==================== block 1
$ cat src/rtl/signal_event_monitor_if.sv
// Record drain port of the signal event monitor: head timestamp/value with valid/ready.
// The monitor drives the master side; a trace sink or harness takes the slave side.
interface signal_event_monitor_if #(
    parameter int unsigned WIDTH = 3,
    parameter int unsigned TS_W  = 16
);
    logic             valid;
    logic             ready;
    logic [TS_W-1:0]  ts;
    logic [WIDTH-1:0] val;

    modport master (output valid, output ts, output val, input ready);
    modport slave  (input valid, input ts, input val, output ready);
endinterface

$ cat src/rtl/signal_event_monitor.sv
// Synthesizable $monitor/$strobe counterpart: logs timestamped samples of a signal bundle
// (on change or every PERIOD cycles) into a first-word-fall-through FIFO.
module signal_event_monitor #(
    parameter int unsigned WIDTH  = 3,
    parameter int unsigned DEPTH  = 8,
    parameter int unsigned TS_W   = 16,
    parameter int unsigned PERIOD = 4
) (
    input  logic                   i_clk,
    input  logic                   i_rst_n,
    input  logic                   i_en,
    input  logic                   i_mode,
    input  logic                   i_clr,
    input  logic [WIDTH-1:0]       i_sig_in,
    signal_event_monitor_if.master o_trace,
    output logic [$clog2(DEPTH):0] o_level,
    output logic                   o_overflow,
    output logic [7:0]             o_drop_cnt
);
    localparam int unsigned AW = $clog2(DEPTH);
    localparam int unsigned LW = AW + 1;
    localparam int unsigned CW = (PERIOD > 1) ? $clog2(PERIOD) : 1;
    localparam int unsigned RW = TS_W + WIDTH;
    localparam logic [CW-1:0] ScntLast = CW'(PERIOD - 1);
    localparam logic [LW-1:0] LvlFull  = LW'(DEPTH);

    logic [TS_W-1:0]  r_ts;
    logic [WIDTH-1:0] r_prev;
    logic             r_armed;
    logic             r_mode;
    logic [CW-1:0]    r_scnt;

    logic [RW-1:0]    r_mem [DEPTH];
    logic [AW-1:0]    r_wptr;
    logic [AW-1:0]    r_rptr;
    logic [LW-1:0]    r_level;
    logic             r_overflow;
    logic [7:0]       r_drop_cnt;
    logic [TS_W-1:0]  r_hold_ts;
    logic [WIDTH-1:0] r_hold_val;

    logic             w_valid;
    logic             w_full;
    logic             w_pop;
    logic             w_mode_chg;
    logic             w_push_req;
    logic             w_push;
    logic             w_drop;
    logic [RW-1:0]    w_head;

    assign w_valid    = (r_level != '0);
    assign w_full     = (r_level == LvlFull);
    assign w_pop      = w_valid && o_trace.ready;
    assign w_mode_chg = i_en && r_armed && (i_mode != r_mode);
    assign w_head     = r_mem[r_rptr];

    always_comb begin
        w_push_req = 1'b0;
        if (i_en && !w_mode_chg && !i_clr) begin
            if (!i_mode) begin
                w_push_req = !r_armed || (i_sig_in != r_prev);
            end else begin
                w_push_req = !r_armed || (r_scnt == ScntLast);
            end
        end
    end

    // A pop on the same edge frees the slot a push into a full FIFO needs.
    assign w_push = w_push_req && (!w_full || w_pop);
    assign w_drop = w_push_req && w_full && !w_pop;

    always_ff @(posedge i_clk) begin
        if (!i_rst_n) begin
            r_ts    <= '0;
            r_prev  <= '0;
            r_armed <= 1'b0;
            r_mode  <= 1'b0;
            r_scnt  <= '0;
        end else begin
            r_ts   <= r_ts + 1'b1;
            r_mode <= i_mode;
            if (i_clr || !i_en || w_mode_chg) begin
                r_armed <= 1'b0;
                r_scnt  <= '0;
            end else if (!i_mode) begin
                r_prev  <= i_sig_in;
                r_armed <= 1'b1;
            end else if (w_push_req) begin
                r_scnt  <= '0;
                r_armed <= 1'b1;
            end else begin
                r_scnt <= r_scnt + 1'b1;
            end
        end
    end

    always_ff @(posedge i_clk) begin
        if (i_rst_n && w_push) begin
            r_mem[r_wptr] <= {r_ts, i_sig_in};
        end
    end

    always_ff @(posedge i_clk) begin
        if (!i_rst_n || i_clr) begin
            r_wptr     <= '0;
            r_rptr     <= '0;
            r_level    <= '0;
            r_overflow <= 1'b0;
            r_drop_cnt <= '0;
        end else begin
            if (w_push) r_wptr <= r_wptr + 1'b1;
            if (w_pop)  r_rptr <= r_rptr + 1'b1;
            case ({w_push, w_pop})
                2'b10:   r_level <= r_level + 1'b1;
                2'b01:   r_level <= r_level - 1'b1;
                default: r_level <= r_level;
            endcase
            if (w_drop) begin
                r_overflow <= 1'b1;
                if (r_drop_cnt != 8'hFF) r_drop_cnt <= r_drop_cnt + 1'b1;
            end
        end
    end

    // Last visible head, shown while the FIFO is empty.
    always_ff @(posedge i_clk) begin
        if (!i_rst_n) begin
            r_hold_ts  <= '0;
            r_hold_val <= '0;
        end else if (w_valid) begin
            r_hold_ts  <= w_head[RW-1:WIDTH];
            r_hold_val <= w_head[WIDTH-1:0];
        end
    end

    assign o_trace.valid = w_valid;
    assign o_trace.ts    = w_valid ? w_head[RW-1:WIDTH] : r_hold_ts;
    assign o_trace.val   = w_valid ? w_head[WIDTH-1:0]  : r_hold_val;
    assign o_level       = r_level;
    assign o_overflow    = r_overflow;
    assign o_drop_cnt    = r_drop_cnt;
endmodule

$ cat src/flat_wrapper.sv
// flat-port wrapper written by rule: the top's interface ports become plain ports
module signal_event_monitor_flat 
#(
    parameter int unsigned WIDTH  = 3,
    parameter int unsigned DEPTH  = 8,
    parameter int unsigned TS_W   = 16,
    parameter int unsigned PERIOD = 4
)
  (i_clk, i_rst_n, i_en, i_mode, i_clr, i_sig_in, o_level, o_overflow, o_drop_cnt, o_trace_valid, o_trace_ts, o_trace_val, o_trace_ready);
  signal_event_monitor_if #(.WIDTH(WIDTH), .TS_W(TS_W)) o_trace_i ();
  input  logic i_clk;
  input  logic i_rst_n;
  input  logic i_en;
  input  logic i_mode;
  input  logic i_clr;
  input  logic [WIDTH-1:0] i_sig_in;
  output logic [$clog2(DEPTH):0] o_level;
  output logic o_overflow;
  output logic [7:0] o_drop_cnt;
  output wire logic [$bits(o_trace_i.valid)-1:0] o_trace_valid;
  output wire logic [$bits(o_trace_i.ts)-1:0] o_trace_ts;
  output wire logic [$bits(o_trace_i.val)-1:0] o_trace_val;
  input wire logic [$bits(o_trace_i.ready)-1:0] o_trace_ready;
  assign o_trace_valid = o_trace_i.valid;
  assign o_trace_ts = o_trace_i.ts;
  assign o_trace_val = o_trace_i.val;
  assign o_trace_i.ready = o_trace_ready;
  signal_event_monitor #(.WIDTH(WIDTH), .DEPTH(DEPTH), .TS_W(TS_W), .PERIOD(PERIOD)) u_core (.i_clk(i_clk), .i_rst_n(i_rst_n), .i_en(i_en), .i_mode(i_mode), .i_clr(i_clr), .i_sig_in(i_sig_in), .o_trace(o_trace_i), .o_level(o_level), .o_overflow(o_overflow), .o_drop_cnt(o_drop_cnt));
endmodule
$ cat config.mk
export PLATFORM = sky130hd
export DESIGN_NAME = signal_event_monitor_flat
export DESIGN_NICKNAME = d
export VERILOG_FILES = /design/src/rtl/signal_event_monitor_if.sv /design/src/rtl/signal_event_monitor.sv /design/src/flat_wrapper.sv
export SDC_FILE = /design/constraint.sdc
export NUM_CORES = 1
export LEC_CHECK = 0
export ABC_AREA = 1
export CAP_MARGIN = 20
export CORE_MARGIN = 3
export CORE_UTILIZATION = 45
export CTS_CLUSTER_DIAMETER = 120
export DETAILED_ROUTE_END_ITERATION = 6
export PLACE_DENSITY_LB_ADDON = 0.15
export RECOVER_POWER = 25
export SYNTH_ARGS = -nofsm -noshare
export SYNTH_HDL_FRONTEND = slang
export SYNTH_SLANG_ARGS = --single-unit
$ cat constraint.sdc
create_clock -name i_clk -period 7.6 [get_ports i_clk]
set_clock_uncertainty 0.05 [all_clocks]
set_input_delay 1.52 -clock i_clk [delete_from_list [all_inputs] [get_ports i_clk]]
set_output_delay 1.52 -clock i_clk [all_outputs]
set_load 0.005 [all_outputs]
**Block 1: placement by cell class**

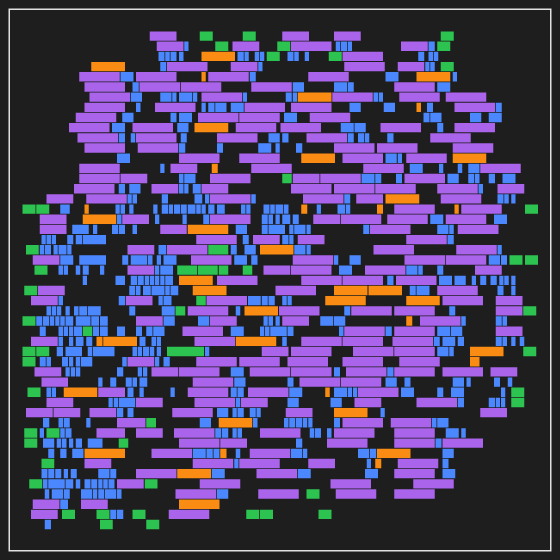
Key: orange = clock drivers and dummy loads [cells 41, share of their area 8.0%]; green = remaining buffers and delay cells [cells 53, share of their area 5.5%]; purple = sequential cells [cells 216, share of their area 60%]; blue = combinational and other logic [cells 466, share of their area 27%]

==> Changelog: implementation <==
## Flow update

- Status: finished clean
- Sequential power share: 0.488
- Crit end category: primary output
- # fillers: about 1,500
- Most Crowded Layer GR: met2
- Crit path max-delay family: buffers and inverters
- Worst slew margin: 0.3189
- Nets: between 700 and 800
- CP required: roughly 6 ns
- Routed len/inst: between 15 and 20 µm
- Vias in the first global route: 5,390
- Post-route ant nets: 0
- Syn Nets: 729
- Drt first pass iters: 5
- Clock power share: 0.436
- Worst slew pin tran: between 1 and 1.5 ns
- Synth flops: about 220
- M2 GR Usage: 0.2916
- Comb gates: around 430
- Post-CTS sizing: 0
- Final GP Congestion: 0.8598
- P_int: 2084 µW

==================== block 2
**Block 2: placement by cell class**

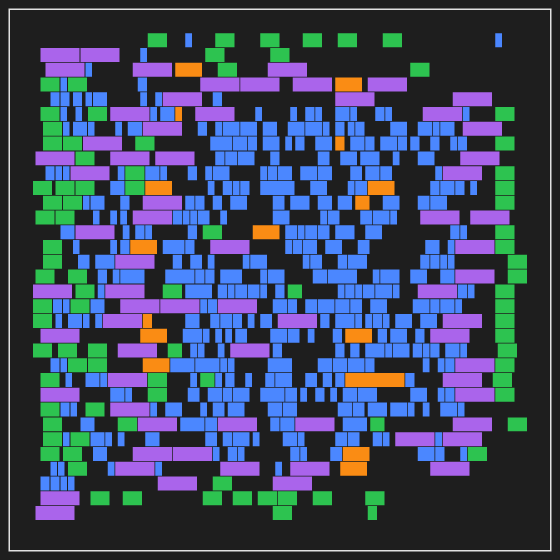
**Block 2: cells by drive strength**

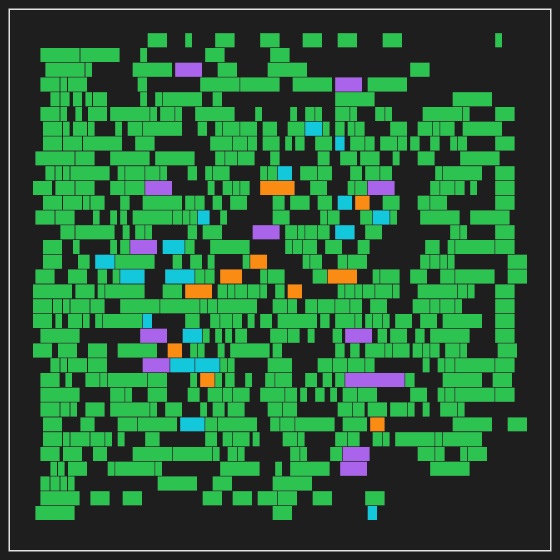
[config.mk]
export PLATFORM = sky130hd
export DESIGN_NAME = instr_fetch_unit_flat
export DESIGN_NICKNAME = d
export VERILOG_FILES = /design/src/rtl/instr_fetch_unit_if.sv /design/src/rtl/instr_fetch_unit.sv /design/src/flat_wrapper.sv
export SDC_FILE = /design/constraint.sdc
export NUM_CORES = 1
export LEC_CHECK = 0
export CORE_MARGIN = 4
export CORE_UTILIZATION = 45
export DETAILED_ROUTE_END_ITERATION = 7
export PLACE_DENSITY = 0.73
export SYNTH_ARGS = -nofsm -noshare
export SYNTH_HDL_FRONTEND = slang
export SYNTH_SLANG_ARGS = --single-unit
export TNS_END_PERCENT = 30
[constraint.sdc]
create_clock -name clock -period 4.2 [get_ports clock]
set_input_delay 0.42 -clock clock [delete_from_list [all_inputs] [get_ports clock]]
set_output_delay 0.42 -clock clock [all_outputs]
set_load 0.1 [all_outputs]
[src/rtl/instr_fetch_unit_if.sv]
// Instruction fetch bus: IRAM read port plus the decoded-instruction handshake.
interface instr_fetch_unit_if;
    logic [1:0]  mem_ctrl;
    logic [15:0] mem_addr;
    logic [15:0] mem_data;
    logic        instr_valid;
    logic        instr_ready;
    logic [3:0]  instr_opcode;
    logic [4:0]  instr_opa;
    logic [4:0]  instr_opb;
    logic [15:0] instr_imm;
    logic        jmp_cond;

    // Fetch unit side
    modport master (
        output mem_ctrl, mem_addr, instr_valid, instr_opcode, instr_opa, instr_opb, instr_imm,
        input  mem_data, instr_ready, jmp_cond
    );

    // IRAM / execute side
    modport slave (
        input  mem_ctrl, mem_addr, instr_valid, instr_opcode, instr_opa, instr_opb, instr_imm,
        output mem_data, instr_ready, jmp_cond
    );
endinterface

[src/rtl/instr_fetch_unit.sv]
// Instruction fetch unit: reads one- or two-word instructions from IRAM,
// presents them on a valid/ready handshake and follows LOAD/JMPZ/END.
// Optional macro IFU_BOUNDS_CHECK_EN: fetches above word 63 fault and halt.
module instr_fetch_unit (
    input  logic                clock,
    input  logic                reset,
    input  logic                start,
    instr_fetch_unit_if.master  bus,
    output logic [15:0]         pc,
    output logic                halted,
    output logic                fault
);
    localparam int unsigned WORD_W = 16;
    localparam int unsigned OP_W   = 4;
    localparam int unsigned REG_W  = 5;
    localparam int unsigned CTRL_W = 2;

    localparam logic [OP_W-1:0]   OP_END   = 4'd1;
    localparam logic [OP_W-1:0]   OP_LOAD  = 4'd4;
    localparam logic [OP_W-1:0]   OP_JMPZ  = 4'd15;
    localparam logic [CTRL_W-1:0] MEM_READ = 2'd1;
    localparam logic [CTRL_W-1:0] MEM_IDLE = 2'd0;
`ifdef IFU_BOUNDS_CHECK_EN
    localparam logic [WORD_W-1:0] ADDR_MAX = 16'd63;
`endif

    typedef enum logic [2:0] {IDLE, FETCH, LATCH, FETCH_IMM, LATCH_IMM, ISSUE, HALT} state_t;

    state_t              state_q, state_d;
    logic [WORD_W-1:0]   pc_q, pc_d;
    logic [CTRL_W-1:0]   ctrl_q, ctrl_d;
    logic [WORD_W-1:0]   addr_q, addr_d;
    logic                valid_q, valid_d;
    logic [OP_W-1:0]     op_q, op_d;
    logic [REG_W-1:0]    opa_q, opa_d;
    logic [REG_W-1:0]    opb_q, opb_d;
    logic [WORD_W-1:0]   imm_q, imm_d;
    logic                halted_q, halted_d;
    logic                fault_q, fault_d;
    logic                go_fetch, go_imm;
    logic [WORD_W-1:0]   fetch_addr;
    logic [WORD_W-1:0]   next_pc;

    // State and registered outputs; reset clears everything
    always_ff @(posedge clock) begin
        if (reset) begin
            state_q  <= IDLE;
            pc_q     <= '0;
            ctrl_q   <= MEM_IDLE;
            addr_q   <= '0;
            valid_q  <= 1'b0;
            op_q     <= '0;
            opa_q    <= '0;
            opb_q    <= '0;
            imm_q    <= '0;
            halted_q <= 1'b0;
            fault_q  <= 1'b0;
        end else begin
            state_q  <= state_d;
            pc_q     <= pc_d;
            ctrl_q   <= ctrl_d;
            addr_q   <= addr_d;
            valid_q  <= valid_d;
            op_q     <= op_d;
            opa_q    <= opa_d;
            opb_q    <= opb_d;
            imm_q    <= imm_d;
            halted_q <= halted_d;
            fault_q  <= fault_d;
        end
    end

    // Next-state and next-output logic; a read is issued only on entry to a fetch state
    always_comb begin
        state_d    = state_q;
        pc_d       = pc_q;
        ctrl_d     = MEM_IDLE;
        addr_d     = addr_q;
        valid_d    = valid_q;
        op_d       = op_q;
        opa_d      = opa_q;
        opb_d      = opb_q;
        imm_d      = imm_q;
        halted_d   = halted_q;
        fault_d    = fault_q;
        go_fetch   = 1'b0;
        go_imm     = 1'b0;
        fetch_addr = pc_q;
        next_pc    = pc_q + WORD_W'(1);

        case (state_q)
            IDLE: begin
                if (start) begin
                    pc_d       = '0;
                    go_fetch   = 1'b1;
                    fetch_addr = '0;
                end
            end
            FETCH:     state_d = LATCH;
            LATCH: begin
                op_d  = bus.mem_data[15:12];
                opa_d = bus.mem_data[11:7];
                opb_d = bus.mem_data[6:2];
                if (bus.mem_data[15:12] == OP_LOAD || bus.mem_data[15:12] == OP_JMPZ) begin
                    go_fetch   = 1'b1;
                    go_imm     = 1'b1;
                    fetch_addr = pc_q + WORD_W'(1);
                end else begin
                    imm_d   = '0;
                    valid_d = 1'b1;
                    state_d = ISSUE;
                end
            end
            FETCH_IMM: state_d = LATCH_IMM;
            LATCH_IMM: begin
                imm_d   = bus.mem_data;
                valid_d = 1'b1;
                state_d = ISSUE;
            end
            ISSUE: begin
                if (bus.instr_ready) begin
                    valid_d = 1'b0;
                    if (op_q == OP_END) begin
                        halted_d = 1'b1;
                        state_d  = HALT;
                    end else begin
                        if (op_q == OP_JMPZ && bus.jmp_cond) begin
                            next_pc = imm_q;
                        end else if (op_q == OP_LOAD || op_q == OP_JMPZ) begin
                            next_pc = pc_q + WORD_W'(2);
                        end
                        pc_d       = next_pc;
                        go_fetch   = 1'b1;
                        fetch_addr = next_pc;
                    end
                end
            end
            HALT:      state_d = HALT;
            default:   state_d = IDLE;
        endcase

        if (go_fetch) begin
`ifdef IFU_BOUNDS_CHECK_EN
            if (fetch_addr > ADDR_MAX) begin
                fault_d  = 1'b1;
                halted_d = 1'b1;
                state_d  = HALT;
            end else
`endif
            begin
                ctrl_d  = MEM_READ;
                addr_d  = fetch_addr;
                state_d = go_imm ? FETCH_IMM : FETCH;
            end
        end
    end

    assign pc               = pc_q;
    assign halted           = halted_q;
    assign fault            = fault_q;
    assign bus.mem_ctrl     = ctrl_q;
    assign bus.mem_addr     = addr_q;
    assign bus.instr_valid  = valid_q;
    assign bus.instr_opcode = op_q;
    assign bus.instr_opa    = opa_q;
    assign bus.instr_opb    = opb_q;
    assign bus.instr_imm    = imm_q;
endmodule

[src/flat_wrapper.sv]
// flat-port wrapper written by rule: the top's interface ports become plain ports
module instr_fetch_unit_flat 
  (clock, reset, start, pc, halted, fault, bus_mem_ctrl, bus_mem_addr, bus_instr_valid, bus_instr_opcode, bus_instr_opa, bus_instr_opb, bus_instr_imm, bus_mem_data, bus_instr_ready, bus_jmp_cond);
  instr_fetch_unit_if bus_i ();
  input  logic clock;
  input  logic reset;
  input  logic start;
  output logic [15:0] pc;
  output logic halted;
  output logic fault;
  output wire logic [$bits(bus_i.mem_ctrl)-1:0] bus_mem_ctrl;
  output wire logic [$bits(bus_i.mem_addr)-1:0] bus_mem_addr;
  output wire logic [$bits(bus_i.instr_valid)-1:0] bus_instr_valid;
  output wire logic [$bits(bus_i.instr_opcode)-1:0] bus_instr_opcode;
  output wire logic [$bits(bus_i.instr_opa)-1:0] bus_instr_opa;
  output wire logic [$bits(bus_i.instr_opb)-1:0] bus_instr_opb;
  output wire logic [$bits(bus_i.instr_imm)-1:0] bus_instr_imm;
  input wire logic [$bits(bus_i.mem_data)-1:0] bus_mem_data;
  input wire logic [$bits(bus_i.instr_ready)-1:0] bus_instr_ready;
  input wire logic [$bits(bus_i.jmp_cond)-1:0] bus_jmp_cond;
  assign bus_mem_ctrl = bus_i.mem_ctrl;
  assign bus_mem_addr = bus_i.mem_addr;
  assign bus_instr_valid = bus_i.instr_valid;
  assign bus_instr_opcode = bus_i.instr_opcode;
  assign bus_instr_opa = bus_i.instr_opa;
  assign bus_instr_opb = bus_i.instr_opb;
  assign bus_instr_imm = bus_i.instr_imm;
  assign bus_i.mem_data = bus_mem_data;
  assign bus_i.instr_ready = bus_instr_ready;
  assign bus_i.jmp_cond = bus_jmp_cond;
  instr_fetch_unit u_core (.clock(clock), .reset(reset), .start(start), .bus(bus_i), .pc(pc), .halted(halted), .fault(fault));
endmodule
==> Changelog: implementation <==
## Flow update

- H-tree Lvls: 3
- N_diodes: 0
- Slowest cell on crit path: a31oi_2
- Status: finished clean
- Synth Area in XOR/XNOR: 0.03728
- Post-route ant nets: 0
- Synth area leader: dfxtp_1
- Setup WS pre-CTS: between 0.8 and 0.9 ns
- Post-route cell area: about 0.0047 mm²
- Peak supply drop: 190.6 µV
- Rows: 33
- FF-to-FF setup slack: roughly 1.1 ns
- Max cap viols: 0
- Post-synth mux share: 0.02264
- Log Warnings: 27
- Post-layout min period: about 3.1 ns
About 'placement by cell class' of block 2:
Key: green = remaining buffers and delay cells [cells 89, share of their area 19%]; purple = sequential cells [cells 68, share of their area 30%]; blue = combinational and other logic [cells 362, share of their area 47%]; orange = clock drivers and dummy loads [cells 16, share of their area 4.4%]

About 'cells by drive strength' of block 2:
Key: green = _0 and _1 cells [cells 496]; purple = _6 and larger [cells 12]; orange = _3 and _4 cells [cells 10]; cyan = _2 cells [cells 17]


==================== block 3
<file path="src/rtl/regfile_wb_arbiter.sv">
`default_nettype none
// ============================================================================
// Module      : regfile_wb_arbiter
// Description : Round-robin arbiter that shares the register file's single
//               write port (we3/a3/wd3) among NREQ writeback requesters. It
//               also keeps a pending-write scoreboard over the architectural
//               registers, which decode uses to detect read-after-write
//               hazards on its two source operands.
// Ports       : clk, rst_n        - clock (rising edge), async active-low reset
//               req_valid/ready   - per-requester handshake (ready one-hot)
//               req_addr/data     - packed per-requester destination and data
//               we3, a3, wd3      - registered regfile write port
//               sb_set/_addr      - issue marks a destination as pending
//               chk_a1, chk_a2    - source operands to check
//               hazard            - a nonzero source is still pending
//               byp1_hit, byp2_hit, byp_data - forwarding outputs, present
//                                   only when REGFILE_WB_ARB_BYPASS_EN is set
// Options     : `define REGFILE_WB_ARB_BYPASS_EN adds the forwarding outputs
//               and removes forwarded sources from the hazard.
// Revision    : 1.0 - initial release
// ============================================================================
module regfile_wb_arbiter #(
  parameter int NREQ = 3,
  parameter int XLEN = 32,
  parameter int AW   = 5
) (
  input  logic                 clk,
  input  logic                 rst_n,
  input  logic [NREQ-1:0]      req_valid,
  output logic [NREQ-1:0]      req_ready,
  input  logic [NREQ*AW-1:0]   req_addr,
  input  logic [NREQ*XLEN-1:0] req_data,
  output logic                 we3,
  output logic [AW-1:0]        a3,
  output logic [XLEN-1:0]      wd3,
  input  logic                 sb_set,
  input  logic [AW-1:0]        sb_set_addr,
  input  logic [AW-1:0]        chk_a1,
  input  logic [AW-1:0]        chk_a2,
`ifdef REGFILE_WB_ARB_BYPASS_EN
  output logic                 byp1_hit,
  output logic                 byp2_hit,
  output logic [XLEN-1:0]      byp_data,
`endif
  output logic                 hazard
);

  localparam int c_PW   = (NREQ > 1) ? $clog2(NREQ) : 1;
  localparam int c_NREG = 1 << AW;

  logic [c_PW-1:0]   r_ptr;
  logic [c_NREG-1:0] r_pend;
  logic [c_NREG-1:0] w_pend_nxt;
  logic              w_any;
  logic [c_PW-1:0]   w_win;
  logic [c_PW-1:0]   w_ptr_nxt;
  logic [AW-1:0]     w_win_addr;
  logic [XLEN-1:0]   w_win_data;
  logic              w_pend1;
  logic              w_pend2;

  // Requester index that is 'off' positions after 'base', wrapping at NREQ
  // (NREQ need not be a power of two).
  function automatic logic [c_PW-1:0] f_wrap(input logic [c_PW-1:0] base,
                                             input int off);
    int s;
    s = int'(base) + off;
    if (s >= NREQ) s = s - NREQ;
    return s[c_PW-1:0];
  endfunction

  // Rotating-priority search: the first valid requester at or after r_ptr wins.
  always_comb begin
    w_any = 1'b0;
    w_win = '0;
    for (int k = 0; k < NREQ; k++) begin
      if (!w_any && req_valid[f_wrap(r_ptr, k)]) begin
        w_any = 1'b1;
        w_win = f_wrap(r_ptr, k);
      end
    end
  end

  // Grants are suppressed while reset is held so nothing appears accepted.
  always_comb begin
    req_ready = '0;
    if (rst_n && w_any) req_ready[w_win] = 1'b1;
  end

  assign w_ptr_nxt  = (w_win == c_PW'(NREQ - 1)) ? '0 : w_win + 1'b1;
  assign w_win_addr = req_addr[int'(w_win) * AW +: AW];
  assign w_win_data = req_data[int'(w_win) * XLEN +: XLEN];

  // Clear for the write currently on the port, then apply the issue set, so a
  // newer instruction claiming the same register keeps it pending.
  always_comb begin
    w_pend_nxt = r_pend;
    if (we3)    w_pend_nxt[a3]          = 1'b0;
    if (sb_set) w_pend_nxt[sb_set_addr] = 1'b1;
    w_pend_nxt[0] = 1'b0;
  end

  always_ff @(posedge clk or negedge rst_n) begin
    if (!rst_n) begin
      r_ptr  <= '0;
      r_pend <= '0;
      we3    <= 1'b0;
      a3     <= '0;
      wd3    <= '0;
    end else begin
      r_pend <= w_pend_nxt;
      // A write to x0 consumes its grant but never reaches the regfile.
      we3    <= w_any && (w_win_addr != '0);
      if (w_any) begin
        r_ptr <= w_ptr_nxt;
        a3    <= w_win_addr;
        wd3   <= w_win_data;
      end
    end
  end

  // The pending bit is cleared only at the regfile's write edge, so a source
  // whose write is on the port this cycle still reads as pending.
  assign w_pend1 = (chk_a1 != '0) && r_pend[chk_a1];
  assign w_pend2 = (chk_a2 != '0) && r_pend[chk_a2];

`ifdef REGFILE_WB_ARB_BYPASS_EN
  assign byp1_hit = we3 && (a3 == chk_a1) && (chk_a1 != '0);
  assign byp2_hit = we3 && (a3 == chk_a2) && (chk_a2 != '0);
  assign byp_data = wd3;
  assign hazard   = (w_pend1 && !byp1_hit) || (w_pend2 && !byp2_hit);
`else
  assign hazard   = w_pend1 || w_pend2;
`endif

endmodule
`default_nettype wire

</file>
<file path="config.mk">
export PLATFORM = sky130hd
export DESIGN_NAME = regfile_wb_arbiter
export DESIGN_NICKNAME = d
export VERILOG_FILES = /design/src/rtl/regfile_wb_arbiter.sv
export SDC_FILE = /design/constraint.sdc
export NUM_CORES = 1
export LEC_CHECK = 0
export ABC_AREA = 1
export CAP_MARGIN = 40
export CORE_MARGIN = 2
export CORE_UTILIZATION = 48
export DETAILED_ROUTE_END_ITERATION = 7
export PLACE_DENSITY_LB_ADDON = 0.08
export SYNTH_ARGS = -nofsm -noshare
export SYNTH_HDL_FRONTEND = slang
export SYNTH_SLANG_ARGS = --single-unit
</file>
<file path="constraint.sdc">
create_clock -name clk -period 3.9 [get_ports clk]
set_clock_uncertainty 0.05 [all_clocks]
set_input_delay 0.78 -clock clk [delete_from_list [all_inputs] [get_ports clk]]
set_output_delay 0.78 -clock clk [all_outputs]
set_load 0.05 [all_outputs]
</file>
==> Changelog: implementation <==
## Flow update

- Clock root buffer master: clkbuf_8
- Non-clk invs: 53
- Status: finished clean
- Post-route ant nets: 0
- Worst Path Max Fanout: 12
- Yosys cell count: 616
- Setup WS pre-CTS: between 0.4 and 0.5 ns
- Core Region: 0.009196 mm²
- Comb. pwr: 4520 µW
- # clock sinks: between 70 and 80
- Flops: 71
- Layout cells sized above 1: 0.08557
- Final setup fails: 0
- Yosys Chip Area: 0.004522 mm²
- Crit end category: primary output
- Vias in the first global route: 4,846
- Final Max Tran Viols: 0
- Yosys warnings: 0
- Sum Neg Setup Slack: 0 ns
- Via density: between 5 and 6
- Post-synth mux share: 0
- Non-clock buffer share: 0.2821
- Startpoint types: primary input
- DRT Wirelength: approximately 14 mm
- RSZ-0062 raised after global routing: false
- # hold bufs at CTS: 0
- Post-CTS sizing: 0
**Block 3: cell density map**

The bar under the picture is 20 µm long. 10 x 10 tiles, from dark blue (low) to red (high), 0 to 100% covered.
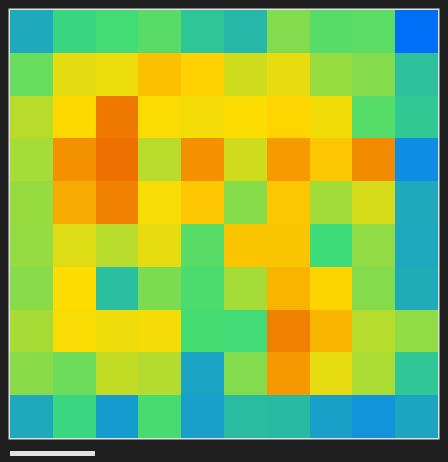
22% of the tiles are over 75% full. The fullest tile reaches 87%. The mean over all tiles is 61%.

**Block 3: routing congestion map**

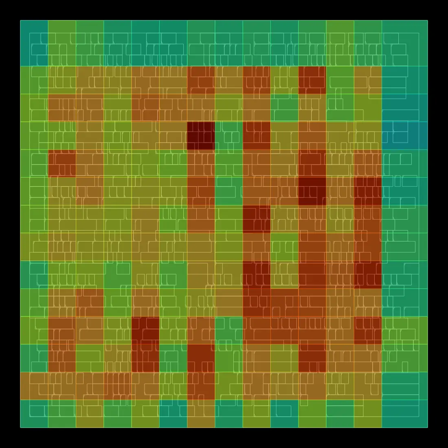
met1 GRT Util: 0.3297
GRT Total Usage: 0.2816
met3 Use GR: 0.09085
routed len/inst: 16.06 µm


==================== block 4
**Block 4: cells by drive strength**

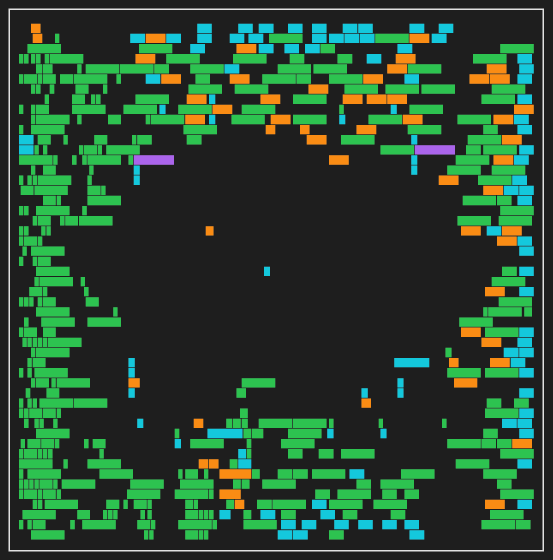
**Block 4: routing congestion map**

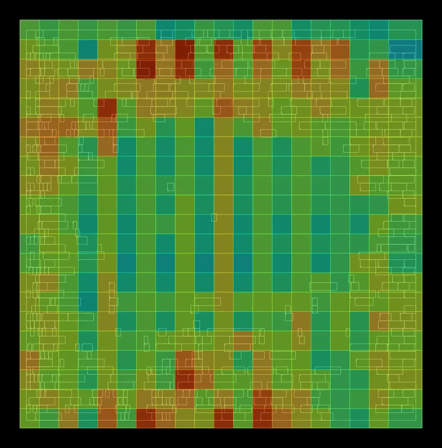
===== src/rtl/vxe_mem_req_arb.sv =====
// Two-client round-robin merge of the VxE rqa/rqd memory request streams.
// Optional VXE_MEM_ARB_TAG_EN: o_m_rqa[43] carries the granted client index.
module vxe_mem_req_arb (
    input  logic        clk,
    input  logic        rst,
    input  logic        i_c0_rqa_vld,
    input  logic [43:0] i_c0_rqa,
    output logic        o_c0_rqa_rd,
    input  logic        i_c1_rqa_vld,
    input  logic [43:0] i_c1_rqa,
    output logic        o_c1_rqa_rd,
    input  logic        i_c0_rqd_vld,
    input  logic [71:0] i_c0_rqd,
    output logic        o_c0_rqd_rd,
    input  logic        i_c1_rqd_vld,
    input  logic [71:0] i_c1_rqd,
    output logic        o_c1_rqd_rd,
    output logic        o_m_rqa_vld,
    output logic [43:0] o_m_rqa,
    input  logic        i_m_rqa_rd,
    output logic        o_m_rqd_vld,
    output logic [71:0] o_m_rqd,
    input  logic        i_m_rqd_rd
);

    typedef enum logic {ARB, WDATA} state_t;

    state_t      state, state_nx;
    logic        last, last_nx;
    logic        owner, owner_nx;
    logic        ora_free, ord_free;
    logic        gnt0, gnt1, ld_a, ld_d;
    logic [43:0] rqa_sel;
    logic [71:0] rqd_sel;

    always_comb begin
        state_nx = state;
        last_nx  = last;
        owner_nx = owner;
        gnt0     = 1'b0;
        gnt1     = 1'b0;
        ld_a     = 1'b0;
        ld_d     = 1'b0;
        ora_free = !o_m_rqa_vld || i_m_rqa_rd;
        ord_free = !o_m_rqd_vld || i_m_rqd_rd;
        unique case (state)
            ARB: begin
                if (ora_free) begin
                    gnt1 = i_c1_rqa_vld && (!i_c0_rqa_vld || !last);
                    gnt0 = i_c0_rqa_vld && !gnt1;
                end
            end
            WDATA: begin
                if (ord_free && (owner ? i_c1_rqd_vld : i_c0_rqd_vld)) begin
                    ld_d     = 1'b1;
                    state_nx = ARB;
                end
            end
            default: state_nx = ARB;
        endcase
        rqa_sel = gnt1 ? i_c1_rqa : i_c0_rqa;
`ifdef VXE_MEM_ARB_TAG_EN
        rqa_sel[43] = gnt1;
`endif
        rqd_sel = owner ? i_c1_rqd : i_c0_rqd;
        if (gnt0 || gnt1) begin
            ld_a    = 1'b1;
            last_nx = gnt1;
            if (!rqa_sel[37]) begin
                owner_nx = gnt1;
                state_nx = WDATA;
            end
        end
    end

    // Pops are held off while reset is asserted so clients see no stray pulses.
    assign o_c0_rqa_rd = gnt0 && !rst;
    assign o_c1_rqa_rd = gnt1 && !rst;
    assign o_c0_rqd_rd = ld_d && !owner && !rst;
    assign o_c1_rqd_rd = ld_d && owner && !rst;

    always_ff @(posedge clk or posedge rst) begin
        if (rst) begin
            state       <= ARB;
            last        <= 1'b1;
            owner       <= 1'b0;
            o_m_rqa_vld <= 1'b0;
            o_m_rqa     <= '0;
            o_m_rqd_vld <= 1'b0;
            o_m_rqd     <= '0;
        end else begin
            state <= state_nx;
            last  <= last_nx;
            owner <= owner_nx;
            if (ld_a) begin
                o_m_rqa_vld <= 1'b1;
                o_m_rqa     <= rqa_sel;
            end else if (i_m_rqa_rd) begin
                o_m_rqa_vld <= 1'b0;
            end
            if (ld_d) begin
                o_m_rqd_vld <= 1'b1;
                o_m_rqd     <= rqd_sel;
            end else if (i_m_rqd_rd) begin
                o_m_rqd_vld <= 1'b0;
            end
        end
    end

endmodule


===== config.mk =====
export PLATFORM = sky130hd
export DESIGN_NAME = vxe_mem_req_arb
export DESIGN_NICKNAME = d
export VERILOG_FILES = /design/src/rtl/vxe_mem_req_arb.sv
export SDC_FILE = /design/constraint.sdc
export NUM_CORES = 1
export LEC_CHECK = 0
export ABC_CLOCK_PERIOD_IN_PS = 5570
export CAP_MARGIN = 10
export CORE_AREA = 2 2 141 143
export CTS_BUF_LIST = sky130_fd_sc_hd__clkbuf_2
export CTS_CLUSTER_DIAMETER = 200
export DETAILED_ROUTE_END_ITERATION = 7
export DIE_AREA = 0 0 143 145
export DONT_BUFFER_PORTS = 1
export PLACE_DENSITY = 0.53
export SLEW_MARGIN = 10
export SYNTH_ARGS = -nofsm -noshare
export SYNTH_HDL_FRONTEND = slang
export SYNTH_SLANG_ARGS = --single-unit

===== constraint.sdc =====
create_clock -name clk -period 5.57 [get_ports clk]
set_clock_uncertainty 0.2 [all_clocks]
set_input_delay 1.114 -clock clk [delete_from_list [all_inputs] [get_ports clk]]
set_output_delay 1.114 -clock clk [all_outputs]
set_load 0.03 [all_outputs]

==> Changelog: implementation <==
## Flow update

- Pwr top: sequential cells
- Setup Fix Bufs, Post-CTS: 0
- Inst Count DP: 742
- Min-Delay Path Class: in -> async
- Yosys cell count: 497
- Cell Pwr Density: ~670 mW/mm²
- DRT iter0 DRCs: 301
- Yosys Chip Area: between 0.006 and 0.007 mm²
- Core Util at FP: 0.3177
- Core Region: 0.01921 mm²
- Final hold vios: 0
- Log Warnings: 26
- # hold bufs at CTS: 0
- Bufs w/o clock: 9
- Post-synth ARST share: 1.000
- Sequential share of cell area: 0.4627
- Num tapcells: approximately 270
- Logic share of the area: 0.3700
- Sequential group power: roughly 2600 µW
- Rows: between 50 and 60
- Crit-path max cell delay: just under 0.7 ns
- Lkg Pwr: between 0.003 and 0.004 µW
- N_diodes: 1
- Most numerous logic cells after layout: inv_1, dfrtp_1, mux2_2, a222oi_1, mux2_4
- First-pass GRT wire length: about 23 mm
- Status: finished clean
- M2 GR Usage: 0.2490
- Synth area leader: dfrtp_1
- Tot Pwr: about 4400 µW
- Wire length on met2: roughly 7.9 mm
Notes on 'cells by drive strength' of block 4 above:
Key: orange = _3 and _4 cells [cells 55]; purple = _6 and larger [cells 2]; green = _0 and _1 cells [cells 351]; cyan = _2 cells [cells 99]

Notes on 'routing congestion map' of block 4 above:
GRT Total Usage: 0.1461
met3 Use GR: 0.05314
Most Crowded Layer GR: met2
routed len/inst: 19.89 µm


==================== block 5
**Block 5: signal metal coverage by tile**

The bar under the picture is 50 µm long. 31 x 31 tiles, from dark blue (low) to red (high), scaled to the fullest tile. Values are wire area over tile area, all layers added.
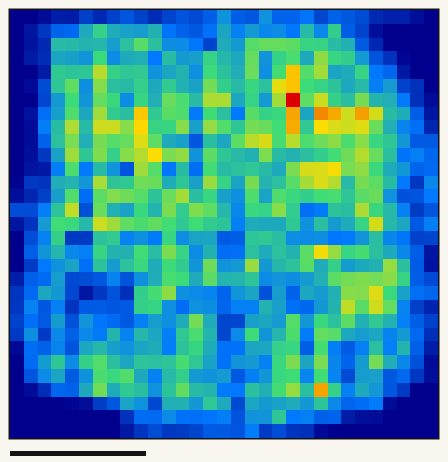
**Block 5: placement by cell class**

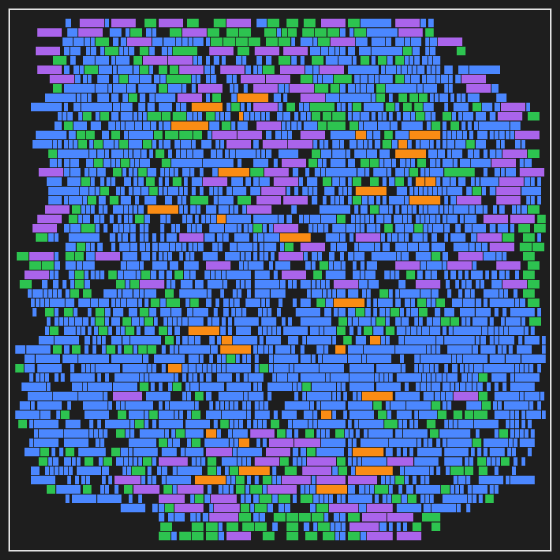
**config.mk**
```make
export PLATFORM = sky130hd
export DESIGN_NAME = arith_lane_pipe
export DESIGN_NICKNAME = d
export VERILOG_FILES = /design/src/rtl/arith_lane_pipe_pkg.sv /design/src/rtl/arith_lane_pipe_lane.sv /design/src/rtl/arith_lane_pipe.sv
export SDC_FILE = /design/constraint.sdc
export NUM_CORES = 1
export LEC_CHECK = 0
export ABC_AREA = 1
export CAP_MARGIN = 20
export CORE_MARGIN = 1
export CORE_UTILIZATION = 56
export CTS_BUF_LIST = sky130_fd_sc_hd__clkbuf_16
export DETAILED_ROUTE_END_ITERATION = 8
export HOLD_SLACK_MARGIN = 0.02
export PLACE_DENSITY_LB_ADDON = 0.25
export SYNTH_ARGS = -nofsm -noshare
export SYNTH_HDL_FRONTEND = slang
export SYNTH_SLANG_ARGS = --single-unit
export TNS_END_PERCENT = 100
```
**constraint.sdc**
```tcl
create_clock -name clk -period 6 [get_ports clk]
set_input_delay 1.5 -clock clk [delete_from_list [all_inputs] [get_ports clk]]
set_output_delay 1.5 -clock clk [all_outputs]
set_load 0.01 [all_outputs]
```
**src/rtl/arith_lane_pipe_pkg.sv**
```systemverilog
// Shared opcodes and saturation-bound helpers for the multi-lane arithmetic pipe.
`timescale 1ns/1ps
package arith_lane_pipe_pkg;

  typedef enum logic [1:0] {
    OP_ADD = 2'b00,
    OP_MUL = 2'b01,
    OP_MAC = 2'b10,
    OP_CLR = 2'b11
  } op_e;

  // Bounds are returned 64 bits wide; callers keep the low acc_w bits.
  function automatic logic [63:0] sat_max(input int unsigned acc_w, input logic is_signed);
    return is_signed ? ((64'd1 << (acc_w - 1)) - 64'd1) : ((64'd1 << acc_w) - 64'd1);
  endfunction

  function automatic logic [63:0] sat_min(input int unsigned acc_w, input logic is_signed);
    return is_signed ? (~64'd0 << (acc_w - 1)) : 64'd0;
  endfunction

endpackage

```
**src/rtl/arith_lane_pipe_lane.sv**
```systemverilog
// One lane's S2 datapath: add / multiply / saturating MAC with a persistent accumulator.
`timescale 1ns/1ps
module arith_lane
  import arith_lane_pipe_pkg::*;
#(
  parameter int WIDTH  = 8,
  parameter int ACC_W  = 20,
  parameter bit SIGNED = 1'b1
) (
  input  logic             clk,
  input  logic             rst,
  input  logic             adv,
  input  op_e              op,
  input  logic [WIDTH-1:0] a,
  input  logic [WIDTH-1:0] b,
  output logic [ACC_W-1:0] res,
  output logic             ovf
);

  localparam int PW = 2 * WIDTH;
  localparam int XW = ACC_W + 1;
  localparam logic [ACC_W-1:0] MAX_V = ACC_W'(sat_max(ACC_W, SIGNED));
  localparam logic [ACC_W-1:0] MIN_V = ACC_W'(sat_min(ACC_W, SIGNED));

  logic [ACC_W-1:0] acc_q, acc_d, res_q, res_d;
  logic             ovf_q, ovf_d;
  logic [PW-1:0]    a_p, b_p, prod;
  logic [XW-1:0]    a_x, b_x, p_x, acc_x, sum_ab, sum_mac;
  logic [ACC_W-1:0] mac_sat;
  logic             mac_ovf;

  always_comb begin
    a_p     = {{WIDTH{SIGNED & a[WIDTH-1]}}, a};
    b_p     = {{WIDTH{SIGNED & b[WIDTH-1]}}, b};
    prod    = a_p * b_p;
    a_x     = {{(XW-WIDTH){SIGNED & a[WIDTH-1]}}, a};
    b_x     = {{(XW-WIDTH){SIGNED & b[WIDTH-1]}}, b};
    p_x     = {{(XW-PW){SIGNED & prod[PW-1]}}, prod};
    acc_x   = {SIGNED & acc_q[ACC_W-1], acc_q};
    sum_ab  = a_x + b_x;
    sum_mac = acc_x + p_x;
    // One guard bit: signed overflow shows as disagreement between the top two bits.
    if (SIGNED) begin
      mac_ovf = sum_mac[XW-1] ^ sum_mac[ACC_W-1];
      mac_sat = mac_ovf ? (sum_mac[XW-1] ? MIN_V : MAX_V) : sum_mac[ACC_W-1:0];
    end else begin
      mac_ovf = sum_mac[XW-1];
      mac_sat = mac_ovf ? MAX_V : sum_mac[ACC_W-1:0];
    end
  end

  always_comb begin
    acc_d = acc_q;
    res_d = res_q;
    ovf_d = ovf_q;
    if (adv) begin
      case (op)
        OP_ADD: begin res_d = sum_ab[ACC_W-1:0]; ovf_d = 1'b0; end
        OP_MUL: begin res_d = p_x[ACC_W-1:0];    ovf_d = 1'b0; end
        OP_MAC: begin res_d = mac_sat; ovf_d = mac_ovf; acc_d = mac_sat; end
        default: begin res_d = '0; ovf_d = 1'b0; acc_d = '0; end
      endcase
    end
  end

  always_ff @(posedge clk) begin
    if (rst) begin
      acc_q <= '0;
      res_q <= '0;
      ovf_q <= 1'b0;
    end else begin
      acc_q <= acc_d;
      res_q <= res_d;
      ovf_q <= ovf_d;
    end
  end

  assign res = res_q;
  assign ovf = ovf_q;

endmodule

```
**src/rtl/arith_lane_pipe.sv**
```systemverilog
// Two-stage multi-lane arithmetic pipe: S1 captures operands, S2 (per lane) computes and holds results.
`timescale 1ns/1ps
module arith_lane_pipe
  import arith_lane_pipe_pkg::*;
#(
  parameter int WIDTH  = 8,
  parameter int LANES  = 2,
  parameter int ACC_W  = 20,
  parameter bit SIGNED = 1'b1
) (
  input  logic                   clk,
  input  logic                   rst,
  input  logic                   in_valid,
  output logic                   in_ready,
  input  logic [1:0]             in_op,
  input  logic [LANES*WIDTH-1:0] in_a,
  input  logic [LANES*WIDTH-1:0] in_b,
  output logic                   out_valid,
  input  logic                   out_ready,
  output logic [LANES*ACC_W-1:0] out_res,
  output logic [LANES-1:0]       out_ovf
);

  logic                   s1_valid_q, s1_valid_d, s2_valid_q, s2_valid_d;
  op_e                    s1_op_q, s1_op_d;
  logic [LANES*WIDTH-1:0] s1_a_q, s1_a_d, s1_b_q, s1_b_d;
  logic                   stall, adv;

  // Handshake: a beat moves on valid && ready at the clock edge. The whole pipe
  // freezes only while S2 holds an unaccepted result, so an empty S2 never blocks S1.
  assign stall    = s2_valid_q & ~out_ready;
  assign in_ready = ~stall;
  assign adv      = s1_valid_q & ~stall;

  always_comb begin
    s1_valid_d = s1_valid_q;
    s2_valid_d = s2_valid_q;
    s1_op_d    = s1_op_q;
    s1_a_d     = s1_a_q;
    s1_b_d     = s1_b_q;
    if (!stall) begin
      s1_valid_d = in_valid;
      s2_valid_d = s1_valid_q;
      if (in_valid) begin
        s1_op_d = op_e'(in_op);
        s1_a_d  = in_a;
        s1_b_d  = in_b;
      end
    end
  end

  always_ff @(posedge clk) begin
    if (rst) begin
      s1_valid_q <= 1'b0;
      s2_valid_q <= 1'b0;
      s1_op_q    <= OP_ADD;
      s1_a_q     <= '0;
      s1_b_q     <= '0;
    end else begin
      s1_valid_q <= s1_valid_d;
      s2_valid_q <= s2_valid_d;
      s1_op_q    <= s1_op_d;
      s1_a_q     <= s1_a_d;
      s1_b_q     <= s1_b_d;
    end
  end

  assign out_valid = s2_valid_q;

  for (genvar i = 0; i < LANES; i++) begin : g_lane
    arith_lane #(
      .WIDTH (WIDTH),
      .ACC_W (ACC_W),
      .SIGNED(SIGNED)
    ) u_lane (
      .clk(clk),
      .rst(rst),
      .adv(adv),
      .op (s1_op_q),
      .a  (s1_a_q[i*WIDTH +: WIDTH]),
      .b  (s1_b_q[i*WIDTH +: WIDTH]),
      .res(out_res[i*ACC_W +: ACC_W]),
      .ovf(out_ovf[i])
    );
  end

endmodule

```
==> Changelog: implementation <==
## Flow update

- Net Switching: roughly 2300 µW
- CTS tree: done
- Vias: 14,475
- Reg2reg start: s1_a_q[7]
- Latency at later pin: between 0.4 and 0.5 ns
- Storage element area: 0.002422 mm²
- Final setup fails: 20
- Period Utilization, post-route: 1.018
- Slack of the critical path: -0.1095 ns
- Status: complete, but fails checks
- Synth Seq Share: 0.1745
- Final hold vios: 0
- Num tapcells: ~320
- Worst Path Arrival: around 6.4 ns
- Logic share of the area: 0.5783
- Post-route cell area: between 0.015 and 0.02 mm²
- Log Warnings: 33
- Clk power: ~1100 µW
- Crit path max-delay family: adder cells
- Pwr top: combinational cells
- Sequential group power: 893 µW
- Failing checks: setup timing
- Worst hold path startpoint: g_lane[0].u_lane.res[18]
Notes on 'signal metal coverage by tile' of block 5 above:
The fullest tile reaches 0.88. The mean over all tiles is 0.30. 7.9% of the tiles are nearly empty.

Notes on 'placement by cell class' of block 5 above:
Key: orange = clock drivers and dummy loads [cells 32, share of their area 3.3%]; blue = combinational and other logic [cells 1,822, share of their area 68%]; purple = sequential cells [cells 118, share of their area 14%]; green = remaining buffers and delay cells [cells 323, share of their area 16%]


==================== block 6
**Block 6: placement by cell class**

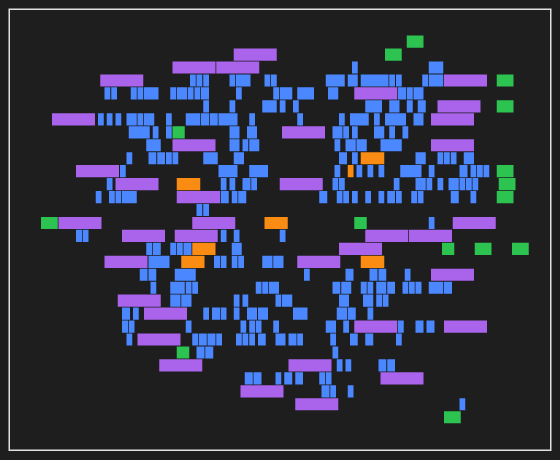
**Block 6: cells by drive strength**

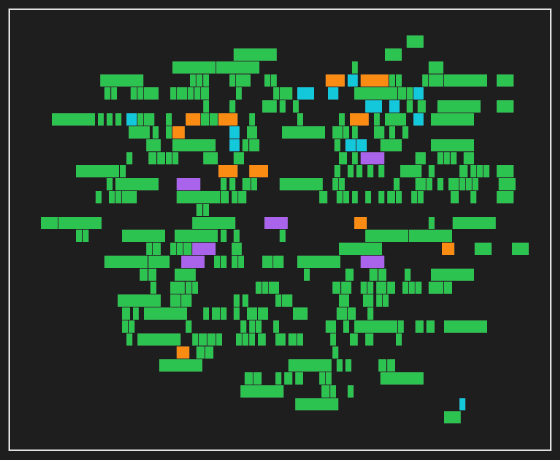
<file path="src/rtl/thermostat_pkg.sv">
// Shared types and encodings for the thermostat controller slice.
package thermostat_pkg;

  localparam int unsigned CTRL_STATE_W = 2;

  // State encoding as seen on ctrl_state and in the status register
  typedef enum logic [CTRL_STATE_W-1:0] {
    ST_IDLE    = 2'd0,
    ST_HEATING = 2'd1,
    ST_COOLING = 2'd2
  } ctrl_state_t;

  typedef enum logic [1:0] {
    DIR_NONE = 2'd0,
    DIR_GT   = 2'd1,
    DIR_EQ   = 2'd2,
    DIR_LT   = 2'd3
  } dir_t;

  // One-hot comparator flags map to a direction; anything else is NONE
  function automatic dir_t classify(input logic gt, input logic eq, input logic lt);
    dir_t d;
    case ({gt, eq, lt})
      3'b100:  d = DIR_GT;
      3'b010:  d = DIR_EQ;
      3'b001:  d = DIR_LT;
      default: d = DIR_NONE;
    endcase
    return d;
  endfunction

endpackage

</file>
<file path="src/rtl/thermostat_ctrl_fsm_sample_confirm.sv">
// Classifies comparator samples and confirms a direction after N consecutive matches.
module sample_confirm
  import thermostat_pkg::*;
#(
  parameter int unsigned CONFIRM_COUNT = 3
) (
  input  logic clk,
  input  logic rst,
  input  logic sample_valid,
  input  logic temp_greater,
  input  logic temp_equal,
  input  logic temp_lower,
  input  logic clear,
  output dir_t dir_c,
  output logic confirmed_c,
  output logic malformed_c
);

  localparam int unsigned CNT_W = $clog2(CONFIRM_COUNT + 1);
  localparam logic [CNT_W-1:0] CNT_MAX = CNT_W'(CONFIRM_COUNT);

  logic [CNT_W-1:0] cnt_q, cnt_upd, cnt_d;
  dir_t             cand_q, cand_d;

  // Filter update for the current sample, before any external clear
  always_comb begin
    dir_c       = classify(temp_greater, temp_equal, temp_lower);
    malformed_c = sample_valid && (dir_c == DIR_NONE);
    cand_d      = cand_q;
    cnt_upd     = cnt_q;
    if (sample_valid) begin
      if (malformed_c) begin
        cand_d  = DIR_NONE;
        cnt_upd = '0;
      end else if (dir_c == cand_q) begin
        if (cnt_q != CNT_MAX) cnt_upd = cnt_q + CNT_W'(1);
      end else begin
        cand_d  = dir_c;
        cnt_upd = CNT_W'(1);
      end
    end
    confirmed_c = sample_valid && !malformed_c && (cnt_upd == CNT_MAX);
  end

  // A state move or watchdog expiry demands a fresh run of samples
  always_comb begin
    cnt_d = cnt_upd;
    if (clear) cnt_d = '0;
  end

  always_ff @(posedge clk or posedge rst) begin
    if (rst) begin
      cnt_q  <= '0;
      cand_q <= DIR_NONE;
    end else begin
      cnt_q  <= cnt_d;
      cand_q <= cand_d;
    end
  end

endmodule

</file>
<file path="src/rtl/thermostat_ctrl_fsm.sv">
// Heater/cooler control FSM with confirmation filter, minimum dwell and sensor watchdog.
module thermostat_ctrl_fsm
  import thermostat_pkg::*;
#(
  parameter int unsigned CONFIRM_COUNT    = 3,
  parameter int unsigned MIN_DWELL_CYCLES = 1000,
  parameter int unsigned TIMEOUT_CYCLES   = 100000
) (
  input  logic                    clk,
  input  logic                    rst,
  input  logic                    sample_valid,
  input  logic                    temp_greater,
  input  logic                    temp_equal,
  input  logic                    temp_lower,
  output logic                    heater_on,
  output logic                    cooler_on,
  output logic [CTRL_STATE_W-1:0] ctrl_state,
  output logic                    sensor_timeout,
  output logic                    flag_error
);

  localparam int unsigned DWELL_W = $clog2(MIN_DWELL_CYCLES + 1);
  localparam int unsigned TMO_W   = $clog2(TIMEOUT_CYCLES + 1);

  localparam logic [CTRL_STATE_W-1:0] S_IDLE    = CTRL_STATE_W'(ST_IDLE);
  localparam logic [CTRL_STATE_W-1:0] S_HEATING = CTRL_STATE_W'(ST_HEATING);
  localparam logic [CTRL_STATE_W-1:0] S_COOLING = CTRL_STATE_W'(ST_COOLING);

  localparam logic [DWELL_W-1:0] DWELL_LOAD = DWELL_W'(MIN_DWELL_CYCLES - 1);
  localparam logic [TMO_W-1:0]   TMO_LAST   = TMO_W'(TIMEOUT_CYCLES - 1);
  localparam logic [TMO_W-1:0]   TMO_ARM    = TMO_W'(TIMEOUT_CYCLES - 2);

  logic [CTRL_STATE_W-1:0] state_q, state_d;
  logic [DWELL_W-1:0]      dwell_q, dwell_d;
  logic [TMO_W-1:0]        tmo_q, tmo_d;
  logic                    timeout_d;
  logic                    go_c, expire_c, confirm_clr_c;
  dir_t                    dir_c;
  logic                    confirmed_c, malformed_c;

  sample_confirm #(
    .CONFIRM_COUNT(CONFIRM_COUNT)
  ) u_confirm (
    .clk         (clk),
    .rst         (rst),
    .sample_valid(sample_valid),
    .temp_greater(temp_greater),
    .temp_equal  (temp_equal),
    .temp_lower  (temp_lower),
    .clear       (confirm_clr_c),
    .dir_c       (dir_c),
    .confirmed_c (confirmed_c),
    .malformed_c (malformed_c)
  );

  // Next state, dwell, watchdog and confirm-clear decisions
  always_comb begin
    state_d       = state_q;
    dwell_d       = dwell_q;
    tmo_d         = tmo_q;
    timeout_d     = sensor_timeout;
    confirm_clr_c = 1'b0;
    go_c          = confirmed_c && (dwell_q == '0);
    expire_c      = !sample_valid && (tmo_q == TMO_ARM);

    case (state_q)
      S_IDLE: begin
        if (go_c && dir_c == DIR_LT)      state_d = S_HEATING;
        else if (go_c && dir_c == DIR_GT) state_d = S_COOLING;
      end
      S_HEATING: if (go_c && (dir_c == DIR_EQ || dir_c == DIR_GT)) state_d = S_IDLE;
      S_COOLING: if (go_c && (dir_c == DIR_EQ || dir_c == DIR_LT)) state_d = S_IDLE;
      default:   state_d = S_IDLE;
    endcase

    if (state_d != state_q) begin
      dwell_d       = DWELL_LOAD;
      confirm_clr_c = 1'b1;
    end else if (dwell_q != '0) begin
      dwell_d = dwell_q - DWELL_W'(1);
    end

    if (sample_valid)          tmo_d = '0;
    else if (tmo_q != TMO_LAST) tmo_d = tmo_q + TMO_W'(1);

    // Expiry only fires without a coincident sample, so it never races a move
    if (expire_c) begin
      state_d       = S_IDLE;
      dwell_d       = '0;
      confirm_clr_c = 1'b1;
      timeout_d     = 1'b1;
    end
    if (sample_valid) timeout_d = 1'b0;
  end

  always_ff @(posedge clk or posedge rst) begin
    if (rst) begin
      state_q        <= S_IDLE;
      dwell_q        <= '0;
      tmo_q          <= '0;
      sensor_timeout <= 1'b0;
      flag_error     <= 1'b0;
      heater_on      <= 1'b0;
      cooler_on      <= 1'b0;
    end else begin
      state_q        <= state_d;
      dwell_q        <= dwell_d;
      tmo_q          <= tmo_d;
      sensor_timeout <= timeout_d;
      flag_error     <= malformed_c;
      heater_on      <= (state_d == S_HEATING);
      cooler_on      <= (state_d == S_COOLING);
    end
  end

  assign ctrl_state = state_q;

endmodule
</file>
<file path="config.mk">
export PLATFORM = sky130hd
export DESIGN_NAME = thermostat_ctrl_fsm
export DESIGN_NICKNAME = d
export VERILOG_FILES = /design/src/rtl/thermostat_pkg.sv /design/src/rtl/thermostat_ctrl_fsm_sample_confirm.sv /design/src/rtl/thermostat_ctrl_fsm.sv
export SDC_FILE = /design/constraint.sdc
export NUM_CORES = 1
export LEC_CHECK = 0
export ABC_AREA = 1
export CAP_MARGIN = 20
export CORE_ASPECT_RATIO = 0.8
export CORE_MARGIN = 4
export CORE_UTILIZATION = 25
export CTS_CLUSTER_SIZE = 28
export DETAILED_ROUTE_END_ITERATION = 6
export PLACE_DENSITY = 0.38
export SLEW_MARGIN = 30
export SYNTH_ARGS = -nofsm -noshare
export SYNTH_HDL_FRONTEND = slang
export SYNTH_SLANG_ARGS = --single-unit
</file>
<file path="constraint.sdc">
create_clock -name clk -period 3.9 [get_ports clk]
set_clock_uncertainty 0.1 [all_clocks]
set_input_delay 0.78 -clock clk [delete_from_list [all_inputs] [get_ports clk]]
set_output_delay 0.78 -clock clk [all_outputs]
set_load 0.02 [all_outputs]
</file>
==> Changelog: implementation <==
## Flow update

- Largest register FFs: 17
- Top cell area share: 0.4167
- Post-route ant nets: 0
- Vias in the first global route: 1,897
- Sequential group power: around 400 µW
- Sequential power share: 0.532
- Met1 GRT Util: 0.1567
- Peak supply drop: 128.4 µV
- CTS buffer count: 5
- Crit-path max cell delay: ~0.50 ns
- Slack of the critical path: 0.8694 ns
- Antenna violations before repair: 0
- Setup WS pre-CTS: between 0.5 and 0.6 ns
- Num tapcells: around 110
- Slowest cell on crit path: clkdlybuf4s50_1
- Bufs w/o clock: 15
- Synth Seq Share: 0.4167
- Largest registers: tmo_q x17, dwell_q x10
- Syn Nets: 307
- DRT Wirelength: around 5.0 mm
- Reg2reg start: dwell_q[0]
- Final Max Tran Viols: 0
- # fillers: 968
- Status: finished clean
- Via density: between 4 and 5
- Ys flop type: dfrtp_1
- Startpoint types: primary input
- FF-to-FF setup slack: 1.60 ns
- Dominant logic cell type in the layout: nand2_1
Notes on 'placement by cell class' of block 6 above:
Key: orange = clock drivers and dummy loads [cells 7, share of their area 3.5%]; purple = sequential cells [cells 37, share of their area 38%]; blue = combinational and other logic [cells 256, share of their area 53%]; green = remaining buffers and delay cells [cells 15, share of their area 5.7%]

Notes on 'cells by drive strength' of block 6 above:
Key: cyan = _2 cells [cells 13]; green = _0 and _1 cells [cells 285]; purple = _6 and larger [cells 6]; orange = _3 and _4 cells [cells 11]


==================== block 7
==> src/rtl/pc_seq_pkg.sv <==
// Shared types and constants for the next-PC sequencer.
package pc_seq_pkg;

    localparam int ADDR_W = 16;

    // Instruction phase of the sequencer.
    typedef enum logic [1:0] {
        BOOT  = 2'd0,
        FETCH = 2'd1,
        EXEC  = 2'd2,
        HALT  = 2'd3
    } state_t;

    // Source of the next PC value.
    typedef enum logic [2:0] {
        HOLD  = 3'd0,
        SEQ   = 3'd1,
        TGT   = 3'd2,
        POP   = 3'd3,
        VEC   = 3'd4,
        BOOTV = 3'd5
    } sel_t;

    // Return-stack entry: isr marks entries pushed by interrupt entry.
    typedef struct packed {
        logic              isr;
        logic [ADDR_W-1:0] addr;
    } rs_entry_t;

    // Sequential successor, wraps modulo 2^16 with no flag.
    function automatic logic [ADDR_W-1:0] addr_inc(input logic [ADDR_W-1:0] a);
        return a + 16'd1;
    endfunction

endpackage

==> src/rtl/return_stack.sv <==
// Small LIFO of return addresses. A push when full is dropped and a pop
// when empty does nothing; the caller reads full/empty to flag the error.
// The caller never requests push and pop in the same cycle.
module return_stack
    import pc_seq_pkg::*;
#(
    parameter int DEPTH = 4
) (
    input  logic      clk,
    input  logic      rst,
    input  logic      push,
    input  logic      pop,
    input  rs_entry_t push_data,
    output rs_entry_t top_data,
    output logic      full,
    output logic      empty
);

    localparam int PW = $clog2(DEPTH);
    localparam logic [PW:0] DEPTH_C = (PW+1)'(DEPTH);

    logic [PW:0] count;
    logic [PW:0] top_idx;
    rs_entry_t   mem [DEPTH];

    assign full    = (count == DEPTH_C);
    assign empty   = (count == '0);
    assign top_idx = count - 1'b1;

    // Top-of-stack read; zero when empty so nothing undefined leaks out.
    always_comb begin
        top_data = '0;
        if (!empty) begin
            top_data = mem[top_idx[PW-1:0]];
        end
    end

    // Occupancy counter; reset empties the stack.
    always_ff @(posedge clk or posedge rst) begin
        if (rst) begin
            count <= '0;
        end else if (push && !full) begin
            count <= count + 1'b1;
        end else if (pop && !empty) begin
            count <= count - 1'b1;
        end
    end

    // Entry storage; only the slot just above the current top is written.
    always_ff @(posedge clk) begin
        if (push && !full) begin
            mem[count[PW-1:0]] <= push_data;
        end
    end

endmodule

==> src/rtl/pc_sequencer.sv <==
// Next-PC controller: walks each instruction through FETCH and EXEC,
// picks the next PC source by priority and owns the return stack,
// the interrupt mask and the sticky stack-error flag.
//
// Fetch handshake: imem_req is high for every FETCH cycle and requests
// the word at PC; the word transfers on a cycle where imem_req and
// imem_ack are both high, and imem_req drops the following cycle.
module pc_sequencer
    import pc_seq_pkg::*;
#(
    parameter logic [ADDR_W-1:0] BOOT_ADDR = 16'h0000,
    parameter logic [ADDR_W-1:0] IRQ_VEC   = 16'h0010,
    parameter int                RS_DEPTH  = 4
) (
    input  logic              clk,
    input  logic              PC_rst,
    input  logic [ADDR_W-1:0] PC,
    output logic [ADDR_W-1:0] PC_next,
    output logic              imem_req,
    input  logic              imem_ack,
    input  logic              exec_done,
    input  logic              br_taken,
    input  logic              jump,
    input  logic              call,
    input  logic              ret,
    input  logic [ADDR_W-1:0] target,
    input  logic              halt,
    input  logic              irq,
    output logic              irq_en,
    output logic              rs_err,
    output state_t            state_dbg
);

    state_t            state, state_n;
    sel_t              sel;
    logic              irq_en_n;
    logic              err_set;
    logic              rs_push, rs_pop;
    rs_entry_t         push_data;
    rs_entry_t         top_data;
    logic              rs_full, rs_empty;
    logic [ADDR_W-1:0] pc_inc;

    assign pc_inc    = addr_inc(PC);
    assign state_dbg = state;

    return_stack #(
        .DEPTH (RS_DEPTH)
    ) u_rs (
        .clk       (clk),
        .rst       (PC_rst),
        .push      (rs_push),
        .pop       (rs_pop),
        .push_data (push_data),
        .top_data  (top_data),
        .full      (rs_full),
        .empty     (rs_empty)
    );

    // State, interrupt mask and sticky error all move on the PC edge.
    always_ff @(posedge clk or posedge PC_rst) begin
        if (PC_rst) begin
            state  <= BOOT;
            irq_en <= 1'b1;
            rs_err <= 1'b0;
        end else begin
            state  <= state_n;
            irq_en <= irq_en_n;
            if (err_set) begin
                rs_err <= 1'b1;
            end
        end
    end

    // Next state, redirect select and stack control, first match wins in EXEC.
    always_comb begin
        state_n   = state;
        sel       = HOLD;
        imem_req  = 1'b0;
        rs_push   = 1'b0;
        rs_pop    = 1'b0;
        push_data = '{isr: 1'b0, addr: pc_inc};
        irq_en_n  = irq_en;
        err_set   = 1'b0;
        case (state)
            BOOT: begin
                sel     = BOOTV;
                state_n = FETCH;
            end
            FETCH: begin
                imem_req = 1'b1;
                if (imem_ack) begin
                    state_n = EXEC;
                end
            end
            EXEC: begin
                if (exec_done) begin
                    state_n = FETCH;
                    if (irq && irq_en) begin
                        rs_push   = 1'b1;
                        push_data = '{isr: 1'b1, addr: pc_inc};
                        err_set   = rs_full;
                        sel       = VEC;
                        irq_en_n  = 1'b0;
                    end else if (ret) begin
                        if (rs_empty) begin
                            // Underflow: fall through to the next instruction.
                            sel     = SEQ;
                            err_set = 1'b1;
                        end else begin
                            rs_pop = 1'b1;
                            sel    = POP;
                            if (top_data.isr) begin
                                irq_en_n = 1'b1;
                            end
                        end
                    end else if (call) begin
                        rs_push   = 1'b1;
                        push_data = '{isr: 1'b0, addr: pc_inc};
                        err_set   = rs_full;
                        sel       = TGT;
                    end else if (jump || br_taken) begin
                        sel = TGT;
                    end else if (halt) begin
                        sel     = SEQ;
                        state_n = HALT;
                    end else begin
                        sel = SEQ;
                    end
                end
            end
            HALT: begin
                if (irq && irq_en) begin
                    // Halted PC already points past the halt; resume there.
                    rs_push   = 1'b1;
                    push_data = '{isr: 1'b1, addr: PC};
                    err_set   = rs_full;
                    sel       = VEC;
                    irq_en_n  = 1'b0;
                    state_n   = FETCH;
                end
            end
            default: begin
                state_n = BOOT;
            end
        endcase
    end

    // Next-PC source mux.
    always_comb begin
        PC_next = PC;
        case (sel)
            HOLD:    PC_next = PC;
            SEQ:     PC_next = pc_inc;
            TGT:     PC_next = target;
            POP:     PC_next = top_data.addr;
            VEC:     PC_next = IRQ_VEC;
            BOOTV:   PC_next = BOOT_ADDR;
            default: PC_next = PC;
        endcase
    end

endmodule

==> config.mk <==
export PLATFORM = sky130hd
export DESIGN_NAME = pc_sequencer
export DESIGN_NICKNAME = d
export VERILOG_FILES = /design/src/rtl/pc_seq_pkg.sv /design/src/rtl/return_stack.sv /design/src/rtl/pc_sequencer.sv
export SDC_FILE = /design/constraint.sdc
export NUM_CORES = 1
export LEC_CHECK = 0
export ABC_AREA = 1
export CAP_MARGIN = 20
export CORE_UTILIZATION = 40
export CTS_CLUSTER_DIAMETER = 40
export DETAILED_ROUTE_END_ITERATION = 8
export GPL_ROUTABILITY_DRIVEN = 0
export PLACE_DENSITY = 0.73
export REMOVE_ABC_BUFFERS = 1
export SKIP_CTS_REPAIR_TIMING = 1
export SLEW_MARGIN = 15
export SYNTH_ARGS = -nofsm -noshare
export SYNTH_HDL_FRONTEND = slang
export SYNTH_HIERARCHICAL = 1
export SYNTH_SLANG_ARGS = --single-unit
==> constraint.sdc <==
create_clock -name clk -period 6.48 [get_ports clk]
set_input_delay 0.648 -clock clk [delete_from_list [all_inputs] [get_ports clk]]
set_output_delay 0.648 -clock clk [all_outputs]
set_load 0.1 [all_outputs]
**Block 7: placement by cell class**

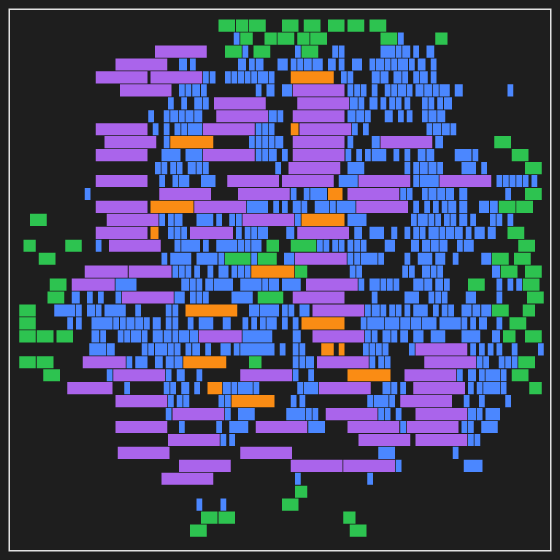
Key: green = remaining buffers and delay cells [cells 69, share of their area 12%]; blue = combinational and other logic [cells 528, share of their area 45%]; purple = sequential cells [cells 75, share of their area 38%]; orange = clock drivers and dummy loads [cells 16, share of their area 5.1%]

**Block 7: routing congestion map**

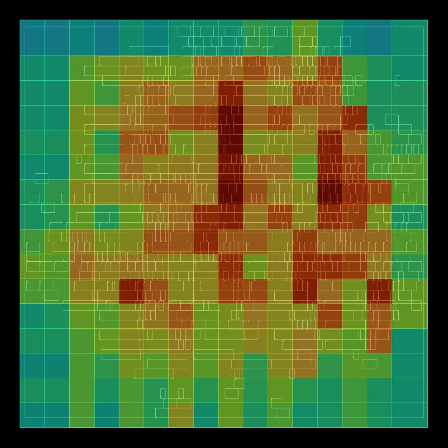
met3 Use GR: 0.04410
routed len/inst: 15.24 µm

==> Changelog: implementation <==
## Flow update

- Net Switching: between 1000 and 1500 µW
- Yosys aoi share: 0.05968
- Inst Count DP: about 840
- Log Warnings: 32
- Non-clk invs: about 150
- CTS clock-pin slew for the worst setup and hold paths: roughly 0.06 ns
- Wire length on met2: approximately 6 mm
- Mapped Area: approximately 0.005 mm²
- Clock power share: 0.196
- RSZ-0062 raised after global routing: false
- Clock root buffer master: clkbuf_16
- CP Class: reg -> out
- Yosys adder share: 0.02770
- Status: finished clean
- Sum Neg Setup Slack: 0 ns
- Rows: roughly 40
- Latency at later pin: ~0.33 ns
- Crit end category: primary output
- Number of enable flip-flop cells: 68
- Post-route cell area: about 0.006 mm²
- N_diodes: 0
- Area grow syn2layout: 20.70%
- Logic share of the area: 0.3374
- Top class by area: sequential cells
- Worst Path Max Fanout: 22
- Met1 GRT Util: 0.2828
- Lkg Pwr: 0.002796 µW
- Largest net degree at the start of global routing: 38

==================== block 8
**Block 8: cell density map**

The bar under the picture is 20 µm long. 12 x 12 tiles, from dark blue (low) to red (high), 0 to 100% covered.
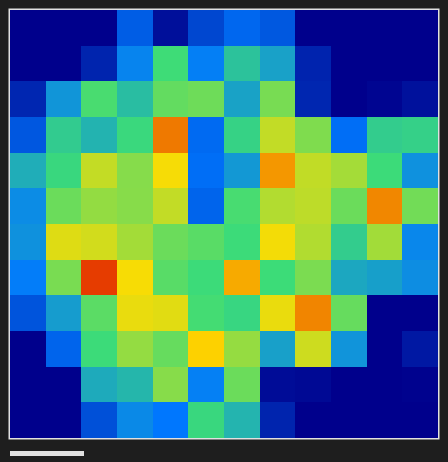
**Block 8: placement by cell class**

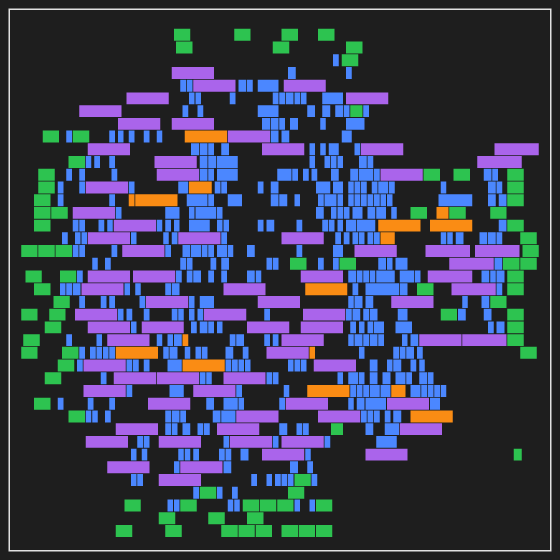
**src/rtl/sd_cmd_seq.sv**
```systemverilog
// SD-card SPI command sequencer: drops CS, sends a 6-byte command frame, polls for R1,
// then optionally raises CS and clocks trailing 0xFF bytes through the byte-level SPI controller.
module sd_cmd_seq #(
  parameter int unsigned RESP_TIMEOUT = 8,
  parameter int unsigned TRAIL_BYTES  = 1
) (
  input  logic        clk_i,
  input  logic        rst_ni,
  input  logic        start_i,
  input  logic [5:0]  cmd_idx_i,
  input  logic [31:0] arg_i,
  input  logic [6:0]  crc_i,
  input  logic        hold_cs_i,
  output logic        busy_o,
  output logic        done_o,
  output logic [7:0]  resp_o,
  output logic        timeout_o,
  output logic        spi_ce_o,
  output logic        spi_we_o,
  output logic        spi_func_o,
  output logic [7:0]  spi_data_o,
  input  logic [7:0]  spi_data_i,
  input  logic        spi_val_i
);

  typedef enum logic [3:0] {
    S_IDLE, S_CS_LO, S_CS_LO_W, S_FRAME, S_FRAME_W, S_POLL_WR, S_POLL_WR_W,
    S_POLL_RD, S_POLL_RD_W, S_CS_HI, S_CS_HI_W, S_TRAIL, S_TRAIL_W, S_DONE
  } state_e;

  state_e      state_q, state_d, end_state;
  logic [5:0]  cmd_idx_q, cmd_idx_d;
  logic [31:0] arg_q, arg_d;
  logic [6:0]  crc_q, crc_d;
  logic        hold_q, hold_d;
  logic [2:0]  byte_cnt_q, byte_cnt_d;
  logic [7:0]  poll_cnt_q, poll_cnt_d;
  logic [3:0]  trail_cnt_q, trail_cnt_d;
  logic [7:0]  resp_q, resp_d;
  logic        timeout_q, timeout_d;

  // Where a finished poll goes: straight to DONE when CS must stay low for a data phase.
  assign end_state = hold_q ? S_DONE : S_CS_HI;

  // NOTE: sequential state uses non-blocking assignments so every flop samples pre-edge values.
  always_ff @(posedge clk_i or negedge rst_ni) begin
    if (!rst_ni) begin
      state_q     <= S_IDLE;
      cmd_idx_q   <= '0;
      arg_q       <= '0;
      crc_q       <= '0;
      hold_q      <= 1'b0;
      byte_cnt_q  <= '0;
      poll_cnt_q  <= '0;
      trail_cnt_q <= '0;
      resp_q      <= 8'hFF;
      timeout_q   <= 1'b0;
    end else begin
      state_q     <= state_d;
      cmd_idx_q   <= cmd_idx_d;
      arg_q       <= arg_d;
      crc_q       <= crc_d;
      hold_q      <= hold_d;
      byte_cnt_q  <= byte_cnt_d;
      poll_cnt_q  <= poll_cnt_d;
      trail_cnt_q <= trail_cnt_d;
      resp_q      <= resp_d;
      timeout_q   <= timeout_d;
    end
  end

  // NOTE: every variable gets a default first so no path through the case infers a latch.
  always_comb begin
    state_d     = state_q;
    cmd_idx_d   = cmd_idx_q;
    arg_d       = arg_q;
    crc_d       = crc_q;
    hold_d      = hold_q;
    byte_cnt_d  = byte_cnt_q;
    poll_cnt_d  = poll_cnt_q;
    trail_cnt_d = trail_cnt_q;
    resp_d      = resp_q;
    timeout_d   = timeout_q;
    unique case (state_q)
      S_IDLE: if (start_i) begin
        cmd_idx_d   = cmd_idx_i;
        arg_d       = arg_i;
        crc_d       = crc_i;
        hold_d      = hold_cs_i;
        byte_cnt_d  = '0;
        poll_cnt_d  = '0;
        trail_cnt_d = '0;
        timeout_d   = 1'b0;
        state_d     = S_CS_LO;
      end
      S_CS_LO:   state_d = S_CS_LO_W;
      S_CS_LO_W: if (spi_val_i) state_d = S_FRAME;
      S_FRAME:   state_d = S_FRAME_W;
      S_FRAME_W: if (spi_val_i) begin
        if (byte_cnt_q == 3'd5) begin
          state_d = S_POLL_WR;
        end else begin
          byte_cnt_d = byte_cnt_q + 3'd1;
          state_d    = S_FRAME;
        end
      end
      S_POLL_WR:   state_d = S_POLL_WR_W;
      S_POLL_WR_W: if (spi_val_i) state_d = S_POLL_RD;
      S_POLL_RD:   state_d = S_POLL_RD_W;
      // The response check is folded into the read completion so done follows the read val directly.
      S_POLL_RD_W: if (spi_val_i) begin
        if (!spi_data_i[7]) begin
          resp_d  = spi_data_i;
          state_d = end_state;
        end else begin
          poll_cnt_d = poll_cnt_q + 8'd1;
          if (poll_cnt_d == 8'(RESP_TIMEOUT)) begin
            timeout_d = 1'b1;
            resp_d    = 8'hFF;
            state_d   = end_state;
          end else begin
            state_d = S_POLL_WR;
          end
        end
      end
      S_CS_HI:   state_d = S_CS_HI_W;
      S_CS_HI_W: if (spi_val_i) state_d = (TRAIL_BYTES == 0) ? S_DONE : S_TRAIL;
      S_TRAIL:   state_d = S_TRAIL_W;
      S_TRAIL_W: if (spi_val_i) begin
        if (trail_cnt_q == 4'(TRAIL_BYTES - 1)) begin
          state_d = S_DONE;
        end else begin
          trail_cnt_d = trail_cnt_q + 4'd1;
          state_d     = S_TRAIL;
        end
      end
      S_DONE:  state_d = S_IDLE;
      default: state_d = S_IDLE;
    endcase
  end

  always_comb begin
    spi_ce_o   = 1'b0;
    spi_we_o   = 1'b0;
    spi_func_o = 1'b0;
    spi_data_o = 8'h00;
    unique case (state_q)
      S_CS_LO: begin
        spi_ce_o   = 1'b1;
        spi_we_o   = 1'b1;
        spi_func_o = 1'b1;
      end
      S_FRAME: begin
        spi_ce_o = 1'b1;
        spi_we_o = 1'b1;
        unique case (byte_cnt_q)
          3'd0:    spi_data_o = {2'b01, cmd_idx_q};
          3'd1:    spi_data_o = arg_q[31:24];
          3'd2:    spi_data_o = arg_q[23:16];
          3'd3:    spi_data_o = arg_q[15:8];
          3'd4:    spi_data_o = arg_q[7:0];
          default: spi_data_o = {crc_q, 1'b1};
        endcase
      end
      S_POLL_WR, S_TRAIL: begin
        spi_ce_o   = 1'b1;
        spi_we_o   = 1'b1;
        spi_data_o = 8'hFF;
      end
      S_POLL_RD: spi_ce_o = 1'b1;
      S_CS_HI: begin
        spi_ce_o   = 1'b1;
        spi_we_o   = 1'b1;
        spi_func_o = 1'b1;
        spi_data_o = 8'h01;
      end
      default: ;
    endcase
  end

  assign busy_o    = (state_q != S_IDLE) && (state_q != S_DONE);
  assign done_o    = (state_q == S_DONE);
  assign resp_o    = resp_q;
  assign timeout_o = timeout_q;

endmodule
```
**config.mk**
```make
export PLATFORM = sky130hd
export DESIGN_NAME = sd_cmd_seq
export DESIGN_NICKNAME = d
export VERILOG_FILES = /design/src/rtl/sd_cmd_seq.sv
export SDC_FILE = /design/constraint.sdc
export NUM_CORES = 1
export LEC_CHECK = 0
export ABC_AREA = 1
export CORE_MARGIN = 2
export CORE_UTILIZATION = 31
export DETAILED_ROUTE_END_ITERATION = 10
export SLEW_MARGIN = 20
export SYNTH_ARGS = -nofsm -noshare
export SYNTH_HDL_FRONTEND = slang
export SYNTH_SLANG_ARGS = --single-unit
```
**constraint.sdc**
```tcl
create_clock -name clk_i -period 4.8 [get_ports clk_i]
set_input_delay 0.48 -clock clk_i [delete_from_list [all_inputs] [get_ports clk_i]]
set_output_delay 0.48 -clock clk_i [all_outputs]
set_load 0.05 [all_outputs]
```
==> Changelog: implementation <==
## Flow update

- Status: finished clean
- Finished Core Util: 0.4187
- Most Crowded Layer GR: met2
- # fillers: ~1,200
- Logic area: 0.001704 mm²
- RR Endpoint: poll_cnt_q[2]
- M2 GR Usage: 0.2480
- Flops: about 74
- Buf/Inv on CP: 3
- Post-synth ARST share: 1.000
- Synth Area in XOR/XNOR: 0.002274
- Min-Delay Path Class: in -> async
- Met3 Use GR: 0.03713
- RSZ-0062 raised after global routing: false
- Largest net degree at the start of global routing: roughly 57
- Post-layout min period: between 3 and 4 ns
- Largest register FFs: 32
- Period Utilization, post-route: 0.7182
Notes on 'cell density map' of block 8 above:
The mean over all tiles is 36%. The emptiest ninth of the die: north-east. 4.9% of the tiles are over 75% full. 21% of the tiles are nearly empty.

Notes on 'placement by cell class' of block 8 above:
Key: orange = clock drivers and dummy loads [cells 16, share of their area 5.7%]; purple = sequential cells [cells 74, share of their area 38%]; green = remaining buffers and delay cells [cells 81, share of their area 17%]; blue = combinational and other logic [cells 409, share of their area 39%]


==================== block 9
**src/rtl/serial_operand_shift_reg.sv**
```systemverilog
// Parallel-load, serial-out operand register for the bit-serial add/subtract datapath.
// Optionally stores the two's complement of the operand and tracks progress with Cnt/Busy/Done.
module serial_operand_shift_reg #(
    parameter int WIDTH     = 8,
    parameter bit MSB_FIRST = 1'b0,
    parameter bit SIGN_EXT  = 1'b0,
    localparam int CW       = $clog2(WIDTH + 1)
) (
    input  logic             CLK,
    input  logic             RST_N,
    input  logic             L,
    input  logic [WIDTH-1:0] Load,
    input  logic             NEG,
    input  logic             SH,
    output logic             Sout,
    output logic             Busy,
    output logic             Done,
    output logic [CW-1:0]    Cnt
);

    typedef enum logic [1:0] {
        ST_IDLE  = 2'd0,
        ST_SHIFT = 2'd1,
        ST_DONE  = 2'd2
    } state_t;

    state_t           state_q, state_d;
    logic [WIDTH-1:0] data_q, data_d;
    logic [CW-1:0]    cnt_q, cnt_d;
    logic             sign_q, sign_d;
    logic [WIDTH-1:0] ld_val;

    // Negation wraps modulo 2^WIDTH, so the most negative value maps to itself.
    assign ld_val = NEG ? (~Load + {{(WIDTH-1){1'b0}}, 1'b1}) : Load;

    always_ff @(posedge CLK or negedge RST_N) begin
        if (!RST_N) begin
            state_q <= ST_IDLE;
            data_q  <= '0;
            cnt_q   <= '0;
            sign_q  <= 1'b0;
        end else begin
            state_q <= state_d;
            data_q  <= data_d;
            cnt_q   <= cnt_d;
            sign_q  <= sign_d;
        end
    end

    always_comb begin
        state_d = state_q;
        data_d  = data_q;
        cnt_d   = cnt_q;
        sign_d  = sign_q;
        if (L) begin
            data_d  = ld_val;
            cnt_d   = '0;
            state_d = ST_SHIFT;
            sign_d  = ld_val[WIDTH-1];
        end else if (state_q == ST_SHIFT && SH) begin
            data_d = MSB_FIRST ? {data_q[WIDTH-2:0], 1'b0} : {1'b0, data_q[WIDTH-1:1]};
            cnt_d  = cnt_q + CW'(1);
            if (cnt_q == CW'(WIDTH - 1)) begin
                state_d = ST_DONE;
            end
        end
    end

    // Outputs decode registered state only; no input reaches Sout combinationally.
    always_comb begin
        Sout = 1'b0;
        case (state_q)
            ST_SHIFT: Sout = MSB_FIRST ? data_q[WIDTH-1] : data_q[0];
            ST_DONE:  Sout = (SIGN_EXT && !MSB_FIRST) ? sign_q : 1'b0;
            default:  Sout = 1'b0;
        endcase
    end

    assign Busy = (state_q == ST_SHIFT);
    assign Done = (state_q == ST_DONE);
    assign Cnt  = cnt_q;

endmodule

```
**config.mk**
```make
export PLATFORM = sky130hd
export DESIGN_NAME = serial_operand_shift_reg
export DESIGN_NICKNAME = d
export VERILOG_FILES = /design/src/rtl/serial_operand_shift_reg.sv
export SDC_FILE = /design/constraint.sdc
export NUM_CORES = 1
export LEC_CHECK = 0
export ABC_AREA = 1
export CAP_MARGIN = 40
export CELL_PAD_IN_SITES_DETAIL_PLACEMENT = 1
export CELL_PAD_IN_SITES_GLOBAL_PLACEMENT = 1
export CORE_UTILIZATION = 35
export CTS_CLUSTER_SIZE = 25
export DETAILED_ROUTE_END_ITERATION = 12
export PLACE_DENSITY = 0.8
export SYNTH_ARGS = -nofsm -noshare
export SYNTH_HDL_FRONTEND = slang
export SYNTH_SLANG_ARGS = --single-unit
```
**constraint.sdc**
```tcl
create_clock -name CLK -period 1.32 [get_ports CLK]
set_input_delay 0.264 -clock CLK [delete_from_list [all_inputs] [get_ports CLK]]
set_output_delay 0.264 -clock CLK [all_outputs]
set_load 0.005 [all_outputs]
```
**Block 9: routing congestion map**

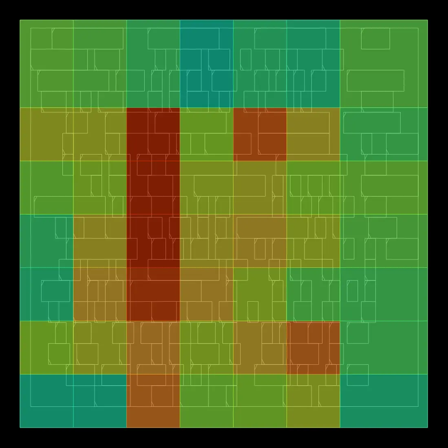
routed len/inst: 13.23 µm
M2 GR Usage: 0.3692
GRT Total Usage: 0.2107
Most Crowded Layer GR: met2
met3 Use GR: 0.05507

==> Changelog: implementation <==
## Flow update

- Layout cells sized above 1: 0.3193
- CTS buffer count: 3
- Clock power share: 0.217
- Vias: a little under 1,000
- Max cap viols: 0
- Most numerous logic cells after layout: nand2_1, buf_4, dfrtp_1, nor2_1, nand3_1
- Crit end category: primary output
- Top cell area share: 0.3889
- Status: finished clean
- # clock sinks: 14
- Rows: 18
- DRT Wirelength: approximately 2.6 mm
- Mean post-synth cell area: between 7 and 8 µm²
- Post-route cell area: 0.001384 mm²
- Cell Area, Placed: approximately 0.0013 mm²
- Antenna violations before repair: 0
- Lkg Pwr: a little over 0.0007 µW
- Non-clk invs: 13
- Setup Fix Bufs, Post-CTS: 4
- Sum Neg Setup Slack: 0 ns
- Worst slew margin: 0.8137
- Wire length on met2: around 1.4 mm
- Worst Path Max Fanout: 3
- Post-Synth Simple-Gate Area: 0.3903
- Logic share of the area: 0.3888
**Block 9: cells by drive strength**

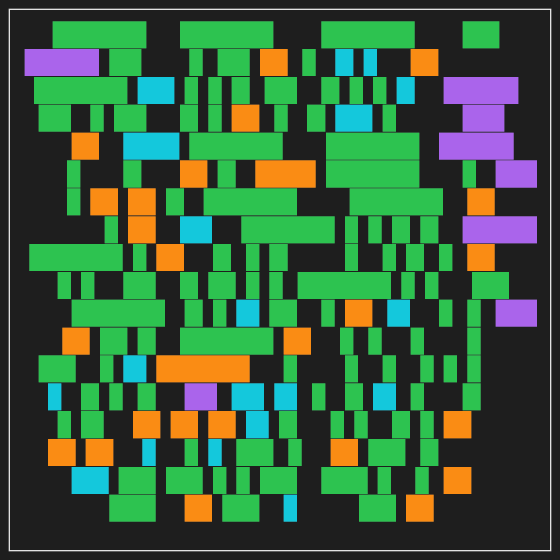
Key: purple = _6 and larger [cells 8]; cyan = _2 cells [cells 19]; orange = _3 and _4 cells [cells 26]; green = _0 and _1 cells [cells 113]


==================== block 10
**Block 10: routing congestion map**

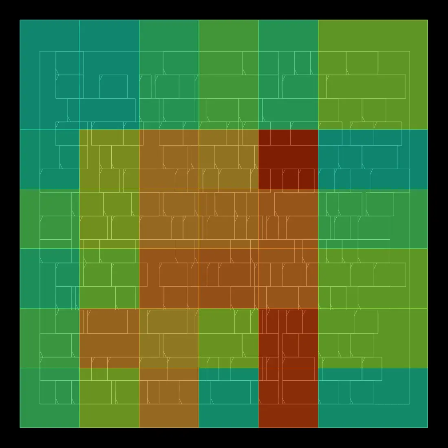
**Block 10: placement by cell class**

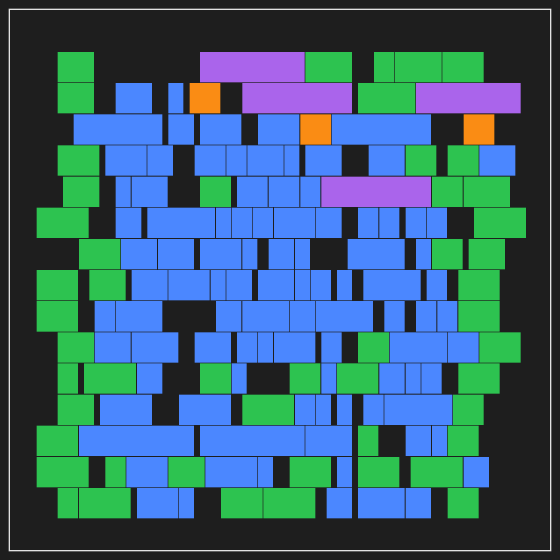
**Block 10: signal metal coverage by tile**

The bar under the picture is 10 µm long. 9 x 9 tiles, from dark blue (low) to red (high), scaled to the fullest tile. Values are wire area over tile area, all layers added.
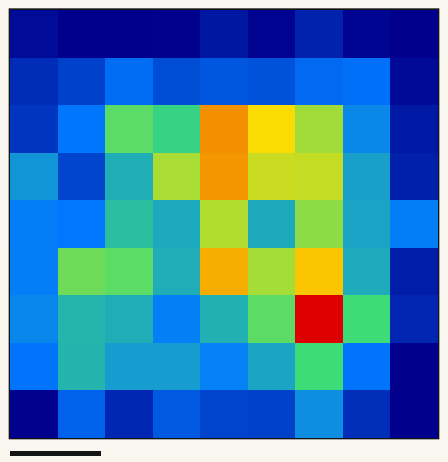
==> src/rtl/mips_pkg.sv <==
// Shared encodings for the multicycle MIPS control path: opcodes, functs,
// FSM states, ALU control codes and datapath mux selects.
package mips_pkg;

  // Primary opcodes (instr[31:26])
  localparam logic [5:0] OP_RTYPE = 6'b000000;
  localparam logic [5:0] OP_LW    = 6'b100011;
  localparam logic [5:0] OP_SW    = 6'b101011;
  localparam logic [5:0] OP_BEQ   = 6'b000100;
  localparam logic [5:0] OP_BNE   = 6'b000101;
  localparam logic [5:0] OP_ADDI  = 6'b001000;
  localparam logic [5:0] OP_J     = 6'b000010;

  // R-type function codes (instr[5:0])
  localparam logic [5:0] FN_ADD = 6'b100000;
  localparam logic [5:0] FN_SUB = 6'b100010;
  localparam logic [5:0] FN_AND = 6'b100100;
  localparam logic [5:0] FN_OR  = 6'b100101;
  localparam logic [5:0] FN_SLT = 6'b101010;

  typedef enum logic [3:0] {
    S_FETCH    = 4'd0,
    S_DECODE   = 4'd1,
    S_MEMADR   = 4'd2,
    S_MEMREAD  = 4'd3,
    S_MEMWB    = 4'd4,
    S_MEMWRITE = 4'd5,
    S_EXECUTE  = 4'd6,
    S_ALUWB    = 4'd7,
    S_BRANCH   = 4'd8,
    S_ADDIEXEC = 4'd9,
    S_ADDIWB   = 4'd10,
    S_JUMP     = 4'd11
  } state_t;

  typedef enum logic [2:0] {
    ALU_AND = 3'b000,
    ALU_OR  = 3'b001,
    ALU_ADD = 3'b010,
    ALU_SUB = 3'b110,
    ALU_SLT = 3'b111
  } alu_ctrl_t;

  // What the FSM asks of the ALU decoder: fixed add, fixed sub, or decode funct
  typedef enum logic [1:0] {
    ALU_OP_ADD   = 2'b00,
    ALU_OP_SUB   = 2'b01,
    ALU_OP_FUNCT = 2'b10
  } alu_op_t;

  // alu_src_b selects
  localparam logic [1:0] SRCB_REG     = 2'b00;
  localparam logic [1:0] SRCB_FOUR    = 2'b01;
  localparam logic [1:0] SRCB_IMM     = 2'b10;
  localparam logic [1:0] SRCB_IMM_SH2 = 2'b11;

  // pc_src selects
  localparam logic [1:0] PC_SRC_ALU    = 2'b00;
  localparam logic [1:0] PC_SRC_ALUOUT = 2'b01;
  localparam logic [1:0] PC_SRC_JUMP   = 2'b10;

endpackage

==> src/rtl/mips_alu_decoder.sv <==
// Maps the FSM's ALU request plus the R-type funct field onto an ALU
// control code. funct_illegal flags a funct outside the supported set and
// is meaningful only for R-type instructions.
module mips_alu_decoder
  import mips_pkg::*;
(
  input  alu_op_t    alu_op,
  input  logic [5:0] funct,
  output alu_ctrl_t  alu_ctrl,
  output logic       funct_illegal
);

  alu_ctrl_t fn_ctrl;

  // Decode funct independently of alu_op, then pick the final control code
  always_comb begin
    // NOTE: every output of a combinational block gets a default first so no path leaves it unassigned (no latch).
    fn_ctrl       = ALU_ADD;
    funct_illegal = 1'b0;
    case (funct)
      FN_ADD:  fn_ctrl = ALU_ADD;
      FN_SUB:  fn_ctrl = ALU_SUB;
      FN_AND:  fn_ctrl = ALU_AND;
      FN_OR:   fn_ctrl = ALU_OR;
      FN_SLT:  fn_ctrl = ALU_SLT;
      default: funct_illegal = 1'b1;
    endcase

    alu_ctrl = ALU_ADD;
    case (alu_op)
      ALU_OP_SUB:   alu_ctrl = ALU_SUB;
      ALU_OP_FUNCT: alu_ctrl = fn_ctrl;
      default:      alu_ctrl = ALU_ADD;
    endcase
  end

endmodule

==> src/rtl/mips_multicycle_control.sv <==
// Control FSM for the multicycle MIPS datapath. One state per cycle; every
// output is a combinational function of the state and the instruction
// fields, and is forced to its idle value while reset is asserted.
module mips_multicycle_control
  import mips_pkg::*;
#(
  parameter int USE_MEM_READY = 1
) (
  input  logic       clk,
  input  logic       rst,
  input  logic [5:0] opcode,
  input  logic [5:0] funct,
  input  logic       alu_zero,
  input  logic       mem_ready,
  output logic       pc_en,
  output logic       ir_write,
  output logic       iord,
  output logic       mem_rd_en,
  output logic       mem_wr_en,
  output logic       rf_wr_en,
  output logic       reg_dst,
  output logic       mem_to_reg,
  output logic       alu_src_a,
  output logic [1:0] alu_src_b,
  output logic [2:0] alu_ctrl,
  output logic [1:0] pc_src,
  output logic       illegal_instr,
  output logic       instr_done
);

  state_t    state_q, state_d;
  alu_op_t   alu_op;
  alu_ctrl_t dec_ctrl;
  logic      funct_illegal;
  logic      mem_rdy;

  // Without a handshake the memory is assumed to complete every access in one cycle
  assign mem_rdy = (USE_MEM_READY != 0) ? mem_ready : 1'b1;

  mips_alu_decoder u_alu_decoder (
    .alu_op        (alu_op),
    .funct         (funct),
    .alu_ctrl      (dec_ctrl),
    .funct_illegal (funct_illegal)
  );

  assign alu_ctrl = dec_ctrl;

  // State register; reset returns to FETCH immediately
  always_ff @(posedge clk or negedge rst) begin
    // NOTE: sequential state uses non-blocking assignment so all flops update together at the edge.
    if (!rst) state_q <= S_FETCH;
    else      state_q <= state_d;
  end

  // ALU request per state; reset holds it at add so alu_ctrl idles at 010
  always_comb begin
    alu_op = ALU_OP_ADD;
    if (rst) begin
      case (state_q)
        S_EXECUTE: alu_op = ALU_OP_FUNCT;
        S_BRANCH:  alu_op = ALU_OP_SUB;
        default:   alu_op = ALU_OP_ADD;
      endcase
    end
  end

  // Next-state and datapath controls
  always_comb begin
    state_d       = state_q;
    pc_en         = 1'b0;
    ir_write      = 1'b0;
    iord          = 1'b0;
    mem_rd_en     = 1'b0;
    mem_wr_en     = 1'b0;
    rf_wr_en      = 1'b0;
    reg_dst       = 1'b0;
    mem_to_reg    = 1'b0;
    alu_src_a     = 1'b0;
    alu_src_b     = SRCB_REG;
    pc_src        = PC_SRC_ALU;
    illegal_instr = 1'b0;
    instr_done    = 1'b0;

    case (state_q)
      S_FETCH: begin
        alu_src_b = SRCB_FOUR;
        ir_write  = mem_rdy;
        pc_en     = mem_rdy;
        if (mem_rdy) state_d = S_DECODE;
      end
      S_DECODE: begin
        alu_src_b = SRCB_IMM_SH2;
        case (opcode)
          OP_LW, OP_SW:   state_d = S_MEMADR;
          OP_BEQ, OP_BNE: state_d = S_BRANCH;
          OP_ADDI:        state_d = S_ADDIEXEC;
          OP_J:           state_d = S_JUMP;
          OP_RTYPE: begin
            if (funct_illegal) begin
              illegal_instr = 1'b1;
              instr_done    = 1'b1;
              state_d       = S_FETCH;
            end else begin
              state_d = S_EXECUTE;
            end
          end
          default: begin
            illegal_instr = 1'b1;
            instr_done    = 1'b1;
            state_d       = S_FETCH;
          end
        endcase
      end
      S_MEMADR: begin
        alu_src_a = 1'b1;
        alu_src_b = SRCB_IMM;
        state_d   = (opcode == OP_SW) ? S_MEMWRITE : S_MEMREAD;
      end
      S_MEMREAD: begin
        iord      = 1'b1;
        mem_rd_en = 1'b1;
        if (mem_rdy) state_d = S_MEMWB;
      end
      S_MEMWB: begin
        rf_wr_en   = 1'b1;
        mem_to_reg = 1'b1;
        instr_done = 1'b1;
        state_d    = S_FETCH;
      end
      S_MEMWRITE: begin
        // Write enable stays up until the memory accepts, keeping address/data stable
        iord       = 1'b1;
        mem_wr_en  = 1'b1;
        instr_done = mem_rdy;
        if (mem_rdy) state_d = S_FETCH;
      end
      S_EXECUTE: begin
        alu_src_a = 1'b1;
        state_d   = S_ALUWB;
      end
      S_ALUWB: begin
        rf_wr_en   = 1'b1;
        reg_dst    = 1'b1;
        instr_done = 1'b1;
        state_d    = S_FETCH;
      end
      S_BRANCH: begin
        alu_src_a  = 1'b1;
        pc_src     = PC_SRC_ALUOUT;
        pc_en      = (opcode == OP_BEQ) ? alu_zero : ~alu_zero;
        instr_done = 1'b1;
        state_d    = S_FETCH;
      end
      S_ADDIEXEC: begin
        alu_src_a = 1'b1;
        alu_src_b = SRCB_IMM;
        state_d   = S_ADDIWB;
      end
      S_ADDIWB: begin
        rf_wr_en   = 1'b1;
        instr_done = 1'b1;
        state_d    = S_FETCH;
      end
      S_JUMP: begin
        pc_src     = PC_SRC_JUMP;
        pc_en      = 1'b1;
        instr_done = 1'b1;
        state_d    = S_FETCH;
      end
      default: state_d = S_FETCH;
    endcase

    // Reset abandons the current instruction: no enables, selects idle
    if (!rst) begin
      pc_en         = 1'b0;
      ir_write      = 1'b0;
      iord          = 1'b0;
      mem_rd_en     = 1'b0;
      mem_wr_en     = 1'b0;
      rf_wr_en      = 1'b0;
      reg_dst       = 1'b0;
      mem_to_reg    = 1'b0;
      alu_src_a     = 1'b0;
      alu_src_b     = SRCB_REG;
      pc_src        = PC_SRC_ALU;
      illegal_instr = 1'b0;
      instr_done    = 1'b0;
    end
  end

endmodule

==> config.mk <==
export PLATFORM = sky130hd
export DESIGN_NAME = mips_multicycle_control
export DESIGN_NICKNAME = d
export VERILOG_FILES = /design/src/rtl/mips_pkg.sv /design/src/rtl/mips_alu_decoder.sv /design/src/rtl/mips_multicycle_control.sv
export SDC_FILE = /design/constraint.sdc
export NUM_CORES = 1
export LEC_CHECK = 0
export CAP_MARGIN = 30
export CORE_MARGIN = 2
export CORE_UTILIZATION = 41
export DETAILED_ROUTE_END_ITERATION = 16
export GPL_TIMING_DRIVEN = 0
export PLACE_DENSITY = 0.83
export SYNTH_ARGS = -nofsm -noshare
export SYNTH_HDL_FRONTEND = slang
export SYNTH_HIERARCHICAL = 1
export SYNTH_SLANG_ARGS = --single-unit
==> constraint.sdc <==
create_clock -name clk -period 2.3 [get_ports clk]
set_clock_uncertainty 0.05 [all_clocks]
set_input_delay 0.345 -clock clk [delete_from_list [all_inputs] [get_ports clk]]
set_output_delay 0.345 -clock clk [all_outputs]
set_load 0.01 [all_outputs]
==> Changelog: implementation <==
## Flow update

- Crit-path cells: buf_6, nor2_4, and3_4, inv_1, ha_4, nand4bb_4, o22ai_2, buf_2
- Post-Synth Simple-Gate Area: 0.4787
- Overflow left after global routing: 0
- Final GP Congestion: 0.8775
- Top non-seq family: simple AND/OR/NAND/NOR gates
- P_int: around 420 µW
- DRT Wirelength: around 2.7 mm
- Worst Path Max Fanout: 6
- Bufs w/o clock: around 50
- Crit path max-delay family: simple AND/OR/NAND/NOR gates
- Drc violations: 0
- Period Utilization, post-route: 0.9742
- Post-CTS sizing: about 43
- Crit-path max cell delay: about 0.39 ns
- Finished Core Util: 0.7928
- CP required: 1.90 ns
- Status: finished clean
- Buf/Inv on CP: 3
- # fillers: roughly 130
- Vias in the first global route: approximately 850
- Wire length on met2: roughly 1.4 mm
- CP startpoint: state_q[0]
About 'routing congestion map' of block 10:
M2 GR Usage: 0.4356
met1 GRT Util: 0.2906

About 'placement by cell class' of block 10:
Key: blue = combinational and other logic [cells 96, share of their area 56%]; green = remaining buffers and delay cells [cells 50, share of their area 34%]; purple = sequential cells [cells 4, share of their area 7.6%]; orange = clock drivers [cells 3, share of their area 1.7%]

About 'signal metal coverage by tile' of block 10:
11% of the tiles are nearly empty. The fullest tile reaches 0.62. The mean over all tiles is 0.19. The densest ninth of the die: center. 24% of the tiles are over half the peak.


==================== block 11
**Block 11: placement by cell class**

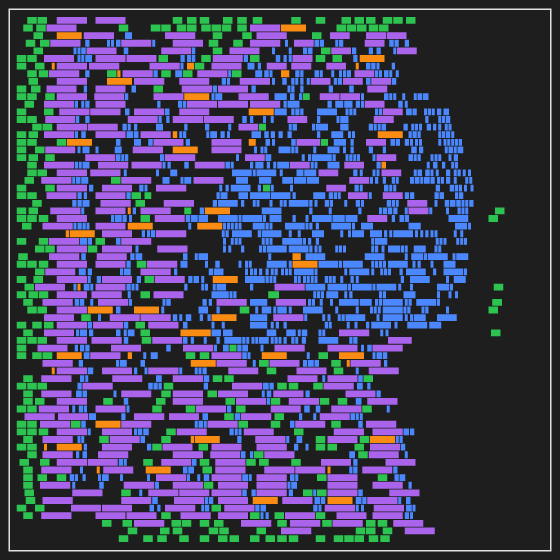
## src/rtl/matrix_dot_unit_if.sv

```systemverilog
// Operand/result bundle between the NPU controller (master) and matrix_dot_unit (slave).
interface matrix_dot_unit_if #(
    parameter int unsigned N  = 16,
    parameter int unsigned DW = 8,
    parameter int unsigned OW = 16
);
    logic          start;
    logic [DW-1:0] a [0:N-1];
    logic [DW-1:0] b [0:N-1];
    logic [OW-1:0] c;
    logic          done;

    modport master (output start, output a, output b, input c, input done);
    modport slave  (input start, input a, input b, output c, output done);
endinterface

```

## src/rtl/matrix_dot_unit.sv

```systemverilog
// Sequential unsigned dot product c = sum(a[i]*b[i]), LANES products per cycle, sticky done.
// Optional MATRIX_DOT_SATURATE_EN clamps c to 2^OW-1 instead of wrapping.
module matrix_dot_unit #(
    parameter int unsigned N     = 16,
    parameter int unsigned DW    = 8,
    parameter int unsigned OW    = 16,
    parameter int unsigned LANES = 1
) (
    input logic             clk,
    input logic             rst,
    matrix_dot_unit_if.slave bus
);
    localparam int unsigned AW = 2 * DW + $clog2(N);
    localparam int unsigned IW = (N > 1) ? $clog2(N) : 1;
    localparam logic [IW-1:0] LastIdx = IW'(N - LANES);

    typedef enum logic [1:0] {StIdle, StRun, StFinish, StDone} state_e;

    state_e        state;
    logic [DW-1:0] a_q [N];
    logic [DW-1:0] b_q [N];
    logic [AW-1:0] acc;
    logic [IW-1:0] idx;
    logic [OW-1:0] c_q;
    logic          done_q;
    logic [AW-1:0] lane_sum;
    logic [OW-1:0] result;
    logic          accept;

    assign accept = !rst && bus.start && (state == StIdle || state == StDone);

    always_comb begin
        lane_sum = '0;
        for (int l = 0; l < int'(LANES); l++) begin
            lane_sum = lane_sum + AW'(a_q[idx + IW'(l)]) * AW'(b_q[idx + IW'(l)]);
        end
    end

    always_comb begin
`ifdef MATRIX_DOT_SATURATE_EN
        result = (acc > AW'({OW{1'b1}})) ? '1 : acc[OW-1:0];
`else
        result = acc[OW-1:0];
`endif
    end

    // Operand capture needs no reset; it is only consumed after an accept.
    always_ff @(posedge clk) begin
        if (accept) begin
            a_q <= bus.a;
            b_q <= bus.b;
        end
    end

    always_ff @(posedge clk) begin
        if (rst) begin
            state  <= StIdle;
            acc    <= '0;
            idx    <= '0;
            c_q    <= '0;
            done_q <= 1'b0;
        end else begin
            case (state)
                StIdle, StDone: begin
                    if (bus.start) begin
                        acc    <= '0;
                        idx    <= '0;
                        done_q <= 1'b0;
                        state  <= StRun;
                    end
                end
                StRun: begin
                    acc <= acc + lane_sum;
                    idx <= idx + IW'(LANES);
                    if (idx == LastIdx) begin
                        state <= StFinish;
                    end
                end
                StFinish: begin
                    c_q    <= result;
                    done_q <= 1'b1;
                    state  <= StDone;
                end
                default: state <= StIdle;
            endcase
        end
    end

    assign bus.c    = c_q;
    assign bus.done = done_q;
endmodule

```

## src/flat_wrapper.sv

```systemverilog
// flat-port wrapper written by rule: the top's interface ports become plain ports
module matrix_dot_unit_flat 
#(
    parameter int unsigned N     = 16,
    parameter int unsigned DW    = 8,
    parameter int unsigned OW    = 16,
    parameter int unsigned LANES = 1
)
  (clk, rst, bus_start, bus_a, bus_b, bus_c, bus_done);
  matrix_dot_unit_if #(.N(N), .DW(DW), .OW(OW)) bus_i ();
  input logic clk;
  input logic rst;
  input wire logic [$bits(bus_i.start)-1:0] bus_start;
  input wire logic [$bits(bus_i.a)-1:0] bus_a;
  input wire logic [$bits(bus_i.b)-1:0] bus_b;
  output wire logic [$bits(bus_i.c)-1:0] bus_c;
  output wire logic [$bits(bus_i.done)-1:0] bus_done;
  assign bus_i.start = bus_start;
  assign bus_i.a = {>>{bus_a}};
  assign bus_i.b = {>>{bus_b}};
  assign bus_c = bus_i.c;
  assign bus_done = bus_i.done;
  matrix_dot_unit #(.N(N), .DW(DW), .OW(OW), .LANES(LANES)) u_core (.clk(clk), .rst(rst), .bus(bus_i));
endmodule
```

## config.mk

```make
export PLATFORM = sky130hd
export DESIGN_NAME = matrix_dot_unit_flat
export DESIGN_NICKNAME = d
export VERILOG_FILES = /design/src/rtl/matrix_dot_unit_if.sv /design/src/rtl/matrix_dot_unit.sv /design/src/flat_wrapper.sv
export SDC_FILE = /design/constraint.sdc
export NUM_CORES = 1
export LEC_CHECK = 0
export ABC_AREA = 1
export CAP_MARGIN = 10
export CELL_PAD_IN_SITES_DETAIL_PLACEMENT = 0
export CELL_PAD_IN_SITES_GLOBAL_PLACEMENT = 1
export CORE_MARGIN = 2
export CORE_UTILIZATION = 40
export DETAILED_ROUTE_END_ITERATION = 12
export PLACE_DENSITY = 0.8
export SLEW_MARGIN = 20
export SYNTH_ARGS = -nofsm -noshare
export SYNTH_HDL_FRONTEND = slang
export SYNTH_SLANG_ARGS = --single-unit
```

## constraint.sdc

```tcl
create_clock -name clk -period 17.6 [get_ports clk]
set_clock_uncertainty 0.1 [all_clocks]
set_input_delay 3.52 -clock clk [delete_from_list [all_inputs] [get_ports clk]]
set_output_delay 3.52 -clock clk [all_outputs]
set_load 0.05 [all_outputs]
```

==> Changelog: implementation <==
## Flow update

- Synth flops: around 300
- Setup Fix Bufs, Post-CTS: 0
- Cells after Synth: about 1,300
- Die area: roughly 0.037 mm²
- H-tree Lvls: 1
- CP Class: in -> reg
- Min-Delay Path Class: reg -> reg
- Crit-path max cell delay: roughly 0.9 ns
- Yosys Chip Area: approximately 0.014 mm²
- Finished Core Util: 0.5153
- Area grow syn2layout: 27.68%
- Drc violations: 0
- Yosys cell count: 1,313
- First-pass GRT wire length: between 50 and 60 mm
- Die width: between 150 and 200 µm
- Setup WS pre-CTS: 10.61 ns
- Worst Path Max Fanout: between 80 and 90
- Status: finished clean
- Nets: around 1,900
- Synth Area in XOR/XNOR: 0.003073
- Comb gates: ~800
- Worst slew margin: 0.2491
- Wire length on met2: 19.68 mm
- Final GP Congestion: slightly above 0.8
- Num tapcells: 461
## Picture notes: 'placement by cell class' of block 11
Key: purple = sequential cells [cells 295, share of their area 48%]; green = remaining buffers and delay cells [cells 283, share of their area 16%]; blue = combinational and other logic [cells 961, share of their area 31%]; orange = clock drivers and dummy loads [cells 49, share of their area 4.8%]


==================== block 12
**src/rtl/bus_pkg.sv**
```systemverilog
// Shared frame layout and receiver state encoding for the serial bus.
// The serializer uses the same constants, so both ends agree on field order and widths.
package bus_pkg;

    localparam int SRC_W      = 4;
    localparam int DST_W      = 4;
    localparam int DATA_W     = 64;
    localparam int CRC_W      = 4;
    localparam int FRAME_BITS = 1 + SRC_W + DST_W + DATA_W + CRC_W;

    localparam logic [3:0] CRC_POLY = 4'b0011;
    localparam logic [3:0] BCAST    = 4'hF;

    typedef enum logic [2:0] {
        IDLE,
        SRC,
        DST,
        DATA,
        CRC,
        CHECK
    } rx_state_t;

endpackage

```
**src/rtl/crc4_serial.sv**
```systemverilog
// Bit-serial CRC-4 (x^4+x+1) with an initial value of zero, one message bit per enabled cycle.
// clr has priority over en, so the receiver can hold the register at zero while it waits for a frame.
module crc4_serial
    import bus_pkg::*;
(
    input  logic       clock,
    input  logic       reset,
    input  logic       clr,
    input  logic       en,
    input  logic       bit_in,
    output logic [3:0] crc
);

    logic [3:0] crc_reg;
    logic       feedback;

    assign feedback = crc_reg[3] ^ bit_in;

    always_ff @(posedge clock) begin
        if (reset || clr) begin
            crc_reg <= 4'b0000;
        end else if (en) begin
            crc_reg <= {crc_reg[2:0], 1'b0} ^ (feedback ? CRC_POLY : 4'b0000);
        end
    end

    assign crc = crc_reg;

endmodule

```
**src/rtl/bus_frame_receiver.sv**
```systemverilog
// Serial frame receiver: parses START|SRC|DST|DATA|CRC, checks the CRC and the destination address,
// and presents accepted payloads through a single valid/ready holding register.
module bus_frame_receiver #(
    parameter logic [3:0] MY_ADDR = 4'd1,
    parameter logic [3:0] BCAST   = 4'hF,
    parameter int         DATA_W  = 64,
    parameter int         CRC_W   = 4
) (
    input  logic              clock,
    input  logic              reset,
    input  logic              bus_in,
    input  logic              rx_ready,
    output logic              rx_valid,
    output logic [DATA_W-1:0] rx_data,
    output logic [3:0]        rx_src,
    output logic              crc_err,
    output logic              overflow,
    output logic              busy
);
    // Explicit imports keep the package constants from colliding with this module's parameters.
    import bus_pkg::rx_state_t;
    import bus_pkg::IDLE;
    import bus_pkg::SRC;
    import bus_pkg::DST;
    import bus_pkg::DATA;
    import bus_pkg::CRC;
    import bus_pkg::CHECK;

    rx_state_t          state_reg, state_next;
    logic [6:0]         bit_cnt_reg;
    logic [3:0]         src_sr_reg;
    logic [3:0]         dst_sr_reg;
    logic [DATA_W-1:0]  data_sr_reg;
    logic [CRC_W-1:0]   crc_sr_reg;
    logic               rx_valid_reg;
    logic [DATA_W-1:0]  rx_data_reg;
    logic [3:0]         rx_src_reg;

    logic               crc_clr, crc_en, load, addr_hit;
    logic [3:0]         crc_calc;

    crc4_serial u_crc (
        .clock  (clock),
        .reset  (reset),
        .clr    (crc_clr),
        .en     (crc_en),
        .bit_in (bus_in),
        .crc    (crc_calc)
    );

    assign addr_hit = (dst_sr_reg == MY_ADDR) || (dst_sr_reg == BCAST);

    always_comb begin
        state_next = state_reg;
        crc_clr    = 1'b0;
        crc_en     = 1'b0;
        load       = 1'b0;
        crc_err    = 1'b0;
        overflow   = 1'b0;
        busy       = 1'b1;
        case (state_reg)
            IDLE: begin
                crc_clr = 1'b1;
                busy    = bus_in;
                if (bus_in) state_next = SRC;
            end
            SRC: begin
                if (bit_cnt_reg == 7'd3) state_next = DST;
            end
            DST: begin
                crc_en = 1'b1;
                if (bit_cnt_reg == 7'd3) state_next = DATA;
            end
            DATA: begin
                crc_en = 1'b1;
                if (bit_cnt_reg == 7'(DATA_W - 1)) state_next = CRC;
            end
            CRC: begin
                if (bit_cnt_reg == 7'(CRC_W - 1)) state_next = CHECK;
            end
            CHECK: begin
                state_next = IDLE;
                // Address miss is silent; otherwise CRC error beats overflow.
                if (addr_hit) begin
                    if (crc_calc != crc_sr_reg)        crc_err  = 1'b1;
                    else if (rx_valid_reg && !rx_ready) overflow = 1'b1;
                    else                               load     = 1'b1;
                end
            end
            default: begin
                state_next = IDLE;
                busy       = 1'b0;
            end
        endcase
    end

    always_ff @(posedge clock) begin
        if (reset) begin
            state_reg   <= IDLE;
            bit_cnt_reg <= 7'd0;
        end else begin
            state_reg   <= state_next;
            bit_cnt_reg <= (state_next != state_reg) ? 7'd0 : bit_cnt_reg + 7'd1;
        end
    end

    always_ff @(posedge clock) begin
        case (state_reg)
            SRC:     src_sr_reg  <= {src_sr_reg[2:0], bus_in};
            DST:     dst_sr_reg  <= {dst_sr_reg[2:0], bus_in};
            DATA:    data_sr_reg <= {data_sr_reg[DATA_W-2:0], bus_in};
            CRC:     crc_sr_reg  <= {crc_sr_reg[CRC_W-2:0], bus_in};
            default: ;
        endcase
    end

    // A pop and a load in the same cycle leave rx_valid high with the new frame.
    always_ff @(posedge clock) begin
        if (reset) begin
            rx_valid_reg <= 1'b0;
            rx_data_reg  <= '0;
            rx_src_reg   <= 4'd0;
        end else if (load) begin
            rx_valid_reg <= 1'b1;
            rx_data_reg  <= data_sr_reg;
            rx_src_reg   <= src_sr_reg;
        end else if (rx_valid_reg && rx_ready) begin
            rx_valid_reg <= 1'b0;
        end
    end

    assign rx_valid = rx_valid_reg;
    assign rx_data  = rx_data_reg;
    assign rx_src   = rx_src_reg;

endmodule
```
**config.mk**
```make
export PLATFORM = sky130hd
export DESIGN_NAME = bus_frame_receiver
export DESIGN_NICKNAME = d
export VERILOG_FILES = /design/src/rtl/bus_pkg.sv /design/src/rtl/crc4_serial.sv /design/src/rtl/bus_frame_receiver.sv
export SDC_FILE = /design/constraint.sdc
export NUM_CORES = 1
export LEC_CHECK = 0
export CORE_MARGIN = 3
export CORE_UTILIZATION = 25
export DETAILED_ROUTE_END_ITERATION = 7
export HOLD_SLACK_MARGIN = 0.15
export SLEW_MARGIN = 20
export SYNTH_ARGS = -nofsm -noshare
export SYNTH_HDL_FRONTEND = slang
export SYNTH_SLANG_ARGS = --single-unit
```
**constraint.sdc**
```tcl
create_clock -name clock -period 5.92 [get_ports clock]
set_input_delay 0.592 -clock clock [delete_from_list [all_inputs] [get_ports clock]]
set_output_delay 0.592 -clock clock [all_outputs]
set_load 0.005 [all_outputs]
```
==> Changelog: implementation <==
## Flow update

- Die width: between 150 and 200 µm
- Sum Neg Setup Slack: 0 ns
- CP startpoint: state_reg[1]
- Pwr top: sequential cells
- Storage element area: 0.003944 mm²
- Post-synth mux share: 0
- Status: finished clean
- Clk power: 1120 µW
- Drc violations: 0
- Top cell area share: 0.3770
- CP Class: reg -> out
- Rows: 56
- Comb. pwr: approximately 30 µW
- Yosys Chip Area: 0.006053 mm²
- RSZ-0062 raised after global routing: false
- Buf/Inv on CP: 2
- Yosys cell count: 504
- Core Util at FP: 0.2564
- Final hold vios: 0
- Post-Synth Simple-Gate Area: 0.1213
- Reg2reg start: state_reg[1]
- Synth area leader: edfxtp_1
- Setup Fix Bufs, Post-CTS: 0
- Antenna violations before repair: 0
- Crit-path cells: and2b_1, o2111ai_4, buf_4, nor3_1, clkdlybuf4s50_1
- Clock root buffer master: clkbuf_16
**Block 12: cells by drive strength**

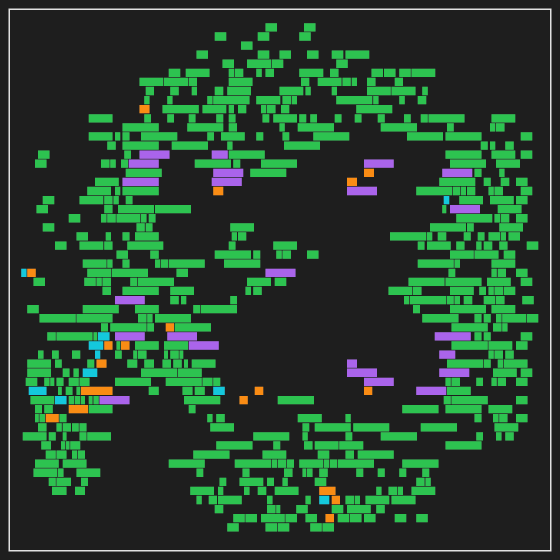
Key: purple = _6 and larger [cells 23]; cyan = _2 cells [cells 10]; green = _0 and _1 cells [cells 509]; orange = _3 and _4 cells [cells 18]

**Block 12: signal metal coverage by tile**

The bar under the picture is 50 µm long. 32 x 32 tiles, from dark blue (low) to red (high), scaled to the fullest tile. Values are wire area over tile area, all layers added.
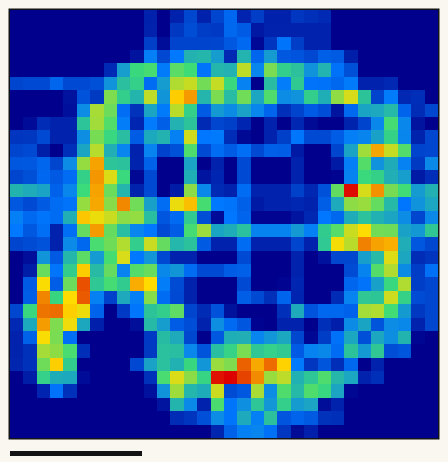
14% of the tiles are over half the peak. 27% of the tiles are nearly empty. The fullest tile reaches 0.39. The mean over all tiles is 0.088. The densest ninth of the die: west.


==================== block 13
**Block 13: cell density map**

The bar under the picture is 20 µm long. 9 x 9 tiles, from dark blue (low) to red (high), 0 to 100% covered.
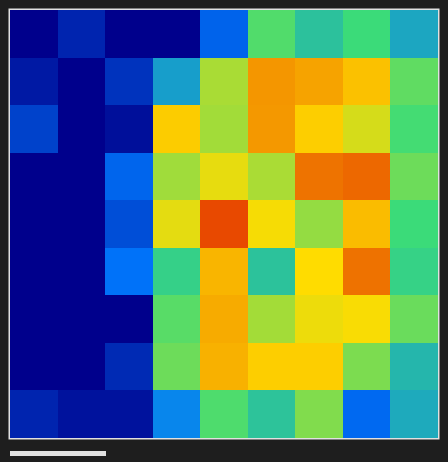
## config.mk

```make
export PLATFORM = sky130hd
export DESIGN_NAME = bridge_read_mapper
export DESIGN_NICKNAME = d
export VERILOG_FILES = /design/src/rtl/bridge_read_mapper.sv
export SDC_FILE = /design/constraint.sdc
export NUM_CORES = 1
export LEC_CHECK = 0
export CAP_MARGIN = 10
export CORE_MARGIN = 2
export CORE_UTILIZATION = 35
export CTS_CLUSTER_DIAMETER = 40
export DETAILED_ROUTE_END_ITERATION = 12
export HOLD_SLACK_MARGIN = 0.06
export PLACE_DENSITY = 0.76
export SLEW_MARGIN = 20
export SYNTH_ARGS = -nofsm -noshare
export SYNTH_HDL_FRONTEND = slang
export SYNTH_SLANG_ARGS = --single-unit
```

## constraint.sdc

```tcl
create_clock -name clk -period 2.1 [get_ports clk]
set_input_delay 0.21 -clock clk [delete_from_list [all_inputs] [get_ports clk]]
set_output_delay 0.21 -clock clk [all_outputs]
set_load 0.03 [all_outputs]
```

## src/rtl/bridge_read_mapper.sv

```systemverilog
// Services APF bridge reads that fall inside an address window. It translates each
// hit into a handshaked target-memory read and returns the data on the bridge read bus.
module bridge_read_mapper #(
  parameter logic [31:0] BASE_ADDRESS   = 32'h0,
  parameter logic [31:0] MAP_ADDRESS    = 32'h0,
  parameter logic [15:0] MAP_LENGTH     = 16'd0,
  parameter int          TIMEOUT_CYCLES = 16,
  parameter logic [31:0] DEFAULT_DATA   = 32'hFFFF_FFFF
) (
  input  logic        clk,
  input  logic        reset_n,
  input  logic [31:0] bridge_addr,
  input  logic        bridge_rd,
  output logic [31:0] bridge_rd_data,
  output logic        rd_done,
  output logic        rd_timeout,
  output logic        rd_dropped,
  output logic        busy,
  output logic [31:0] mem_addr,
  output logic        mem_rd_req,
  input  logic        mem_rd_ack,
  input  logic        mem_rd_data_valid,
  input  logic [31:0] mem_rd_data
);

  typedef enum logic [1:0] {S_IDLE, S_REQ, S_WAIT, S_DRAIN} state_t;

  localparam logic [15:0] TIMEOUT_LAST = 16'(TIMEOUT_CYCLES - 1);
  // A window whose 32-bit end address wraps below its base selects nothing.
  localparam logic [32:0] END_FULL  = {1'b0, BASE_ADDRESS} + {17'h0, MAP_LENGTH};
  localparam logic        WINDOW_OK = ~END_FULL[32];

  state_t      state_reg, state_next;
  logic [15:0] count_reg, count_next;
  logic [31:0] data_next;
  logic [31:0] addr_next;
  logic        done_next, timeout_next, dropped_next;

  logic [31:0] window_len;
  logic [31:0] offset;
  logic [31:0] mapped_addr;
  logic        hit;
  logic        count_last;

  assign window_len  = {16'h0, MAP_LENGTH};
  assign offset      = bridge_addr - BASE_ADDRESS;
  assign mapped_addr = offset + MAP_ADDRESS;
  assign hit         = WINDOW_OK && (offset < window_len);
  assign count_last  = (count_reg == TIMEOUT_LAST);

  always_comb begin
    state_next   = state_reg;
    count_next   = count_reg;
    data_next    = bridge_rd_data;
    addr_next    = mem_addr;
    done_next    = 1'b0;
    timeout_next = 1'b0;
    dropped_next = bridge_rd && hit && (state_reg != S_IDLE);

    unique case (state_reg)
      S_IDLE: begin
        if (bridge_rd && hit) begin
          addr_next  = mapped_addr;
          count_next = 16'd0;
          state_next = S_REQ;
        end
      end
      S_REQ: begin
        count_next = count_reg + 16'd1;
        if (mem_rd_ack && mem_rd_data_valid) begin
          data_next  = mem_rd_data;
          done_next  = 1'b1;
          state_next = S_IDLE;
        end else if (count_last) begin
          data_next    = DEFAULT_DATA;
          done_next    = 1'b1;
          timeout_next = 1'b1;
          // An ack on the final cycle means a response may still arrive, so drain it.
          if (mem_rd_ack) begin
            count_next = 16'd0;
            state_next = S_DRAIN;
          end else begin
            state_next = S_IDLE;
          end
        end else if (mem_rd_ack) begin
          state_next = S_WAIT;
        end
      end
      S_WAIT: begin
        count_next = count_reg + 16'd1;
        if (mem_rd_data_valid) begin
          data_next  = mem_rd_data;
          done_next  = 1'b1;
          state_next = S_IDLE;
        end else if (count_last) begin
          data_next    = DEFAULT_DATA;
          done_next    = 1'b1;
          timeout_next = 1'b1;
          count_next   = 16'd0;
          state_next   = S_DRAIN;
        end
      end
      S_DRAIN: begin
        count_next = count_reg + 16'd1;
        if (mem_rd_data_valid || count_last) begin
          state_next = S_IDLE;
        end
      end
      default: state_next = S_IDLE;
    endcase
  end

  always_ff @(posedge clk or negedge reset_n) begin
    if (!reset_n) begin
      state_reg      <= S_IDLE;
      count_reg      <= 16'd0;
      bridge_rd_data <= 32'h0;
      mem_addr       <= 32'h0;
      mem_rd_req     <= 1'b0;
      rd_done        <= 1'b0;
      rd_timeout     <= 1'b0;
      rd_dropped     <= 1'b0;
      busy           <= 1'b0;
    end else begin
      state_reg      <= state_next;
      count_reg      <= count_next;
      bridge_rd_data <= data_next;
      mem_addr       <= addr_next;
      mem_rd_req     <= (state_next == S_REQ);
      rd_done        <= done_next;
      rd_timeout     <= timeout_next;
      rd_dropped     <= dropped_next;
      busy           <= (state_next != S_IDLE);
    end
  end

endmodule

```

==> Changelog: implementation <==
## Flow update

- Slowest cell on crit path: or4_4
- H-tree Lvls: 2
- Peak supply drop: between 300 and 400 µV
- Reg2Reg Depth: 6
- Top non-seq family: AND-OR/OR-AND gates
- Hold Path Sink: count_reg[15]
- Nets: 382
- Top cell area share: 0.5271
- Buf/Inv on CP: 1
- Max cap viols: 0
- Slack of the critical path: -0.03193 ns
- Mean post-synth cell area: between 10 and 15 µm²
- Hold depth: 1
- Final setup fails: 3
- Most numerous logic cells after layout: clkdlybuf4s50_1, dfrtp_1, conb_1, o22a_1, buf_4
- Log Warnings: ~65
- Status: complete, but fails checks
- Top cells by area: dfrtp_1, o22a_1, buf_4
- Yosys Chip Area: 0.002564 mm²
- Dominant logic cell type in the layout: clkdlybuf4s50_1
- Synth Area in XOR/XNOR: 0.04100
- Worst slew pin tran: between 0.6 and 0.7 ns
- Failing checks: setup timing
- Finished Core Util: 0.4882
## Picture notes: 'cell density map' of block 13
The emptiest ninth of the die: south-west. The mean over all tiles is 42%. The fullest tile reaches 92%.


==================== block 14
**Block 14: placement by cell class**

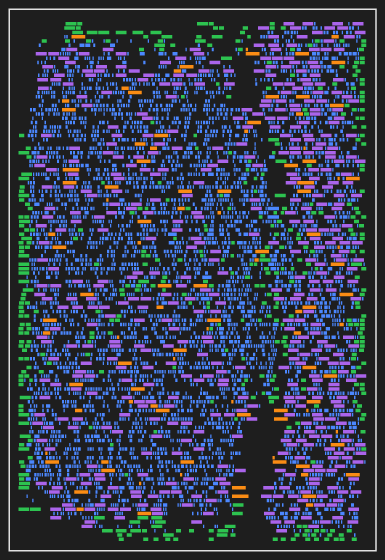
**Block 14: routing congestion map**

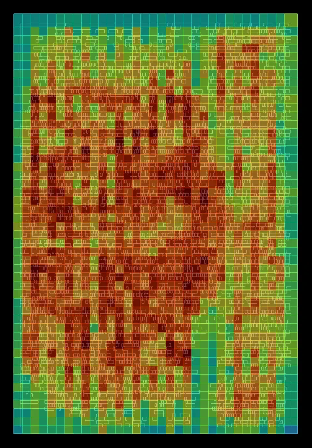
[src/rtl/rs_custom_pkg.sv]
// Shared widths, entry layout and wakeup helpers for the custom-unit reservation station.
// Width constants keep the names that constants.vh provided to the original code.
package rs_custom_pkg;

  localparam int DATA_LEN          = 32;
  localparam int RRF_SEL           = 6;
  localparam int SPECTAG_LEN       = 5;
  localparam int FUNCT3_WIDTH      = 3;
  localparam int FUNCT7_WIDTH      = 7;
  localparam int SRC_A_SEL_WIDTH   = 2;
  localparam int SRC_B_SEL_WIDTH   = 2;
  localparam int RS_CUSTOM_ENT_NUM = 4;
  localparam int RS_CUSTOM_ENT_SEL = 2;

  typedef logic [DATA_LEN-1:0]    data_t;
  typedef logic [RRF_SEL-1:0]     rrf_t;
  typedef logic [SPECTAG_LEN-1:0] spectag_t;

  typedef enum logic [1:0] {
    WK_NONE,
    WK_BUS0,
    WK_BUS1
  } wk_src_t;

  // While an operand is not valid, the low RRF_SEL bits of val hold the producer tag.
  typedef struct packed {
    logic  valid;
    data_t val;
  } rs_operand_t;

  typedef struct packed {
    rs_operand_t                op1;
    rs_operand_t                op2;
    data_t                      imm;
    rrf_t                       rrftag;
    logic                       dstval;
    logic [SRC_A_SEL_WIDTH-1:0] src_a;
    logic [SRC_B_SEL_WIDTH-1:0] src_b;
    logic [FUNCT7_WIDTH-1:0]    funct7;
    logic [FUNCT3_WIDTH-1:0]    funct3;
    spectag_t                   spectag;
    logic                       specbit;
  } rs_ent_t;

  function automatic logic spec_hit(spectag_t tag, spectag_t fix);
    return |(tag & fix);
  endfunction

  // Bus 0 has priority when both result buses carry the awaited tag.
  function automatic wk_src_t wake_src(rs_operand_t op, logic wb0_en, rrf_t wb0_tag,
                                       logic wb1_en, rrf_t wb1_tag);
    wk_src_t src;
    src = WK_NONE;
    if (!op.valid) begin
      if (wb0_en && (wb0_tag == op.val[RRF_SEL-1:0])) begin
        src = WK_BUS0;
      end else if (wb1_en && (wb1_tag == op.val[RRF_SEL-1:0])) begin
        src = WK_BUS1;
      end
    end
    return src;
  endfunction

  function automatic rs_operand_t capture(rs_operand_t op,
                                          logic wb0_en, rrf_t wb0_tag, data_t wb0_data,
                                          logic wb1_en, rrf_t wb1_tag, data_t wb1_data);
    rs_operand_t res;
    res = op;
    case (wake_src(op, wb0_en, wb0_tag, wb1_en, wb1_tag))
      WK_BUS0: begin
        res.valid = 1'b1;
        res.val   = wb0_data;
      end
      WK_BUS1: begin
        res.valid = 1'b1;
        res.val   = wb1_data;
      end
      default: ;
    endcase
    return res;
  endfunction

endpackage

[src/rtl/prienc_rs.sv]
// Lowest-index-wins priority encoder over the station entries.
module prienc_rs
  import rs_custom_pkg::*;
#(
  parameter int ENTRIES = RS_CUSTOM_ENT_NUM,
  parameter int ENT_SEL = RS_CUSTOM_ENT_SEL
) (
  input  logic [ENTRIES-1:0] req,
  output logic               en,
  output logic [ENT_SEL-1:0] idx
);

  always_comb begin
    en  = 1'b0;
    idx = '0;
    for (int unsigned i = 0; i < ENTRIES; i++) begin
      if (req[i] && !en) begin
        en  = 1'b1;
        idx = ENT_SEL'(i);
      end
    end
  end

endmodule

[src/rtl/rs_custom.sv]
// Reservation station feeding exunit_custom: holds ops until both operands arrive,
// issues the lowest-index ready entry each cycle, and honours branch kill/clear.
module rs_custom
  import rs_custom_pkg::*;
#(
  parameter int ENTRIES = RS_CUSTOM_ENT_NUM,
  parameter int ENT_SEL = RS_CUSTOM_ENT_SEL
) (
  input  logic                       clk,
  input  logic                       reset,
  input  logic                       dp_we,
  input  logic [DATA_LEN-1:0]        dp_src1,
  input  logic                       dp_valid1,
  input  logic [DATA_LEN-1:0]        dp_src2,
  input  logic                       dp_valid2,
  input  logic [DATA_LEN-1:0]        dp_imm,
  input  logic [RRF_SEL-1:0]         dp_rrftag,
  input  logic                       dp_dstval,
  input  logic [SRC_A_SEL_WIDTH-1:0] dp_src_a,
  input  logic [SRC_B_SEL_WIDTH-1:0] dp_src_b,
  input  logic [FUNCT7_WIDTH-1:0]    dp_funct7,
  input  logic [FUNCT3_WIDTH-1:0]    dp_funct3,
  input  logic [SPECTAG_LEN-1:0]     dp_spectag,
  input  logic                       dp_specbit,
  input  logic                       wb0_en,
  input  logic [RRF_SEL-1:0]         wb0_tag,
  input  logic [DATA_LEN-1:0]        wb0_data,
  input  logic                       wb1_en,
  input  logic [RRF_SEL-1:0]         wb1_tag,
  input  logic [DATA_LEN-1:0]        wb1_data,
  input  logic                       prmiss,
  input  logic                       prsuccess,
  input  logic [SPECTAG_LEN-1:0]     spectagfix,
  output logic                       rs_full,
  output logic                       issue,
  output logic [DATA_LEN-1:0]        ex_src1,
  output logic [DATA_LEN-1:0]        ex_src2,
  output logic [DATA_LEN-1:0]        ex_imm,
  output logic [RRF_SEL-1:0]         ex_rrftag,
  output logic                       ex_dstval,
  output logic [SRC_A_SEL_WIDTH-1:0] ex_src_a,
  output logic [SRC_B_SEL_WIDTH-1:0] ex_src_b,
  output logic [FUNCT7_WIDTH-1:0]    ex_funct7,
  output logic [FUNCT3_WIDTH-1:0]    ex_funct3,
  output logic [SPECTAG_LEN-1:0]     ex_spectag,
  output logic                       ex_specbit
);

  logic [ENTRIES-1:0] busy;
  logic [ENTRIES-1:0] busy_nx;
  logic [ENTRIES-1:0] kill;
  logic [ENTRIES-1:0] ready;
  logic [ENTRIES-1:0] free_req;
  rs_ent_t            ent_q  [ENTRIES];
  rs_ent_t            ent_nx [ENTRIES];
  rs_ent_t            dp_ent;
  rs_ent_t            sel_ent;
  logic               alloc_en;
  logic               sel_en;
  logic [ENT_SEL-1:0] alloc_idx;
  logic [ENT_SEL-1:0] sel_idx;
  logic               clear_spec;
  logic               dp_kill;
  logic               dp_write;

  // A mispredict overrides a simultaneous correct-prediction report.
  assign clear_spec = prsuccess & ~prmiss;

  always_comb begin
    kill  = '0;
    ready = '0;
    for (int unsigned i = 0; i < ENTRIES; i++) begin
      kill[i]  = prmiss & busy[i] & ent_q[i].specbit & spec_hit(ent_q[i].spectag, spectagfix);
      ready[i] = busy[i] & ent_q[i].op1.valid & ent_q[i].op2.valid & ~kill[i];
    end
  end

  assign free_req = ~busy;

  prienc_rs #(.ENTRIES(ENTRIES), .ENT_SEL(ENT_SEL)) u_alloc (
    .req (free_req),
    .en  (alloc_en),
    .idx (alloc_idx)
  );

  prienc_rs #(.ENTRIES(ENTRIES), .ENT_SEL(ENT_SEL)) u_select (
    .req (ready),
    .en  (sel_en),
    .idx (sel_idx)
  );

  assign rs_full = &busy;
  assign issue   = sel_en;

  // Dispatched operands may be satisfied by a result bus in the same cycle.
  always_comb begin
    dp_ent         = '0;
    dp_ent.op1     = capture(rs_operand_t'({dp_valid1, dp_src1}),
                             wb0_en, wb0_tag, wb0_data, wb1_en, wb1_tag, wb1_data);
    dp_ent.op2     = capture(rs_operand_t'({dp_valid2, dp_src2}),
                             wb0_en, wb0_tag, wb0_data, wb1_en, wb1_tag, wb1_data);
    dp_ent.imm     = dp_imm;
    dp_ent.rrftag  = dp_rrftag;
    dp_ent.dstval  = dp_dstval;
    dp_ent.src_a   = dp_src_a;
    dp_ent.src_b   = dp_src_b;
    dp_ent.funct7  = dp_funct7;
    dp_ent.funct3  = dp_funct3;
    dp_ent.spectag = dp_spectag;
    dp_ent.specbit = dp_specbit & ~(clear_spec & spec_hit(dp_spectag, spectagfix));
  end

  assign dp_kill  = prmiss & dp_specbit & spec_hit(dp_spectag, spectagfix);
  assign dp_write = dp_we & alloc_en & ~dp_kill;

  always_comb begin
    sel_ent = '0;
    if (sel_en) begin
      sel_ent = ent_q[sel_idx];
      if (clear_spec && spec_hit(sel_ent.spectag, spectagfix)) begin
        sel_ent.specbit = 1'b0;
      end
    end
  end

  assign ex_src1    = sel_ent.op1.val;
  assign ex_src2    = sel_ent.op2.val;
  assign ex_imm     = sel_ent.imm;
  assign ex_rrftag  = sel_ent.rrftag;
  assign ex_dstval  = sel_ent.dstval;
  assign ex_src_a   = sel_ent.src_a;
  assign ex_src_b   = sel_ent.src_b;
  assign ex_funct7  = sel_ent.funct7;
  assign ex_funct3  = sel_ent.funct3;
  assign ex_spectag = sel_ent.spectag;
  assign ex_specbit = sel_ent.specbit;

  // Allocation uses the pre-edge free list, so the issuing entry is never reused this cycle.
  always_comb begin
    busy_nx = busy;
    for (int unsigned i = 0; i < ENTRIES; i++) begin
      ent_nx[i]     = ent_q[i];
      ent_nx[i].op1 = capture(ent_q[i].op1, wb0_en, wb0_tag, wb0_data, wb1_en, wb1_tag, wb1_data);
      ent_nx[i].op2 = capture(ent_q[i].op2, wb0_en, wb0_tag, wb0_data, wb1_en, wb1_tag, wb1_data);
      if (clear_spec && spec_hit(ent_q[i].spectag, spectagfix)) begin
        ent_nx[i].specbit = 1'b0;
      end
      if ((sel_en && (sel_idx == ENT_SEL'(i))) || kill[i]) begin
        busy_nx[i] = 1'b0;
      end
      if (dp_write && (alloc_idx == ENT_SEL'(i))) begin
        ent_nx[i]  = dp_ent;
        busy_nx[i] = 1'b1;
      end
    end
  end

  always_ff @(posedge clk) begin
    if (reset) begin
      busy <= '0;
      for (int unsigned i = 0; i < ENTRIES; i++) begin
        ent_q[i] <= '0;
      end
    end else begin
      busy <= busy_nx;
      for (int unsigned i = 0; i < ENTRIES; i++) begin
        ent_q[i] <= ent_nx[i];
      end
    end
  end

endmodule

[config.mk]
export PLATFORM = sky130hd
export DESIGN_NAME = rs_custom
export DESIGN_NICKNAME = d
export VERILOG_FILES = /design/src/rtl/rs_custom_pkg.sv /design/src/rtl/prienc_rs.sv /design/src/rtl/rs_custom.sv
export SDC_FILE = /design/constraint.sdc
export NUM_CORES = 2
export LEC_CHECK = 0
export ABC_AREA = 1
export ABC_CLOCK_PERIOD_IN_PS = 9230
export CELL_PAD_IN_SITES_DETAIL_PLACEMENT = 0
export CELL_PAD_IN_SITES_GLOBAL_PLACEMENT = 1
export CORE_ASPECT_RATIO = 1.5
export CORE_MARGIN = 5
export CORE_UTILIZATION = 44
export DETAILED_ROUTE_END_ITERATION = 10
export GPL_ROUTABILITY_DRIVEN = 0
export GPL_TIMING_DRIVEN = 1
export PLACE_DENSITY = 0.87
export SETUP_SLACK_MARGIN = 0.05
export SLEW_MARGIN = 15
export SYNTH_ARGS = -nofsm -noshare
export SYNTH_HDL_FRONTEND = slang
export SYNTH_HIERARCHICAL = 1
export SYNTH_SLANG_ARGS = --single-unit
[constraint.sdc]
create_clock -name clk -period 9.23 [get_ports clk]
set_clock_uncertainty 0.1 [all_clocks]
set_input_delay 1.846 -clock clk [delete_from_list [all_inputs] [get_ports clk]]
set_output_delay 1.846 -clock clk [all_outputs]
set_load 0.05 [all_outputs]
==> Changelog: implementation <==
## Flow update

- Max cap viols: 0
- Worst Path Arrival: between 6 and 7 ns
- Dominant logic cell type in the layout: nand2_1
- Logic share of the area: 0.4724
- Clk power: about 2300 µW
- First-pass GRT wire length: about 220 mm
- Layout cells sized above 1: 0.06480
- Synth flops: 504
- Peak supply drop: between 100 and 150 µV
- Reg2Reg Depth: 13
- Status: finished clean
- Netlist cell types: roughly 44
- Die area: roughly 0.08 mm²
- # hold bufs at CTS: 0
- DRT iter0 DRCs: approximately 5,100
- RR Endpoint: ent_q[3][98]
- Worst Setup EP: ex_spectag[2]
- CP Class: in -> out
- Met3 Use GR: 0.09267
- Levels on crit path: 16
- CTS buffer count: around 54
- Sum Neg Setup Slack: 0 ns
About 'placement by cell class' of block 14:
Key: purple = sequential cells [cells 504, share of their area 28%]; blue = combinational and other logic [cells 4,314, share of their area 55%]; green = remaining buffers and delay cells [cells 408, share of their area 12%]; orange = clock drivers and dummy loads [cells 98, share of their area 5.1%]

About 'routing congestion map' of block 14:
met1 GRT Util: 0.4404
M2 GR Usage: 0.5434
Most Crowded Layer GR: met2


==================== block 15
**Block 15: cells by drive strength**

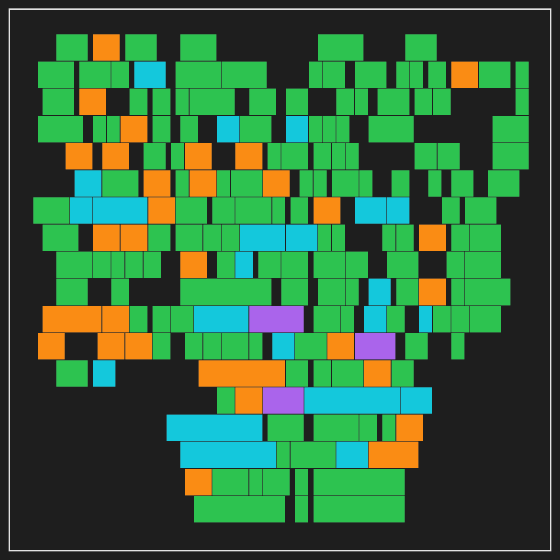
File: src/rtl/ctrl_pkg.sv
// Shared opcodes, ALU codes, sequencer states and the control-strobe bundle
// for the hardwired control unit.
package ctrl_pkg;

  localparam int unsigned OP_W   = 5;
  localparam int unsigned CTRL_W = 4;
  localparam int unsigned WAIT_W = 3;

  localparam logic [OP_W-1:0] OP_LD   = 5'd0;
  localparam logic [OP_W-1:0] OP_LDI  = 5'd1;
  localparam logic [OP_W-1:0] OP_ST   = 5'd2;
  localparam logic [OP_W-1:0] OP_ADD  = 5'd3;
  localparam logic [OP_W-1:0] OP_SUB  = 5'd4;
  localparam logic [OP_W-1:0] OP_AND  = 5'd5;
  localparam logic [OP_W-1:0] OP_OR   = 5'd6;
  localparam logic [OP_W-1:0] OP_HALT = 5'd27;

  localparam logic [CTRL_W-1:0] ALU_ADD = 4'd2;
  localparam logic [CTRL_W-1:0] ALU_SUB = 4'd3;
  localparam logic [CTRL_W-1:0] ALU_AND = 4'd4;
  localparam logic [CTRL_W-1:0] ALU_OR  = 4'd5;

  localparam logic [1:0] MDR_BUS = 2'b00;
  localparam logic [1:0] MDR_MEM = 2'b01;

  // Fetch/decode states, then per-opcode execute states.
  typedef enum logic [4:0] {
    RST    = 5'd0,
    T0     = 5'd1,
    T1     = 5'd2,
    T2     = 5'd3,
    T3     = 5'd4,
    LD_T4  = 5'd5,
    LD_T5  = 5'd6,
    LD_T6  = 5'd7,
    LD_T7  = 5'd8,
    LDI_T5 = 5'd9,
    ST_T6  = 5'd10,
    ST_T7  = 5'd11,
    ALU_T4 = 5'd12,
    ALU_T5 = 5'd13,
    HALT   = 5'd14
  } state_t;

  typedef struct packed {
    logic              pc_out;
    logic              zlow_out;
    logic              mdr_out;
    logic              c_out;
    logic              ba_out;
    logic              r_out;
    logic              pc_in;
    logic              mar_in;
    logic              mdr_in;
    logic              ir_in;
    logic              y_in;
    logic              zlow_in;
    logic              r_in;
    logic              inc_pc;
    logic              read;
    logic              write;
    logic [1:0]        mdr_read;
    logic [CTRL_W-1:0] control;
    logic              gra;
    logic              grb;
    logic              grc;
    logic              run;
  } strobes_t;

  function automatic logic [CTRL_W-1:0] alu_code(input logic [OP_W-1:0] op);
    case (op)
      OP_SUB:  return ALU_SUB;
      OP_AND:  return ALU_AND;
      OP_OR:   return ALU_OR;
      default: return ALU_ADD;
    endcase
  endfunction

endpackage

File: src/rtl/ctrl_wait_counter.sv
// Memory wait-state counter: preloads the wait count, counts down while a
// memory state is stretched, and flags the final cycle.
module ctrl_wait_counter #(
  parameter int unsigned W = 3
) (
  input  logic         clk,
  input  logic         reset,
  input  logic         load,
  input  logic         dec,
  input  logic [W-1:0] load_val,
  output logic         done_c
);

  logic [W-1:0] count_q;

  always_ff @(posedge clk or negedge reset) begin
    if (!reset) begin
      count_q <= '0;
    end else if (load) begin
      count_q <= load_val;
    end else if (dec && (count_q != '0)) begin
      count_q <= count_q - W'(1);
    end
  end

  assign done_c = (count_q == '0);

endmodule

File: src/rtl/ctrl_sequencer.sv
// Hardwired control unit: instruction fetch, IR opcode decode and per-opcode
// T-state sequencing of every datapath bus, register and memory strobe.
module ctrl_sequencer
  import ctrl_pkg::*;
#(
  parameter int unsigned MEM_WAIT = 0,
  parameter int unsigned OPW      = 5
) (
  input  logic        clk,
  input  logic        reset,
  input  logic [31:0] IR,
  input  logic        stop,
  output logic        PCout,
  output logic        Zlowout,
  output logic        MDRout,
  output logic        Cout,
  output logic        BAout,
  output logic        Rout,
  output logic        PCin,
  output logic        MARin,
  output logic        MDRin,
  output logic        IRin,
  output logic        Yin,
  output logic        Zlowin,
  output logic        Rin,
  output logic        IncPc,
  output logic        read,
  output logic        write,
  output logic [1:0]  mdr_read,
  output logic [3:0]  control,
  output logic        GRA,
  output logic        GRB,
  output logic        GRC,
  output logic        run
);

  state_t           state_q;
  state_t           state_d;
  state_t           boundary_c;
  strobes_t         s;
  logic [OP_W-1:0]  op;
  logic             in_wait_c;
  logic             wait_done_c;
  logic             unused_ir;

  assign op        = OP_W'(IR[31 -: OPW]);
  assign unused_ir = ^IR[31-OPW:0];

  // One counter serves all three stretchable memory states (never adjacent).
  assign in_wait_c = (state_q == T1) || (state_q == LD_T6) || (state_q == ST_T7);

  ctrl_wait_counter #(.W(WAIT_W)) u_wait (
    .clk      (clk),
    .reset    (reset),
    .load     (!in_wait_c),
    .dec      (in_wait_c && !wait_done_c),
    .load_val (WAIT_W'(MEM_WAIT)),
    .done_c   (wait_done_c)
  );

  always_ff @(posedge clk or negedge reset) begin
    if (!reset) begin
      state_q <= RST;
    end else begin
      state_q <= state_d;
    end
  end

  assign boundary_c = stop ? HALT : T0;

  // Next-state: stop is honoured only in the last state of each sequence.
  always_comb begin
    state_d = state_q;
    case (state_q)
      RST:    state_d = T0;
      T0:     state_d = T1;
      T1:     if (wait_done_c) state_d = T2;
      T2:     state_d = T3;
      T3: begin
        case (op)
          OP_LD, OP_LDI, OP_ST:           state_d = LD_T4;
          OP_ADD, OP_SUB, OP_AND, OP_OR:  state_d = ALU_T4;
          OP_HALT:                        state_d = HALT;
          default:                        state_d = boundary_c;
        endcase
      end
      LD_T4:  state_d = (op == OP_LDI) ? LDI_T5 : LD_T5;
      LD_T5:  state_d = (op == OP_ST) ? ST_T6 : LD_T6;
      LD_T6:  if (wait_done_c) state_d = LD_T7;
      LD_T7:  state_d = boundary_c;
      LDI_T5: state_d = boundary_c;
      ST_T6:  state_d = ST_T7;
      ST_T7:  if (wait_done_c) state_d = boundary_c;
      ALU_T4: state_d = ALU_T5;
      ALU_T5: state_d = boundary_c;
      HALT:   state_d = HALT;
      default: state_d = RST;
    endcase
  end

  // Moore strobe decode; T3 also looks at the freshly loaded IR opcode.
  always_comb begin
    s     = '0;
    s.run = 1'b1;
    case (state_q)
      T0: begin
        s.pc_out  = 1'b1;
        s.mar_in  = 1'b1;
        s.inc_pc  = 1'b1;
        s.zlow_in = 1'b1;
      end
      T1: begin
        s.read     = 1'b1;
        s.mdr_read = MDR_MEM;
        s.zlow_out = wait_done_c;
        s.pc_in    = wait_done_c;
        s.mdr_in   = wait_done_c;
      end
      T2: begin
        s.mdr_out = 1'b1;
        s.ir_in   = 1'b1;
      end
      T3: begin
        case (op)
          OP_LD, OP_LDI, OP_ST: begin
            s.grb    = 1'b1;
            s.ba_out = 1'b1;
            s.y_in   = 1'b1;
          end
          OP_ADD, OP_SUB, OP_AND, OP_OR: begin
            s.grb   = 1'b1;
            s.r_out = 1'b1;
            s.y_in  = 1'b1;
          end
          default: ;
        endcase
      end
      LD_T4: begin
        s.c_out   = 1'b1;
        s.control = ALU_ADD;
        s.zlow_in = 1'b1;
      end
      LD_T5: begin
        s.zlow_out = 1'b1;
        s.mar_in   = 1'b1;
      end
      LD_T6: begin
        s.read     = 1'b1;
        s.mdr_read = MDR_MEM;
        s.mdr_in   = wait_done_c;
      end
      LD_T7: begin
        s.mdr_out = 1'b1;
        s.gra     = 1'b1;
        s.r_in    = 1'b1;
      end
      LDI_T5, ALU_T5: begin
        s.zlow_out = 1'b1;
        s.gra      = 1'b1;
        s.r_in     = 1'b1;
      end
      ST_T6: begin
        s.gra      = 1'b1;
        s.r_out    = 1'b1;
        s.mdr_in   = 1'b1;
        s.mdr_read = MDR_BUS;
      end
      ST_T7: s.write = 1'b1;
      ALU_T4: begin
        s.grc     = 1'b1;
        s.r_out   = 1'b1;
        s.control = alu_code(op);
        s.zlow_in = 1'b1;
      end
      default: s.run = 1'b0;
    endcase
  end

  assign PCout    = s.pc_out;
  assign Zlowout  = s.zlow_out;
  assign MDRout   = s.mdr_out;
  assign Cout     = s.c_out;
  assign BAout    = s.ba_out;
  assign Rout     = s.r_out;
  assign PCin     = s.pc_in;
  assign MARin    = s.mar_in;
  assign MDRin    = s.mdr_in;
  assign IRin     = s.ir_in;
  assign Yin      = s.y_in;
  assign Zlowin   = s.zlow_in;
  assign Rin      = s.r_in;
  assign IncPc    = s.inc_pc;
  assign read     = s.read;
  assign write    = s.write;
  assign mdr_read = s.mdr_read;
  assign control  = s.control;
  assign GRA      = s.gra;
  assign GRB      = s.grb;
  assign GRC      = s.grc;
  assign run      = s.run;

endmodule
File: config.mk
export PLATFORM = sky130hd
export DESIGN_NAME = ctrl_sequencer
export DESIGN_NICKNAME = d
export VERILOG_FILES = /design/src/rtl/ctrl_pkg.sv /design/src/rtl/ctrl_wait_counter.sv /design/src/rtl/ctrl_sequencer.sv
export SDC_FILE = /design/constraint.sdc
export NUM_CORES = 1
export LEC_CHECK = 0
export CORE_MARGIN = 2
export CORE_UTILIZATION = 40
export DETAILED_ROUTE_END_ITERATION = 12
export PLACE_DENSITY = 0.82
export SLEW_MARGIN = 20
export SYNTH_ARGS = -nofsm -noshare
export SYNTH_HDL_FRONTEND = slang
export SYNTH_SLANG_ARGS = --single-unit
export TNS_END_PERCENT = 10
File: constraint.sdc
create_clock -name clk -period 2.3 [get_ports clk]
set_input_delay 0.46 -clock clk [delete_from_list [all_inputs] [get_ports clk]]
set_output_delay 0.46 -clock clk [all_outputs]
set_load 0.01 [all_outputs]
==> Changelog: implementation <==
## Flow update

- Startpoint types: flop
- Max Fclk: approximately 450 MHz
- RR Endpoint: state_q[3]
- Metal1 wirelength: ~1.3 mm
- Status: finished clean
- Clock skew: between 0.01 and 0.015 ns
- Yosys aoi share: 0.2830
- CTS tree: done
- Netlist cell types: between 40 and 50
- Comb gates: roughly 120
- Core Region: between 0.002 and 0.0025 mm²
- N_diodes: 0
- Met3 Use GR: 0.01389
- Dominant logic cell type in the layout: buf_4
- Cell Area, Placed: 0.001473 mm²
- Post-route cell area: between 0.0015 and 0.002 mm²
- Largest register FFs: 4
- Met3 routed wirelength: approximately 170 µm
- Vias in the first global route: roughly 1,100
- Top non-seq family: simple AND/OR/NAND/NOR gates
- Yosys Chip Area: between 0.001 and 0.0015 mm²
- Largest net degree at the start of global routing: 24
- Buf/Inv on CP: 2
- CTS buffer count: 3
- Slack of the critical path: about 0.073 ns
- Clk power: around 120 µW
- FF-to-FF setup slack: 0.68 ns
## Picture notes: 'cells by drive strength' of block 15
Key: purple = _6 and larger [cells 3]; cyan = _2 cells [cells 22]; orange = _3 and _4 cells [cells 30]; green = _0 and _1 cells [cells 142]


==================== block 16
**Block 16: routing congestion map**

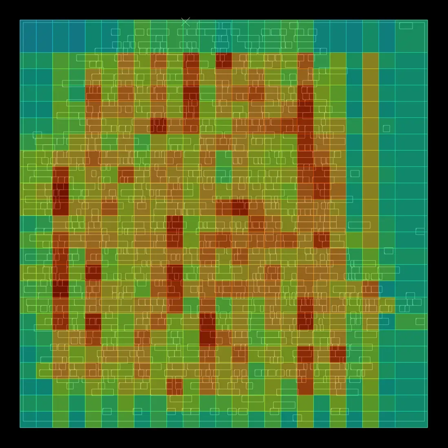
**Block 16: cell density map**

The bar under the picture is 50 µm long. 17 x 17 tiles, from dark blue (low) to red (high), 0 to 100% covered.
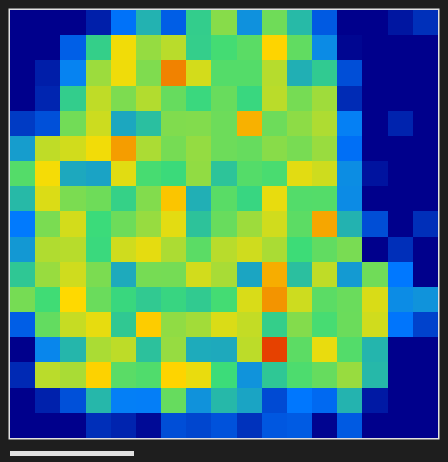
**Block 16: signal metal coverage by tile**

The bar under the picture is 50 µm long. 34 x 34 tiles, from dark blue (low) to red (high), scaled to the fullest tile. Values are wire area over tile area, all layers added.
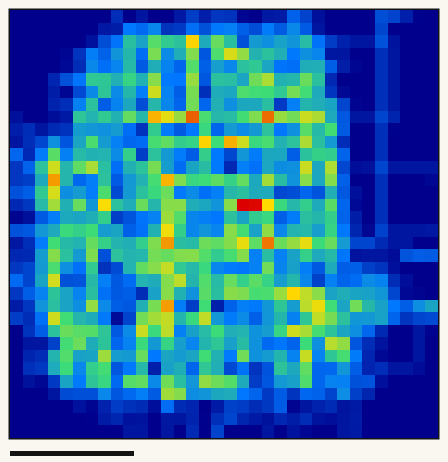
<file path="src/rtl/hstate_packer.sv">
// hstate_packer: packs serial 1-bit sampled hidden states LSB-first into
// WORD_W-bit words, queues them in a small FIFO and hands them back to the
// RBM core over valid/ready. Tracks one pass of NUM_HIDDEN states at a time,
// flags dropped or unexpected data and pulses pass_done when the pass drains.
module hstate_packer #(
    parameter int WORD_W     = 32,
    parameter int FIFO_DEPTH = 4,
    parameter int NUM_HIDDEN = 64
) (
    input  logic              clk,
    input  logic              rst_n,
    input  logic              en,
    input  logic              pass_start,
    input  logic              state_in,
    input  logic              state_in_en,
    output logic [WORD_W-1:0] out_data,
    output logic              out_valid,
    output logic              out_last,
    input  logic              out_ready,
    output logic              overflow,
    output logic              pass_done
);

    localparam int BW = $clog2(WORD_W);
    localparam int SW = $clog2(NUM_HIDDEN + 1);
    localparam int PW = $clog2(FIFO_DEPTH);
    localparam int CW = PW + 1;

    localparam logic [BW-1:0] BIT_LAST   = BW'(WORD_W - 1);
    localparam logic [SW-1:0] STATE_LAST = SW'(NUM_HIDDEN - 1);
    localparam logic [CW-1:0] FIFO_FULL  = CW'(FIFO_DEPTH);

    typedef enum logic [1:0] {
        ST_IDLE    = 2'b00,
        ST_COLLECT = 2'b01,
        ST_DRAIN   = 2'b10
    } state_e;

    // Control state
    state_e            state_q, state_d;
    logic [BW-1:0]     bit_cnt_q, bit_cnt_d;
    logic [SW-1:0]     state_cnt_q, state_cnt_d;
    logic [WORD_W-1:0] shift_q, shift_d;
    logic              overflow_q, overflow_d;
    logic              pass_done_q, pass_done_d;

    // Output FIFO
    logic [WORD_W-1:0]     mem_q [FIFO_DEPTH];
    logic [WORD_W-1:0]     mem_d [FIFO_DEPTH];
    logic [FIFO_DEPTH-1:0] last_q, last_d;
    logic [PW-1:0]         wr_ptr_q, wr_ptr_d;
    logic [PW-1:0]         rd_ptr_q, rd_ptr_d;
    logic [CW-1:0]         count_q, count_d;

    // Registered head-of-FIFO view
    logic [WORD_W-1:0] out_data_q, out_data_d;
    logic              out_valid_q, out_valid_d;
    logic              out_last_q, out_last_d;

    // Per-cycle decode
    logic              accept_s;
    logic              stray_s;
    logic              final_s;
    logic              push_s;
    logic              push_ok_s;
    logic              pop_s;
    logic              full_s;
    logic [WORD_W-1:0] word_s;

    // Decode acceptance, word completion and FIFO handshake for this cycle
    always_comb begin
        accept_s  = en & state_in_en & (state_q == ST_COLLECT);
        stray_s   = en & state_in_en & (state_q != ST_COLLECT);
        final_s   = accept_s & (state_cnt_q == STATE_LAST);
        push_s    = accept_s & ((bit_cnt_q == BIT_LAST) | (state_cnt_q == STATE_LAST));
        full_s    = (count_q == FIFO_FULL);
        pop_s     = (count_q != {CW{1'b0}}) & out_ready;
        // A push into a full FIFO still lands when the head leaves the same cycle
        push_ok_s = push_s & (~full_s | pop_s);
        // Word as it would look with the current bit merged in; upper bits stay 0
        word_s            = shift_q;
        word_s[bit_cnt_q] = state_in;
    end

    // Next-state for packing counters, FIFO storage, sticky overflow and head view
    always_comb begin
        shift_d     = shift_q;
        bit_cnt_d   = bit_cnt_q;
        state_cnt_d = state_cnt_q;
        mem_d       = mem_q;
        last_d      = last_q;
        wr_ptr_d    = wr_ptr_q;
        rd_ptr_d    = rd_ptr_q;
        count_d     = count_q;
        overflow_d  = overflow_q;

        if (pass_start) begin
            shift_d     = {WORD_W{1'b0}};
            bit_cnt_d   = {BW{1'b0}};
            state_cnt_d = {SW{1'b0}};
            last_d      = {FIFO_DEPTH{1'b0}};
            wr_ptr_d    = {PW{1'b0}};
            rd_ptr_d    = {PW{1'b0}};
            count_d     = {CW{1'b0}};
            overflow_d  = 1'b0;
        end else begin
            if (accept_s) begin
                state_cnt_d = state_cnt_q + 1'b1;
                if (push_s) begin
                    shift_d   = {WORD_W{1'b0}};
                    bit_cnt_d = {BW{1'b0}};
                end else begin
                    shift_d   = word_s;
                    bit_cnt_d = bit_cnt_q + 1'b1;
                end
            end else begin
                state_cnt_d = state_cnt_q;
            end

            if (push_ok_s) begin
                mem_d[wr_ptr_q]  = word_s;
                last_d[wr_ptr_q] = final_s;
                wr_ptr_d         = wr_ptr_q + 1'b1;
            end else begin
                wr_ptr_d = wr_ptr_q;
            end

            if (pop_s) begin
                rd_ptr_d = rd_ptr_q + 1'b1;
            end else begin
                rd_ptr_d = rd_ptr_q;
            end

            case ({push_ok_s, pop_s})
                2'b10:   count_d = count_q + 1'b1;
                2'b01:   count_d = count_q - 1'b1;
                default: count_d = count_q;
            endcase

            // Dropped word or a bit arriving outside the collect window
            if ((push_s & full_s & ~pop_s) | stray_s) begin
                overflow_d = 1'b1;
            end else begin
                overflow_d = overflow_q;
            end
        end

        out_valid_d = (count_d != {CW{1'b0}});
        out_data_d  = out_valid_d ? mem_d[rd_ptr_d] : {WORD_W{1'b0}};
        out_last_d  = out_valid_d & last_d[rd_ptr_d];
    end

    // Pass sequencing: collect NUM_HIDDEN bits, drain the FIFO, pulse pass_done
    always_comb begin
        state_d     = state_q;
        pass_done_d = 1'b0;
        if (pass_start) begin
            state_d = ST_COLLECT;
        end else begin
            case (state_q)
                ST_IDLE: begin
                    state_d = ST_IDLE;
                end
                ST_COLLECT: begin
                    if (final_s) begin
                        state_d = ST_DRAIN;
                    end else begin
                        state_d = ST_COLLECT;
                    end
                end
                ST_DRAIN: begin
                    if (count_d == {CW{1'b0}}) begin
                        state_d     = ST_IDLE;
                        pass_done_d = 1'b1;
                    end else begin
                        state_d = ST_DRAIN;
                    end
                end
                default: begin
                    state_d = ST_IDLE;
                end
            endcase
        end
    end

    // State register bank with asynchronous active-low clear
    always_ff @(posedge clk or negedge rst_n) begin
        if (!rst_n) begin
            state_q     <= ST_IDLE;
            bit_cnt_q   <= {BW{1'b0}};
            state_cnt_q <= {SW{1'b0}};
            shift_q     <= {WORD_W{1'b0}};
            overflow_q  <= 1'b0;
            pass_done_q <= 1'b0;
            mem_q       <= '{default: {WORD_W{1'b0}}};
            last_q      <= {FIFO_DEPTH{1'b0}};
            wr_ptr_q    <= {PW{1'b0}};
            rd_ptr_q    <= {PW{1'b0}};
            count_q     <= {CW{1'b0}};
            out_data_q  <= {WORD_W{1'b0}};
            out_valid_q <= 1'b0;
            out_last_q  <= 1'b0;
        end else begin
            state_q     <= state_d;
            bit_cnt_q   <= bit_cnt_d;
            state_cnt_q <= state_cnt_d;
            shift_q     <= shift_d;
            overflow_q  <= overflow_d;
            pass_done_q <= pass_done_d;
            mem_q       <= mem_d;
            last_q      <= last_d;
            wr_ptr_q    <= wr_ptr_d;
            rd_ptr_q    <= rd_ptr_d;
            count_q     <= count_d;
            out_data_q  <= out_data_d;
            out_valid_q <= out_valid_d;
            out_last_q  <= out_last_d;
        end
    end

    assign out_data  = out_data_q;
    assign out_valid = out_valid_q;
    assign out_last  = out_last_q;
    assign overflow  = overflow_q;
    assign pass_done = pass_done_q;

endmodule
</file>
<file path="config.mk">
export PLATFORM = sky130hd
export DESIGN_NAME = hstate_packer
export DESIGN_NICKNAME = d
export VERILOG_FILES = /design/src/rtl/hstate_packer.sv
export SDC_FILE = /design/constraint.sdc
export NUM_CORES = 1
export LEC_CHECK = 0
export CORE_UTILIZATION = 38
export CTS_CLUSTER_SIZE = 16
export DETAILED_ROUTE_END_ITERATION = 12
export SLEW_MARGIN = 20
export SYNTH_ARGS = -nofsm -noshare
export SYNTH_HDL_FRONTEND = slang
export SYNTH_SLANG_ARGS = --single-unit
</file>
<file path="constraint.sdc">
create_clock -name clk -period 4.8 [get_ports clk]
set_input_delay 0.96 -clock clk [delete_from_list [all_inputs] [get_ports clk]]
set_output_delay 0.96 -clock clk [all_outputs]
set_load 0.005 [all_outputs]
</file>
==> Changelog: implementation <==
## Flow update

- Drt first pass iters: 9
- Met3 routed wirelength: between 1 and 1.5 mm
- Log Warnings: 35
- Finished Core Util: 0.4392
- Count leader, synth: dfrtp_1
- Synth area leader: dfrtp_1
- Worst Path Max Fanout: 6
- Net Switching: 860.8 µW
- Core Region: 0.02863 mm²
- Status: complete, but fails checks
- Ys flop type: dfrtp_1
- Largest register FFs: 128
- Worst Path Arrival: between 4 and 5 ns
- Drc violations: 1
- Syn Nets: just over 1,000
- IO buf count: ~42
- Top non-seq family: AND-OR/OR-AND gates
- Worst Setup EP: out_last
- Final GP Congestion: between 0.8 and 0.9
- Sequential share of cell area: 0.4399
- Sequential power share: 0.488
- Peak supply drop: around 280 µV
- Logic share of the area: 0.3991
- Non-clk invs: 11
- Num tapcells: 384
- Crit path max-delay family: adder cells
- Failing checks: DRC
- Die Y: 172.4 µm
- Core Util at FP: 0.3856
- First-pass GRT wire length: about 47 mm
Notes on 'routing congestion map' of block 16 above:
met3 Use GR: 0.02953
GRT Total Usage: 0.2021
M2 GR Usage: 0.3200

Notes on 'cell density map' of block 16 above:
17% of the tiles are nearly empty. The mean over all tiles is 41%. The emptiest ninth of the die: north-east.

Notes on 'signal metal coverage by tile' of block 16 above:
The densest ninth of the die: center. The fullest tile reaches 0.60. 20% of the tiles are nearly empty.


==================== block 17
**Block 17: cell density map**

The bar under the picture is 20 µm long. 11 x 17 tiles, from dark blue (low) to red (high), 0 to 100% covered.
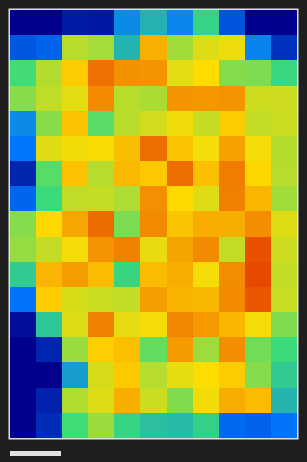
==> config.mk <==
export PLATFORM = sky130hd
export DESIGN_NAME = smss_power_pipe
export DESIGN_NICKNAME = d
export VERILOG_FILES = /design/src/rtl/smss_pkg.sv /design/src/rtl/smss_gf64_power_lane.sv /design/src/rtl/smss_power_pipe.sv
export SDC_FILE = /design/constraint.sdc
export NUM_CORES = 1
export LEC_CHECK = 0
export CORE_ASPECT_RATIO = 1.5
export CORE_UTILIZATION = 60
export CTS_CLUSTER_DIAMETER = 200
export DETAILED_ROUTE_END_ITERATION = 10
export GPL_ROUTABILITY_DRIVEN = 0
export PLACE_DENSITY = 0.8
export REMOVE_ABC_BUFFERS = 1
export SKIP_LAST_GASP = 1
export SYNTH_ARGS = -nofsm -noshare
export SYNTH_HDL_FRONTEND = slang
export SYNTH_SLANG_ARGS = --single-unit
==> constraint.sdc <==
create_clock -name clk -period 7.41 [get_ports clk]
set_input_delay 1.482 -clock clk [delete_from_list [all_inputs] [get_ports clk]]
set_output_delay 1.482 -clock clk [all_outputs]
set_load 0.01 [all_outputs]
==> src/rtl/smss_pkg.sv <==
// smss_pkg: shared definitions for the GF(2^6) power-map S-box pipeline.
//   Field: GF(2^6) in polynomial basis, modulus x^6 + x + 1.
//   Composite: GF((2^3)^2) as {a1, a0} = a1*Y + a0 with Y^2 = Y + 1,
//   subfield GF(2^3) modulo z^3 + z + 1.
//   ISO maps polynomial basis -> composite; ISO_INV maps back. Both matrices
//   are derived at elaboration from a root of x^6 + x + 1 in the composite
//   field, so they always match the arithmetic defined below.
package smss_pkg;

  localparam int FIELD_W = 6;
  localparam int SUB_W   = 3;

  typedef enum logic [1:0] {
    MODE_P5  = 2'd0,  // x^5
    MODE_P38 = 2'd1,  // x^38, inverse permutation of x^5
    MODE_INV = 2'd2,  // x^62, inversion with 0 -> 0
    MODE_BYP = 2'd3   // y = x
  } smss_mode_e;

  // Entry [j] is the image of input basis bit j.
  typedef logic [FIELD_W-1:0][FIELD_W-1:0] mat6_t;

  function automatic logic [SUB_W-1:0] gf8_mul(input logic [SUB_W-1:0] a,
                                               input logic [SUB_W-1:0] b);
    logic [4:0] p;
    p = '0;
    for (int i = 0; i < SUB_W; i++)
      if (b[i]) p = p ^ (5'(a) << i);
    if (p[4]) p = p ^ 5'b10110;  // z * (z^3 + z + 1)
    if (p[3]) p = p ^ 5'b01011;  // z^3 + z + 1
    return p[2:0];
  endfunction

  // Squaring in GF(2^3) is linear: z^4 folds to z^2 + z.
  function automatic logic [SUB_W-1:0] gf8_sq(input logic [SUB_W-1:0] a);
    return {a[1] ^ a[2], a[2], a[0]};
  endfunction

  // a^-1 = a^6 in GF(2^3); 0 maps to 0.
  function automatic logic [SUB_W-1:0] gf8_inv(input logic [SUB_W-1:0] a);
    return gf8_mul(gf8_sq(gf8_sq(a)), gf8_sq(a));
  endfunction

  function automatic logic [FIELD_W-1:0] gfc_mul(input logic [FIELD_W-1:0] a,
                                                 input logic [FIELD_W-1:0] b);
    logic [SUB_W-1:0] hh;
    hh = gf8_mul(a[5:3], b[5:3]);
    return {hh ^ gf8_mul(a[5:3], b[2:0]) ^ gf8_mul(a[2:0], b[5:3]),
            hh ^ gf8_mul(a[2:0], b[2:0])};
  endfunction

  // (a1 Y + a0)^2 = a1^2 Y + (a1^2 + a0^2)
  function automatic logic [FIELD_W-1:0] gfc_sq(input logic [FIELD_W-1:0] a);
    logic [SUB_W-1:0] h;
    h = gf8_sq(a[5:3]);
    return {h, h ^ gf8_sq(a[2:0])};
  endfunction

  function automatic logic [FIELD_W-1:0] iso_apply(input mat6_t m,
                                                   input logic [FIELD_W-1:0] x);
    logic [FIELD_W-1:0] r;
    r = '0;
    for (int j = 0; j < FIELD_W; j++)
      if (x[j]) r = r ^ m[j];
    return r;
  endfunction

  // Columns are g^j for the first composite g with g^6 + g + 1 = 0.
  function automatic mat6_t build_iso();
    mat6_t            m;
    logic [FIELD_W-1:0] g, c;
    logic             found;
    g     = '0;
    found = 1'b0;
    for (int k = 2; k < 64; k++) begin
      c = 6'(k);
      if (!found && ((gfc_mul(gfc_sq(gfc_sq(c)), gfc_sq(c)) ^ c ^ 6'h01) == 6'h00)) begin
        g     = c;
        found = 1'b1;
      end
    end
    m[0] = 6'h01;
    for (int j = 1; j < FIELD_W; j++) m[j] = gfc_mul(m[j-1], g);
    return m;
  endfunction

  function automatic mat6_t build_iso_inv(input mat6_t m);
    mat6_t r;
    r = '0;
    for (int x = 0; x < 64; x++)
      for (int k = 0; k < FIELD_W; k++)
        if (iso_apply(m, 6'(x)) == (6'h01 << k)) r[k] = 6'(x);
    return r;
  endfunction

  localparam mat6_t ISO     = build_iso();
  localparam mat6_t ISO_INV = build_iso_inv(ISO);

endpackage

==> src/rtl/smss_gf64_power_lane.sv <==
// smss_gf64_power_lane: one combinational S-box lane.
//   Every mode is reduced to a single composite product y = p * q, so the
//   lane splits cleanly into a pre half (basis map, squarings, first
//   multiply / norm inversion) and a post half (final multiply, inverse map,
//   lane mask). The caller may register p/q between the halves.
//   Pre:  i_x, i_mode -> o_p, o_q   (composite basis)
//   Post: i_p, i_q, i_en -> o_y     (polynomial basis, 0 when disabled)
module smss_gf64_power_lane
  import smss_pkg::*;
(
  input  logic [FIELD_W-1:0] i_x,
  input  smss_mode_e         i_mode,
  output logic [FIELD_W-1:0] o_p,
  output logic [FIELD_W-1:0] o_q,
  input  logic [FIELD_W-1:0] i_p,
  input  logic [FIELD_W-1:0] i_q,
  input  logic               i_en,
  output logic [FIELD_W-1:0] o_y
);

  logic [FIELD_W-1:0] w_xc, w_x2, w_x4, w_x32;
  logic [SUB_W-1:0]   w_norm, w_ninv;

  assign w_xc  = iso_apply(ISO, i_x);
  assign w_x2  = gfc_sq(w_xc);
  assign w_x4  = gfc_sq(w_x2);
  assign w_x32 = gfc_sq(gfc_sq(gfc_sq(w_x4)));

  // Norm of a1 Y + a0 over GF(2^3); its conjugate is a1 Y + (a1 + a0).
  assign w_norm = gf8_sq(w_xc[5:3]) ^ gf8_mul(w_xc[5:3], w_xc[2:0]) ^ gf8_sq(w_xc[2:0]);
  assign w_ninv = gf8_inv(w_norm);

  always_comb begin
    o_p = 6'h01;
    o_q = w_xc;
    case (i_mode)
      MODE_P5:  begin o_p = w_x4;                 o_q = w_xc;  end
      MODE_P38: begin o_p = gfc_mul(w_x2, w_x4);  o_q = w_x32; end
      MODE_INV: begin
        o_p = {3'b000, w_ninv};
        o_q = {w_xc[5:3], w_xc[5:3] ^ w_xc[2:0]};
      end
      default: ;
    endcase
  end

  assign o_y = i_en ? iso_apply(ISO_INV, gfc_mul(i_p, i_q)) : '0;

endmodule

==> src/rtl/smss_power_pipe.sv <==
// smss_power_pipe: NUM_LANES-wide pipelined GF(2^6) power S-box.
//   clk, rst (sync, active high)
//   in_valid/in_ready, in_mode, in_lane_en, in_data : input stream
//   out_valid/out_ready, out_mode, out_data         : output stream
//   Optional macro SMSS_PARITY_EN adds in_parity, out_parity, par_err.
//   Whole pipe advances when en = !out_valid || out_ready; in_ready = en.
//   With PIPE_STAGES > 1, stage 1 holds the lane p/q operands and later
//   stages hold finished results; with PIPE_STAGES = 1 the lane is fully
//   combinational ahead of the only register.
module smss_power_pipe
  import smss_pkg::*;
#(
  parameter int NUM_LANES   = 4,
  parameter int PIPE_STAGES = 2
) (
  input  logic                         clk,
  input  logic                         rst,
  input  logic                         in_valid,
  output logic                         in_ready,
  input  logic [1:0]                   in_mode,
  input  logic [NUM_LANES-1:0]         in_lane_en,
  input  logic [FIELD_W*NUM_LANES-1:0] in_data,
  output logic                         out_valid,
  input  logic                         out_ready,
  output logic [1:0]                   out_mode,
  output logic [FIELD_W*NUM_LANES-1:0] out_data
`ifdef SMSS_PARITY_EN
  ,
  input  logic [NUM_LANES-1:0]         in_parity,
  output logic [NUM_LANES-1:0]         out_parity,
  output logic                         par_err
`endif
);

  if (NUM_LANES < 1 || NUM_LANES > 16) begin : g_bad_lanes
    $fatal(1, "smss_power_pipe: NUM_LANES must be 1..16");
  end
  if (PIPE_STAGES < 1 || PIPE_STAGES > 4) begin : g_bad_stages
    $fatal(1, "smss_power_pipe: PIPE_STAGES must be 1..4");
  end

  logic                                w_en;
  logic [PIPE_STAGES:1]                r_vld_pipe;
  smss_mode_e                          r_mode [PIPE_STAGES:1];
  logic [NUM_LANES-1:0][FIELD_W-1:0]   w_pre_p, w_pre_q, w_post_p, w_post_q, w_y, w_out_y;
  logic [NUM_LANES-1:0]                w_post_en;

  assign out_valid = r_vld_pipe[PIPE_STAGES];
  assign w_en      = !out_valid || out_ready;
  assign in_ready  = w_en;
  assign out_mode  = r_mode[PIPE_STAGES];
  assign out_data  = w_out_y;

  for (genvar l = 0; l < NUM_LANES; l++) begin : g_lane
    smss_gf64_power_lane u_lane (
      .i_x    (in_data[FIELD_W*l +: FIELD_W]),
      .i_mode (smss_mode_e'(in_mode)),
      .o_p    (w_pre_p[l]),
      .o_q    (w_pre_q[l]),
      .i_p    (w_post_p[l]),
      .i_q    (w_post_q[l]),
      .i_en   (w_post_en[l]),
      .o_y    (w_y[l])
    );
  end

  // Valid and mode shift together; bubbles travel as zeros in r_vld_pipe.
  always_ff @(posedge clk) begin
    if (rst) begin
      r_vld_pipe <= '0;
      for (int s = 1; s <= PIPE_STAGES; s++) r_mode[s] <= MODE_P5;
    end else if (w_en) begin
      r_vld_pipe[1] <= in_valid;
      r_mode[1]     <= smss_mode_e'(in_mode);
      for (int s = 2; s <= PIPE_STAGES; s++) begin
        r_vld_pipe[s] <= r_vld_pipe[s-1];
        r_mode[s]     <= r_mode[s-1];
      end
    end
  end

`ifdef SMSS_PARITY_EN
  logic [NUM_LANES-1:0] w_in_par_bad, w_y_par;
  logic                 r_par_err;

  for (genvar l = 0; l < NUM_LANES; l++) begin : g_par
    assign w_in_par_bad[l] = in_parity[l] ^ (^in_data[FIELD_W*l +: FIELD_W]);
    assign w_y_par[l]      = ^w_y[l];
  end

  always_ff @(posedge clk) begin
    if (rst)                                       r_par_err <= 1'b0;
    else if (in_valid && w_en && (|w_in_par_bad))  r_par_err <= 1'b1;
  end
  assign par_err = r_par_err;
`endif

  if (PIPE_STAGES == 1) begin : g_one
    logic [NUM_LANES-1:0][FIELD_W-1:0] r_y;
    assign w_post_p  = w_pre_p;
    assign w_post_q  = w_pre_q;
    assign w_post_en = in_lane_en;
    always_ff @(posedge clk) begin
      if (rst)       r_y <= '0;
      else if (w_en) r_y <= w_y;
    end
    assign w_out_y = r_y;
`ifdef SMSS_PARITY_EN
    logic [NUM_LANES-1:0] r_ypar;
    always_ff @(posedge clk) begin
      if (rst)       r_ypar <= '0;
      else if (w_en) r_ypar <= w_y_par;
    end
    assign out_parity = r_ypar;
`endif
  end else begin : g_multi
    logic [NUM_LANES-1:0][FIELD_W-1:0] r_p, r_q;
    logic [NUM_LANES-1:0]              r_len;
    logic [NUM_LANES-1:0][FIELD_W-1:0] r_y [PIPE_STAGES:2];
    assign w_post_p  = r_p;
    assign w_post_q  = r_q;
    assign w_post_en = r_len;
    always_ff @(posedge clk) begin
      if (rst) begin
        r_p   <= '0;
        r_q   <= '0;
        r_len <= '0;
        for (int s = 2; s <= PIPE_STAGES; s++) r_y[s] <= '0;
      end else if (w_en) begin
        r_p    <= w_pre_p;
        r_q    <= w_pre_q;
        r_len  <= in_lane_en;
        r_y[2] <= w_y;
        for (int s = 3; s <= PIPE_STAGES; s++) r_y[s] <= r_y[s-1];
      end
    end
    assign w_out_y = r_y[PIPE_STAGES];
`ifdef SMSS_PARITY_EN
    logic [NUM_LANES-1:0] r_ypar [PIPE_STAGES:2];
    always_ff @(posedge clk) begin
      if (rst) begin
        for (int s = 2; s <= PIPE_STAGES; s++) r_ypar[s] <= '0;
      end else if (w_en) begin
        r_ypar[2] <= w_y_par;
        for (int s = 3; s <= PIPE_STAGES; s++) r_ypar[s] <= r_ypar[s-1];
      end
    end
    assign out_parity = r_ypar[PIPE_STAGES];
`endif
  end

endmodule
==> Changelog: implementation <==
## Flow update

- Most used cell, CP: ha_1
- Final Max Tran Viols: 0
- Yosys warnings: 0
- Logic area: roughly 0.0085 mm²
- Nets: roughly 1,500
- Cell Pwr Density: around 250 mW/mm²
- Synth Area in XOR/XNOR: 0.2896
- Period Utilization, post-route: 0.7872
- Status: finished clean
- P_int: approximately 1700 µW
- Die area: about 0.019 mm²
- First-pass GRT wire length: 44.42 mm
- Combinational share of power: 0.590
- Post-DP HPWL: roughly 19 mm
- Largest net degree at the start of global routing: between 40 and 50
- Via density: ~5.9
- Synth flops: about 80
About 'cell density map' of block 17:
4.8% of the tiles are nearly empty. The emptiest ninth of the die: south-west. The mean over all tiles is 61%. 35% of the tiles are over 75% full. The fullest tile reaches 92%.


==================== block 18
**Block 18: placement by cell class**

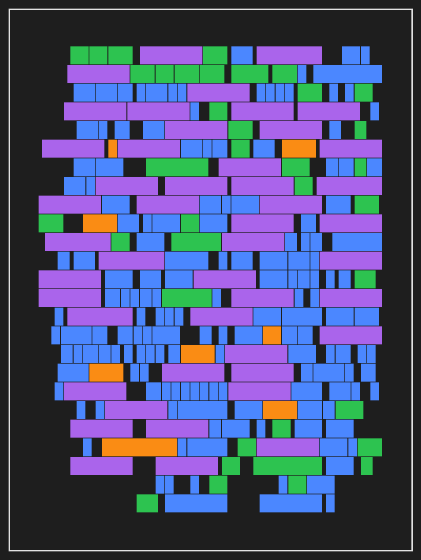
**Block 18: signal metal coverage by tile**

The bar under the picture is 20 µm long. 12 x 16 tiles, from dark blue (low) to red (high), scaled to the fullest tile. Values are wire area over tile area, all layers added.
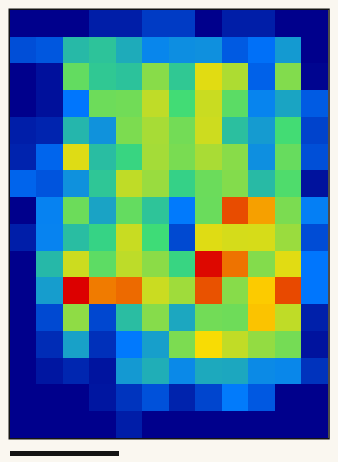
**Block 18: routing congestion map**

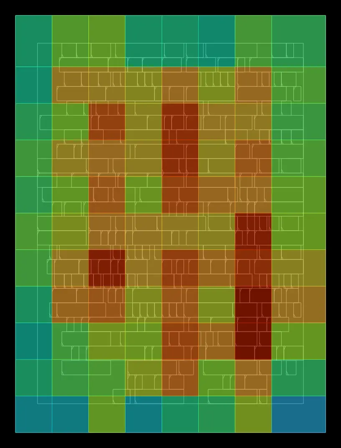
File: src/rtl/serial_reg_loader_if.sv
// Purpose: bundles the serial line, button and command outputs of serial_reg_loader.
// Latency: none, wires only.
// Backpressure: none; every output is a pulse or a level the consumer samples each cycle.
interface serial_reg_loader_if;
  logic       rx;
  logic       btn;
  logic       ld;
  logic [7:0] data;
  logic       inc;
  logic       frame_err;
  logic       busy;

  modport master (
    output rx,
    output btn,
    input  ld,
    input  data,
    input  inc,
    input  frame_err,
    input  busy
  );

  modport slave (
    input  rx,
    input  btn,
    output ld,
    output data,
    output inc,
    output frame_err,
    output busy
  );
endinterface

File: src/rtl/serial_reg_loader.sv
// Purpose: serial byte receiver plus debounced button, emitting ld/data and inc commands.
// Latency: ld one cycle after the stop-bit sample; inc on the debounced rise, or one cycle later if it collides with ld.
// Backpressure: none; ld, inc and frame_err are single-cycle pulses that must be consumed when seen.
module serial_reg_loader #(
  parameter int CLKS_PER_BIT    = 16,
  parameter int DEBOUNCE_CYCLES = 1000
) (
  input logic               clk,
  input logic               rst_n,
  serial_reg_loader_if.slave bus
);

  localparam int CW = (CLKS_PER_BIT > 2) ? $clog2(CLKS_PER_BIT) : 1;
  localparam int DW = (DEBOUNCE_CYCLES > 2) ? $clog2(DEBOUNCE_CYCLES) : 1;
  localparam logic [CW-1:0] BIT_LAST  = CW'(CLKS_PER_BIT - 1);
  localparam logic [CW-1:0] HALF_LAST = CW'(CLKS_PER_BIT / 2 - 1);
  localparam logic [DW-1:0] DB_LAST   = DW'(DEBOUNCE_CYCLES - 1);

  typedef enum logic [1:0] {
    IDLE  = 2'd0,
    START = 2'd1,
    DATA  = 2'd2,
    STOP  = 2'd3
  } state_t;

  // synchronizer and edge-detect state
  logic rx_meta, rx_s, rx_prev;
  logic btn_meta, btn_s;
  logic rx_fall;

  // receive FSM state
  state_t        state_q, state_d;
  logic [CW-1:0] cnt_q, cnt_d;
  logic [2:0]    bit_q, bit_d;
  logic [7:0]    shift_q, shift_d;
  logic [7:0]    data_q, data_d;
  logic          ld_q, ld_d;
  logic          ferr_q, ferr_d;
  logic          busy_q;

  // debounce and inc arbitration state
  logic [DW-1:0] db_cnt_q;
  logic          db_lvl_q;
  logic          rise_q;
  logic          pend_q;

  // Two-flop synchronizers; rx idles high so it resets to 1, the button resets released.
  always_ff @(posedge clk or negedge rst_n) begin
    if (!rst_n) begin
      rx_meta  <= 1'b1;
      rx_s     <= 1'b1;
      rx_prev  <= 1'b1;
      btn_meta <= 1'b0;
      btn_s    <= 1'b0;
    end else begin
      rx_meta  <= bus.rx;
      rx_s     <= rx_meta;
      rx_prev  <= rx_s;
      btn_meta <= bus.btn;
      btn_s    <= btn_meta;
    end
  end

  // Only a true 1->0 transition starts a frame, so a line stuck low never retriggers.
  assign rx_fall = rx_prev & ~rx_s;

  // Receive FSM register stage; busy follows the next state so it is registered with it.
  always_ff @(posedge clk or negedge rst_n) begin
    if (!rst_n) begin
      state_q <= IDLE;
      cnt_q   <= '0;
      bit_q   <= '0;
      shift_q <= '0;
      data_q  <= '0;
      ld_q    <= 1'b0;
      ferr_q  <= 1'b0;
      busy_q  <= 1'b0;
    end else begin
      state_q <= state_d;
      cnt_q   <= cnt_d;
      bit_q   <= bit_d;
      shift_q <= shift_d;
      data_q  <= data_d;
      ld_q    <= ld_d;
      ferr_q  <= ferr_d;
      busy_q  <= (state_d != IDLE);
    end
  end

  // Receive FSM next-state: half-bit wait to centre on the start bit, then full-bit strides.
  always_comb begin
    state_d = state_q;
    cnt_d   = cnt_q;
    bit_d   = bit_q;
    shift_d = shift_q;
    data_d  = data_q;
    ld_d    = 1'b0;
    ferr_d  = 1'b0;
    case (state_q)
      IDLE: begin
        cnt_d = '0;
        bit_d = '0;
        if (rx_fall) begin
          state_d = START;
        end
      end
      START: begin
        if (cnt_q == HALF_LAST) begin
          cnt_d   = '0;
          bit_d   = '0;
          // a start bit that is already high again at its centre was a glitch
          state_d = rx_s ? IDLE : DATA;
        end else begin
          cnt_d = cnt_q + 1'b1;
        end
      end
      DATA: begin
        if (cnt_q == BIT_LAST) begin
          cnt_d   = '0;
          shift_d = {rx_s, shift_q[7:1]};
          bit_d   = bit_q + 3'd1;
          if (bit_q == 3'd7) begin
            state_d = STOP;
          end
        end else begin
          cnt_d = cnt_q + 1'b1;
        end
      end
      STOP: begin
        if (cnt_q == BIT_LAST) begin
          cnt_d   = '0;
          state_d = IDLE;
          if (rx_s) begin
            data_d = shift_q;
            ld_d   = 1'b1;
          end else begin
            ferr_d = 1'b1;
          end
        end else begin
          cnt_d = cnt_q + 1'b1;
        end
      end
      default: begin
        state_d = IDLE;
      end
    endcase
  end

  // Debounce: a level change is accepted after DEBOUNCE_CYCLES consecutive differing samples.
  always_ff @(posedge clk or negedge rst_n) begin
    if (!rst_n) begin
      db_cnt_q <= '0;
      db_lvl_q <= 1'b0;
      rise_q   <= 1'b0;
    end else begin
      rise_q <= 1'b0;
      if (btn_s == db_lvl_q) begin
        db_cnt_q <= '0;
      end else if (db_cnt_q == DB_LAST) begin
        db_cnt_q <= '0;
        db_lvl_q <= ~db_lvl_q;
        // only the press (0->1) is a request; release is silent
        rise_q   <= ~db_lvl_q;
      end else begin
        db_cnt_q <= db_cnt_q + 1'b1;
      end
    end
  end

  // A request colliding with ld is deferred one cycle; ld is never two cycles wide.
  always_ff @(posedge clk or negedge rst_n) begin
    if (!rst_n) begin
      pend_q <= 1'b0;
    end else begin
      pend_q <= rise_q & ld_q;
    end
  end

  assign bus.ld        = ld_q;
  assign bus.data      = data_q;
  assign bus.inc       = (rise_q & ~ld_q) | pend_q;
  assign bus.frame_err = ferr_q;
  assign bus.busy      = busy_q;

endmodule

File: src/flat_wrapper.sv
// flat-port wrapper written by rule: the top's interface ports become plain ports
module serial_reg_loader_flat 
#(
  parameter int CLKS_PER_BIT    = 16,
  parameter int DEBOUNCE_CYCLES = 1000
)
  (clk, rst_n, bus_rx, bus_btn, bus_ld, bus_data, bus_inc, bus_frame_err, bus_busy);
  serial_reg_loader_if bus_i ();
  input logic clk;
  input logic rst_n;
  input wire logic [$bits(bus_i.rx)-1:0] bus_rx;
  input wire logic [$bits(bus_i.btn)-1:0] bus_btn;
  output wire logic [$bits(bus_i.ld)-1:0] bus_ld;
  output wire logic [$bits(bus_i.data)-1:0] bus_data;
  output wire logic [$bits(bus_i.inc)-1:0] bus_inc;
  output wire logic [$bits(bus_i.frame_err)-1:0] bus_frame_err;
  output wire logic [$bits(bus_i.busy)-1:0] bus_busy;
  assign bus_i.rx = bus_rx;
  assign bus_i.btn = bus_btn;
  assign bus_ld = bus_i.ld;
  assign bus_data = bus_i.data;
  assign bus_inc = bus_i.inc;
  assign bus_frame_err = bus_i.frame_err;
  assign bus_busy = bus_i.busy;
  serial_reg_loader #(.CLKS_PER_BIT(CLKS_PER_BIT), .DEBOUNCE_CYCLES(DEBOUNCE_CYCLES)) u_core (.clk(clk), .rst_n(rst_n), .bus(bus_i));
endmodule
File: config.mk
export PLATFORM = sky130hd
export DESIGN_NAME = serial_reg_loader_flat
export DESIGN_NICKNAME = d
export VERILOG_FILES = /design/src/rtl/serial_reg_loader_if.sv /design/src/rtl/serial_reg_loader.sv /design/src/flat_wrapper.sv
export SDC_FILE = /design/constraint.sdc
export NUM_CORES = 1
export LEC_CHECK = 0
export ABC_AREA = 1
export CORE_ASPECT_RATIO = 1.4
export CORE_MARGIN = 4
export CORE_UTILIZATION = 56
export CTS_BUF_LIST = sky130_fd_sc_hd__clkbuf_8
export DETAILED_ROUTE_END_ITERATION = 10
export GPL_TIMING_DRIVEN = 0
export PLACE_DENSITY = 0.81
export SETUP_SLACK_MARGIN = 0.5
export SYNTH_ARGS = -nofsm -noshare
export SYNTH_HDL_FRONTEND = slang
export SYNTH_SLANG_ARGS = --single-unit
File: constraint.sdc
create_clock -name clk -period 1.7 [get_ports clk]
set_clock_uncertainty 0.05 [all_clocks]
set_input_delay 0.17 -clock clk [delete_from_list [all_inputs] [get_ports clk]]
set_output_delay 0.17 -clock clk [all_outputs]
set_load 0.01 [all_outputs]
==> Changelog: implementation <==
## Flow update

- Status: finished clean
- Top non-seq family: simple AND/OR/NAND/NOR gates
- First-pass GRT wire length: 6.989 mm
- CTS buffer count: 5
- GRT Total Usage: 0.2058
- Crit-path max cell delay: around 0.40 ns
- Clock root buffer master: clkbuf_8
- Yosys aoi share: 0.08391
- Yosys adder share: 0.02505
- Comb. pwr: 769 µW
- Mean post-synth cell area: around 9.7 µm²
- Cell Area, Placed: about 0.0022 mm²
- Vias in the first global route: 1,576
- Combinational share of power: 0.265
- RSZ-0062 raised after global routing: true
About 'placement by cell class' of block 18:
Key: green = remaining buffers and delay cells [cells 37, share of their area 14%]; purple = sequential cells [cells 46, share of their area 42%]; blue = combinational and other logic [cells 159, share of their area 40%]; orange = clock drivers and dummy loads [cells 8, share of their area 4.0%]

About 'signal metal coverage by tile' of block 18:
17% of the tiles are nearly empty. The densest ninth of the die: center. The mean over all tiles is 0.16. The fullest tile reaches 0.45. The emptiest ninth of the die: south-west. 35% of the tiles are over half the peak.

About 'routing congestion map' of block 18:
Most Crowded Layer GR: met2
M2 GR Usage: 0.3691
met3 Use GR: 0.03618
Finished Core Util: 0.8195
routed len/inst: 15.79 µm


==================== block 19
## config.mk

```make
export PLATFORM = sky130hd
export DESIGN_NAME = zero_pad_stream
export DESIGN_NICKNAME = d
export VERILOG_FILES = /design/src/rtl/zero_pad_stream.sv
export SDC_FILE = /design/constraint.sdc
export NUM_CORES = 1
export LEC_CHECK = 0
export ABC_AREA = 1
export CAP_MARGIN = 20
export CORE_AREA = 2 2 63 65
export DETAILED_ROUTE_END_ITERATION = 10
export DIE_AREA = 0 0 65 67
export GPL_TIMING_DRIVEN = 1
export HOLD_SLACK_MARGIN = 0.03
export PLACE_DENSITY_LB_ADDON = 0.12
export SLEW_MARGIN = 40
export SYNTH_ARGS = -nofsm -noshare
export SYNTH_HDL_FRONTEND = slang
export SYNTH_SLANG_ARGS = --single-unit
```

## constraint.sdc

```tcl
create_clock -name clk -period 1.6 [get_ports clk]
set_input_delay 0.16 -clock clk [delete_from_list [all_inputs] [get_ports clk]]
set_output_delay 0.16 -clock clk [all_outputs]
set_load 0.05 [all_outputs]
```

## src/rtl/zero_pad_stream.sv

```systemverilog
// Zero-padding stage ahead of the 3x3 convolution: wraps each IMG_H x IMG_W raster frame
// in a PAD-wide border of zero pixels, with valid/ready handshakes on both sides.
module zero_pad_stream #(
   parameter int IMG_W = 512,
   parameter int IMG_H = 512,
   parameter int PAD   = 1
) (
   input  logic       clk,
   input  logic       reset,
   input  logic       i_valid,
   input  logic [7:0] i_x,
   output logic       o_ready,
   input  logic       i_ready,
   output logic       o_valid,
   output logic [7:0] o_y,
   output logic       o_frame_done
);

   localparam int STREAM_W = IMG_W + 2 * PAD;
   localparam int STREAM_H = IMG_H + 2 * PAD;
   localparam int CW       = $clog2(STREAM_W);
   localparam int RW       = $clog2(STREAM_H);

   localparam logic [CW-1:0] COL_LAST     = CW'(STREAM_W - 1);
   localparam logic [CW-1:0] COL_LEFT_END = CW'(PAD - 1);
   localparam logic [CW-1:0] COL_BODY_END = CW'(PAD + IMG_W - 1);
   localparam logic [RW-1:0] ROW_TOP_END  = RW'(PAD - 1);
   localparam logic [RW-1:0] ROW_BODY_END = RW'(PAD + IMG_H - 1);
   localparam logic [RW-1:0] ROW_LAST     = RW'(STREAM_H - 1);

   typedef enum logic [2:0] {
      S_TOP,
      S_LEFT,
      S_BODY,
      S_RIGHT,
      S_BOT
   } state_t;

   state_t        state, state_nx;
   logic [CW-1:0] col, col_nx;
   logic [RW-1:0] row, row_nx;
   logic          last_nx;
   logic          o_last;
   logic          advance;
   logic          emit;

   // NOTE: state registers use non-blocking assignments so every flop samples pre-edge values.
   always_ff @(posedge clk or negedge reset) begin
      if (!reset) begin
         state <= S_TOP;
         col   <= '0;
         row   <= '0;
      end else begin
         state <= state_nx;
         col   <= col_nx;
         row   <= row_nx;
      end
   end

   // NOTE: every combinational output gets a default first so no path leaves it unassigned (no latch).
   always_comb begin
      state_nx = state;
      col_nx   = col;
      row_nx   = row;
      last_nx  = 1'b0;
      if (emit) begin
         col_nx = col + CW'(1);
         case (state)
            S_TOP: begin
               if (col == COL_LAST) begin
                  col_nx   = '0;
                  row_nx   = row + RW'(1);
                  state_nx = (row == ROW_TOP_END) ? S_LEFT : S_TOP;
               end
            end
            S_LEFT: begin
               if (col == COL_LEFT_END) state_nx = S_BODY;
            end
            S_BODY: begin
               if (col == COL_BODY_END) state_nx = S_RIGHT;
            end
            S_RIGHT: begin
               if (col == COL_LAST) begin
                  col_nx   = '0;
                  row_nx   = row + RW'(1);
                  state_nx = (row == ROW_BODY_END) ? S_BOT : S_LEFT;
               end
            end
            S_BOT: begin
               if (col == COL_LAST) begin
                  col_nx = '0;
                  if (row == ROW_LAST) begin
                     row_nx   = '0;
                     state_nx = S_TOP;
                     last_nx  = 1'b1;
                  end else begin
                     row_nx = row + RW'(1);
                  end
               end
            end
            default: state_nx = S_TOP;
         endcase
      end
   end

   // Border states emit without waiting on upstream; only the body pixels need i_valid.
   always_comb begin
      advance = ~o_valid | i_ready;
      o_ready = advance & (state == S_BODY);
      emit    = advance & ((state != S_BODY) | i_valid);
   end

   // o_last marks that the output register holds the final pixel of the padded frame.
   always_ff @(posedge clk or negedge reset) begin
      if (!reset) begin
         o_valid      <= 1'b0;
         o_y          <= '0;
         o_last       <= 1'b0;
         o_frame_done <= 1'b0;
      end else begin
         o_frame_done <= o_valid & i_ready & o_last;
         if (advance) begin
            o_valid <= emit;
            o_last  <= last_nx;
            if (emit) o_y <= (state == S_BODY) ? i_x : 8'd0;
         end
      end
   end

endmodule

```

**Block 19: cells by drive strength**

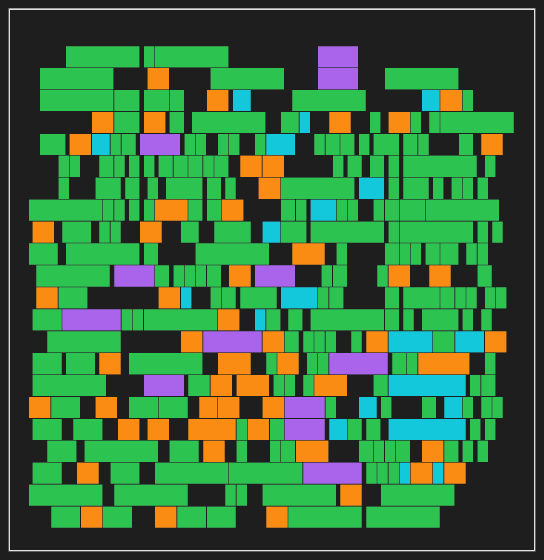
Key: green = _0 and _1 cells [cells 213]; orange = _3 and _4 cells [cells 53]; cyan = _2 cells [cells 20]; purple = _6 and larger [cells 12]

**Block 19: signal metal coverage by tile**

The bar under the picture is 20 µm long. 13 x 13 tiles, from dark blue (low) to red (high), scaled to the fullest tile. Values are wire area over tile area, all layers added.
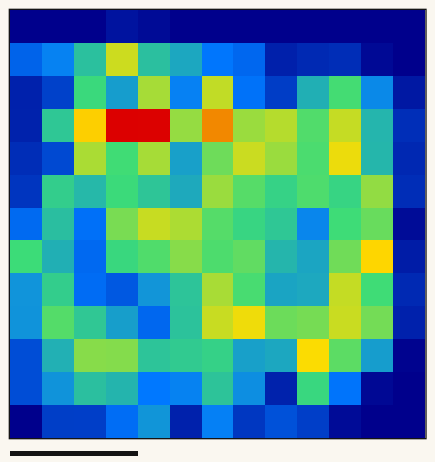
31% of the tiles are over half the peak. The fullest tile reaches 0.42. 11% of the tiles are nearly empty.

**Block 19: cell density map**

The bar under the picture is 20 µm long. 6 x 7 tiles, from dark blue (low) to red (high), 0 to 100% covered.
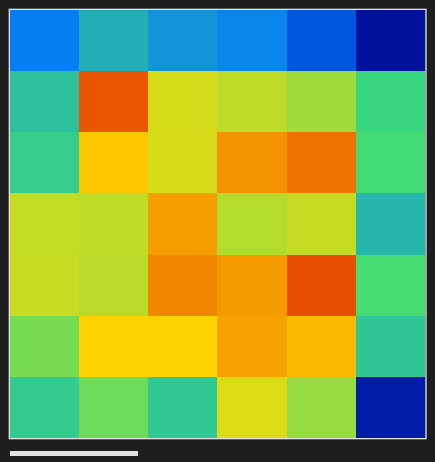
The densest ninth of the die: center. 29% of the tiles are over 75% full. The emptiest ninth of the die: north-east.

==> Changelog: implementation <==
## Flow update

- Largest registers: col x10, row x10, o_y x8
- Clock buf/inv share: 0.04188
- Slowest cell on crit path: dfrtp_1
- Die area: between 0.004 and 0.005 mm²
- Sequential group power: ~1000 µW
- Comb gates: ~170
- Mapped Area: 0.001917 mm²
- Cell Pwr Density: roughly 930 mW/mm²
- Crit path max-delay family: simple AND/OR/NAND/NOR gates
- DRT Wirelength: roughly 4.2 mm
- Final GP Congestion: approximately 0.8
- Post-synth ARST share: 1.000
- Status: finished clean
- Clock power share: 0.304
- Hold Slack: between 0.2 and 0.3 ns
- Non-clk invs: 28
- Worst Setup EP: row[7]
- Count leader, synth: nand2_1
- Min-Delay Path Class: in -> async
- Met3 routed wirelength: 112 µm

==================== block 20
**Block 20: routing congestion map**

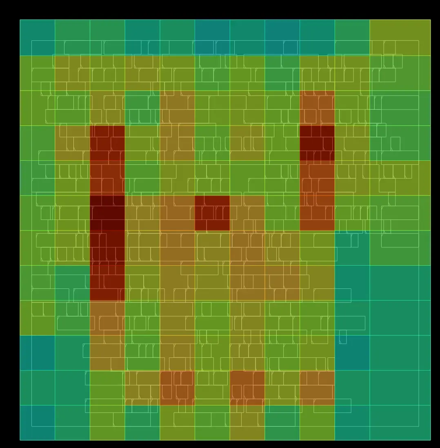
**Block 20: signal metal coverage by tile**

The bar under the picture is 20 µm long. 16 x 17 tiles, from dark blue (low) to red (high), scaled to the fullest tile. Values are wire area over tile area, all layers added.
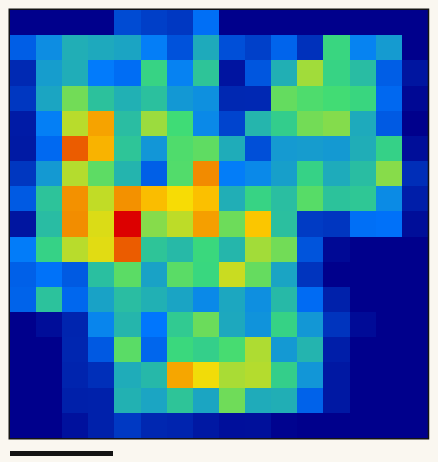
<file path="src/rtl/tamagotchi_pkg.sv">
// Shared state codes and select-FSM encoding for the pet front-end.
// Pure constants plus a cursor wrap helper; no timing, no flow control.
package tamagotchi_pkg;

    localparam logic [2:0] SALUD     = 3'd0;
    localparam logic [2:0] HAMBRE    = 3'd1;
    localparam logic [2:0] SUENO     = 3'd2;
    localparam logic [2:0] FELICIDAD = 3'd3;
    localparam logic [2:0] HIGIENE   = 3'd4;
    localparam logic [2:0] CONDICION = 3'd5;
    localparam logic [2:0] MUERTO    = 3'd6;
    localparam logic [2:0] NO_CHANGE = 3'd7;

    localparam int N_SELECTABLE = 6;

    localparam logic [1:0] SEL_IDLE      = 2'd0;
    localparam logic [1:0] SEL_HOLD      = 2'd1;
    localparam logic [1:0] SEL_LONG_WAIT = 2'd2;

    // MUERTO is not selectable, so the cursor wraps from the last selectable code to SALUD
    function automatic logic [2:0] cursor_next(input logic [2:0] cur);
        return (cur == 3'(N_SELECTABLE - 1)) ? SALUD : cur + 3'd1;
    endfunction

endpackage

</file>
<file path="src/rtl/btn_debounce.sv">
// Raw button -> 2-FF synchroniser -> counter debounce; level output.
// Latency 2 + DEBOUNCE_CYCLES cycles per clean edge; no backpressure.
module btn_debounce #(
    parameter int DEBOUNCE_CYCLES = 4,
    parameter int CNT_W           = 16
) (
    input  logic clk,
    input  logic rst,
    input  logic i_btn,
    output logic o_deb
);

    localparam logic [CNT_W-1:0] CNT_LAST = CNT_W'(DEBOUNCE_CYCLES - 1);

    logic             r_meta;
    logic             r_sync;
    logic             r_deb;
    logic [CNT_W-1:0] r_cnt;

    always_ff @(posedge clk) begin
        if (rst) begin
            r_meta <= 1'b0;
            r_sync <= 1'b0;
            r_deb  <= 1'b0;
            r_cnt  <= '0;
        end else begin
            r_meta <= i_btn;
            r_sync <= r_meta;
            // any cycle where the synchronised level agrees with r_deb restarts the count
            if (r_sync != r_deb) begin
                if (r_cnt == CNT_LAST) begin
                    r_deb <= r_sync;
                    r_cnt <= '0;
                end else begin
                    r_cnt <= r_cnt + CNT_W'(1);
                end
            end else begin
                r_cnt <= '0;
            end
        end
    end

    assign o_deb = r_deb;

endmodule

</file>
<file path="src/rtl/tamagotchi_input_ctrl.sv">
// Two buttons -> cursor over selectable states, short-press command, long-press reset request.
// Outputs registered one cycle after the debounced edge strobe; no backpressure.
module tamagotchi_input_ctrl
    import tamagotchi_pkg::*;
#(
    parameter int DEBOUNCE_CYCLES   = 4,
    parameter int LONG_PRESS_CYCLES = 8,
    parameter int CNT_W             = 16
) (
    input  logic       clk,
    input  logic       rst,
    input  logic       btn_next,
    input  logic       btn_select,
    input  logic [2:0] active_state,
    output logic [2:0] change_state,
    output logic       rst_req,
    output logic [2:0] cursor
);

    localparam logic [CNT_W-1:0] HOLD_LAST = CNT_W'(LONG_PRESS_CYCLES - 1);

    logic             w_next_deb;
    logic             w_sel_deb;
    logic             w_next_rise;
    logic             w_sel_rise;
    logic             w_sel_fall;
    logic             w_dead;

    logic             r_next_prev;
    logic             r_sel_prev;
    logic [1:0]       r_state;
    logic [CNT_W-1:0] r_hold_cnt;
    logic [2:0]       r_cursor;
    logic [2:0]       r_change;
    logic             r_rst_req;

    btn_debounce #(
        .DEBOUNCE_CYCLES(DEBOUNCE_CYCLES),
        .CNT_W          (CNT_W)
    ) u_deb_next (
        .clk  (clk),
        .rst  (rst),
        .i_btn(btn_next),
        .o_deb(w_next_deb)
    );

    btn_debounce #(
        .DEBOUNCE_CYCLES(DEBOUNCE_CYCLES),
        .CNT_W          (CNT_W)
    ) u_deb_select (
        .clk  (clk),
        .rst  (rst),
        .i_btn(btn_select),
        .o_deb(w_sel_deb)
    );

    assign w_next_rise = w_next_deb & ~r_next_prev;
    assign w_sel_rise  = w_sel_deb & ~r_sel_prev;
    assign w_sel_fall  = ~w_sel_deb & r_sel_prev;
    assign w_dead      = (active_state == MUERTO);

    always_ff @(posedge clk) begin
        if (rst) begin
            r_next_prev <= 1'b0;
            r_sel_prev  <= 1'b0;
            r_state     <= SEL_IDLE;
            r_hold_cnt  <= '0;
            r_cursor    <= SUENO;
            r_change    <= NO_CHANGE;
            r_rst_req   <= 1'b0;
        end else begin
            r_next_prev <= w_next_deb;
            r_sel_prev  <= w_sel_deb;
            r_change    <= NO_CHANGE;
            r_rst_req   <= 1'b0;

            case (r_state)
                SEL_IDLE: begin
                    // a select rise in the same cycle swallows any next rise
                    if (w_sel_rise) begin
                        r_state    <= SEL_HOLD;
                        r_hold_cnt <= CNT_W'(1);
                    end else if (w_next_rise && !w_dead) begin
                        r_cursor <= cursor_next(r_cursor);
                    end
                end
                SEL_HOLD: begin
                    if (w_sel_fall) begin
                        r_state <= SEL_IDLE;
                        if (!w_dead) begin
                            r_change <= r_cursor;
                        end
                    end else if (w_sel_deb) begin
                        if (r_hold_cnt == HOLD_LAST) begin
                            r_rst_req  <= 1'b1;
                            r_cursor   <= SUENO;
                            r_state    <= SEL_LONG_WAIT;
                            r_hold_cnt <= '0;
                        end else begin
                            r_hold_cnt <= r_hold_cnt + CNT_W'(1);
                        end
                    end
                end
                SEL_LONG_WAIT: begin
                    if (w_sel_fall) begin
                        r_state <= SEL_IDLE;
                    end
                end
                default: begin
                    r_state <= SEL_IDLE;
                end
            endcase
        end
    end

    assign change_state = r_change;
    assign rst_req      = r_rst_req;
    assign cursor       = r_cursor;

endmodule

</file>
<file path="config.mk">
export PLATFORM = sky130hd
export DESIGN_NAME = tamagotchi_input_ctrl
export DESIGN_NICKNAME = d
export VERILOG_FILES = /design/src/rtl/tamagotchi_pkg.sv /design/src/rtl/btn_debounce.sv /design/src/rtl/tamagotchi_input_ctrl.sv
export SDC_FILE = /design/constraint.sdc
export NUM_CORES = 1
export LEC_CHECK = 0
export CAP_MARGIN = 0
export CORE_AREA = 2 2 79 81
export DETAILED_ROUTE_END_ITERATION = 10
export DIE_AREA = 0 0 81 83
export GPL_TIMING_DRIVEN = 0
export PLACE_DENSITY = 0.68
export SLEW_MARGIN = 20
export SYNTH_ARGS = -nofsm -noshare
export SYNTH_HDL_FRONTEND = slang
export SYNTH_SLANG_ARGS = --single-unit
</file>
<file path="constraint.sdc">
create_clock -name clk -period 1.7 [get_ports clk]
set_input_delay 0.34 -clock clk [delete_from_list [all_inputs] [get_ports clk]]
set_output_delay 0.34 -clock clk [all_outputs]
set_load 0.1 [all_outputs]
</file>
==> Changelog: implementation <==
## Flow update

- Rows: 28
- Worst Path Arrival: about 2.0 ns
- Die area: approximately 0.0067 mm²
- Post-route cell area: between 0.003 and 0.004 mm²
- DRT iter0 DRCs: 193
- Post-CTS sizing: around 46
- Synth Seq Share: 0.4518
- Setup WS pre-CTS: -0.3842 ns
- Mapped Area: slightly below 0.003 mm²
- RR Endpoint: r_hold_cnt[15]
- CTS clock-pin slew for the worst setup and hold paths: around 0.070 ns
- Sw frac: 0.2087
- Period Utilization, post-route: 0.9949
- Status: finished clean
- Log Warnings: 27
- Vias: 2,555
- CP startpoint: r_state[1]
## Picture notes: 'routing congestion map' of block 20
Finished Core Util: 0.6315
met3 Use GR: 0.03913
M2 GR Usage: 0.3088

## Picture notes: 'signal metal coverage by tile' of block 20
The fullest tile reaches 0.50. 20% of the tiles are over half the peak. The mean over all tiles is 0.15. 19% of the tiles are nearly empty. The emptiest ninth of the die: south-east.


==================== block 21
**config.mk**
```make
export PLATFORM = sky130hd
export DESIGN_NAME = hex_scroll_display
export DESIGN_NICKNAME = d
export VERILOG_FILES = /design/src/rtl/hex_scroll_pkg.sv /design/src/rtl/seg7_char_decode.sv /design/src/rtl/hex_scroll_display.sv
export SDC_FILE = /design/constraint.sdc
export NUM_CORES = 1
export LEC_CHECK = 0
export ABC_AREA = 1
export CAP_MARGIN = 10
export CORE_MARGIN = 4
export CORE_UTILIZATION = 45
export DETAILED_ROUTE_END_ITERATION = 10
export PLACE_DENSITY_LB_ADDON = 0.25
export REMOVE_ABC_BUFFERS = 1
export SETUP_SLACK_MARGIN = 0.02
export SYNTH_ARGS = -nofsm -noshare
export SYNTH_HDL_FRONTEND = slang
export SYNTH_SLANG_ARGS = --single-unit
```
**constraint.sdc**
```tcl
create_clock -name CLOCK_50 -period 3.95 [get_ports CLOCK_50]
set_clock_uncertainty 0.15 [all_clocks]
set_input_delay 0.5925 -clock CLOCK_50 [delete_from_list [all_inputs] [get_ports CLOCK_50]]
set_output_delay 0.5925 -clock CLOCK_50 [all_outputs]
set_load 0.05 [all_outputs]
```
**src/rtl/hex_scroll_pkg.sv**
```systemverilog
// Shared definitions for the scrolling HEX display: character codes, segment
// patterns, the run/pause state type and the power-on word contents.
package hex_scroll_pkg;

    localparam logic [2:0] CH_D     = 3'd0;
    localparam logic [2:0] CH_E     = 3'd1;
    localparam logic [2:0] CH_1     = 3'd2;
    localparam logic [2:0] CH_BLANK = 3'd3;
    localparam logic [2:0] CH_H     = 3'd4;
    localparam logic [2:0] CH_L     = 3'd5;
    localparam logic [2:0] CH_O     = 3'd6;
    localparam logic [2:0] CH_P     = 3'd7;

    // Active-low segment patterns, bit order gfedcba.
    localparam logic [6:0] SEG_D     = 7'b0100001;
    localparam logic [6:0] SEG_E     = 7'b0000110;
    localparam logic [6:0] SEG_1     = 7'b1111001;
    localparam logic [6:0] SEG_BLANK = 7'b1111111;
    localparam logic [6:0] SEG_H     = 7'b0001001;
    localparam logic [6:0] SEG_L     = 7'b1000111;
    localparam logic [6:0] SEG_O     = 7'b0100011;
    localparam logic [6:0] SEG_P     = 7'b0001100;

    typedef enum logic {
        PAUSE = 1'b0,
        RUN   = 1'b1
    } scrollState_t;

    function automatic logic [2:0] resetChar(input int unsigned idx);
        case (idx)
            0:       return CH_D;
            1:       return CH_E;
            2:       return CH_1;
            default: return CH_BLANK;
        endcase
    endfunction

endpackage

```
**src/rtl/seg7_char_decode.sv**
```systemverilog
// Maps a 3-bit character code onto its active-low seven-segment pattern.
module seg7_char_decode
    import hex_scroll_pkg::*;
(
    input  logic [2:0] code_i,
    output logic [6:0] seg_o
);

    always_comb begin
        seg_o = SEG_BLANK;
        case (code_i)
            CH_D:     seg_o = SEG_D;
            CH_E:     seg_o = SEG_E;
            CH_1:     seg_o = SEG_1;
            CH_BLANK: seg_o = SEG_BLANK;
            CH_H:     seg_o = SEG_H;
            CH_L:     seg_o = SEG_L;
            CH_O:     seg_o = SEG_O;
            CH_P:     seg_o = SEG_P;
        endcase
    end

endmodule

```
**src/rtl/hex_scroll_display.sv**
```systemverilog
// Scrolls a switch-loaded word buffer across the HEX digits at a prescaled
// rate, with run/pause and direction taken from the synchronised switches.
module hex_scroll_display
    import hex_scroll_pkg::*;
#(
    parameter int unsigned NUM_HEX  = 6,
    parameter int unsigned WORD_LEN = 8,
    parameter int unsigned TICK_DIV = 50000000
)
(
    input  logic                 CLOCK_50,
    input  logic                 Reset,
    input  logic [9:0]           SW,
    output logic [9:0]           LEDR,
    output logic [7*NUM_HEX-1:0] HEX
);

    localparam int unsigned CNT_W = (TICK_DIV > 1) ? $clog2(TICK_DIV) : 1;
    localparam int unsigned IDX_W = (WORD_LEN > 1) ? $clog2(WORD_LEN) : 1;
    localparam logic [CNT_W-1:0] CNT_MAX = CNT_W'(TICK_DIV - 1);
    localparam logic [3:0]       POS_MAX = 4'(WORD_LEN - 1);

    logic [9:0]           swMeta_q;
    logic [9:0]           swSync_q;
    logic                 loadPrev_q;
    scrollState_t         state_q, state_d;
    logic [CNT_W-1:0]     prescale_q, prescale_d;
    logic [3:0]           pos_q, pos_d;
    logic [3:0]           wptr_q, wptr_d;
    logic [2:0]           wordBuf_q [WORD_LEN];
    logic [9:0]           ledr_q, ledr_d;
    logic [7*NUM_HEX-1:0] hex_q, hex_d;
    logic                 tick;
    logic                 loadPulse;
    logic                 unusedSwBits;

    assign unusedSwBits = ^swSync_q[6:3];

    always_ff @(posedge CLOCK_50) begin
        if (Reset) begin
            swMeta_q   <= '0;
            swSync_q   <= '0;
            loadPrev_q <= 1'b0;
        end else begin
            swMeta_q   <= SW;
            swSync_q   <= swMeta_q;
            loadPrev_q <= swSync_q[8];
        end
    end

    assign loadPulse = swSync_q[8] & ~loadPrev_q;

    always_comb begin
        state_d = state_q;
        case (state_q)
            PAUSE: if (swSync_q[9])  state_d = RUN;
            RUN:   if (!swSync_q[9]) state_d = PAUSE;
        endcase
    end

    // The prescaler only counts while staying in RUN, so every entry into RUN
    // starts a full TICK_DIV period before the first step.
    always_comb begin
        tick       = (state_q == RUN) && (prescale_q == CNT_MAX);
        prescale_d = '0;
        if ((state_q == RUN) && (state_d == RUN) && !tick) begin
            prescale_d = prescale_q + CNT_W'(1);
        end
    end

    always_comb begin
        pos_d = pos_q;
        if (tick) begin
            if (swSync_q[7]) begin
                pos_d = (pos_q == 4'd0) ? POS_MAX : pos_q - 4'd1;
            end else begin
                pos_d = (pos_q == POS_MAX) ? 4'd0 : pos_q + 4'd1;
            end
        end
        wptr_d = wptr_q;
        if (loadPulse) begin
            wptr_d = (wptr_q == POS_MAX) ? 4'd0 : wptr_q + 4'd1;
        end
    end

    always_ff @(posedge CLOCK_50) begin
        if (Reset) begin
            state_q    <= PAUSE;
            prescale_q <= '0;
            pos_q      <= 4'd0;
            wptr_q     <= 4'd0;
            for (int unsigned i = 0; i < WORD_LEN; i++) begin
                wordBuf_q[i] <= resetChar(i);
            end
        end else begin
            state_q    <= state_d;
            prescale_q <= prescale_d;
            pos_q      <= pos_d;
            wptr_q     <= wptr_d;
            if (loadPulse) begin
                wordBuf_q[wptr_q[IDX_W-1:0]] <= swSync_q[2:0];
            end
        end
    end

    // During reset the decoders see the power-on word at pos 0, so the
    // registered HEX comes out of reset already showing it.
    for (genvar k = 0; k < NUM_HEX; k++) begin : g_digit
        localparam int unsigned OFFSET = NUM_HEX - 1 - k;
        logic [IDX_W-1:0] slotIdx;
        logic [2:0]       code;

        assign slotIdx = IDX_W'((32'(pos_q) + OFFSET) % WORD_LEN);
        assign code    = Reset ? resetChar(OFFSET) : wordBuf_q[slotIdx];

        seg7_char_decode u_decode (
            .code_i (code),
            .seg_o  (hex_d[7*k +: 7])
        );
    end

    assign ledr_d = {(state_q == RUN), 1'b0, swSync_q[7], 3'b000, pos_q};

    always_ff @(posedge CLOCK_50) begin
        if (Reset) begin
            ledr_q <= '0;
        end else begin
            ledr_q <= ledr_d;
        end
        hex_q <= hex_d;
    end

    assign LEDR = ledr_q;
    assign HEX  = hex_q;

endmodule

```
**Block 21: placement by cell class**

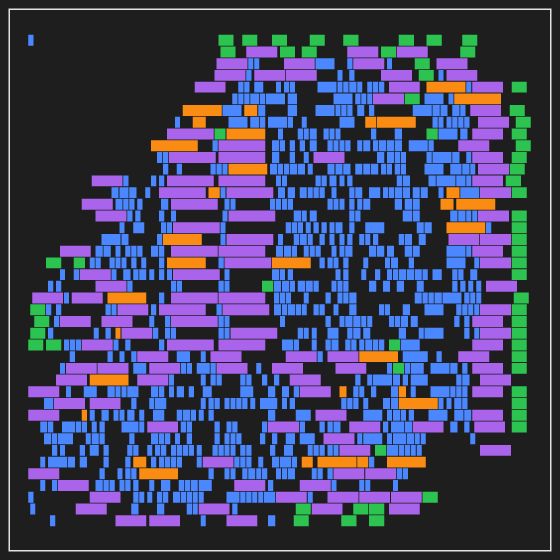
Key: purple = sequential cells [cells 123, share of their area 37%]; green = remaining buffers and delay cells [cells 62, share of their area 8.4%]; orange = clock drivers and dummy loads [cells 32, share of their area 8.0%]; blue = combinational and other logic [cells 715, share of their area 46%]

**Block 21: routing congestion map**

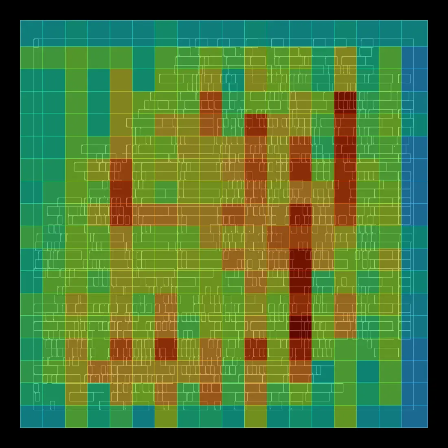
routed len/inst: 11.56 µm
Most Crowded Layer GR: met2
M2 GR Usage: 0.2844

==> Changelog: implementation <==
## Flow update

- Drc violations: 0
- Dominant logic cell type in the layout: nand2_1
- Clock root buffer master: clkbuf_16
- Crit-path cells: inv_1, ha_1, inv_1, nand3_1, nand3_1, nand3_1, ha_1, nand3b_1, nand2_1
- Reg2reg start: pos_q[1]
- Setup Fix Bufs, Post-CTS: 0
- Via density: around 4.7
- Sequential power share: 0.441
- FF-to-FF setup slack: 1.13 ns
- Clock buffer count: 18
- Yosys cell count: around 860
- Comb. pwr: between 150 and 200 µW
- Storage element area: ~0.0027 mm²
- # clock sinks: ~120
- Area grow syn2layout: 19.91%
- N_diodes: 0
- Yosys adder share: 0.06260
- Status: finished clean
- Vias in the first global route: 4,869
- Most numerous logic cells after layout: nand2_1, nor2_1, inv_1, dfxtp_1, nand3_1
- Met1 GRT Util: 0.2180
- Worst Path Arrival: about 3 ns
**Block 21: signal metal coverage by tile**

The bar under the picture is 50 µm long. 25 x 25 tiles, from dark blue (low) to red (high), scaled to the fullest tile. Values are wire area over tile area, all layers added.
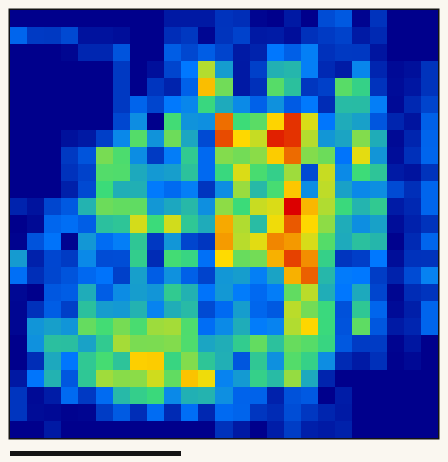
20% of the tiles are nearly empty. The fullest tile reaches 0.51. The emptiest ninth of the die: north-west. The densest ninth of the die: center.


==================== block 22
**Block 22: cell density map**

The bar under the picture is 50 µm long. 17 x 17 tiles, from dark blue (low) to red (high), 0 to 100% covered.
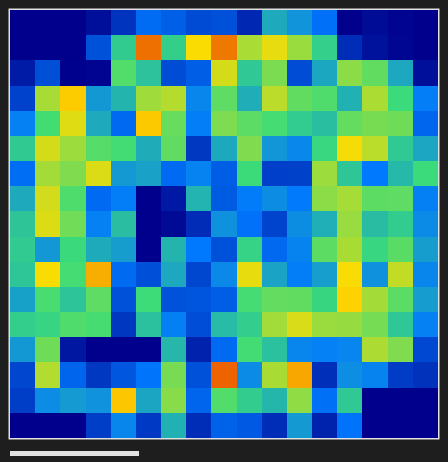
**Block 22: placement by cell class**

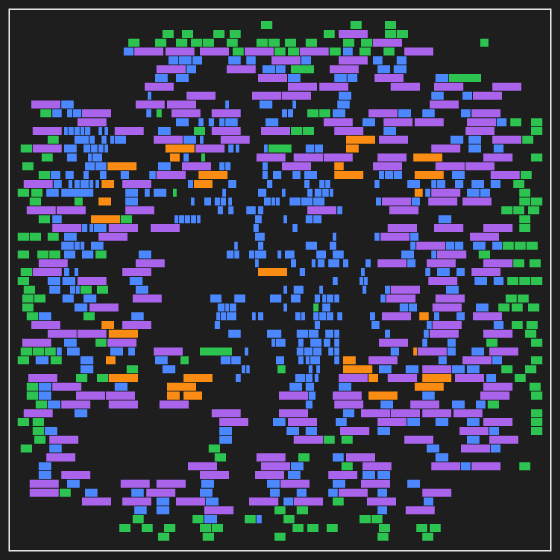
**Block 22: routing congestion map**

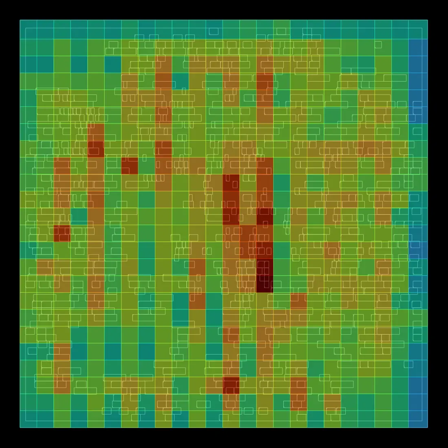
**src/rtl/decode_rb_pipe_if.sv**
```systemverilog
// Toggle-handshake bundle around decode_rb_pipe: fetch side, execute side, register-bank read port.
// slave = the decode stage, master = the surrounding fetch/execute/register-bank environment.
interface decode_rb_pipe_if #(
  parameter int DATA_W = 32,
  parameter int ADDR_W = 4
);
  logic [31:0]       dataIn;
  logic              readyIn;
  logic              triggerIn;
  logic [DATA_W-1:0] dataOut1;
  logic [DATA_W-1:0] dataOut2;
  logic [ADDR_W-1:0] destOut;
  logic [3:0]        typeOut;
  logic [3:0]        condOut;
  logic              setFlagsOut;
  logic              undefOut;
  logic              readyOut;
  logic              triggerOut;
  logic              ackIn;
  logic [ADDR_W-1:0] addrRB;
  logic              triggerOutRB;
  logic              triggerInRB;
  logic              readyInRB;
  logic [DATA_W-1:0] dataInRB;

  modport slave (
    input  dataIn, readyIn, triggerIn, ackIn, triggerInRB, readyInRB, dataInRB,
    output dataOut1, dataOut2, destOut, typeOut, condOut, setFlagsOut, undefOut,
           readyOut, triggerOut, addrRB, triggerOutRB
  );

  modport master (
    output dataIn, readyIn, triggerIn, ackIn, triggerInRB, readyInRB, dataInRB,
    input  dataOut1, dataOut2, destOut, typeOut, condOut, setFlagsOut, undefOut,
           readyOut, triggerOut, addrRB, triggerOutRB
  );
endinterface

```
**src/rtl/decode_rb_pipe.sv**
```systemverilog
// ARM data-processing decode stage: fetches Rn/Rm over a toggle handshake and issues to execute.
// Optional macro DECODE_SHIFT_EN enables the immediate-amount shift on register operand2.
module decode_rb_pipe #(
  parameter int DATA_W = 32,
  parameter int ADDR_W = 4
) (
  input  logic            clk,
  input  logic            reset,
  decode_rb_pipe_if.slave bus
);

  typedef enum logic [2:0] {IDLE, RD_RN, RD_RM, ISSUE, HOLD} state_e;

  localparam logic [3:0] OP_MOV = 4'b1101;
  localparam logic [3:0] OP_MVN = 4'b1111;

  state_e            state_q, state_d;
  logic [31:0]       instr_q, instr_d;
  logic [DATA_W-1:0] rn_val_q, rn_val_d, rm_val_q, rm_val_d;
  logic              trig_seen_q, trig_seen_d, ack_seen_q, ack_seen_d, rb_seen_q, rb_seen_d;
  logic [DATA_W-1:0] op1_q, op1_d, op2_q, op2_d;
  logic [ADDR_W-1:0] dest_q, dest_d, addr_rb_q, addr_rb_d;
  logic [3:0]        type_q, type_d, cond_q, cond_d;
  logic              setf_q, setf_d, undef_q, undef_d, ready_q, ready_d;
  logic              trig_out_q, trig_out_d, trig_rb_q, trig_rb_d;

  logic              trig_evt, ack_evt, rb_evt, instr_undef;
  logic [DATA_W-1:0] imm_exp, reg_opnd;

  function automatic logic is_undef(input logic [31:0] w);
    logic u;
    u = (w[27:26] != 2'b00);
`ifdef DECODE_SHIFT_EN
    // Shift-by-register forms are not supported by this stage.
    u = u | (!w[25] & w[4]);
`endif
    return u;
  endfunction

  function automatic logic needs_rn(input logic [31:0] w);
    return (w[24:21] != OP_MOV) && (w[24:21] != OP_MVN);
  endfunction

  function automatic logic [DATA_W-1:0] rotr(input logic [DATA_W-1:0] x, input int unsigned s);
    int unsigned k;
    k = s % DATA_W;
    return (k == 0) ? x : ((x >> k) | (x << (DATA_W - k)));
  endfunction

`ifdef DECODE_SHIFT_EN
  // Amount 0 follows the ARM encodings: LSR/ASR mean "by full width", ROR means RRX (carry-in 0).
  function automatic logic [DATA_W-1:0] shift_rm(input logic [DATA_W-1:0] x,
                                                 input logic [4:0] amt,
                                                 input logic [1:0] kind);
    logic [DATA_W-1:0]        r;
    logic signed [DATA_W-1:0] sx;
    unique case (kind)
      2'b00: r = x << amt;
      2'b01: r = (amt == 5'd0) ? '0 : (x >> amt);
      2'b10: begin
        if (amt == 5'd0) r = {DATA_W{x[DATA_W-1]}};
        else begin
          sx = $signed(x) >>> amt;
          r  = sx;
        end
      end
      default: r = (amt == 5'd0) ? (x >> 1) : rotr(x, 32'(amt));
    endcase
    return r;
  endfunction
`endif

  assign trig_evt    = (bus.triggerIn   != trig_seen_q);
  assign ack_evt     = (bus.ackIn       != ack_seen_q);
  assign rb_evt      = (bus.triggerInRB != rb_seen_q);
  assign instr_undef = is_undef(instr_q);
  assign imm_exp     = rotr(DATA_W'(instr_q[7:0]), {27'd0, instr_q[11:8], 1'b0});
`ifdef DECODE_SHIFT_EN
  assign reg_opnd    = shift_rm(rm_val_q, instr_q[11:7], instr_q[6:5]);
`else
  assign reg_opnd    = rm_val_q;
`endif

  always_comb begin
    // NOTE: every _d starts from its _q so paths that do not assign it hold state, not a latch.
    state_d     = state_q;
    instr_d     = instr_q;
    rn_val_d    = rn_val_q;
    rm_val_d    = rm_val_q;
    trig_seen_d = trig_seen_q;
    ack_seen_d  = ack_seen_q;
    rb_seen_d   = rb_seen_q;
    op1_d       = op1_q;
    op2_d       = op2_q;
    dest_d      = dest_q;
    addr_rb_d   = addr_rb_q;
    type_d      = type_q;
    cond_d      = cond_q;
    setf_d      = setf_q;
    undef_d     = undef_q;
    ready_d     = ready_q;
    trig_out_d  = trig_out_q;
    trig_rb_d   = trig_rb_q;

    unique case (state_q)
      IDLE: if (trig_evt) begin
        trig_seen_d = bus.triggerIn;
        if (bus.readyIn) begin
          instr_d = bus.dataIn;
          if (is_undef(bus.dataIn)) begin
            state_d = ISSUE;
          end else if (needs_rn(bus.dataIn)) begin
            state_d   = RD_RN;
            addr_rb_d = ADDR_W'(bus.dataIn[19:16]);
            trig_rb_d = ~trig_rb_q;
          end else if (!bus.dataIn[25]) begin
            state_d   = RD_RM;
            addr_rb_d = ADDR_W'(bus.dataIn[3:0]);
            trig_rb_d = ~trig_rb_q;
          end else begin
            state_d = ISSUE;
          end
        end
      end
      RD_RN: if (rb_evt) begin
        rb_seen_d = bus.triggerInRB;
        if (bus.readyInRB) begin
          rn_val_d = bus.dataInRB;
          if (!instr_q[25]) begin
            state_d   = RD_RM;
            addr_rb_d = ADDR_W'(instr_q[3:0]);
            trig_rb_d = ~trig_rb_q;
          end else begin
            state_d = ISSUE;
          end
        end
      end
      RD_RM: if (rb_evt) begin
        rb_seen_d = bus.triggerInRB;
        if (bus.readyInRB) begin
          rm_val_d = bus.dataInRB;
          state_d  = ISSUE;
        end
      end
      ISSUE: begin
        undef_d    = instr_undef;
        op1_d      = (!instr_undef && needs_rn(instr_q)) ? rn_val_q : '0;
        op2_d      = instr_undef ? '0 : (instr_q[25] ? imm_exp : reg_opnd);
        dest_d     = ADDR_W'(instr_q[15:12]);
        type_d     = instr_q[24:21];
        cond_d     = instr_q[31:28];
        setf_d     = instr_q[20];
        ready_d    = 1'b1;
        trig_out_d = ~trig_out_q;
        state_d    = HOLD;
      end
      HOLD: if (ack_evt) begin
        ack_seen_d = bus.ackIn;
        ready_d    = 1'b0;
        state_d    = IDLE;
      end
      default: state_d = IDLE;
    endcase
  end

  // NOTE: registers use non-blocking assignments so each flop samples the pre-edge _d values.
  always_ff @(posedge clk or posedge reset) begin
    if (reset) begin
      state_q     <= IDLE;
      instr_q     <= '0;
      rn_val_q    <= '0;
      rm_val_q    <= '0;
      trig_seen_q <= 1'b0;
      ack_seen_q  <= 1'b0;
      rb_seen_q   <= 1'b0;
      op1_q       <= '0;
      op2_q       <= '0;
      dest_q      <= '0;
      addr_rb_q   <= '0;
      type_q      <= '0;
      cond_q      <= '0;
      setf_q      <= 1'b0;
      undef_q     <= 1'b0;
      ready_q     <= 1'b0;
      trig_out_q  <= 1'b0;
      trig_rb_q   <= 1'b0;
    end else begin
      state_q     <= state_d;
      instr_q     <= instr_d;
      rn_val_q    <= rn_val_d;
      rm_val_q    <= rm_val_d;
      trig_seen_q <= trig_seen_d;
      ack_seen_q  <= ack_seen_d;
      rb_seen_q   <= rb_seen_d;
      op1_q       <= op1_d;
      op2_q       <= op2_d;
      dest_q      <= dest_d;
      addr_rb_q   <= addr_rb_d;
      type_q      <= type_d;
      cond_q      <= cond_d;
      setf_q      <= setf_d;
      undef_q     <= undef_d;
      ready_q     <= ready_d;
      trig_out_q  <= trig_out_d;
      trig_rb_q   <= trig_rb_d;
    end
  end

  assign bus.dataOut1     = op1_q;
  assign bus.dataOut2     = op2_q;
  assign bus.destOut      = dest_q;
  assign bus.typeOut      = type_q;
  assign bus.condOut      = cond_q;
  assign bus.setFlagsOut  = setf_q;
  assign bus.undefOut     = undef_q;
  assign bus.readyOut     = ready_q;
  assign bus.triggerOut   = trig_out_q;
  assign bus.addrRB       = addr_rb_q;
  assign bus.triggerOutRB = trig_rb_q;

endmodule
```
**src/flat_wrapper.sv**
```systemverilog
// flat-port wrapper written by rule: the top's interface ports become plain ports
module decode_rb_pipe_flat 
#(
  parameter int DATA_W = 32,
  parameter int ADDR_W = 4
)
  (clk, reset, bus_dataIn, bus_readyIn, bus_triggerIn, bus_ackIn, bus_triggerInRB, bus_readyInRB, bus_dataInRB, bus_dataOut1, bus_dataOut2, bus_destOut, bus_typeOut, bus_condOut, bus_setFlagsOut, bus_undefOut, bus_readyOut, bus_triggerOut, bus_addrRB, bus_triggerOutRB);
  decode_rb_pipe_if #(.DATA_W(DATA_W), .ADDR_W(ADDR_W)) bus_i ();
  input  logic clk;
  input  logic reset;
  input wire logic [$bits(bus_i.dataIn)-1:0] bus_dataIn;
  input wire logic [$bits(bus_i.readyIn)-1:0] bus_readyIn;
  input wire logic [$bits(bus_i.triggerIn)-1:0] bus_triggerIn;
  input wire logic [$bits(bus_i.ackIn)-1:0] bus_ackIn;
  input wire logic [$bits(bus_i.triggerInRB)-1:0] bus_triggerInRB;
  input wire logic [$bits(bus_i.readyInRB)-1:0] bus_readyInRB;
  input wire logic [$bits(bus_i.dataInRB)-1:0] bus_dataInRB;
  output wire logic [$bits(bus_i.dataOut1)-1:0] bus_dataOut1;
  output wire logic [$bits(bus_i.dataOut2)-1:0] bus_dataOut2;
  output wire logic [$bits(bus_i.destOut)-1:0] bus_destOut;
  output wire logic [$bits(bus_i.typeOut)-1:0] bus_typeOut;
  output wire logic [$bits(bus_i.condOut)-1:0] bus_condOut;
  output wire logic [$bits(bus_i.setFlagsOut)-1:0] bus_setFlagsOut;
  output wire logic [$bits(bus_i.undefOut)-1:0] bus_undefOut;
  output wire logic [$bits(bus_i.readyOut)-1:0] bus_readyOut;
  output wire logic [$bits(bus_i.triggerOut)-1:0] bus_triggerOut;
  output wire logic [$bits(bus_i.addrRB)-1:0] bus_addrRB;
  output wire logic [$bits(bus_i.triggerOutRB)-1:0] bus_triggerOutRB;
  assign bus_i.dataIn = bus_dataIn;
  assign bus_i.readyIn = bus_readyIn;
  assign bus_i.triggerIn = bus_triggerIn;
  assign bus_i.ackIn = bus_ackIn;
  assign bus_i.triggerInRB = bus_triggerInRB;
  assign bus_i.readyInRB = bus_readyInRB;
  assign bus_i.dataInRB = bus_dataInRB;
  assign bus_dataOut1 = bus_i.dataOut1;
  assign bus_dataOut2 = bus_i.dataOut2;
  assign bus_destOut = bus_i.destOut;
  assign bus_typeOut = bus_i.typeOut;
  assign bus_condOut = bus_i.condOut;
  assign bus_setFlagsOut = bus_i.setFlagsOut;
  assign bus_undefOut = bus_i.undefOut;
  assign bus_readyOut = bus_i.readyOut;
  assign bus_triggerOut = bus_i.triggerOut;
  assign bus_addrRB = bus_i.addrRB;
  assign bus_triggerOutRB = bus_i.triggerOutRB;
  decode_rb_pipe #(.DATA_W(DATA_W), .ADDR_W(ADDR_W)) u_core (.clk(clk), .reset(reset), .bus(bus_i));
endmodule
```
**config.mk**
```make
export PLATFORM = sky130hd
export DESIGN_NAME = decode_rb_pipe_flat
export DESIGN_NICKNAME = d
export VERILOG_FILES = /design/src/rtl/decode_rb_pipe_if.sv /design/src/rtl/decode_rb_pipe.sv /design/src/flat_wrapper.sv
export SDC_FILE = /design/constraint.sdc
export NUM_CORES = 1
export LEC_CHECK = 0
export CAP_MARGIN = 30
export CORE_MARGIN = 2
export CORE_UTILIZATION = 30
export DETAILED_ROUTE_END_ITERATION = 16
export PLACE_DENSITY = 0.49
export RECOVER_POWER = 25
export SLEW_MARGIN = 20
export SYNTH_ARGS = -nofsm -noshare
export SYNTH_HDL_FRONTEND = slang
export SYNTH_SLANG_ARGS = --single-unit
```
**constraint.sdc**
```tcl
create_clock -name clk -period 11.2 [get_ports clk]
set_input_delay 1.68 -clock clk [delete_from_list [all_inputs] [get_ports clk]]
set_output_delay 1.68 -clock clk [all_outputs]
set_load 0.05 [all_outputs]
```
==> Changelog: implementation <==
## Flow update

- Final setup fails: 0
- P_int: 1959 µW
- Final Max Tran Viols: 188
- Cells after Synth: approximately 620
- Crit end category: asynchronous set/reset pin
- Status: complete, but fails checks
- Inst Count DP: between 1,000 and 1,500
- Post-Synth Simple-Gate Area: 0.05892
- Met3 Use GR: 0.03470
- Sequential share of cell area: 0.4421
- Mean post-synth cell area: between 10 and 15 µm²
- Clock skew: 0.008329 ns
- Failing checks: capacitance limit, slew limit
- Max cap viols: 3
- Fin cells: between 1,000 and 1,500
- Top cell area share: 0.5781
Notes on 'cell density map' of block 22 above:
The mean over all tiles is 36%. 3.1% of the tiles are over 75% full. 9.7% of the tiles are nearly empty. The fullest tile reaches 89%.

Notes on 'placement by cell class' of block 22 above:
Key: orange = clock drivers and dummy loads [cells 32, share of their area 5.8%]; blue = combinational and other logic [cells 394, share of their area 31%]; purple = sequential cells [cells 183, share of their area 46%]; green = remaining buffers and delay cells [cells 167, share of their area 17%]

Notes on 'routing congestion map' of block 22 above:
routed len/inst: 19.19 µm
Most Crowded Layer GR: met2
Finished Core Util: 0.3986


==================== block 23
## config.mk

```make
export PLATFORM = sky130hd
export DESIGN_NAME = store_drain_buffer
export DESIGN_NICKNAME = d
export VERILOG_FILES = /design/src/rtl/store_drain_buffer.sv
export SDC_FILE = /design/constraint.sdc
export NUM_CORES = 1
export LEC_CHECK = 0
export ABC_CLOCK_PERIOD_IN_PS = 3200
export CORE_UTILIZATION = 55
export DETAILED_ROUTE_END_ITERATION = 6
export HOLD_SLACK_MARGIN = 0.05
export PLACE_DENSITY_LB_ADDON = 0.3
export SYNTH_ARGS = -nofsm -noshare
export SYNTH_HDL_FRONTEND = slang
export SYNTH_SLANG_ARGS = --single-unit
```

## constraint.sdc

```tcl
create_clock -name clock -period 3.2 [get_ports clock]
set_input_delay 0.48 -clock clock [delete_from_list [all_inputs] [get_ports clock]]
set_output_delay 0.48 -clock clock [all_outputs]
set_load 0.01 [all_outputs]
```

## src/rtl/store_drain_buffer.sv

```systemverilog
// In-order buffer for retired stores: drains them to the data-memory bus when loads
// leave it idle, and flags word-address conflicts for younger loads.
module store_drain_buffer #(
    parameter int DEPTH = 4,
    parameter int XLEN  = 32
) (
    input  logic            clock,
    input  logic            reset,
    input  logic [1:0]      store_command,
    input  logic [1:0]      store_size,
    input  logic [XLEN-1:0] store_addr,
    input  logic [XLEN-1:0] store_data,
    output logic            full,
    output logic            empty,
    input  logic            load_req,
    input  logic [XLEN-1:0] lookup_addr,
    output logic            lookup_conflict,
    input  logic            halt_drain,
    output logic            drained,
    output logic [1:0]      proc2mem_command,
    output logic [XLEN-1:0] proc2mem_addr,
    output logic [63:0]     proc2mem_data,
    output logic [1:0]      proc2mem_size,
    input  logic [3:0]      mem2proc_response
);

    localparam int PTR_W = $clog2(DEPTH);
    localparam int CNT_W = PTR_W + 1;

    localparam logic [1:0] BUS_NONE  = 2'd0;
    localparam logic [1:0] BUS_STORE = 2'd2;
    localparam logic [1:0] BYTE      = 2'd0;
    localparam logic [1:0] HALF      = 2'd1;

    typedef enum logic [1:0] {NORMAL, FLUSH, DONE} state_t;

    logic [DEPTH-1:0] valid_q, valid_d;
    logic [XLEN-1:0]  addr_q [DEPTH];
    logic [XLEN-1:0]  addr_d [DEPTH];
    logic [XLEN-1:0]  data_q [DEPTH];
    logic [XLEN-1:0]  data_d [DEPTH];
    logic [1:0]       size_q [DEPTH];
    logic [1:0]       size_d [DEPTH];
    logic [PTR_W-1:0] head_q, head_d, tail_q, tail_d;
    logic [CNT_W-1:0] count_q, count_d;
    state_t           state_q, state_d;
    logic             full_q, full_d, empty_q, empty_d, drained_q, drained_d;
    logic             enq, issue, deq;
    logic             lookup_unused;

    function automatic logic [63:0] replicate(input logic [1:0] sz, input logic [XLEN-1:0] d);
        case (sz)
            BYTE:    return {8{d[7:0]}};
            HALF:    return {4{d[15:0]}};
            default: return {2{d[31:0]}};
        endcase
    endfunction

    always_comb begin
        issue = !empty_q && (!load_req || state_q == FLUSH);
        enq   = (store_command == BUS_STORE) && !full_q && (state_q != DONE);
        deq   = issue && (mem2proc_response != 4'd0);

        valid_d = valid_q;
        addr_d  = addr_q;
        data_d  = data_q;
        size_d  = size_q;
        head_d  = head_q;
        tail_d  = tail_q;

        if (deq) begin
            valid_d[head_q] = 1'b0;
            head_d          = head_q + PTR_W'(1);
        end
        if (enq) begin
            valid_d[tail_q] = 1'b1;
            addr_d[tail_q]  = store_addr;
            data_d[tail_q]  = store_data;
            size_d[tail_q]  = store_size;
            tail_d          = tail_q + PTR_W'(1);
        end
        count_d = count_q + CNT_W'(enq) - CNT_W'(deq);

        // A store accepted alongside halt must still drain, so it forces FLUSH rather than DONE.
        state_d = state_q;
        case (state_q)
            NORMAL:  if (halt_drain) state_d = (count_q != '0 || enq) ? FLUSH : DONE;
            FLUSH:   if (count_d == '0) state_d = DONE;
            default: state_d = state_q;
        endcase

        full_d    = (count_d == CNT_W'(DEPTH));
        empty_d   = (count_d == '0);
        drained_d = (state_d == DONE);
    end

    always_ff @(posedge clock) begin
        if (reset) begin
            valid_q   <= '0;
            for (int i = 0; i < DEPTH; i++) begin
                addr_q[i] <= '0;
                data_q[i] <= '0;
                size_q[i] <= '0;
            end
            head_q    <= '0;
            tail_q    <= '0;
            count_q   <= '0;
            state_q   <= NORMAL;
            full_q    <= 1'b0;
            empty_q   <= 1'b1;
            drained_q <= 1'b0;
        end else begin
            valid_q   <= valid_d;
            addr_q    <= addr_d;
            data_q    <= data_d;
            size_q    <= size_d;
            head_q    <= head_d;
            tail_q    <= tail_d;
            count_q   <= count_d;
            state_q   <= state_d;
            full_q    <= full_d;
            empty_q   <= empty_d;
            drained_q <= drained_d;
        end
    end

    always_comb begin
        proc2mem_command = BUS_NONE;
        proc2mem_addr    = '0;
        proc2mem_data    = '0;
        proc2mem_size    = '0;
        if (issue) begin
            proc2mem_command = BUS_STORE;
            proc2mem_addr    = addr_q[head_q];
            proc2mem_data    = replicate(size_q[head_q], data_q[head_q]);
            proc2mem_size    = size_q[head_q];
        end
    end

    // The entry being dequeued this cycle is still valid here, so it still blocks the load.
    always_comb begin
        lookup_conflict = 1'b0;
        for (int i = 0; i < DEPTH; i++) begin
            if (valid_q[i] && addr_q[i][XLEN-1:2] == lookup_addr[XLEN-1:2]) begin
                lookup_conflict = 1'b1;
            end
        end
    end

    assign lookup_unused = ^lookup_addr[1:0];
    assign full          = full_q;
    assign empty         = empty_q;
    assign drained       = drained_q;

    enq_legal: assert property (@(posedge clock) disable iff (reset)
        (store_command == BUS_STORE) |-> (!full_q && state_q != DONE));

endmodule

```

**Block 23: cell density map**

The bar under the picture is 50 µm long. 16 x 16 tiles, from dark blue (low) to red (high), 0 to 100% covered.
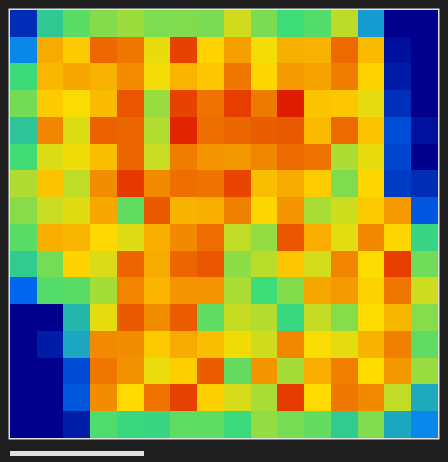
The fullest tile reaches 97%. The mean over all tiles is 65%. 50% of the tiles are over 75% full.

**Block 23: routing congestion map**

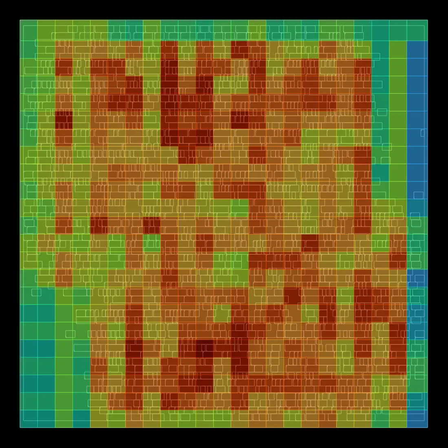
met3 Use GR: 0.06753
routed len/inst: 19.72 µm
Finished Core Util: 0.7010
M2 GR Usage: 0.5198

**Block 23: cells by drive strength**

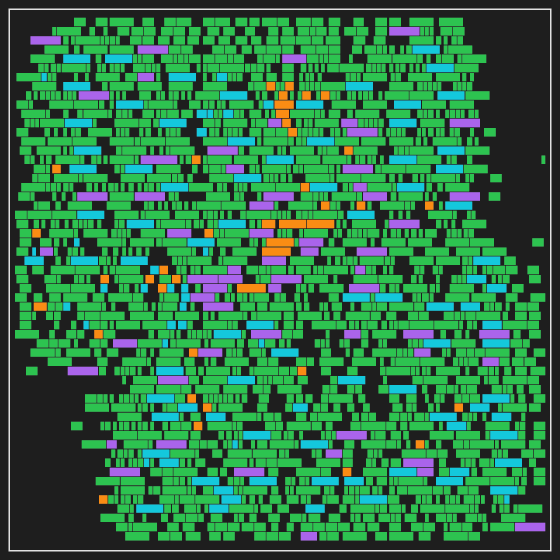
Key: orange = _3 and _4 cells [cells 40]; cyan = _2 cells [cells 110]; purple = _6 and larger [cells 59]; green = _0 and _1 cells [cells 1,588]

==> Changelog: implementation <==
## Flow update

- Hold Path Sink: data_q[25]
- CTS tree: done
- Max cap viols: 0
- H-tree Lvls: 1
- Drt first pass iters: 5
- Status: finished clean
- Cell Area, Placed: about 0.016 mm²
- Clock root buffer master: clkbuf_16
- # clock sinks: 280
- Worst slew pin tran: between 1 and 1.5 ns
- Startpoint types: flop
- Drc violations: 0
- Non-clock buffer share: 0.1559
- CTS clock-pin slew for the worst setup and hold paths: 0.06 ns
- CP Class: reg -> out
- Num tapcells: around 320
- Met3 routed wirelength: 4.063 mm
- # hold bufs at CTS: 0
- DR top layer: met4
- Fin cells: about 2,100
- Clock buffer count: between 40 and 50
- Most numerous logic cells after layout: nand2_1, a21oi_1, dfxtp_1, clkdlybuf4s50_1, mux4_2

==================== block 24
**Block 24: routing congestion map**

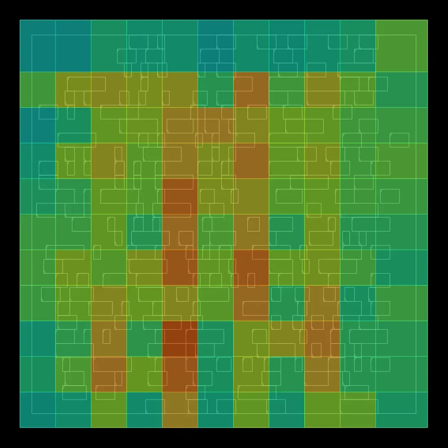
**Block 24: cells by drive strength**

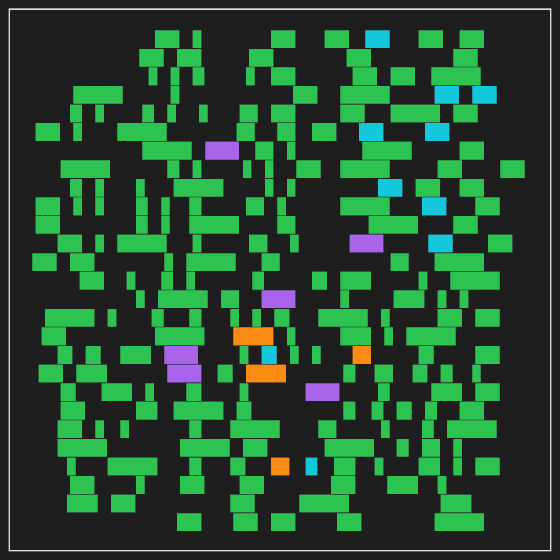
==> src/rtl/stos_pkg.sv <==
// Shared types and default sizes for the LIFO stack controller and the
// stack instance it drives.
package stos_pkg;

    localparam int STOS_DATA_W = 8;
    localparam int STOS_DEPTH  = 32;

    typedef enum logic [1:0] {
        OP_NOP  = 2'b00,
        OP_PUSH = 2'b01,
        OP_POP  = 2'b10,
        OP_PEEK = 2'b11
    } stos_op_t;

    typedef enum logic [1:0] {
        IDLE    = 2'b00,
        EXEC    = 2'b01,
        RESTORE = 2'b10,
        RESP    = 2'b11
    } stos_state_t;

endpackage

==> src/rtl/stos_ctrl_if.sv <==
// Request/response channel between the ID stage and the stack controller.
//
// Handshake: a request transfers on a rising clk edge where req_valid and
// req_ready are both high; req_op/req_data are only looked at on that edge.
// The controller does not back-pressure responses: resp_valid is a
// single-cycle pulse, one per accepted request, and resp_data/resp_err are
// meaningful only while resp_valid is high.
interface stos_ctrl_if
    import stos_pkg::*;
#(
    parameter int DATA_W = STOS_DATA_W
);
    logic              req_valid;
    logic              req_ready;
    stos_op_t          req_op;
    logic [DATA_W-1:0] req_data;
    logic              resp_valid;
    logic [DATA_W-1:0] resp_data;
    logic              resp_err;

    // ID-stage side
    modport master (
        output req_valid, req_op, req_data,
        input  req_ready, resp_valid, resp_data, resp_err
    );

    // Controller side
    modport slave (
        input  req_valid, req_op, req_data,
        output req_ready, resp_valid, resp_data, resp_err
    );
endinterface

==> src/rtl/stos_ctrl.sv <==
// Stack controller: accepts PUSH/POP/PEEK/NOP requests, sequences the stack
// push/pop strobes, captures popped data, implements PEEK as pop-then-restore
// and keeps illegal strobes (push when full, pop when empty) away from the
// stack, reporting them as errors instead.
module stos_ctrl
    import stos_pkg::*;
#(
    parameter int DATA_W = STOS_DATA_W,
    parameter int DEPTH  = STOS_DEPTH
) (
    input  logic                    clk,
    input  logic                    rst,
    stos_ctrl_if.slave              req_if,
    output logic                    err_overflow,
    output logic                    err_underflow,
    input  logic                    err_clr,
    output logic [$clog2(DEPTH):0]  count,
    output logic                    st_push,
    output logic                    st_pop,
    output logic [DATA_W-1:0]       st_data_in,
    input  logic [DATA_W-1:0]       st_data_out,
    input  logic                    st_full,
    input  logic                    st_empty,
    output stos_state_t             dbg_state
);

    localparam int CNT_W = $clog2(DEPTH) + 1;

    stos_state_t       state_q;
    stos_op_t          op_q;
    logic [DATA_W-1:0] data_q;
    logic [DATA_W-1:0] resp_data_q;
    logic              resp_err_q;
    logic              resp_valid_q;
    logic              set_ovf;
    logic              set_udf;

    assign req_if.req_ready  = (state_q == IDLE) && !rst;
    assign req_if.resp_valid = resp_valid_q;
    assign req_if.resp_data  = resp_data_q;
    assign req_if.resp_err   = resp_err_q;
    assign dbg_state         = state_q;

    // Stack strobes and error detection, decoded from the registered state
    // and latched op; suppressed while rst is high so a reset mid-PEEK
    // never reaches the stack as a stray push.
    always_comb begin
        st_push    = 1'b0;
        st_pop     = 1'b0;
        st_data_in = '0;
        set_ovf    = 1'b0;
        set_udf    = 1'b0;
        if (!rst) begin
            case (state_q)
                EXEC: begin
                    case (op_q)
                        OP_PUSH: begin
                            if (st_full) begin
                                set_ovf = 1'b1;
                            end else begin
                                st_push    = 1'b1;
                                st_data_in = data_q;
                            end
                        end
                        OP_POP, OP_PEEK: begin
                            if (st_empty) set_udf = 1'b1;
                            else          st_pop  = 1'b1;
                        end
                        default: ;
                    endcase
                end
                RESTORE: begin
                    // Put the peeked word (already captured for the response) back
                    st_push    = 1'b1;
                    st_data_in = resp_data_q;
                end
                default: ;
            endcase
        end
    end

    // Request sequencing FSM with registered response outputs
    always_ff @(posedge clk) begin
        if (rst) begin
            state_q      <= IDLE;
            op_q         <= OP_NOP;
            data_q       <= '0;
            resp_data_q  <= '0;
            resp_err_q   <= 1'b0;
            resp_valid_q <= 1'b0;
        end else begin
            resp_valid_q <= 1'b0;
            case (state_q)
                IDLE: begin
                    if (req_if.req_valid) begin
                        op_q    <= req_if.req_op;
                        data_q  <= req_if.req_data;
                        state_q <= EXEC;
                    end
                end
                EXEC: begin
                    resp_data_q  <= '0;
                    resp_err_q   <= 1'b0;
                    resp_valid_q <= 1'b1;
                    state_q      <= RESP;
                    case (op_q)
                        OP_PUSH: resp_err_q <= st_full;
                        OP_POP: begin
                            if (st_empty) resp_err_q  <= 1'b1;
                            else          resp_data_q <= st_data_out;
                        end
                        OP_PEEK: begin
                            if (st_empty) begin
                                resp_err_q <= 1'b1;
                            end else begin
                                resp_data_q  <= st_data_out;
                                resp_valid_q <= 1'b0;
                                state_q      <= RESTORE;
                            end
                        end
                        default: ;
                    endcase
                end
                RESTORE: begin
                    resp_valid_q <= 1'b1;
                    state_q      <= RESP;
                end
                RESP: begin
                    state_q <= IDLE;
                end
                default: state_q <= IDLE;
            endcase
        end
    end

    // Sticky error flags: a set in the same cycle as err_clr wins
    always_ff @(posedge clk) begin
        if (rst) begin
            err_overflow  <= 1'b0;
            err_underflow <= 1'b0;
        end else begin
            if (err_clr) begin
                err_overflow  <= 1'b0;
                err_underflow <= 1'b0;
            end
            if (set_ovf) err_overflow  <= 1'b1;
            if (set_udf) err_underflow <= 1'b1;
        end
    end

    // Occupancy mirror tracking every strobe sent to the stack
    always_ff @(posedge clk) begin
        if (rst) begin
            count <= '0;
        end else begin
            count <= count + CNT_W'(st_push) - CNT_W'(st_pop);
        end
    end

endmodule
==> src/flat_wrapper.sv <==
// flat-port wrapper written by rule: the top's interface ports become plain ports
module stos_ctrl_flat import stos_pkg::*;
#(
    parameter int DATA_W = STOS_DATA_W,
    parameter int DEPTH  = STOS_DEPTH
)
  (clk, rst, err_overflow, err_underflow, err_clr, count, st_push, st_pop, st_data_in, st_data_out, st_full, st_empty, dbg_state, req_if_req_valid, req_if_req_op, req_if_req_data, req_if_req_ready, req_if_resp_valid, req_if_resp_data, req_if_resp_err);
  stos_ctrl_if #(.DATA_W(DATA_W)) req_if_i ();
  input  logic clk;
  input  logic rst;
  output logic err_overflow;
  output logic err_underflow;
  input  logic err_clr;
  output logic [$clog2(DEPTH):0] count;
  output logic st_push;
  output logic st_pop;
  output logic [DATA_W-1:0] st_data_in;
  input  logic [DATA_W-1:0] st_data_out;
  input  logic st_full;
  input  logic st_empty;
  output stos_state_t dbg_state;
  input wire logic [$bits(req_if_i.req_valid)-1:0] req_if_req_valid;
  input wire logic [$bits(req_if_i.req_op)-1:0] req_if_req_op;
  input wire logic [$bits(req_if_i.req_data)-1:0] req_if_req_data;
  output wire logic [$bits(req_if_i.req_ready)-1:0] req_if_req_ready;
  output wire logic [$bits(req_if_i.resp_valid)-1:0] req_if_resp_valid;
  output wire logic [$bits(req_if_i.resp_data)-1:0] req_if_resp_data;
  output wire logic [$bits(req_if_i.resp_err)-1:0] req_if_resp_err;
  assign req_if_i.req_valid = req_if_req_valid;
  assign req_if_i.req_op = req_if_req_op;
  assign req_if_i.req_data = req_if_req_data;
  assign req_if_req_ready = req_if_i.req_ready;
  assign req_if_resp_valid = req_if_i.resp_valid;
  assign req_if_resp_data = req_if_i.resp_data;
  assign req_if_resp_err = req_if_i.resp_err;
  stos_ctrl #(.DATA_W(DATA_W), .DEPTH(DEPTH)) u_core (.clk(clk), .rst(rst), .req_if(req_if_i), .err_overflow(err_overflow), .err_underflow(err_underflow), .err_clr(err_clr), .count(count), .st_push(st_push), .st_pop(st_pop), .st_data_in(st_data_in), .st_data_out(st_data_out), .st_full(st_full), .st_empty(st_empty), .dbg_state(dbg_state));
endmodule
==> config.mk <==
export PLATFORM = sky130hd
export DESIGN_NAME = stos_ctrl_flat
export DESIGN_NICKNAME = d
export VERILOG_FILES = /design/src/rtl/stos_pkg.sv /design/src/rtl/stos_ctrl_if.sv /design/src/rtl/stos_ctrl.sv /design/src/flat_wrapper.sv
export SDC_FILE = /design/constraint.sdc
export NUM_CORES = 1
export LEC_CHECK = 0
export CAP_MARGIN = 20
export CELL_PAD_IN_SITES_DETAIL_PLACEMENT = 2
export CELL_PAD_IN_SITES_GLOBAL_PLACEMENT = 2
export CORE_MARGIN = 2
export CORE_UTILIZATION = 25
export CTS_CLUSTER_DIAMETER = 40
export CTS_CLUSTER_SIZE = 40
export DETAILED_ROUTE_END_ITERATION = 10
export HOLD_SLACK_MARGIN = 0.15
export PLACE_DENSITY_LB_ADDON = 0.1
export SYNTH_ARGS = -nofsm -noshare
export SYNTH_HDL_FRONTEND = slang
export SYNTH_SLANG_ARGS = --single-unit
==> constraint.sdc <==
create_clock -name clk -period 3.8 [get_ports clk]
set_input_delay 0.76 -clock clk [delete_from_list [all_inputs] [get_ports clk]]
set_output_delay 0.76 -clock clk [all_outputs]
set_load 0.02 [all_outputs]
==> Changelog: implementation <==
## Flow update

- Log Warnings: 29
- CP startpoint: rst
- Pwr top: combinational cells
- Status: finished clean
- Synth Area in XOR/XNOR: 0.01243
- Clock power share: 0.230
- Post-layout min period: 3.273 ns
- Met1 GRT Util: 0.1759
- Clock root buffer master: clkbuf_8
- Max cap viols: 0
- Max Buffers Root-to-Sink: 2
- Yosys Chip Area: 0.001409 mm²
- P_int: a little over 700 µW
- Combinational share of power: 0.410
- Syn Nets: a little under 200
- Num tapcells: 72
- Period Utilization, post-route: 0.8613
- Top non-seq family: simple AND/OR/NAND/NOR gates
- Storage element area: about 600 µm²
- Met3 routed wirelength: between 150 and 200 µm
- Top class by area: multi-input combinational cells
- Hold Slack: around 0.47 ns
- Max Fclk: around 310 MHz
- Yosys warnings: 0
- DR top layer: met4
- Clock buf/inv share: 0.04309
## Picture notes: 'routing congestion map' of block 24
GRT Total Usage: 0.1460
Most Crowded Layer GR: met2
met3 Use GR: 0.03750
Finished Core Util: 0.3873
M2 GR Usage: 0.2483

## Picture notes: 'cells by drive strength' of block 24
Key: orange = _3 and _4 cells [cells 4]; purple = _6 and larger [cells 6]; green = _0 and _1 cells [cells 200]; cyan = _2 cells [cells 10]


==================== block 25
**src/rtl/lpc_frame_packer.sv**
```systemverilog
// Packs NUM_FIELDS quantized LPC fields into one frame word for the 81-bit stream master.
// Optional LPC_PACK_ZERO_FILL_EN: an early PARAM_LAST ends the frame and zero-fills the remaining fields.
module lpc_frame_packer #(
    parameter int unsigned FIELD_W    = 9,
    parameter int unsigned NUM_FIELDS = 9
) (
    input  logic                            ACLK,
    input  logic                            ARESET_N,
    input  logic [FIELD_W-1:0]              PARAM_IN,
    input  logic                            PARAM_VALID,
    output logic                            PARAM_READY,
    input  logic                            PARAM_LAST,
    input  logic                            FLUSH,
    output logic [FIELD_W*NUM_FIELDS-1:0]   SAMPLE,
    output logic                            VALID_SAMPLE,
    input  logic                            READY,
    output logic [3:0]                      LAST
);

    localparam int unsigned FRAME_W = FIELD_W * NUM_FIELDS;
    localparam int unsigned CNT_W   = $clog2(NUM_FIELDS);
    localparam int unsigned IDX_W   = $clog2(FRAME_W);
    localparam int unsigned SEQ_W   = 3;

    localparam logic [0:0] ST_COLLECT = 1'b0;
    localparam logic [0:0] ST_HOLD    = 1'b1;

    logic [0:0]         state_q, state_d;
    logic [CNT_W-1:0]   fcnt_q, fcnt_d;
    logic [FRAME_W-1:0] asm_q, asm_d;
    logic               asm_last_q, asm_last_d;
    logic [SEQ_W-1:0]   seq_q, seq_d;
    logic [FRAME_W-1:0] sample_q, sample_d;
    logic [3:0]         last_q, last_d;
    logic               valid_q, valid_d;
    logic               rdy_q, rdy_d;

    logic               accept;
    logic               consume;
    logic               frame_end;
    logic [IDX_W-1:0]   field_msb;
    logic [FRAME_W-1:0] asm_ins;
    logic               xfer;
    logic [FRAME_W-1:0] xfer_frame;
    logic               xfer_last;

    assign PARAM_READY  = rdy_q;
    assign SAMPLE       = sample_q;
    assign VALID_SAMPLE = valid_q;
    assign LAST         = last_q;

    // State and datapath registers
    always_ff @(posedge ACLK or negedge ARESET_N) begin
        if (!ARESET_N) begin
            state_q    <= ST_COLLECT;
            fcnt_q     <= '0;
            asm_q      <= '0;
            asm_last_q <= 1'b0;
            seq_q      <= '0;
            sample_q   <= '0;
            last_q     <= '0;
            valid_q    <= 1'b0;
            rdy_q      <= 1'b1;
        end else begin
            state_q    <= state_d;
            fcnt_q     <= fcnt_d;
            asm_q      <= asm_d;
            asm_last_q <= asm_last_d;
            seq_q      <= seq_d;
            sample_q   <= sample_d;
            last_q     <= last_d;
            valid_q    <= valid_d;
            rdy_q      <= rdy_d;
        end
    end

    // Next-state: field assembly, hand-off to the output register, flush
    always_comb begin
        state_d    = state_q;
        fcnt_d     = fcnt_q;
        asm_d      = asm_q;
        asm_last_d = asm_last_q;
        seq_d      = seq_q;
        sample_d   = sample_q;
        last_d     = last_q;
        valid_d    = valid_q;
        xfer       = 1'b0;
        xfer_frame = '0;
        xfer_last  = 1'b0;

        accept    = PARAM_VALID && rdy_q;
        consume   = READY && valid_q;
        field_msb = IDX_W'(FRAME_W - 1) - IDX_W'(fcnt_q) * IDX_W'(FIELD_W);
        asm_ins   = asm_q;
        asm_ins[field_msb -: FIELD_W] = PARAM_IN;
        frame_end = (fcnt_q == CNT_W'(NUM_FIELDS - 1));
`ifdef LPC_PACK_ZERO_FILL_EN
        frame_end = frame_end || PARAM_LAST;
`endif

        if (consume) begin
            valid_d = 1'b0;
        end

        if (FLUSH) begin
            state_d    = ST_COLLECT;
            fcnt_d     = '0;
            asm_d      = '0;
            asm_last_d = 1'b0;
            seq_d      = '0;
            sample_d   = '0;
            last_d     = '0;
            valid_d    = 1'b0;
        end else begin
            case (state_q)
                ST_COLLECT: begin
                    if (accept) begin
                        if (frame_end) begin
                            fcnt_d = '0;
                            if (!valid_q || consume) begin
                                xfer       = 1'b1;
                                xfer_frame = asm_ins;
                                xfer_last  = PARAM_LAST;
                                asm_d      = '0;
                            end else begin
                                asm_d      = asm_ins;
                                asm_last_d = PARAM_LAST;
                                state_d    = ST_HOLD;
                            end
                        end else begin
                            asm_d  = asm_ins;
                            fcnt_d = fcnt_q + CNT_W'(1);
                        end
                    end
                end
                ST_HOLD: begin
                    if (consume) begin
                        xfer       = 1'b1;
                        xfer_frame = asm_q;
                        xfer_last  = asm_last_q;
                        asm_d      = '0;
                        asm_last_d = 1'b0;
                        state_d    = ST_COLLECT;
                    end
                end
                default: state_d = ST_COLLECT;
            endcase
        end

        // Sequence number restarts after an end-of-stream frame
        if (xfer) begin
            sample_d = xfer_frame;
            last_d   = {seq_q, xfer_last};
            valid_d  = 1'b1;
            seq_d    = xfer_last ? '0 : seq_q + SEQ_W'(1);
        end

        rdy_d = (state_d == ST_COLLECT);
    end

endmodule
```
**config.mk**
```make
export PLATFORM = sky130hd
export DESIGN_NAME = lpc_frame_packer
export DESIGN_NICKNAME = d
export VERILOG_FILES = /design/src/rtl/lpc_frame_packer.sv
export SDC_FILE = /design/constraint.sdc
export NUM_CORES = 1
export LEC_CHECK = 0
export CAP_MARGIN = 20
export CORE_ASPECT_RATIO = 0.8
export CORE_MARGIN = 1
export CORE_UTILIZATION = 65
export CTS_BUF_LIST = sky130_fd_sc_hd__clkbuf_8
export DETAILED_ROUTE_END_ITERATION = 7
export HOLD_SLACK_MARGIN = 0.12
export MAX_ROUTING_LAYER = met4
export PLACE_DENSITY_LB_ADDON = 0.1
export SLEW_MARGIN = 20
export SYNTH_ARGS = -nofsm -noshare
export SYNTH_HDL_FRONTEND = slang
export SYNTH_SLANG_ARGS = --single-unit
```
**constraint.sdc**
```tcl
create_clock -name ACLK -period 7.1 [get_ports ACLK]
set_clock_uncertainty 0.2 [all_clocks]
set_input_delay 1.065 -clock ACLK [delete_from_list [all_inputs] [get_ports ACLK]]
set_output_delay 1.065 -clock ACLK [all_outputs]
set_load 0.05 [all_outputs]
```
**Block 25: cell density map**

The bar under the picture is 50 µm long. 15 x 12 tiles, from dark blue (low) to red (high), 0 to 100% covered.
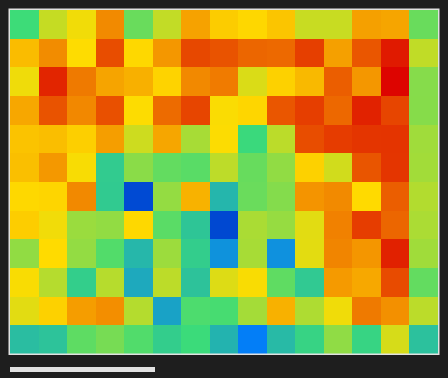
The mean over all tiles is 70%. 47% of the tiles are over 75% full. The emptiest ninth of the die: south.

**Block 25: placement by cell class**

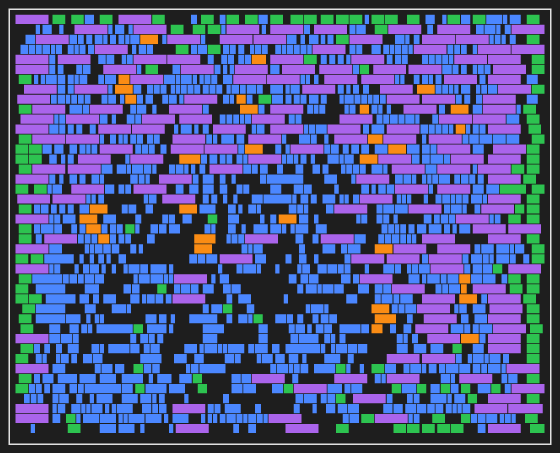
Key: blue = combinational and other logic [cells 993, share of their area 51%]; purple = sequential cells [cells 177, share of their area 36%]; orange = clock drivers and dummy loads [cells 32, share of their area 3.2%]; green = remaining buffers and delay cells [cells 127, share of their area 10%]

==> Changelog: implementation <==
## Flow update

- Levels on crit path: 11
- Synth top cells by count: dfrtp_1, nand2_1, o21ai_0
- M2 GR Usage: 0.6563
- P_int: between 1500 and 2000 µW
- GRT Total Usage: 0.4682
- Yosys Chip Area: approximately 0.011 mm²
- CP startpoint: fcnt_q[0]
- IO buf count: a little over 100
- Pwr top: sequential cells
- Clock root buffer master: clkbuf_8
- Post-synth mux share: 0.02282
- Net Switching: 1221 µW
- Comb. pwr: 1030 µW
- Worst slew margin: 0.1881
- Most Crowded Layer GR: met2
- Post-route ant nets: 0
- Via density: 7.442
- Worst slew pin tran: 1.218 ns
- # fillers: 1,174
- Max Fclk: 206.3 MHz
- RSZ-0062 raised after global routing: false
- Post-CTS sizing: 0
- Status: finished clean
- H-tree Lvls: 4


==> screenshots <==
Cells by drive strength.
picture 1
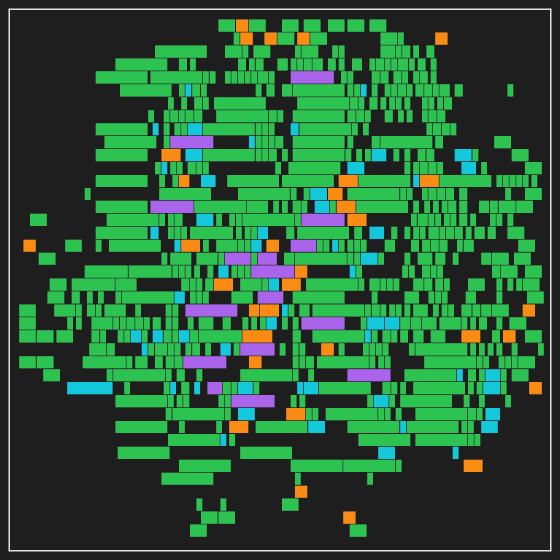
picture 2
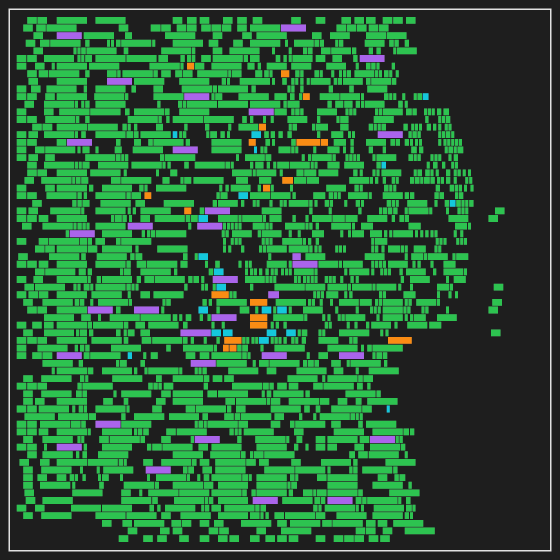
picture 3
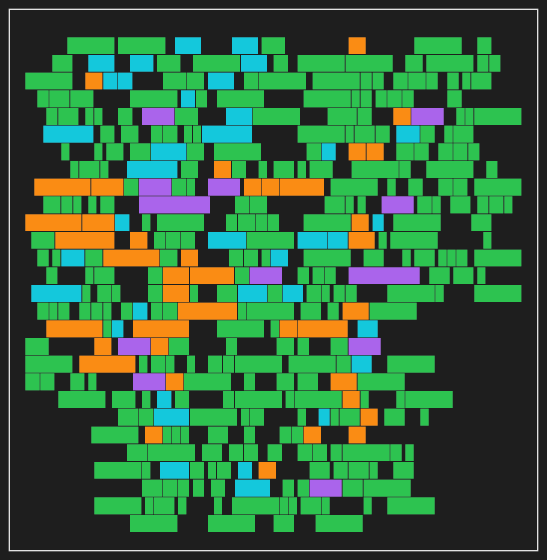
picture 4
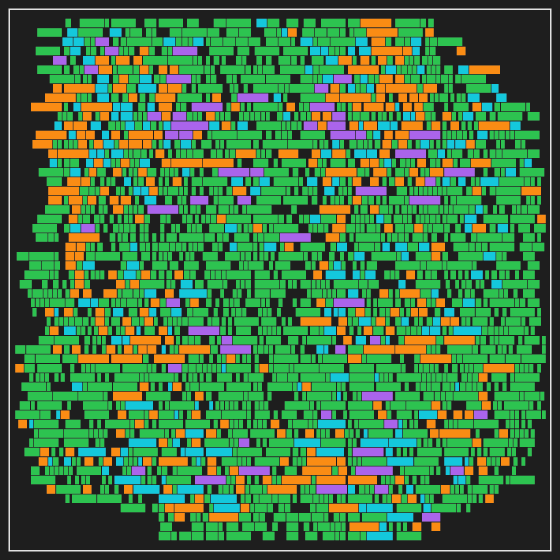
picture 5
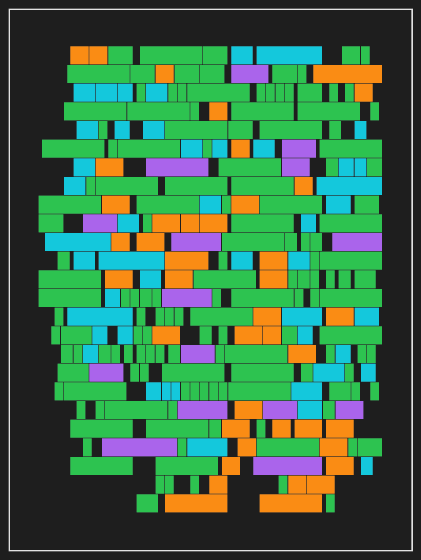
picture 6
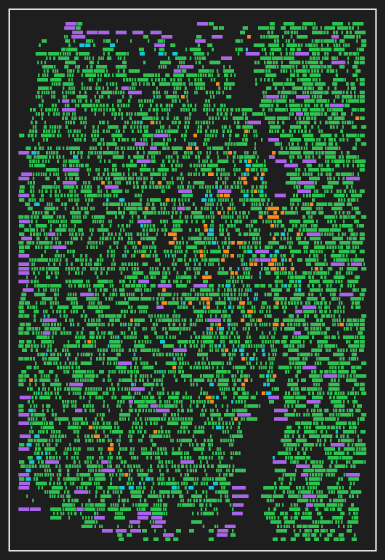
Of these, most cells: picture 6
Of these, fewest cells: picture 5
Picture 4 is block 5.
Picture 5 is block 18.
Picture 3 is block 20.
Picture 6 is block 14.
Picture 1 is block 7.
Picture 2 is block 11.

Key to picture 3:
Key: purple = _6 and larger [cells 12]; orange = _3 and _4 cells [cells 39]; cyan = _2 cells [cells 36]; green = _0 and _1 cells [cells 293]


## Gallery

Cells by drive strength.
image #1
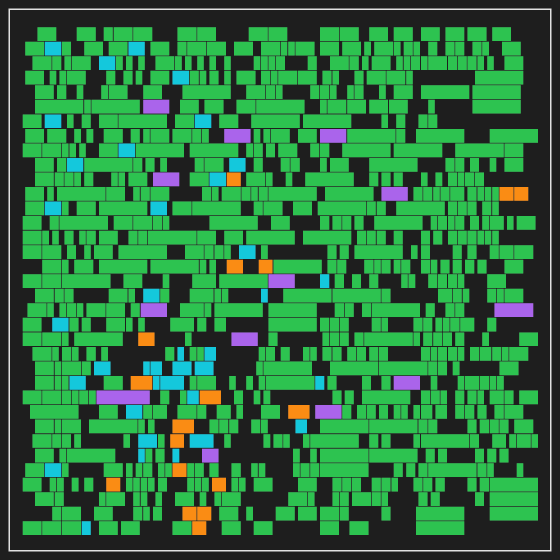
image #2
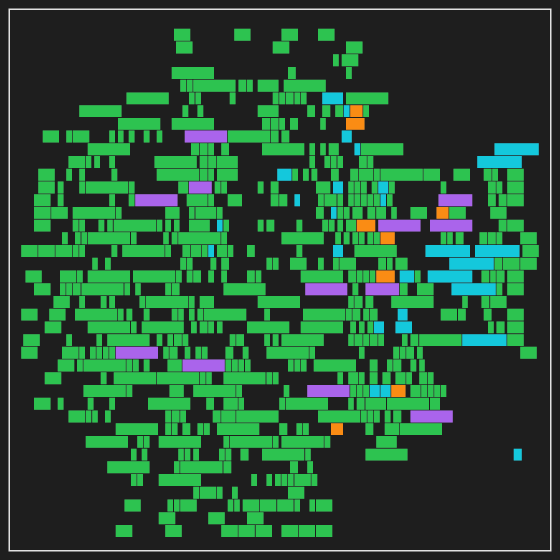
image #3
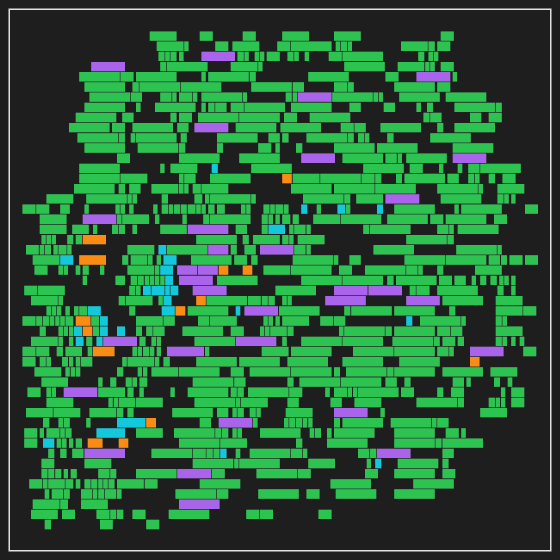
image #4
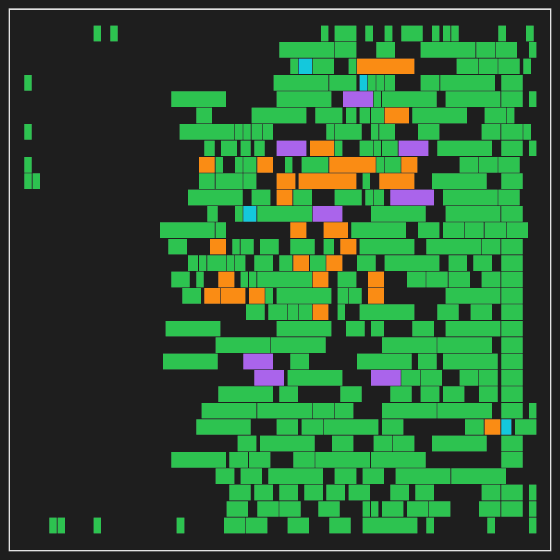
image #5
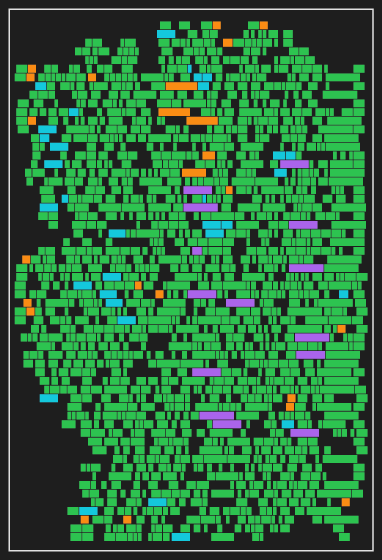
image #6
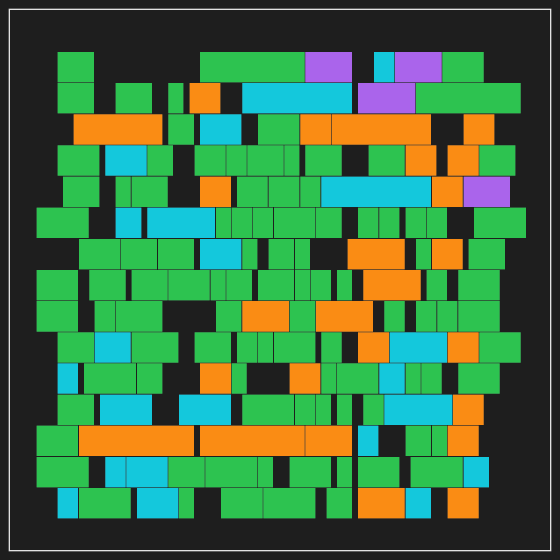
For block 1, see image #3.
For block 13, see image #4.
For block 17, see image #5.
For block 8, see image #2.
For block 10, see image #6.
For block 3, see image #1.
Of these, fewest cells: image #6

Key to image #3:
Key: purple = _6 and larger [cells 32]; cyan = _2 cells [cells 30]; green = _0 and _1 cells [cells 700]; orange = _3 and _4 cells [cells 14]

Power and IR drop assume default switching activity.
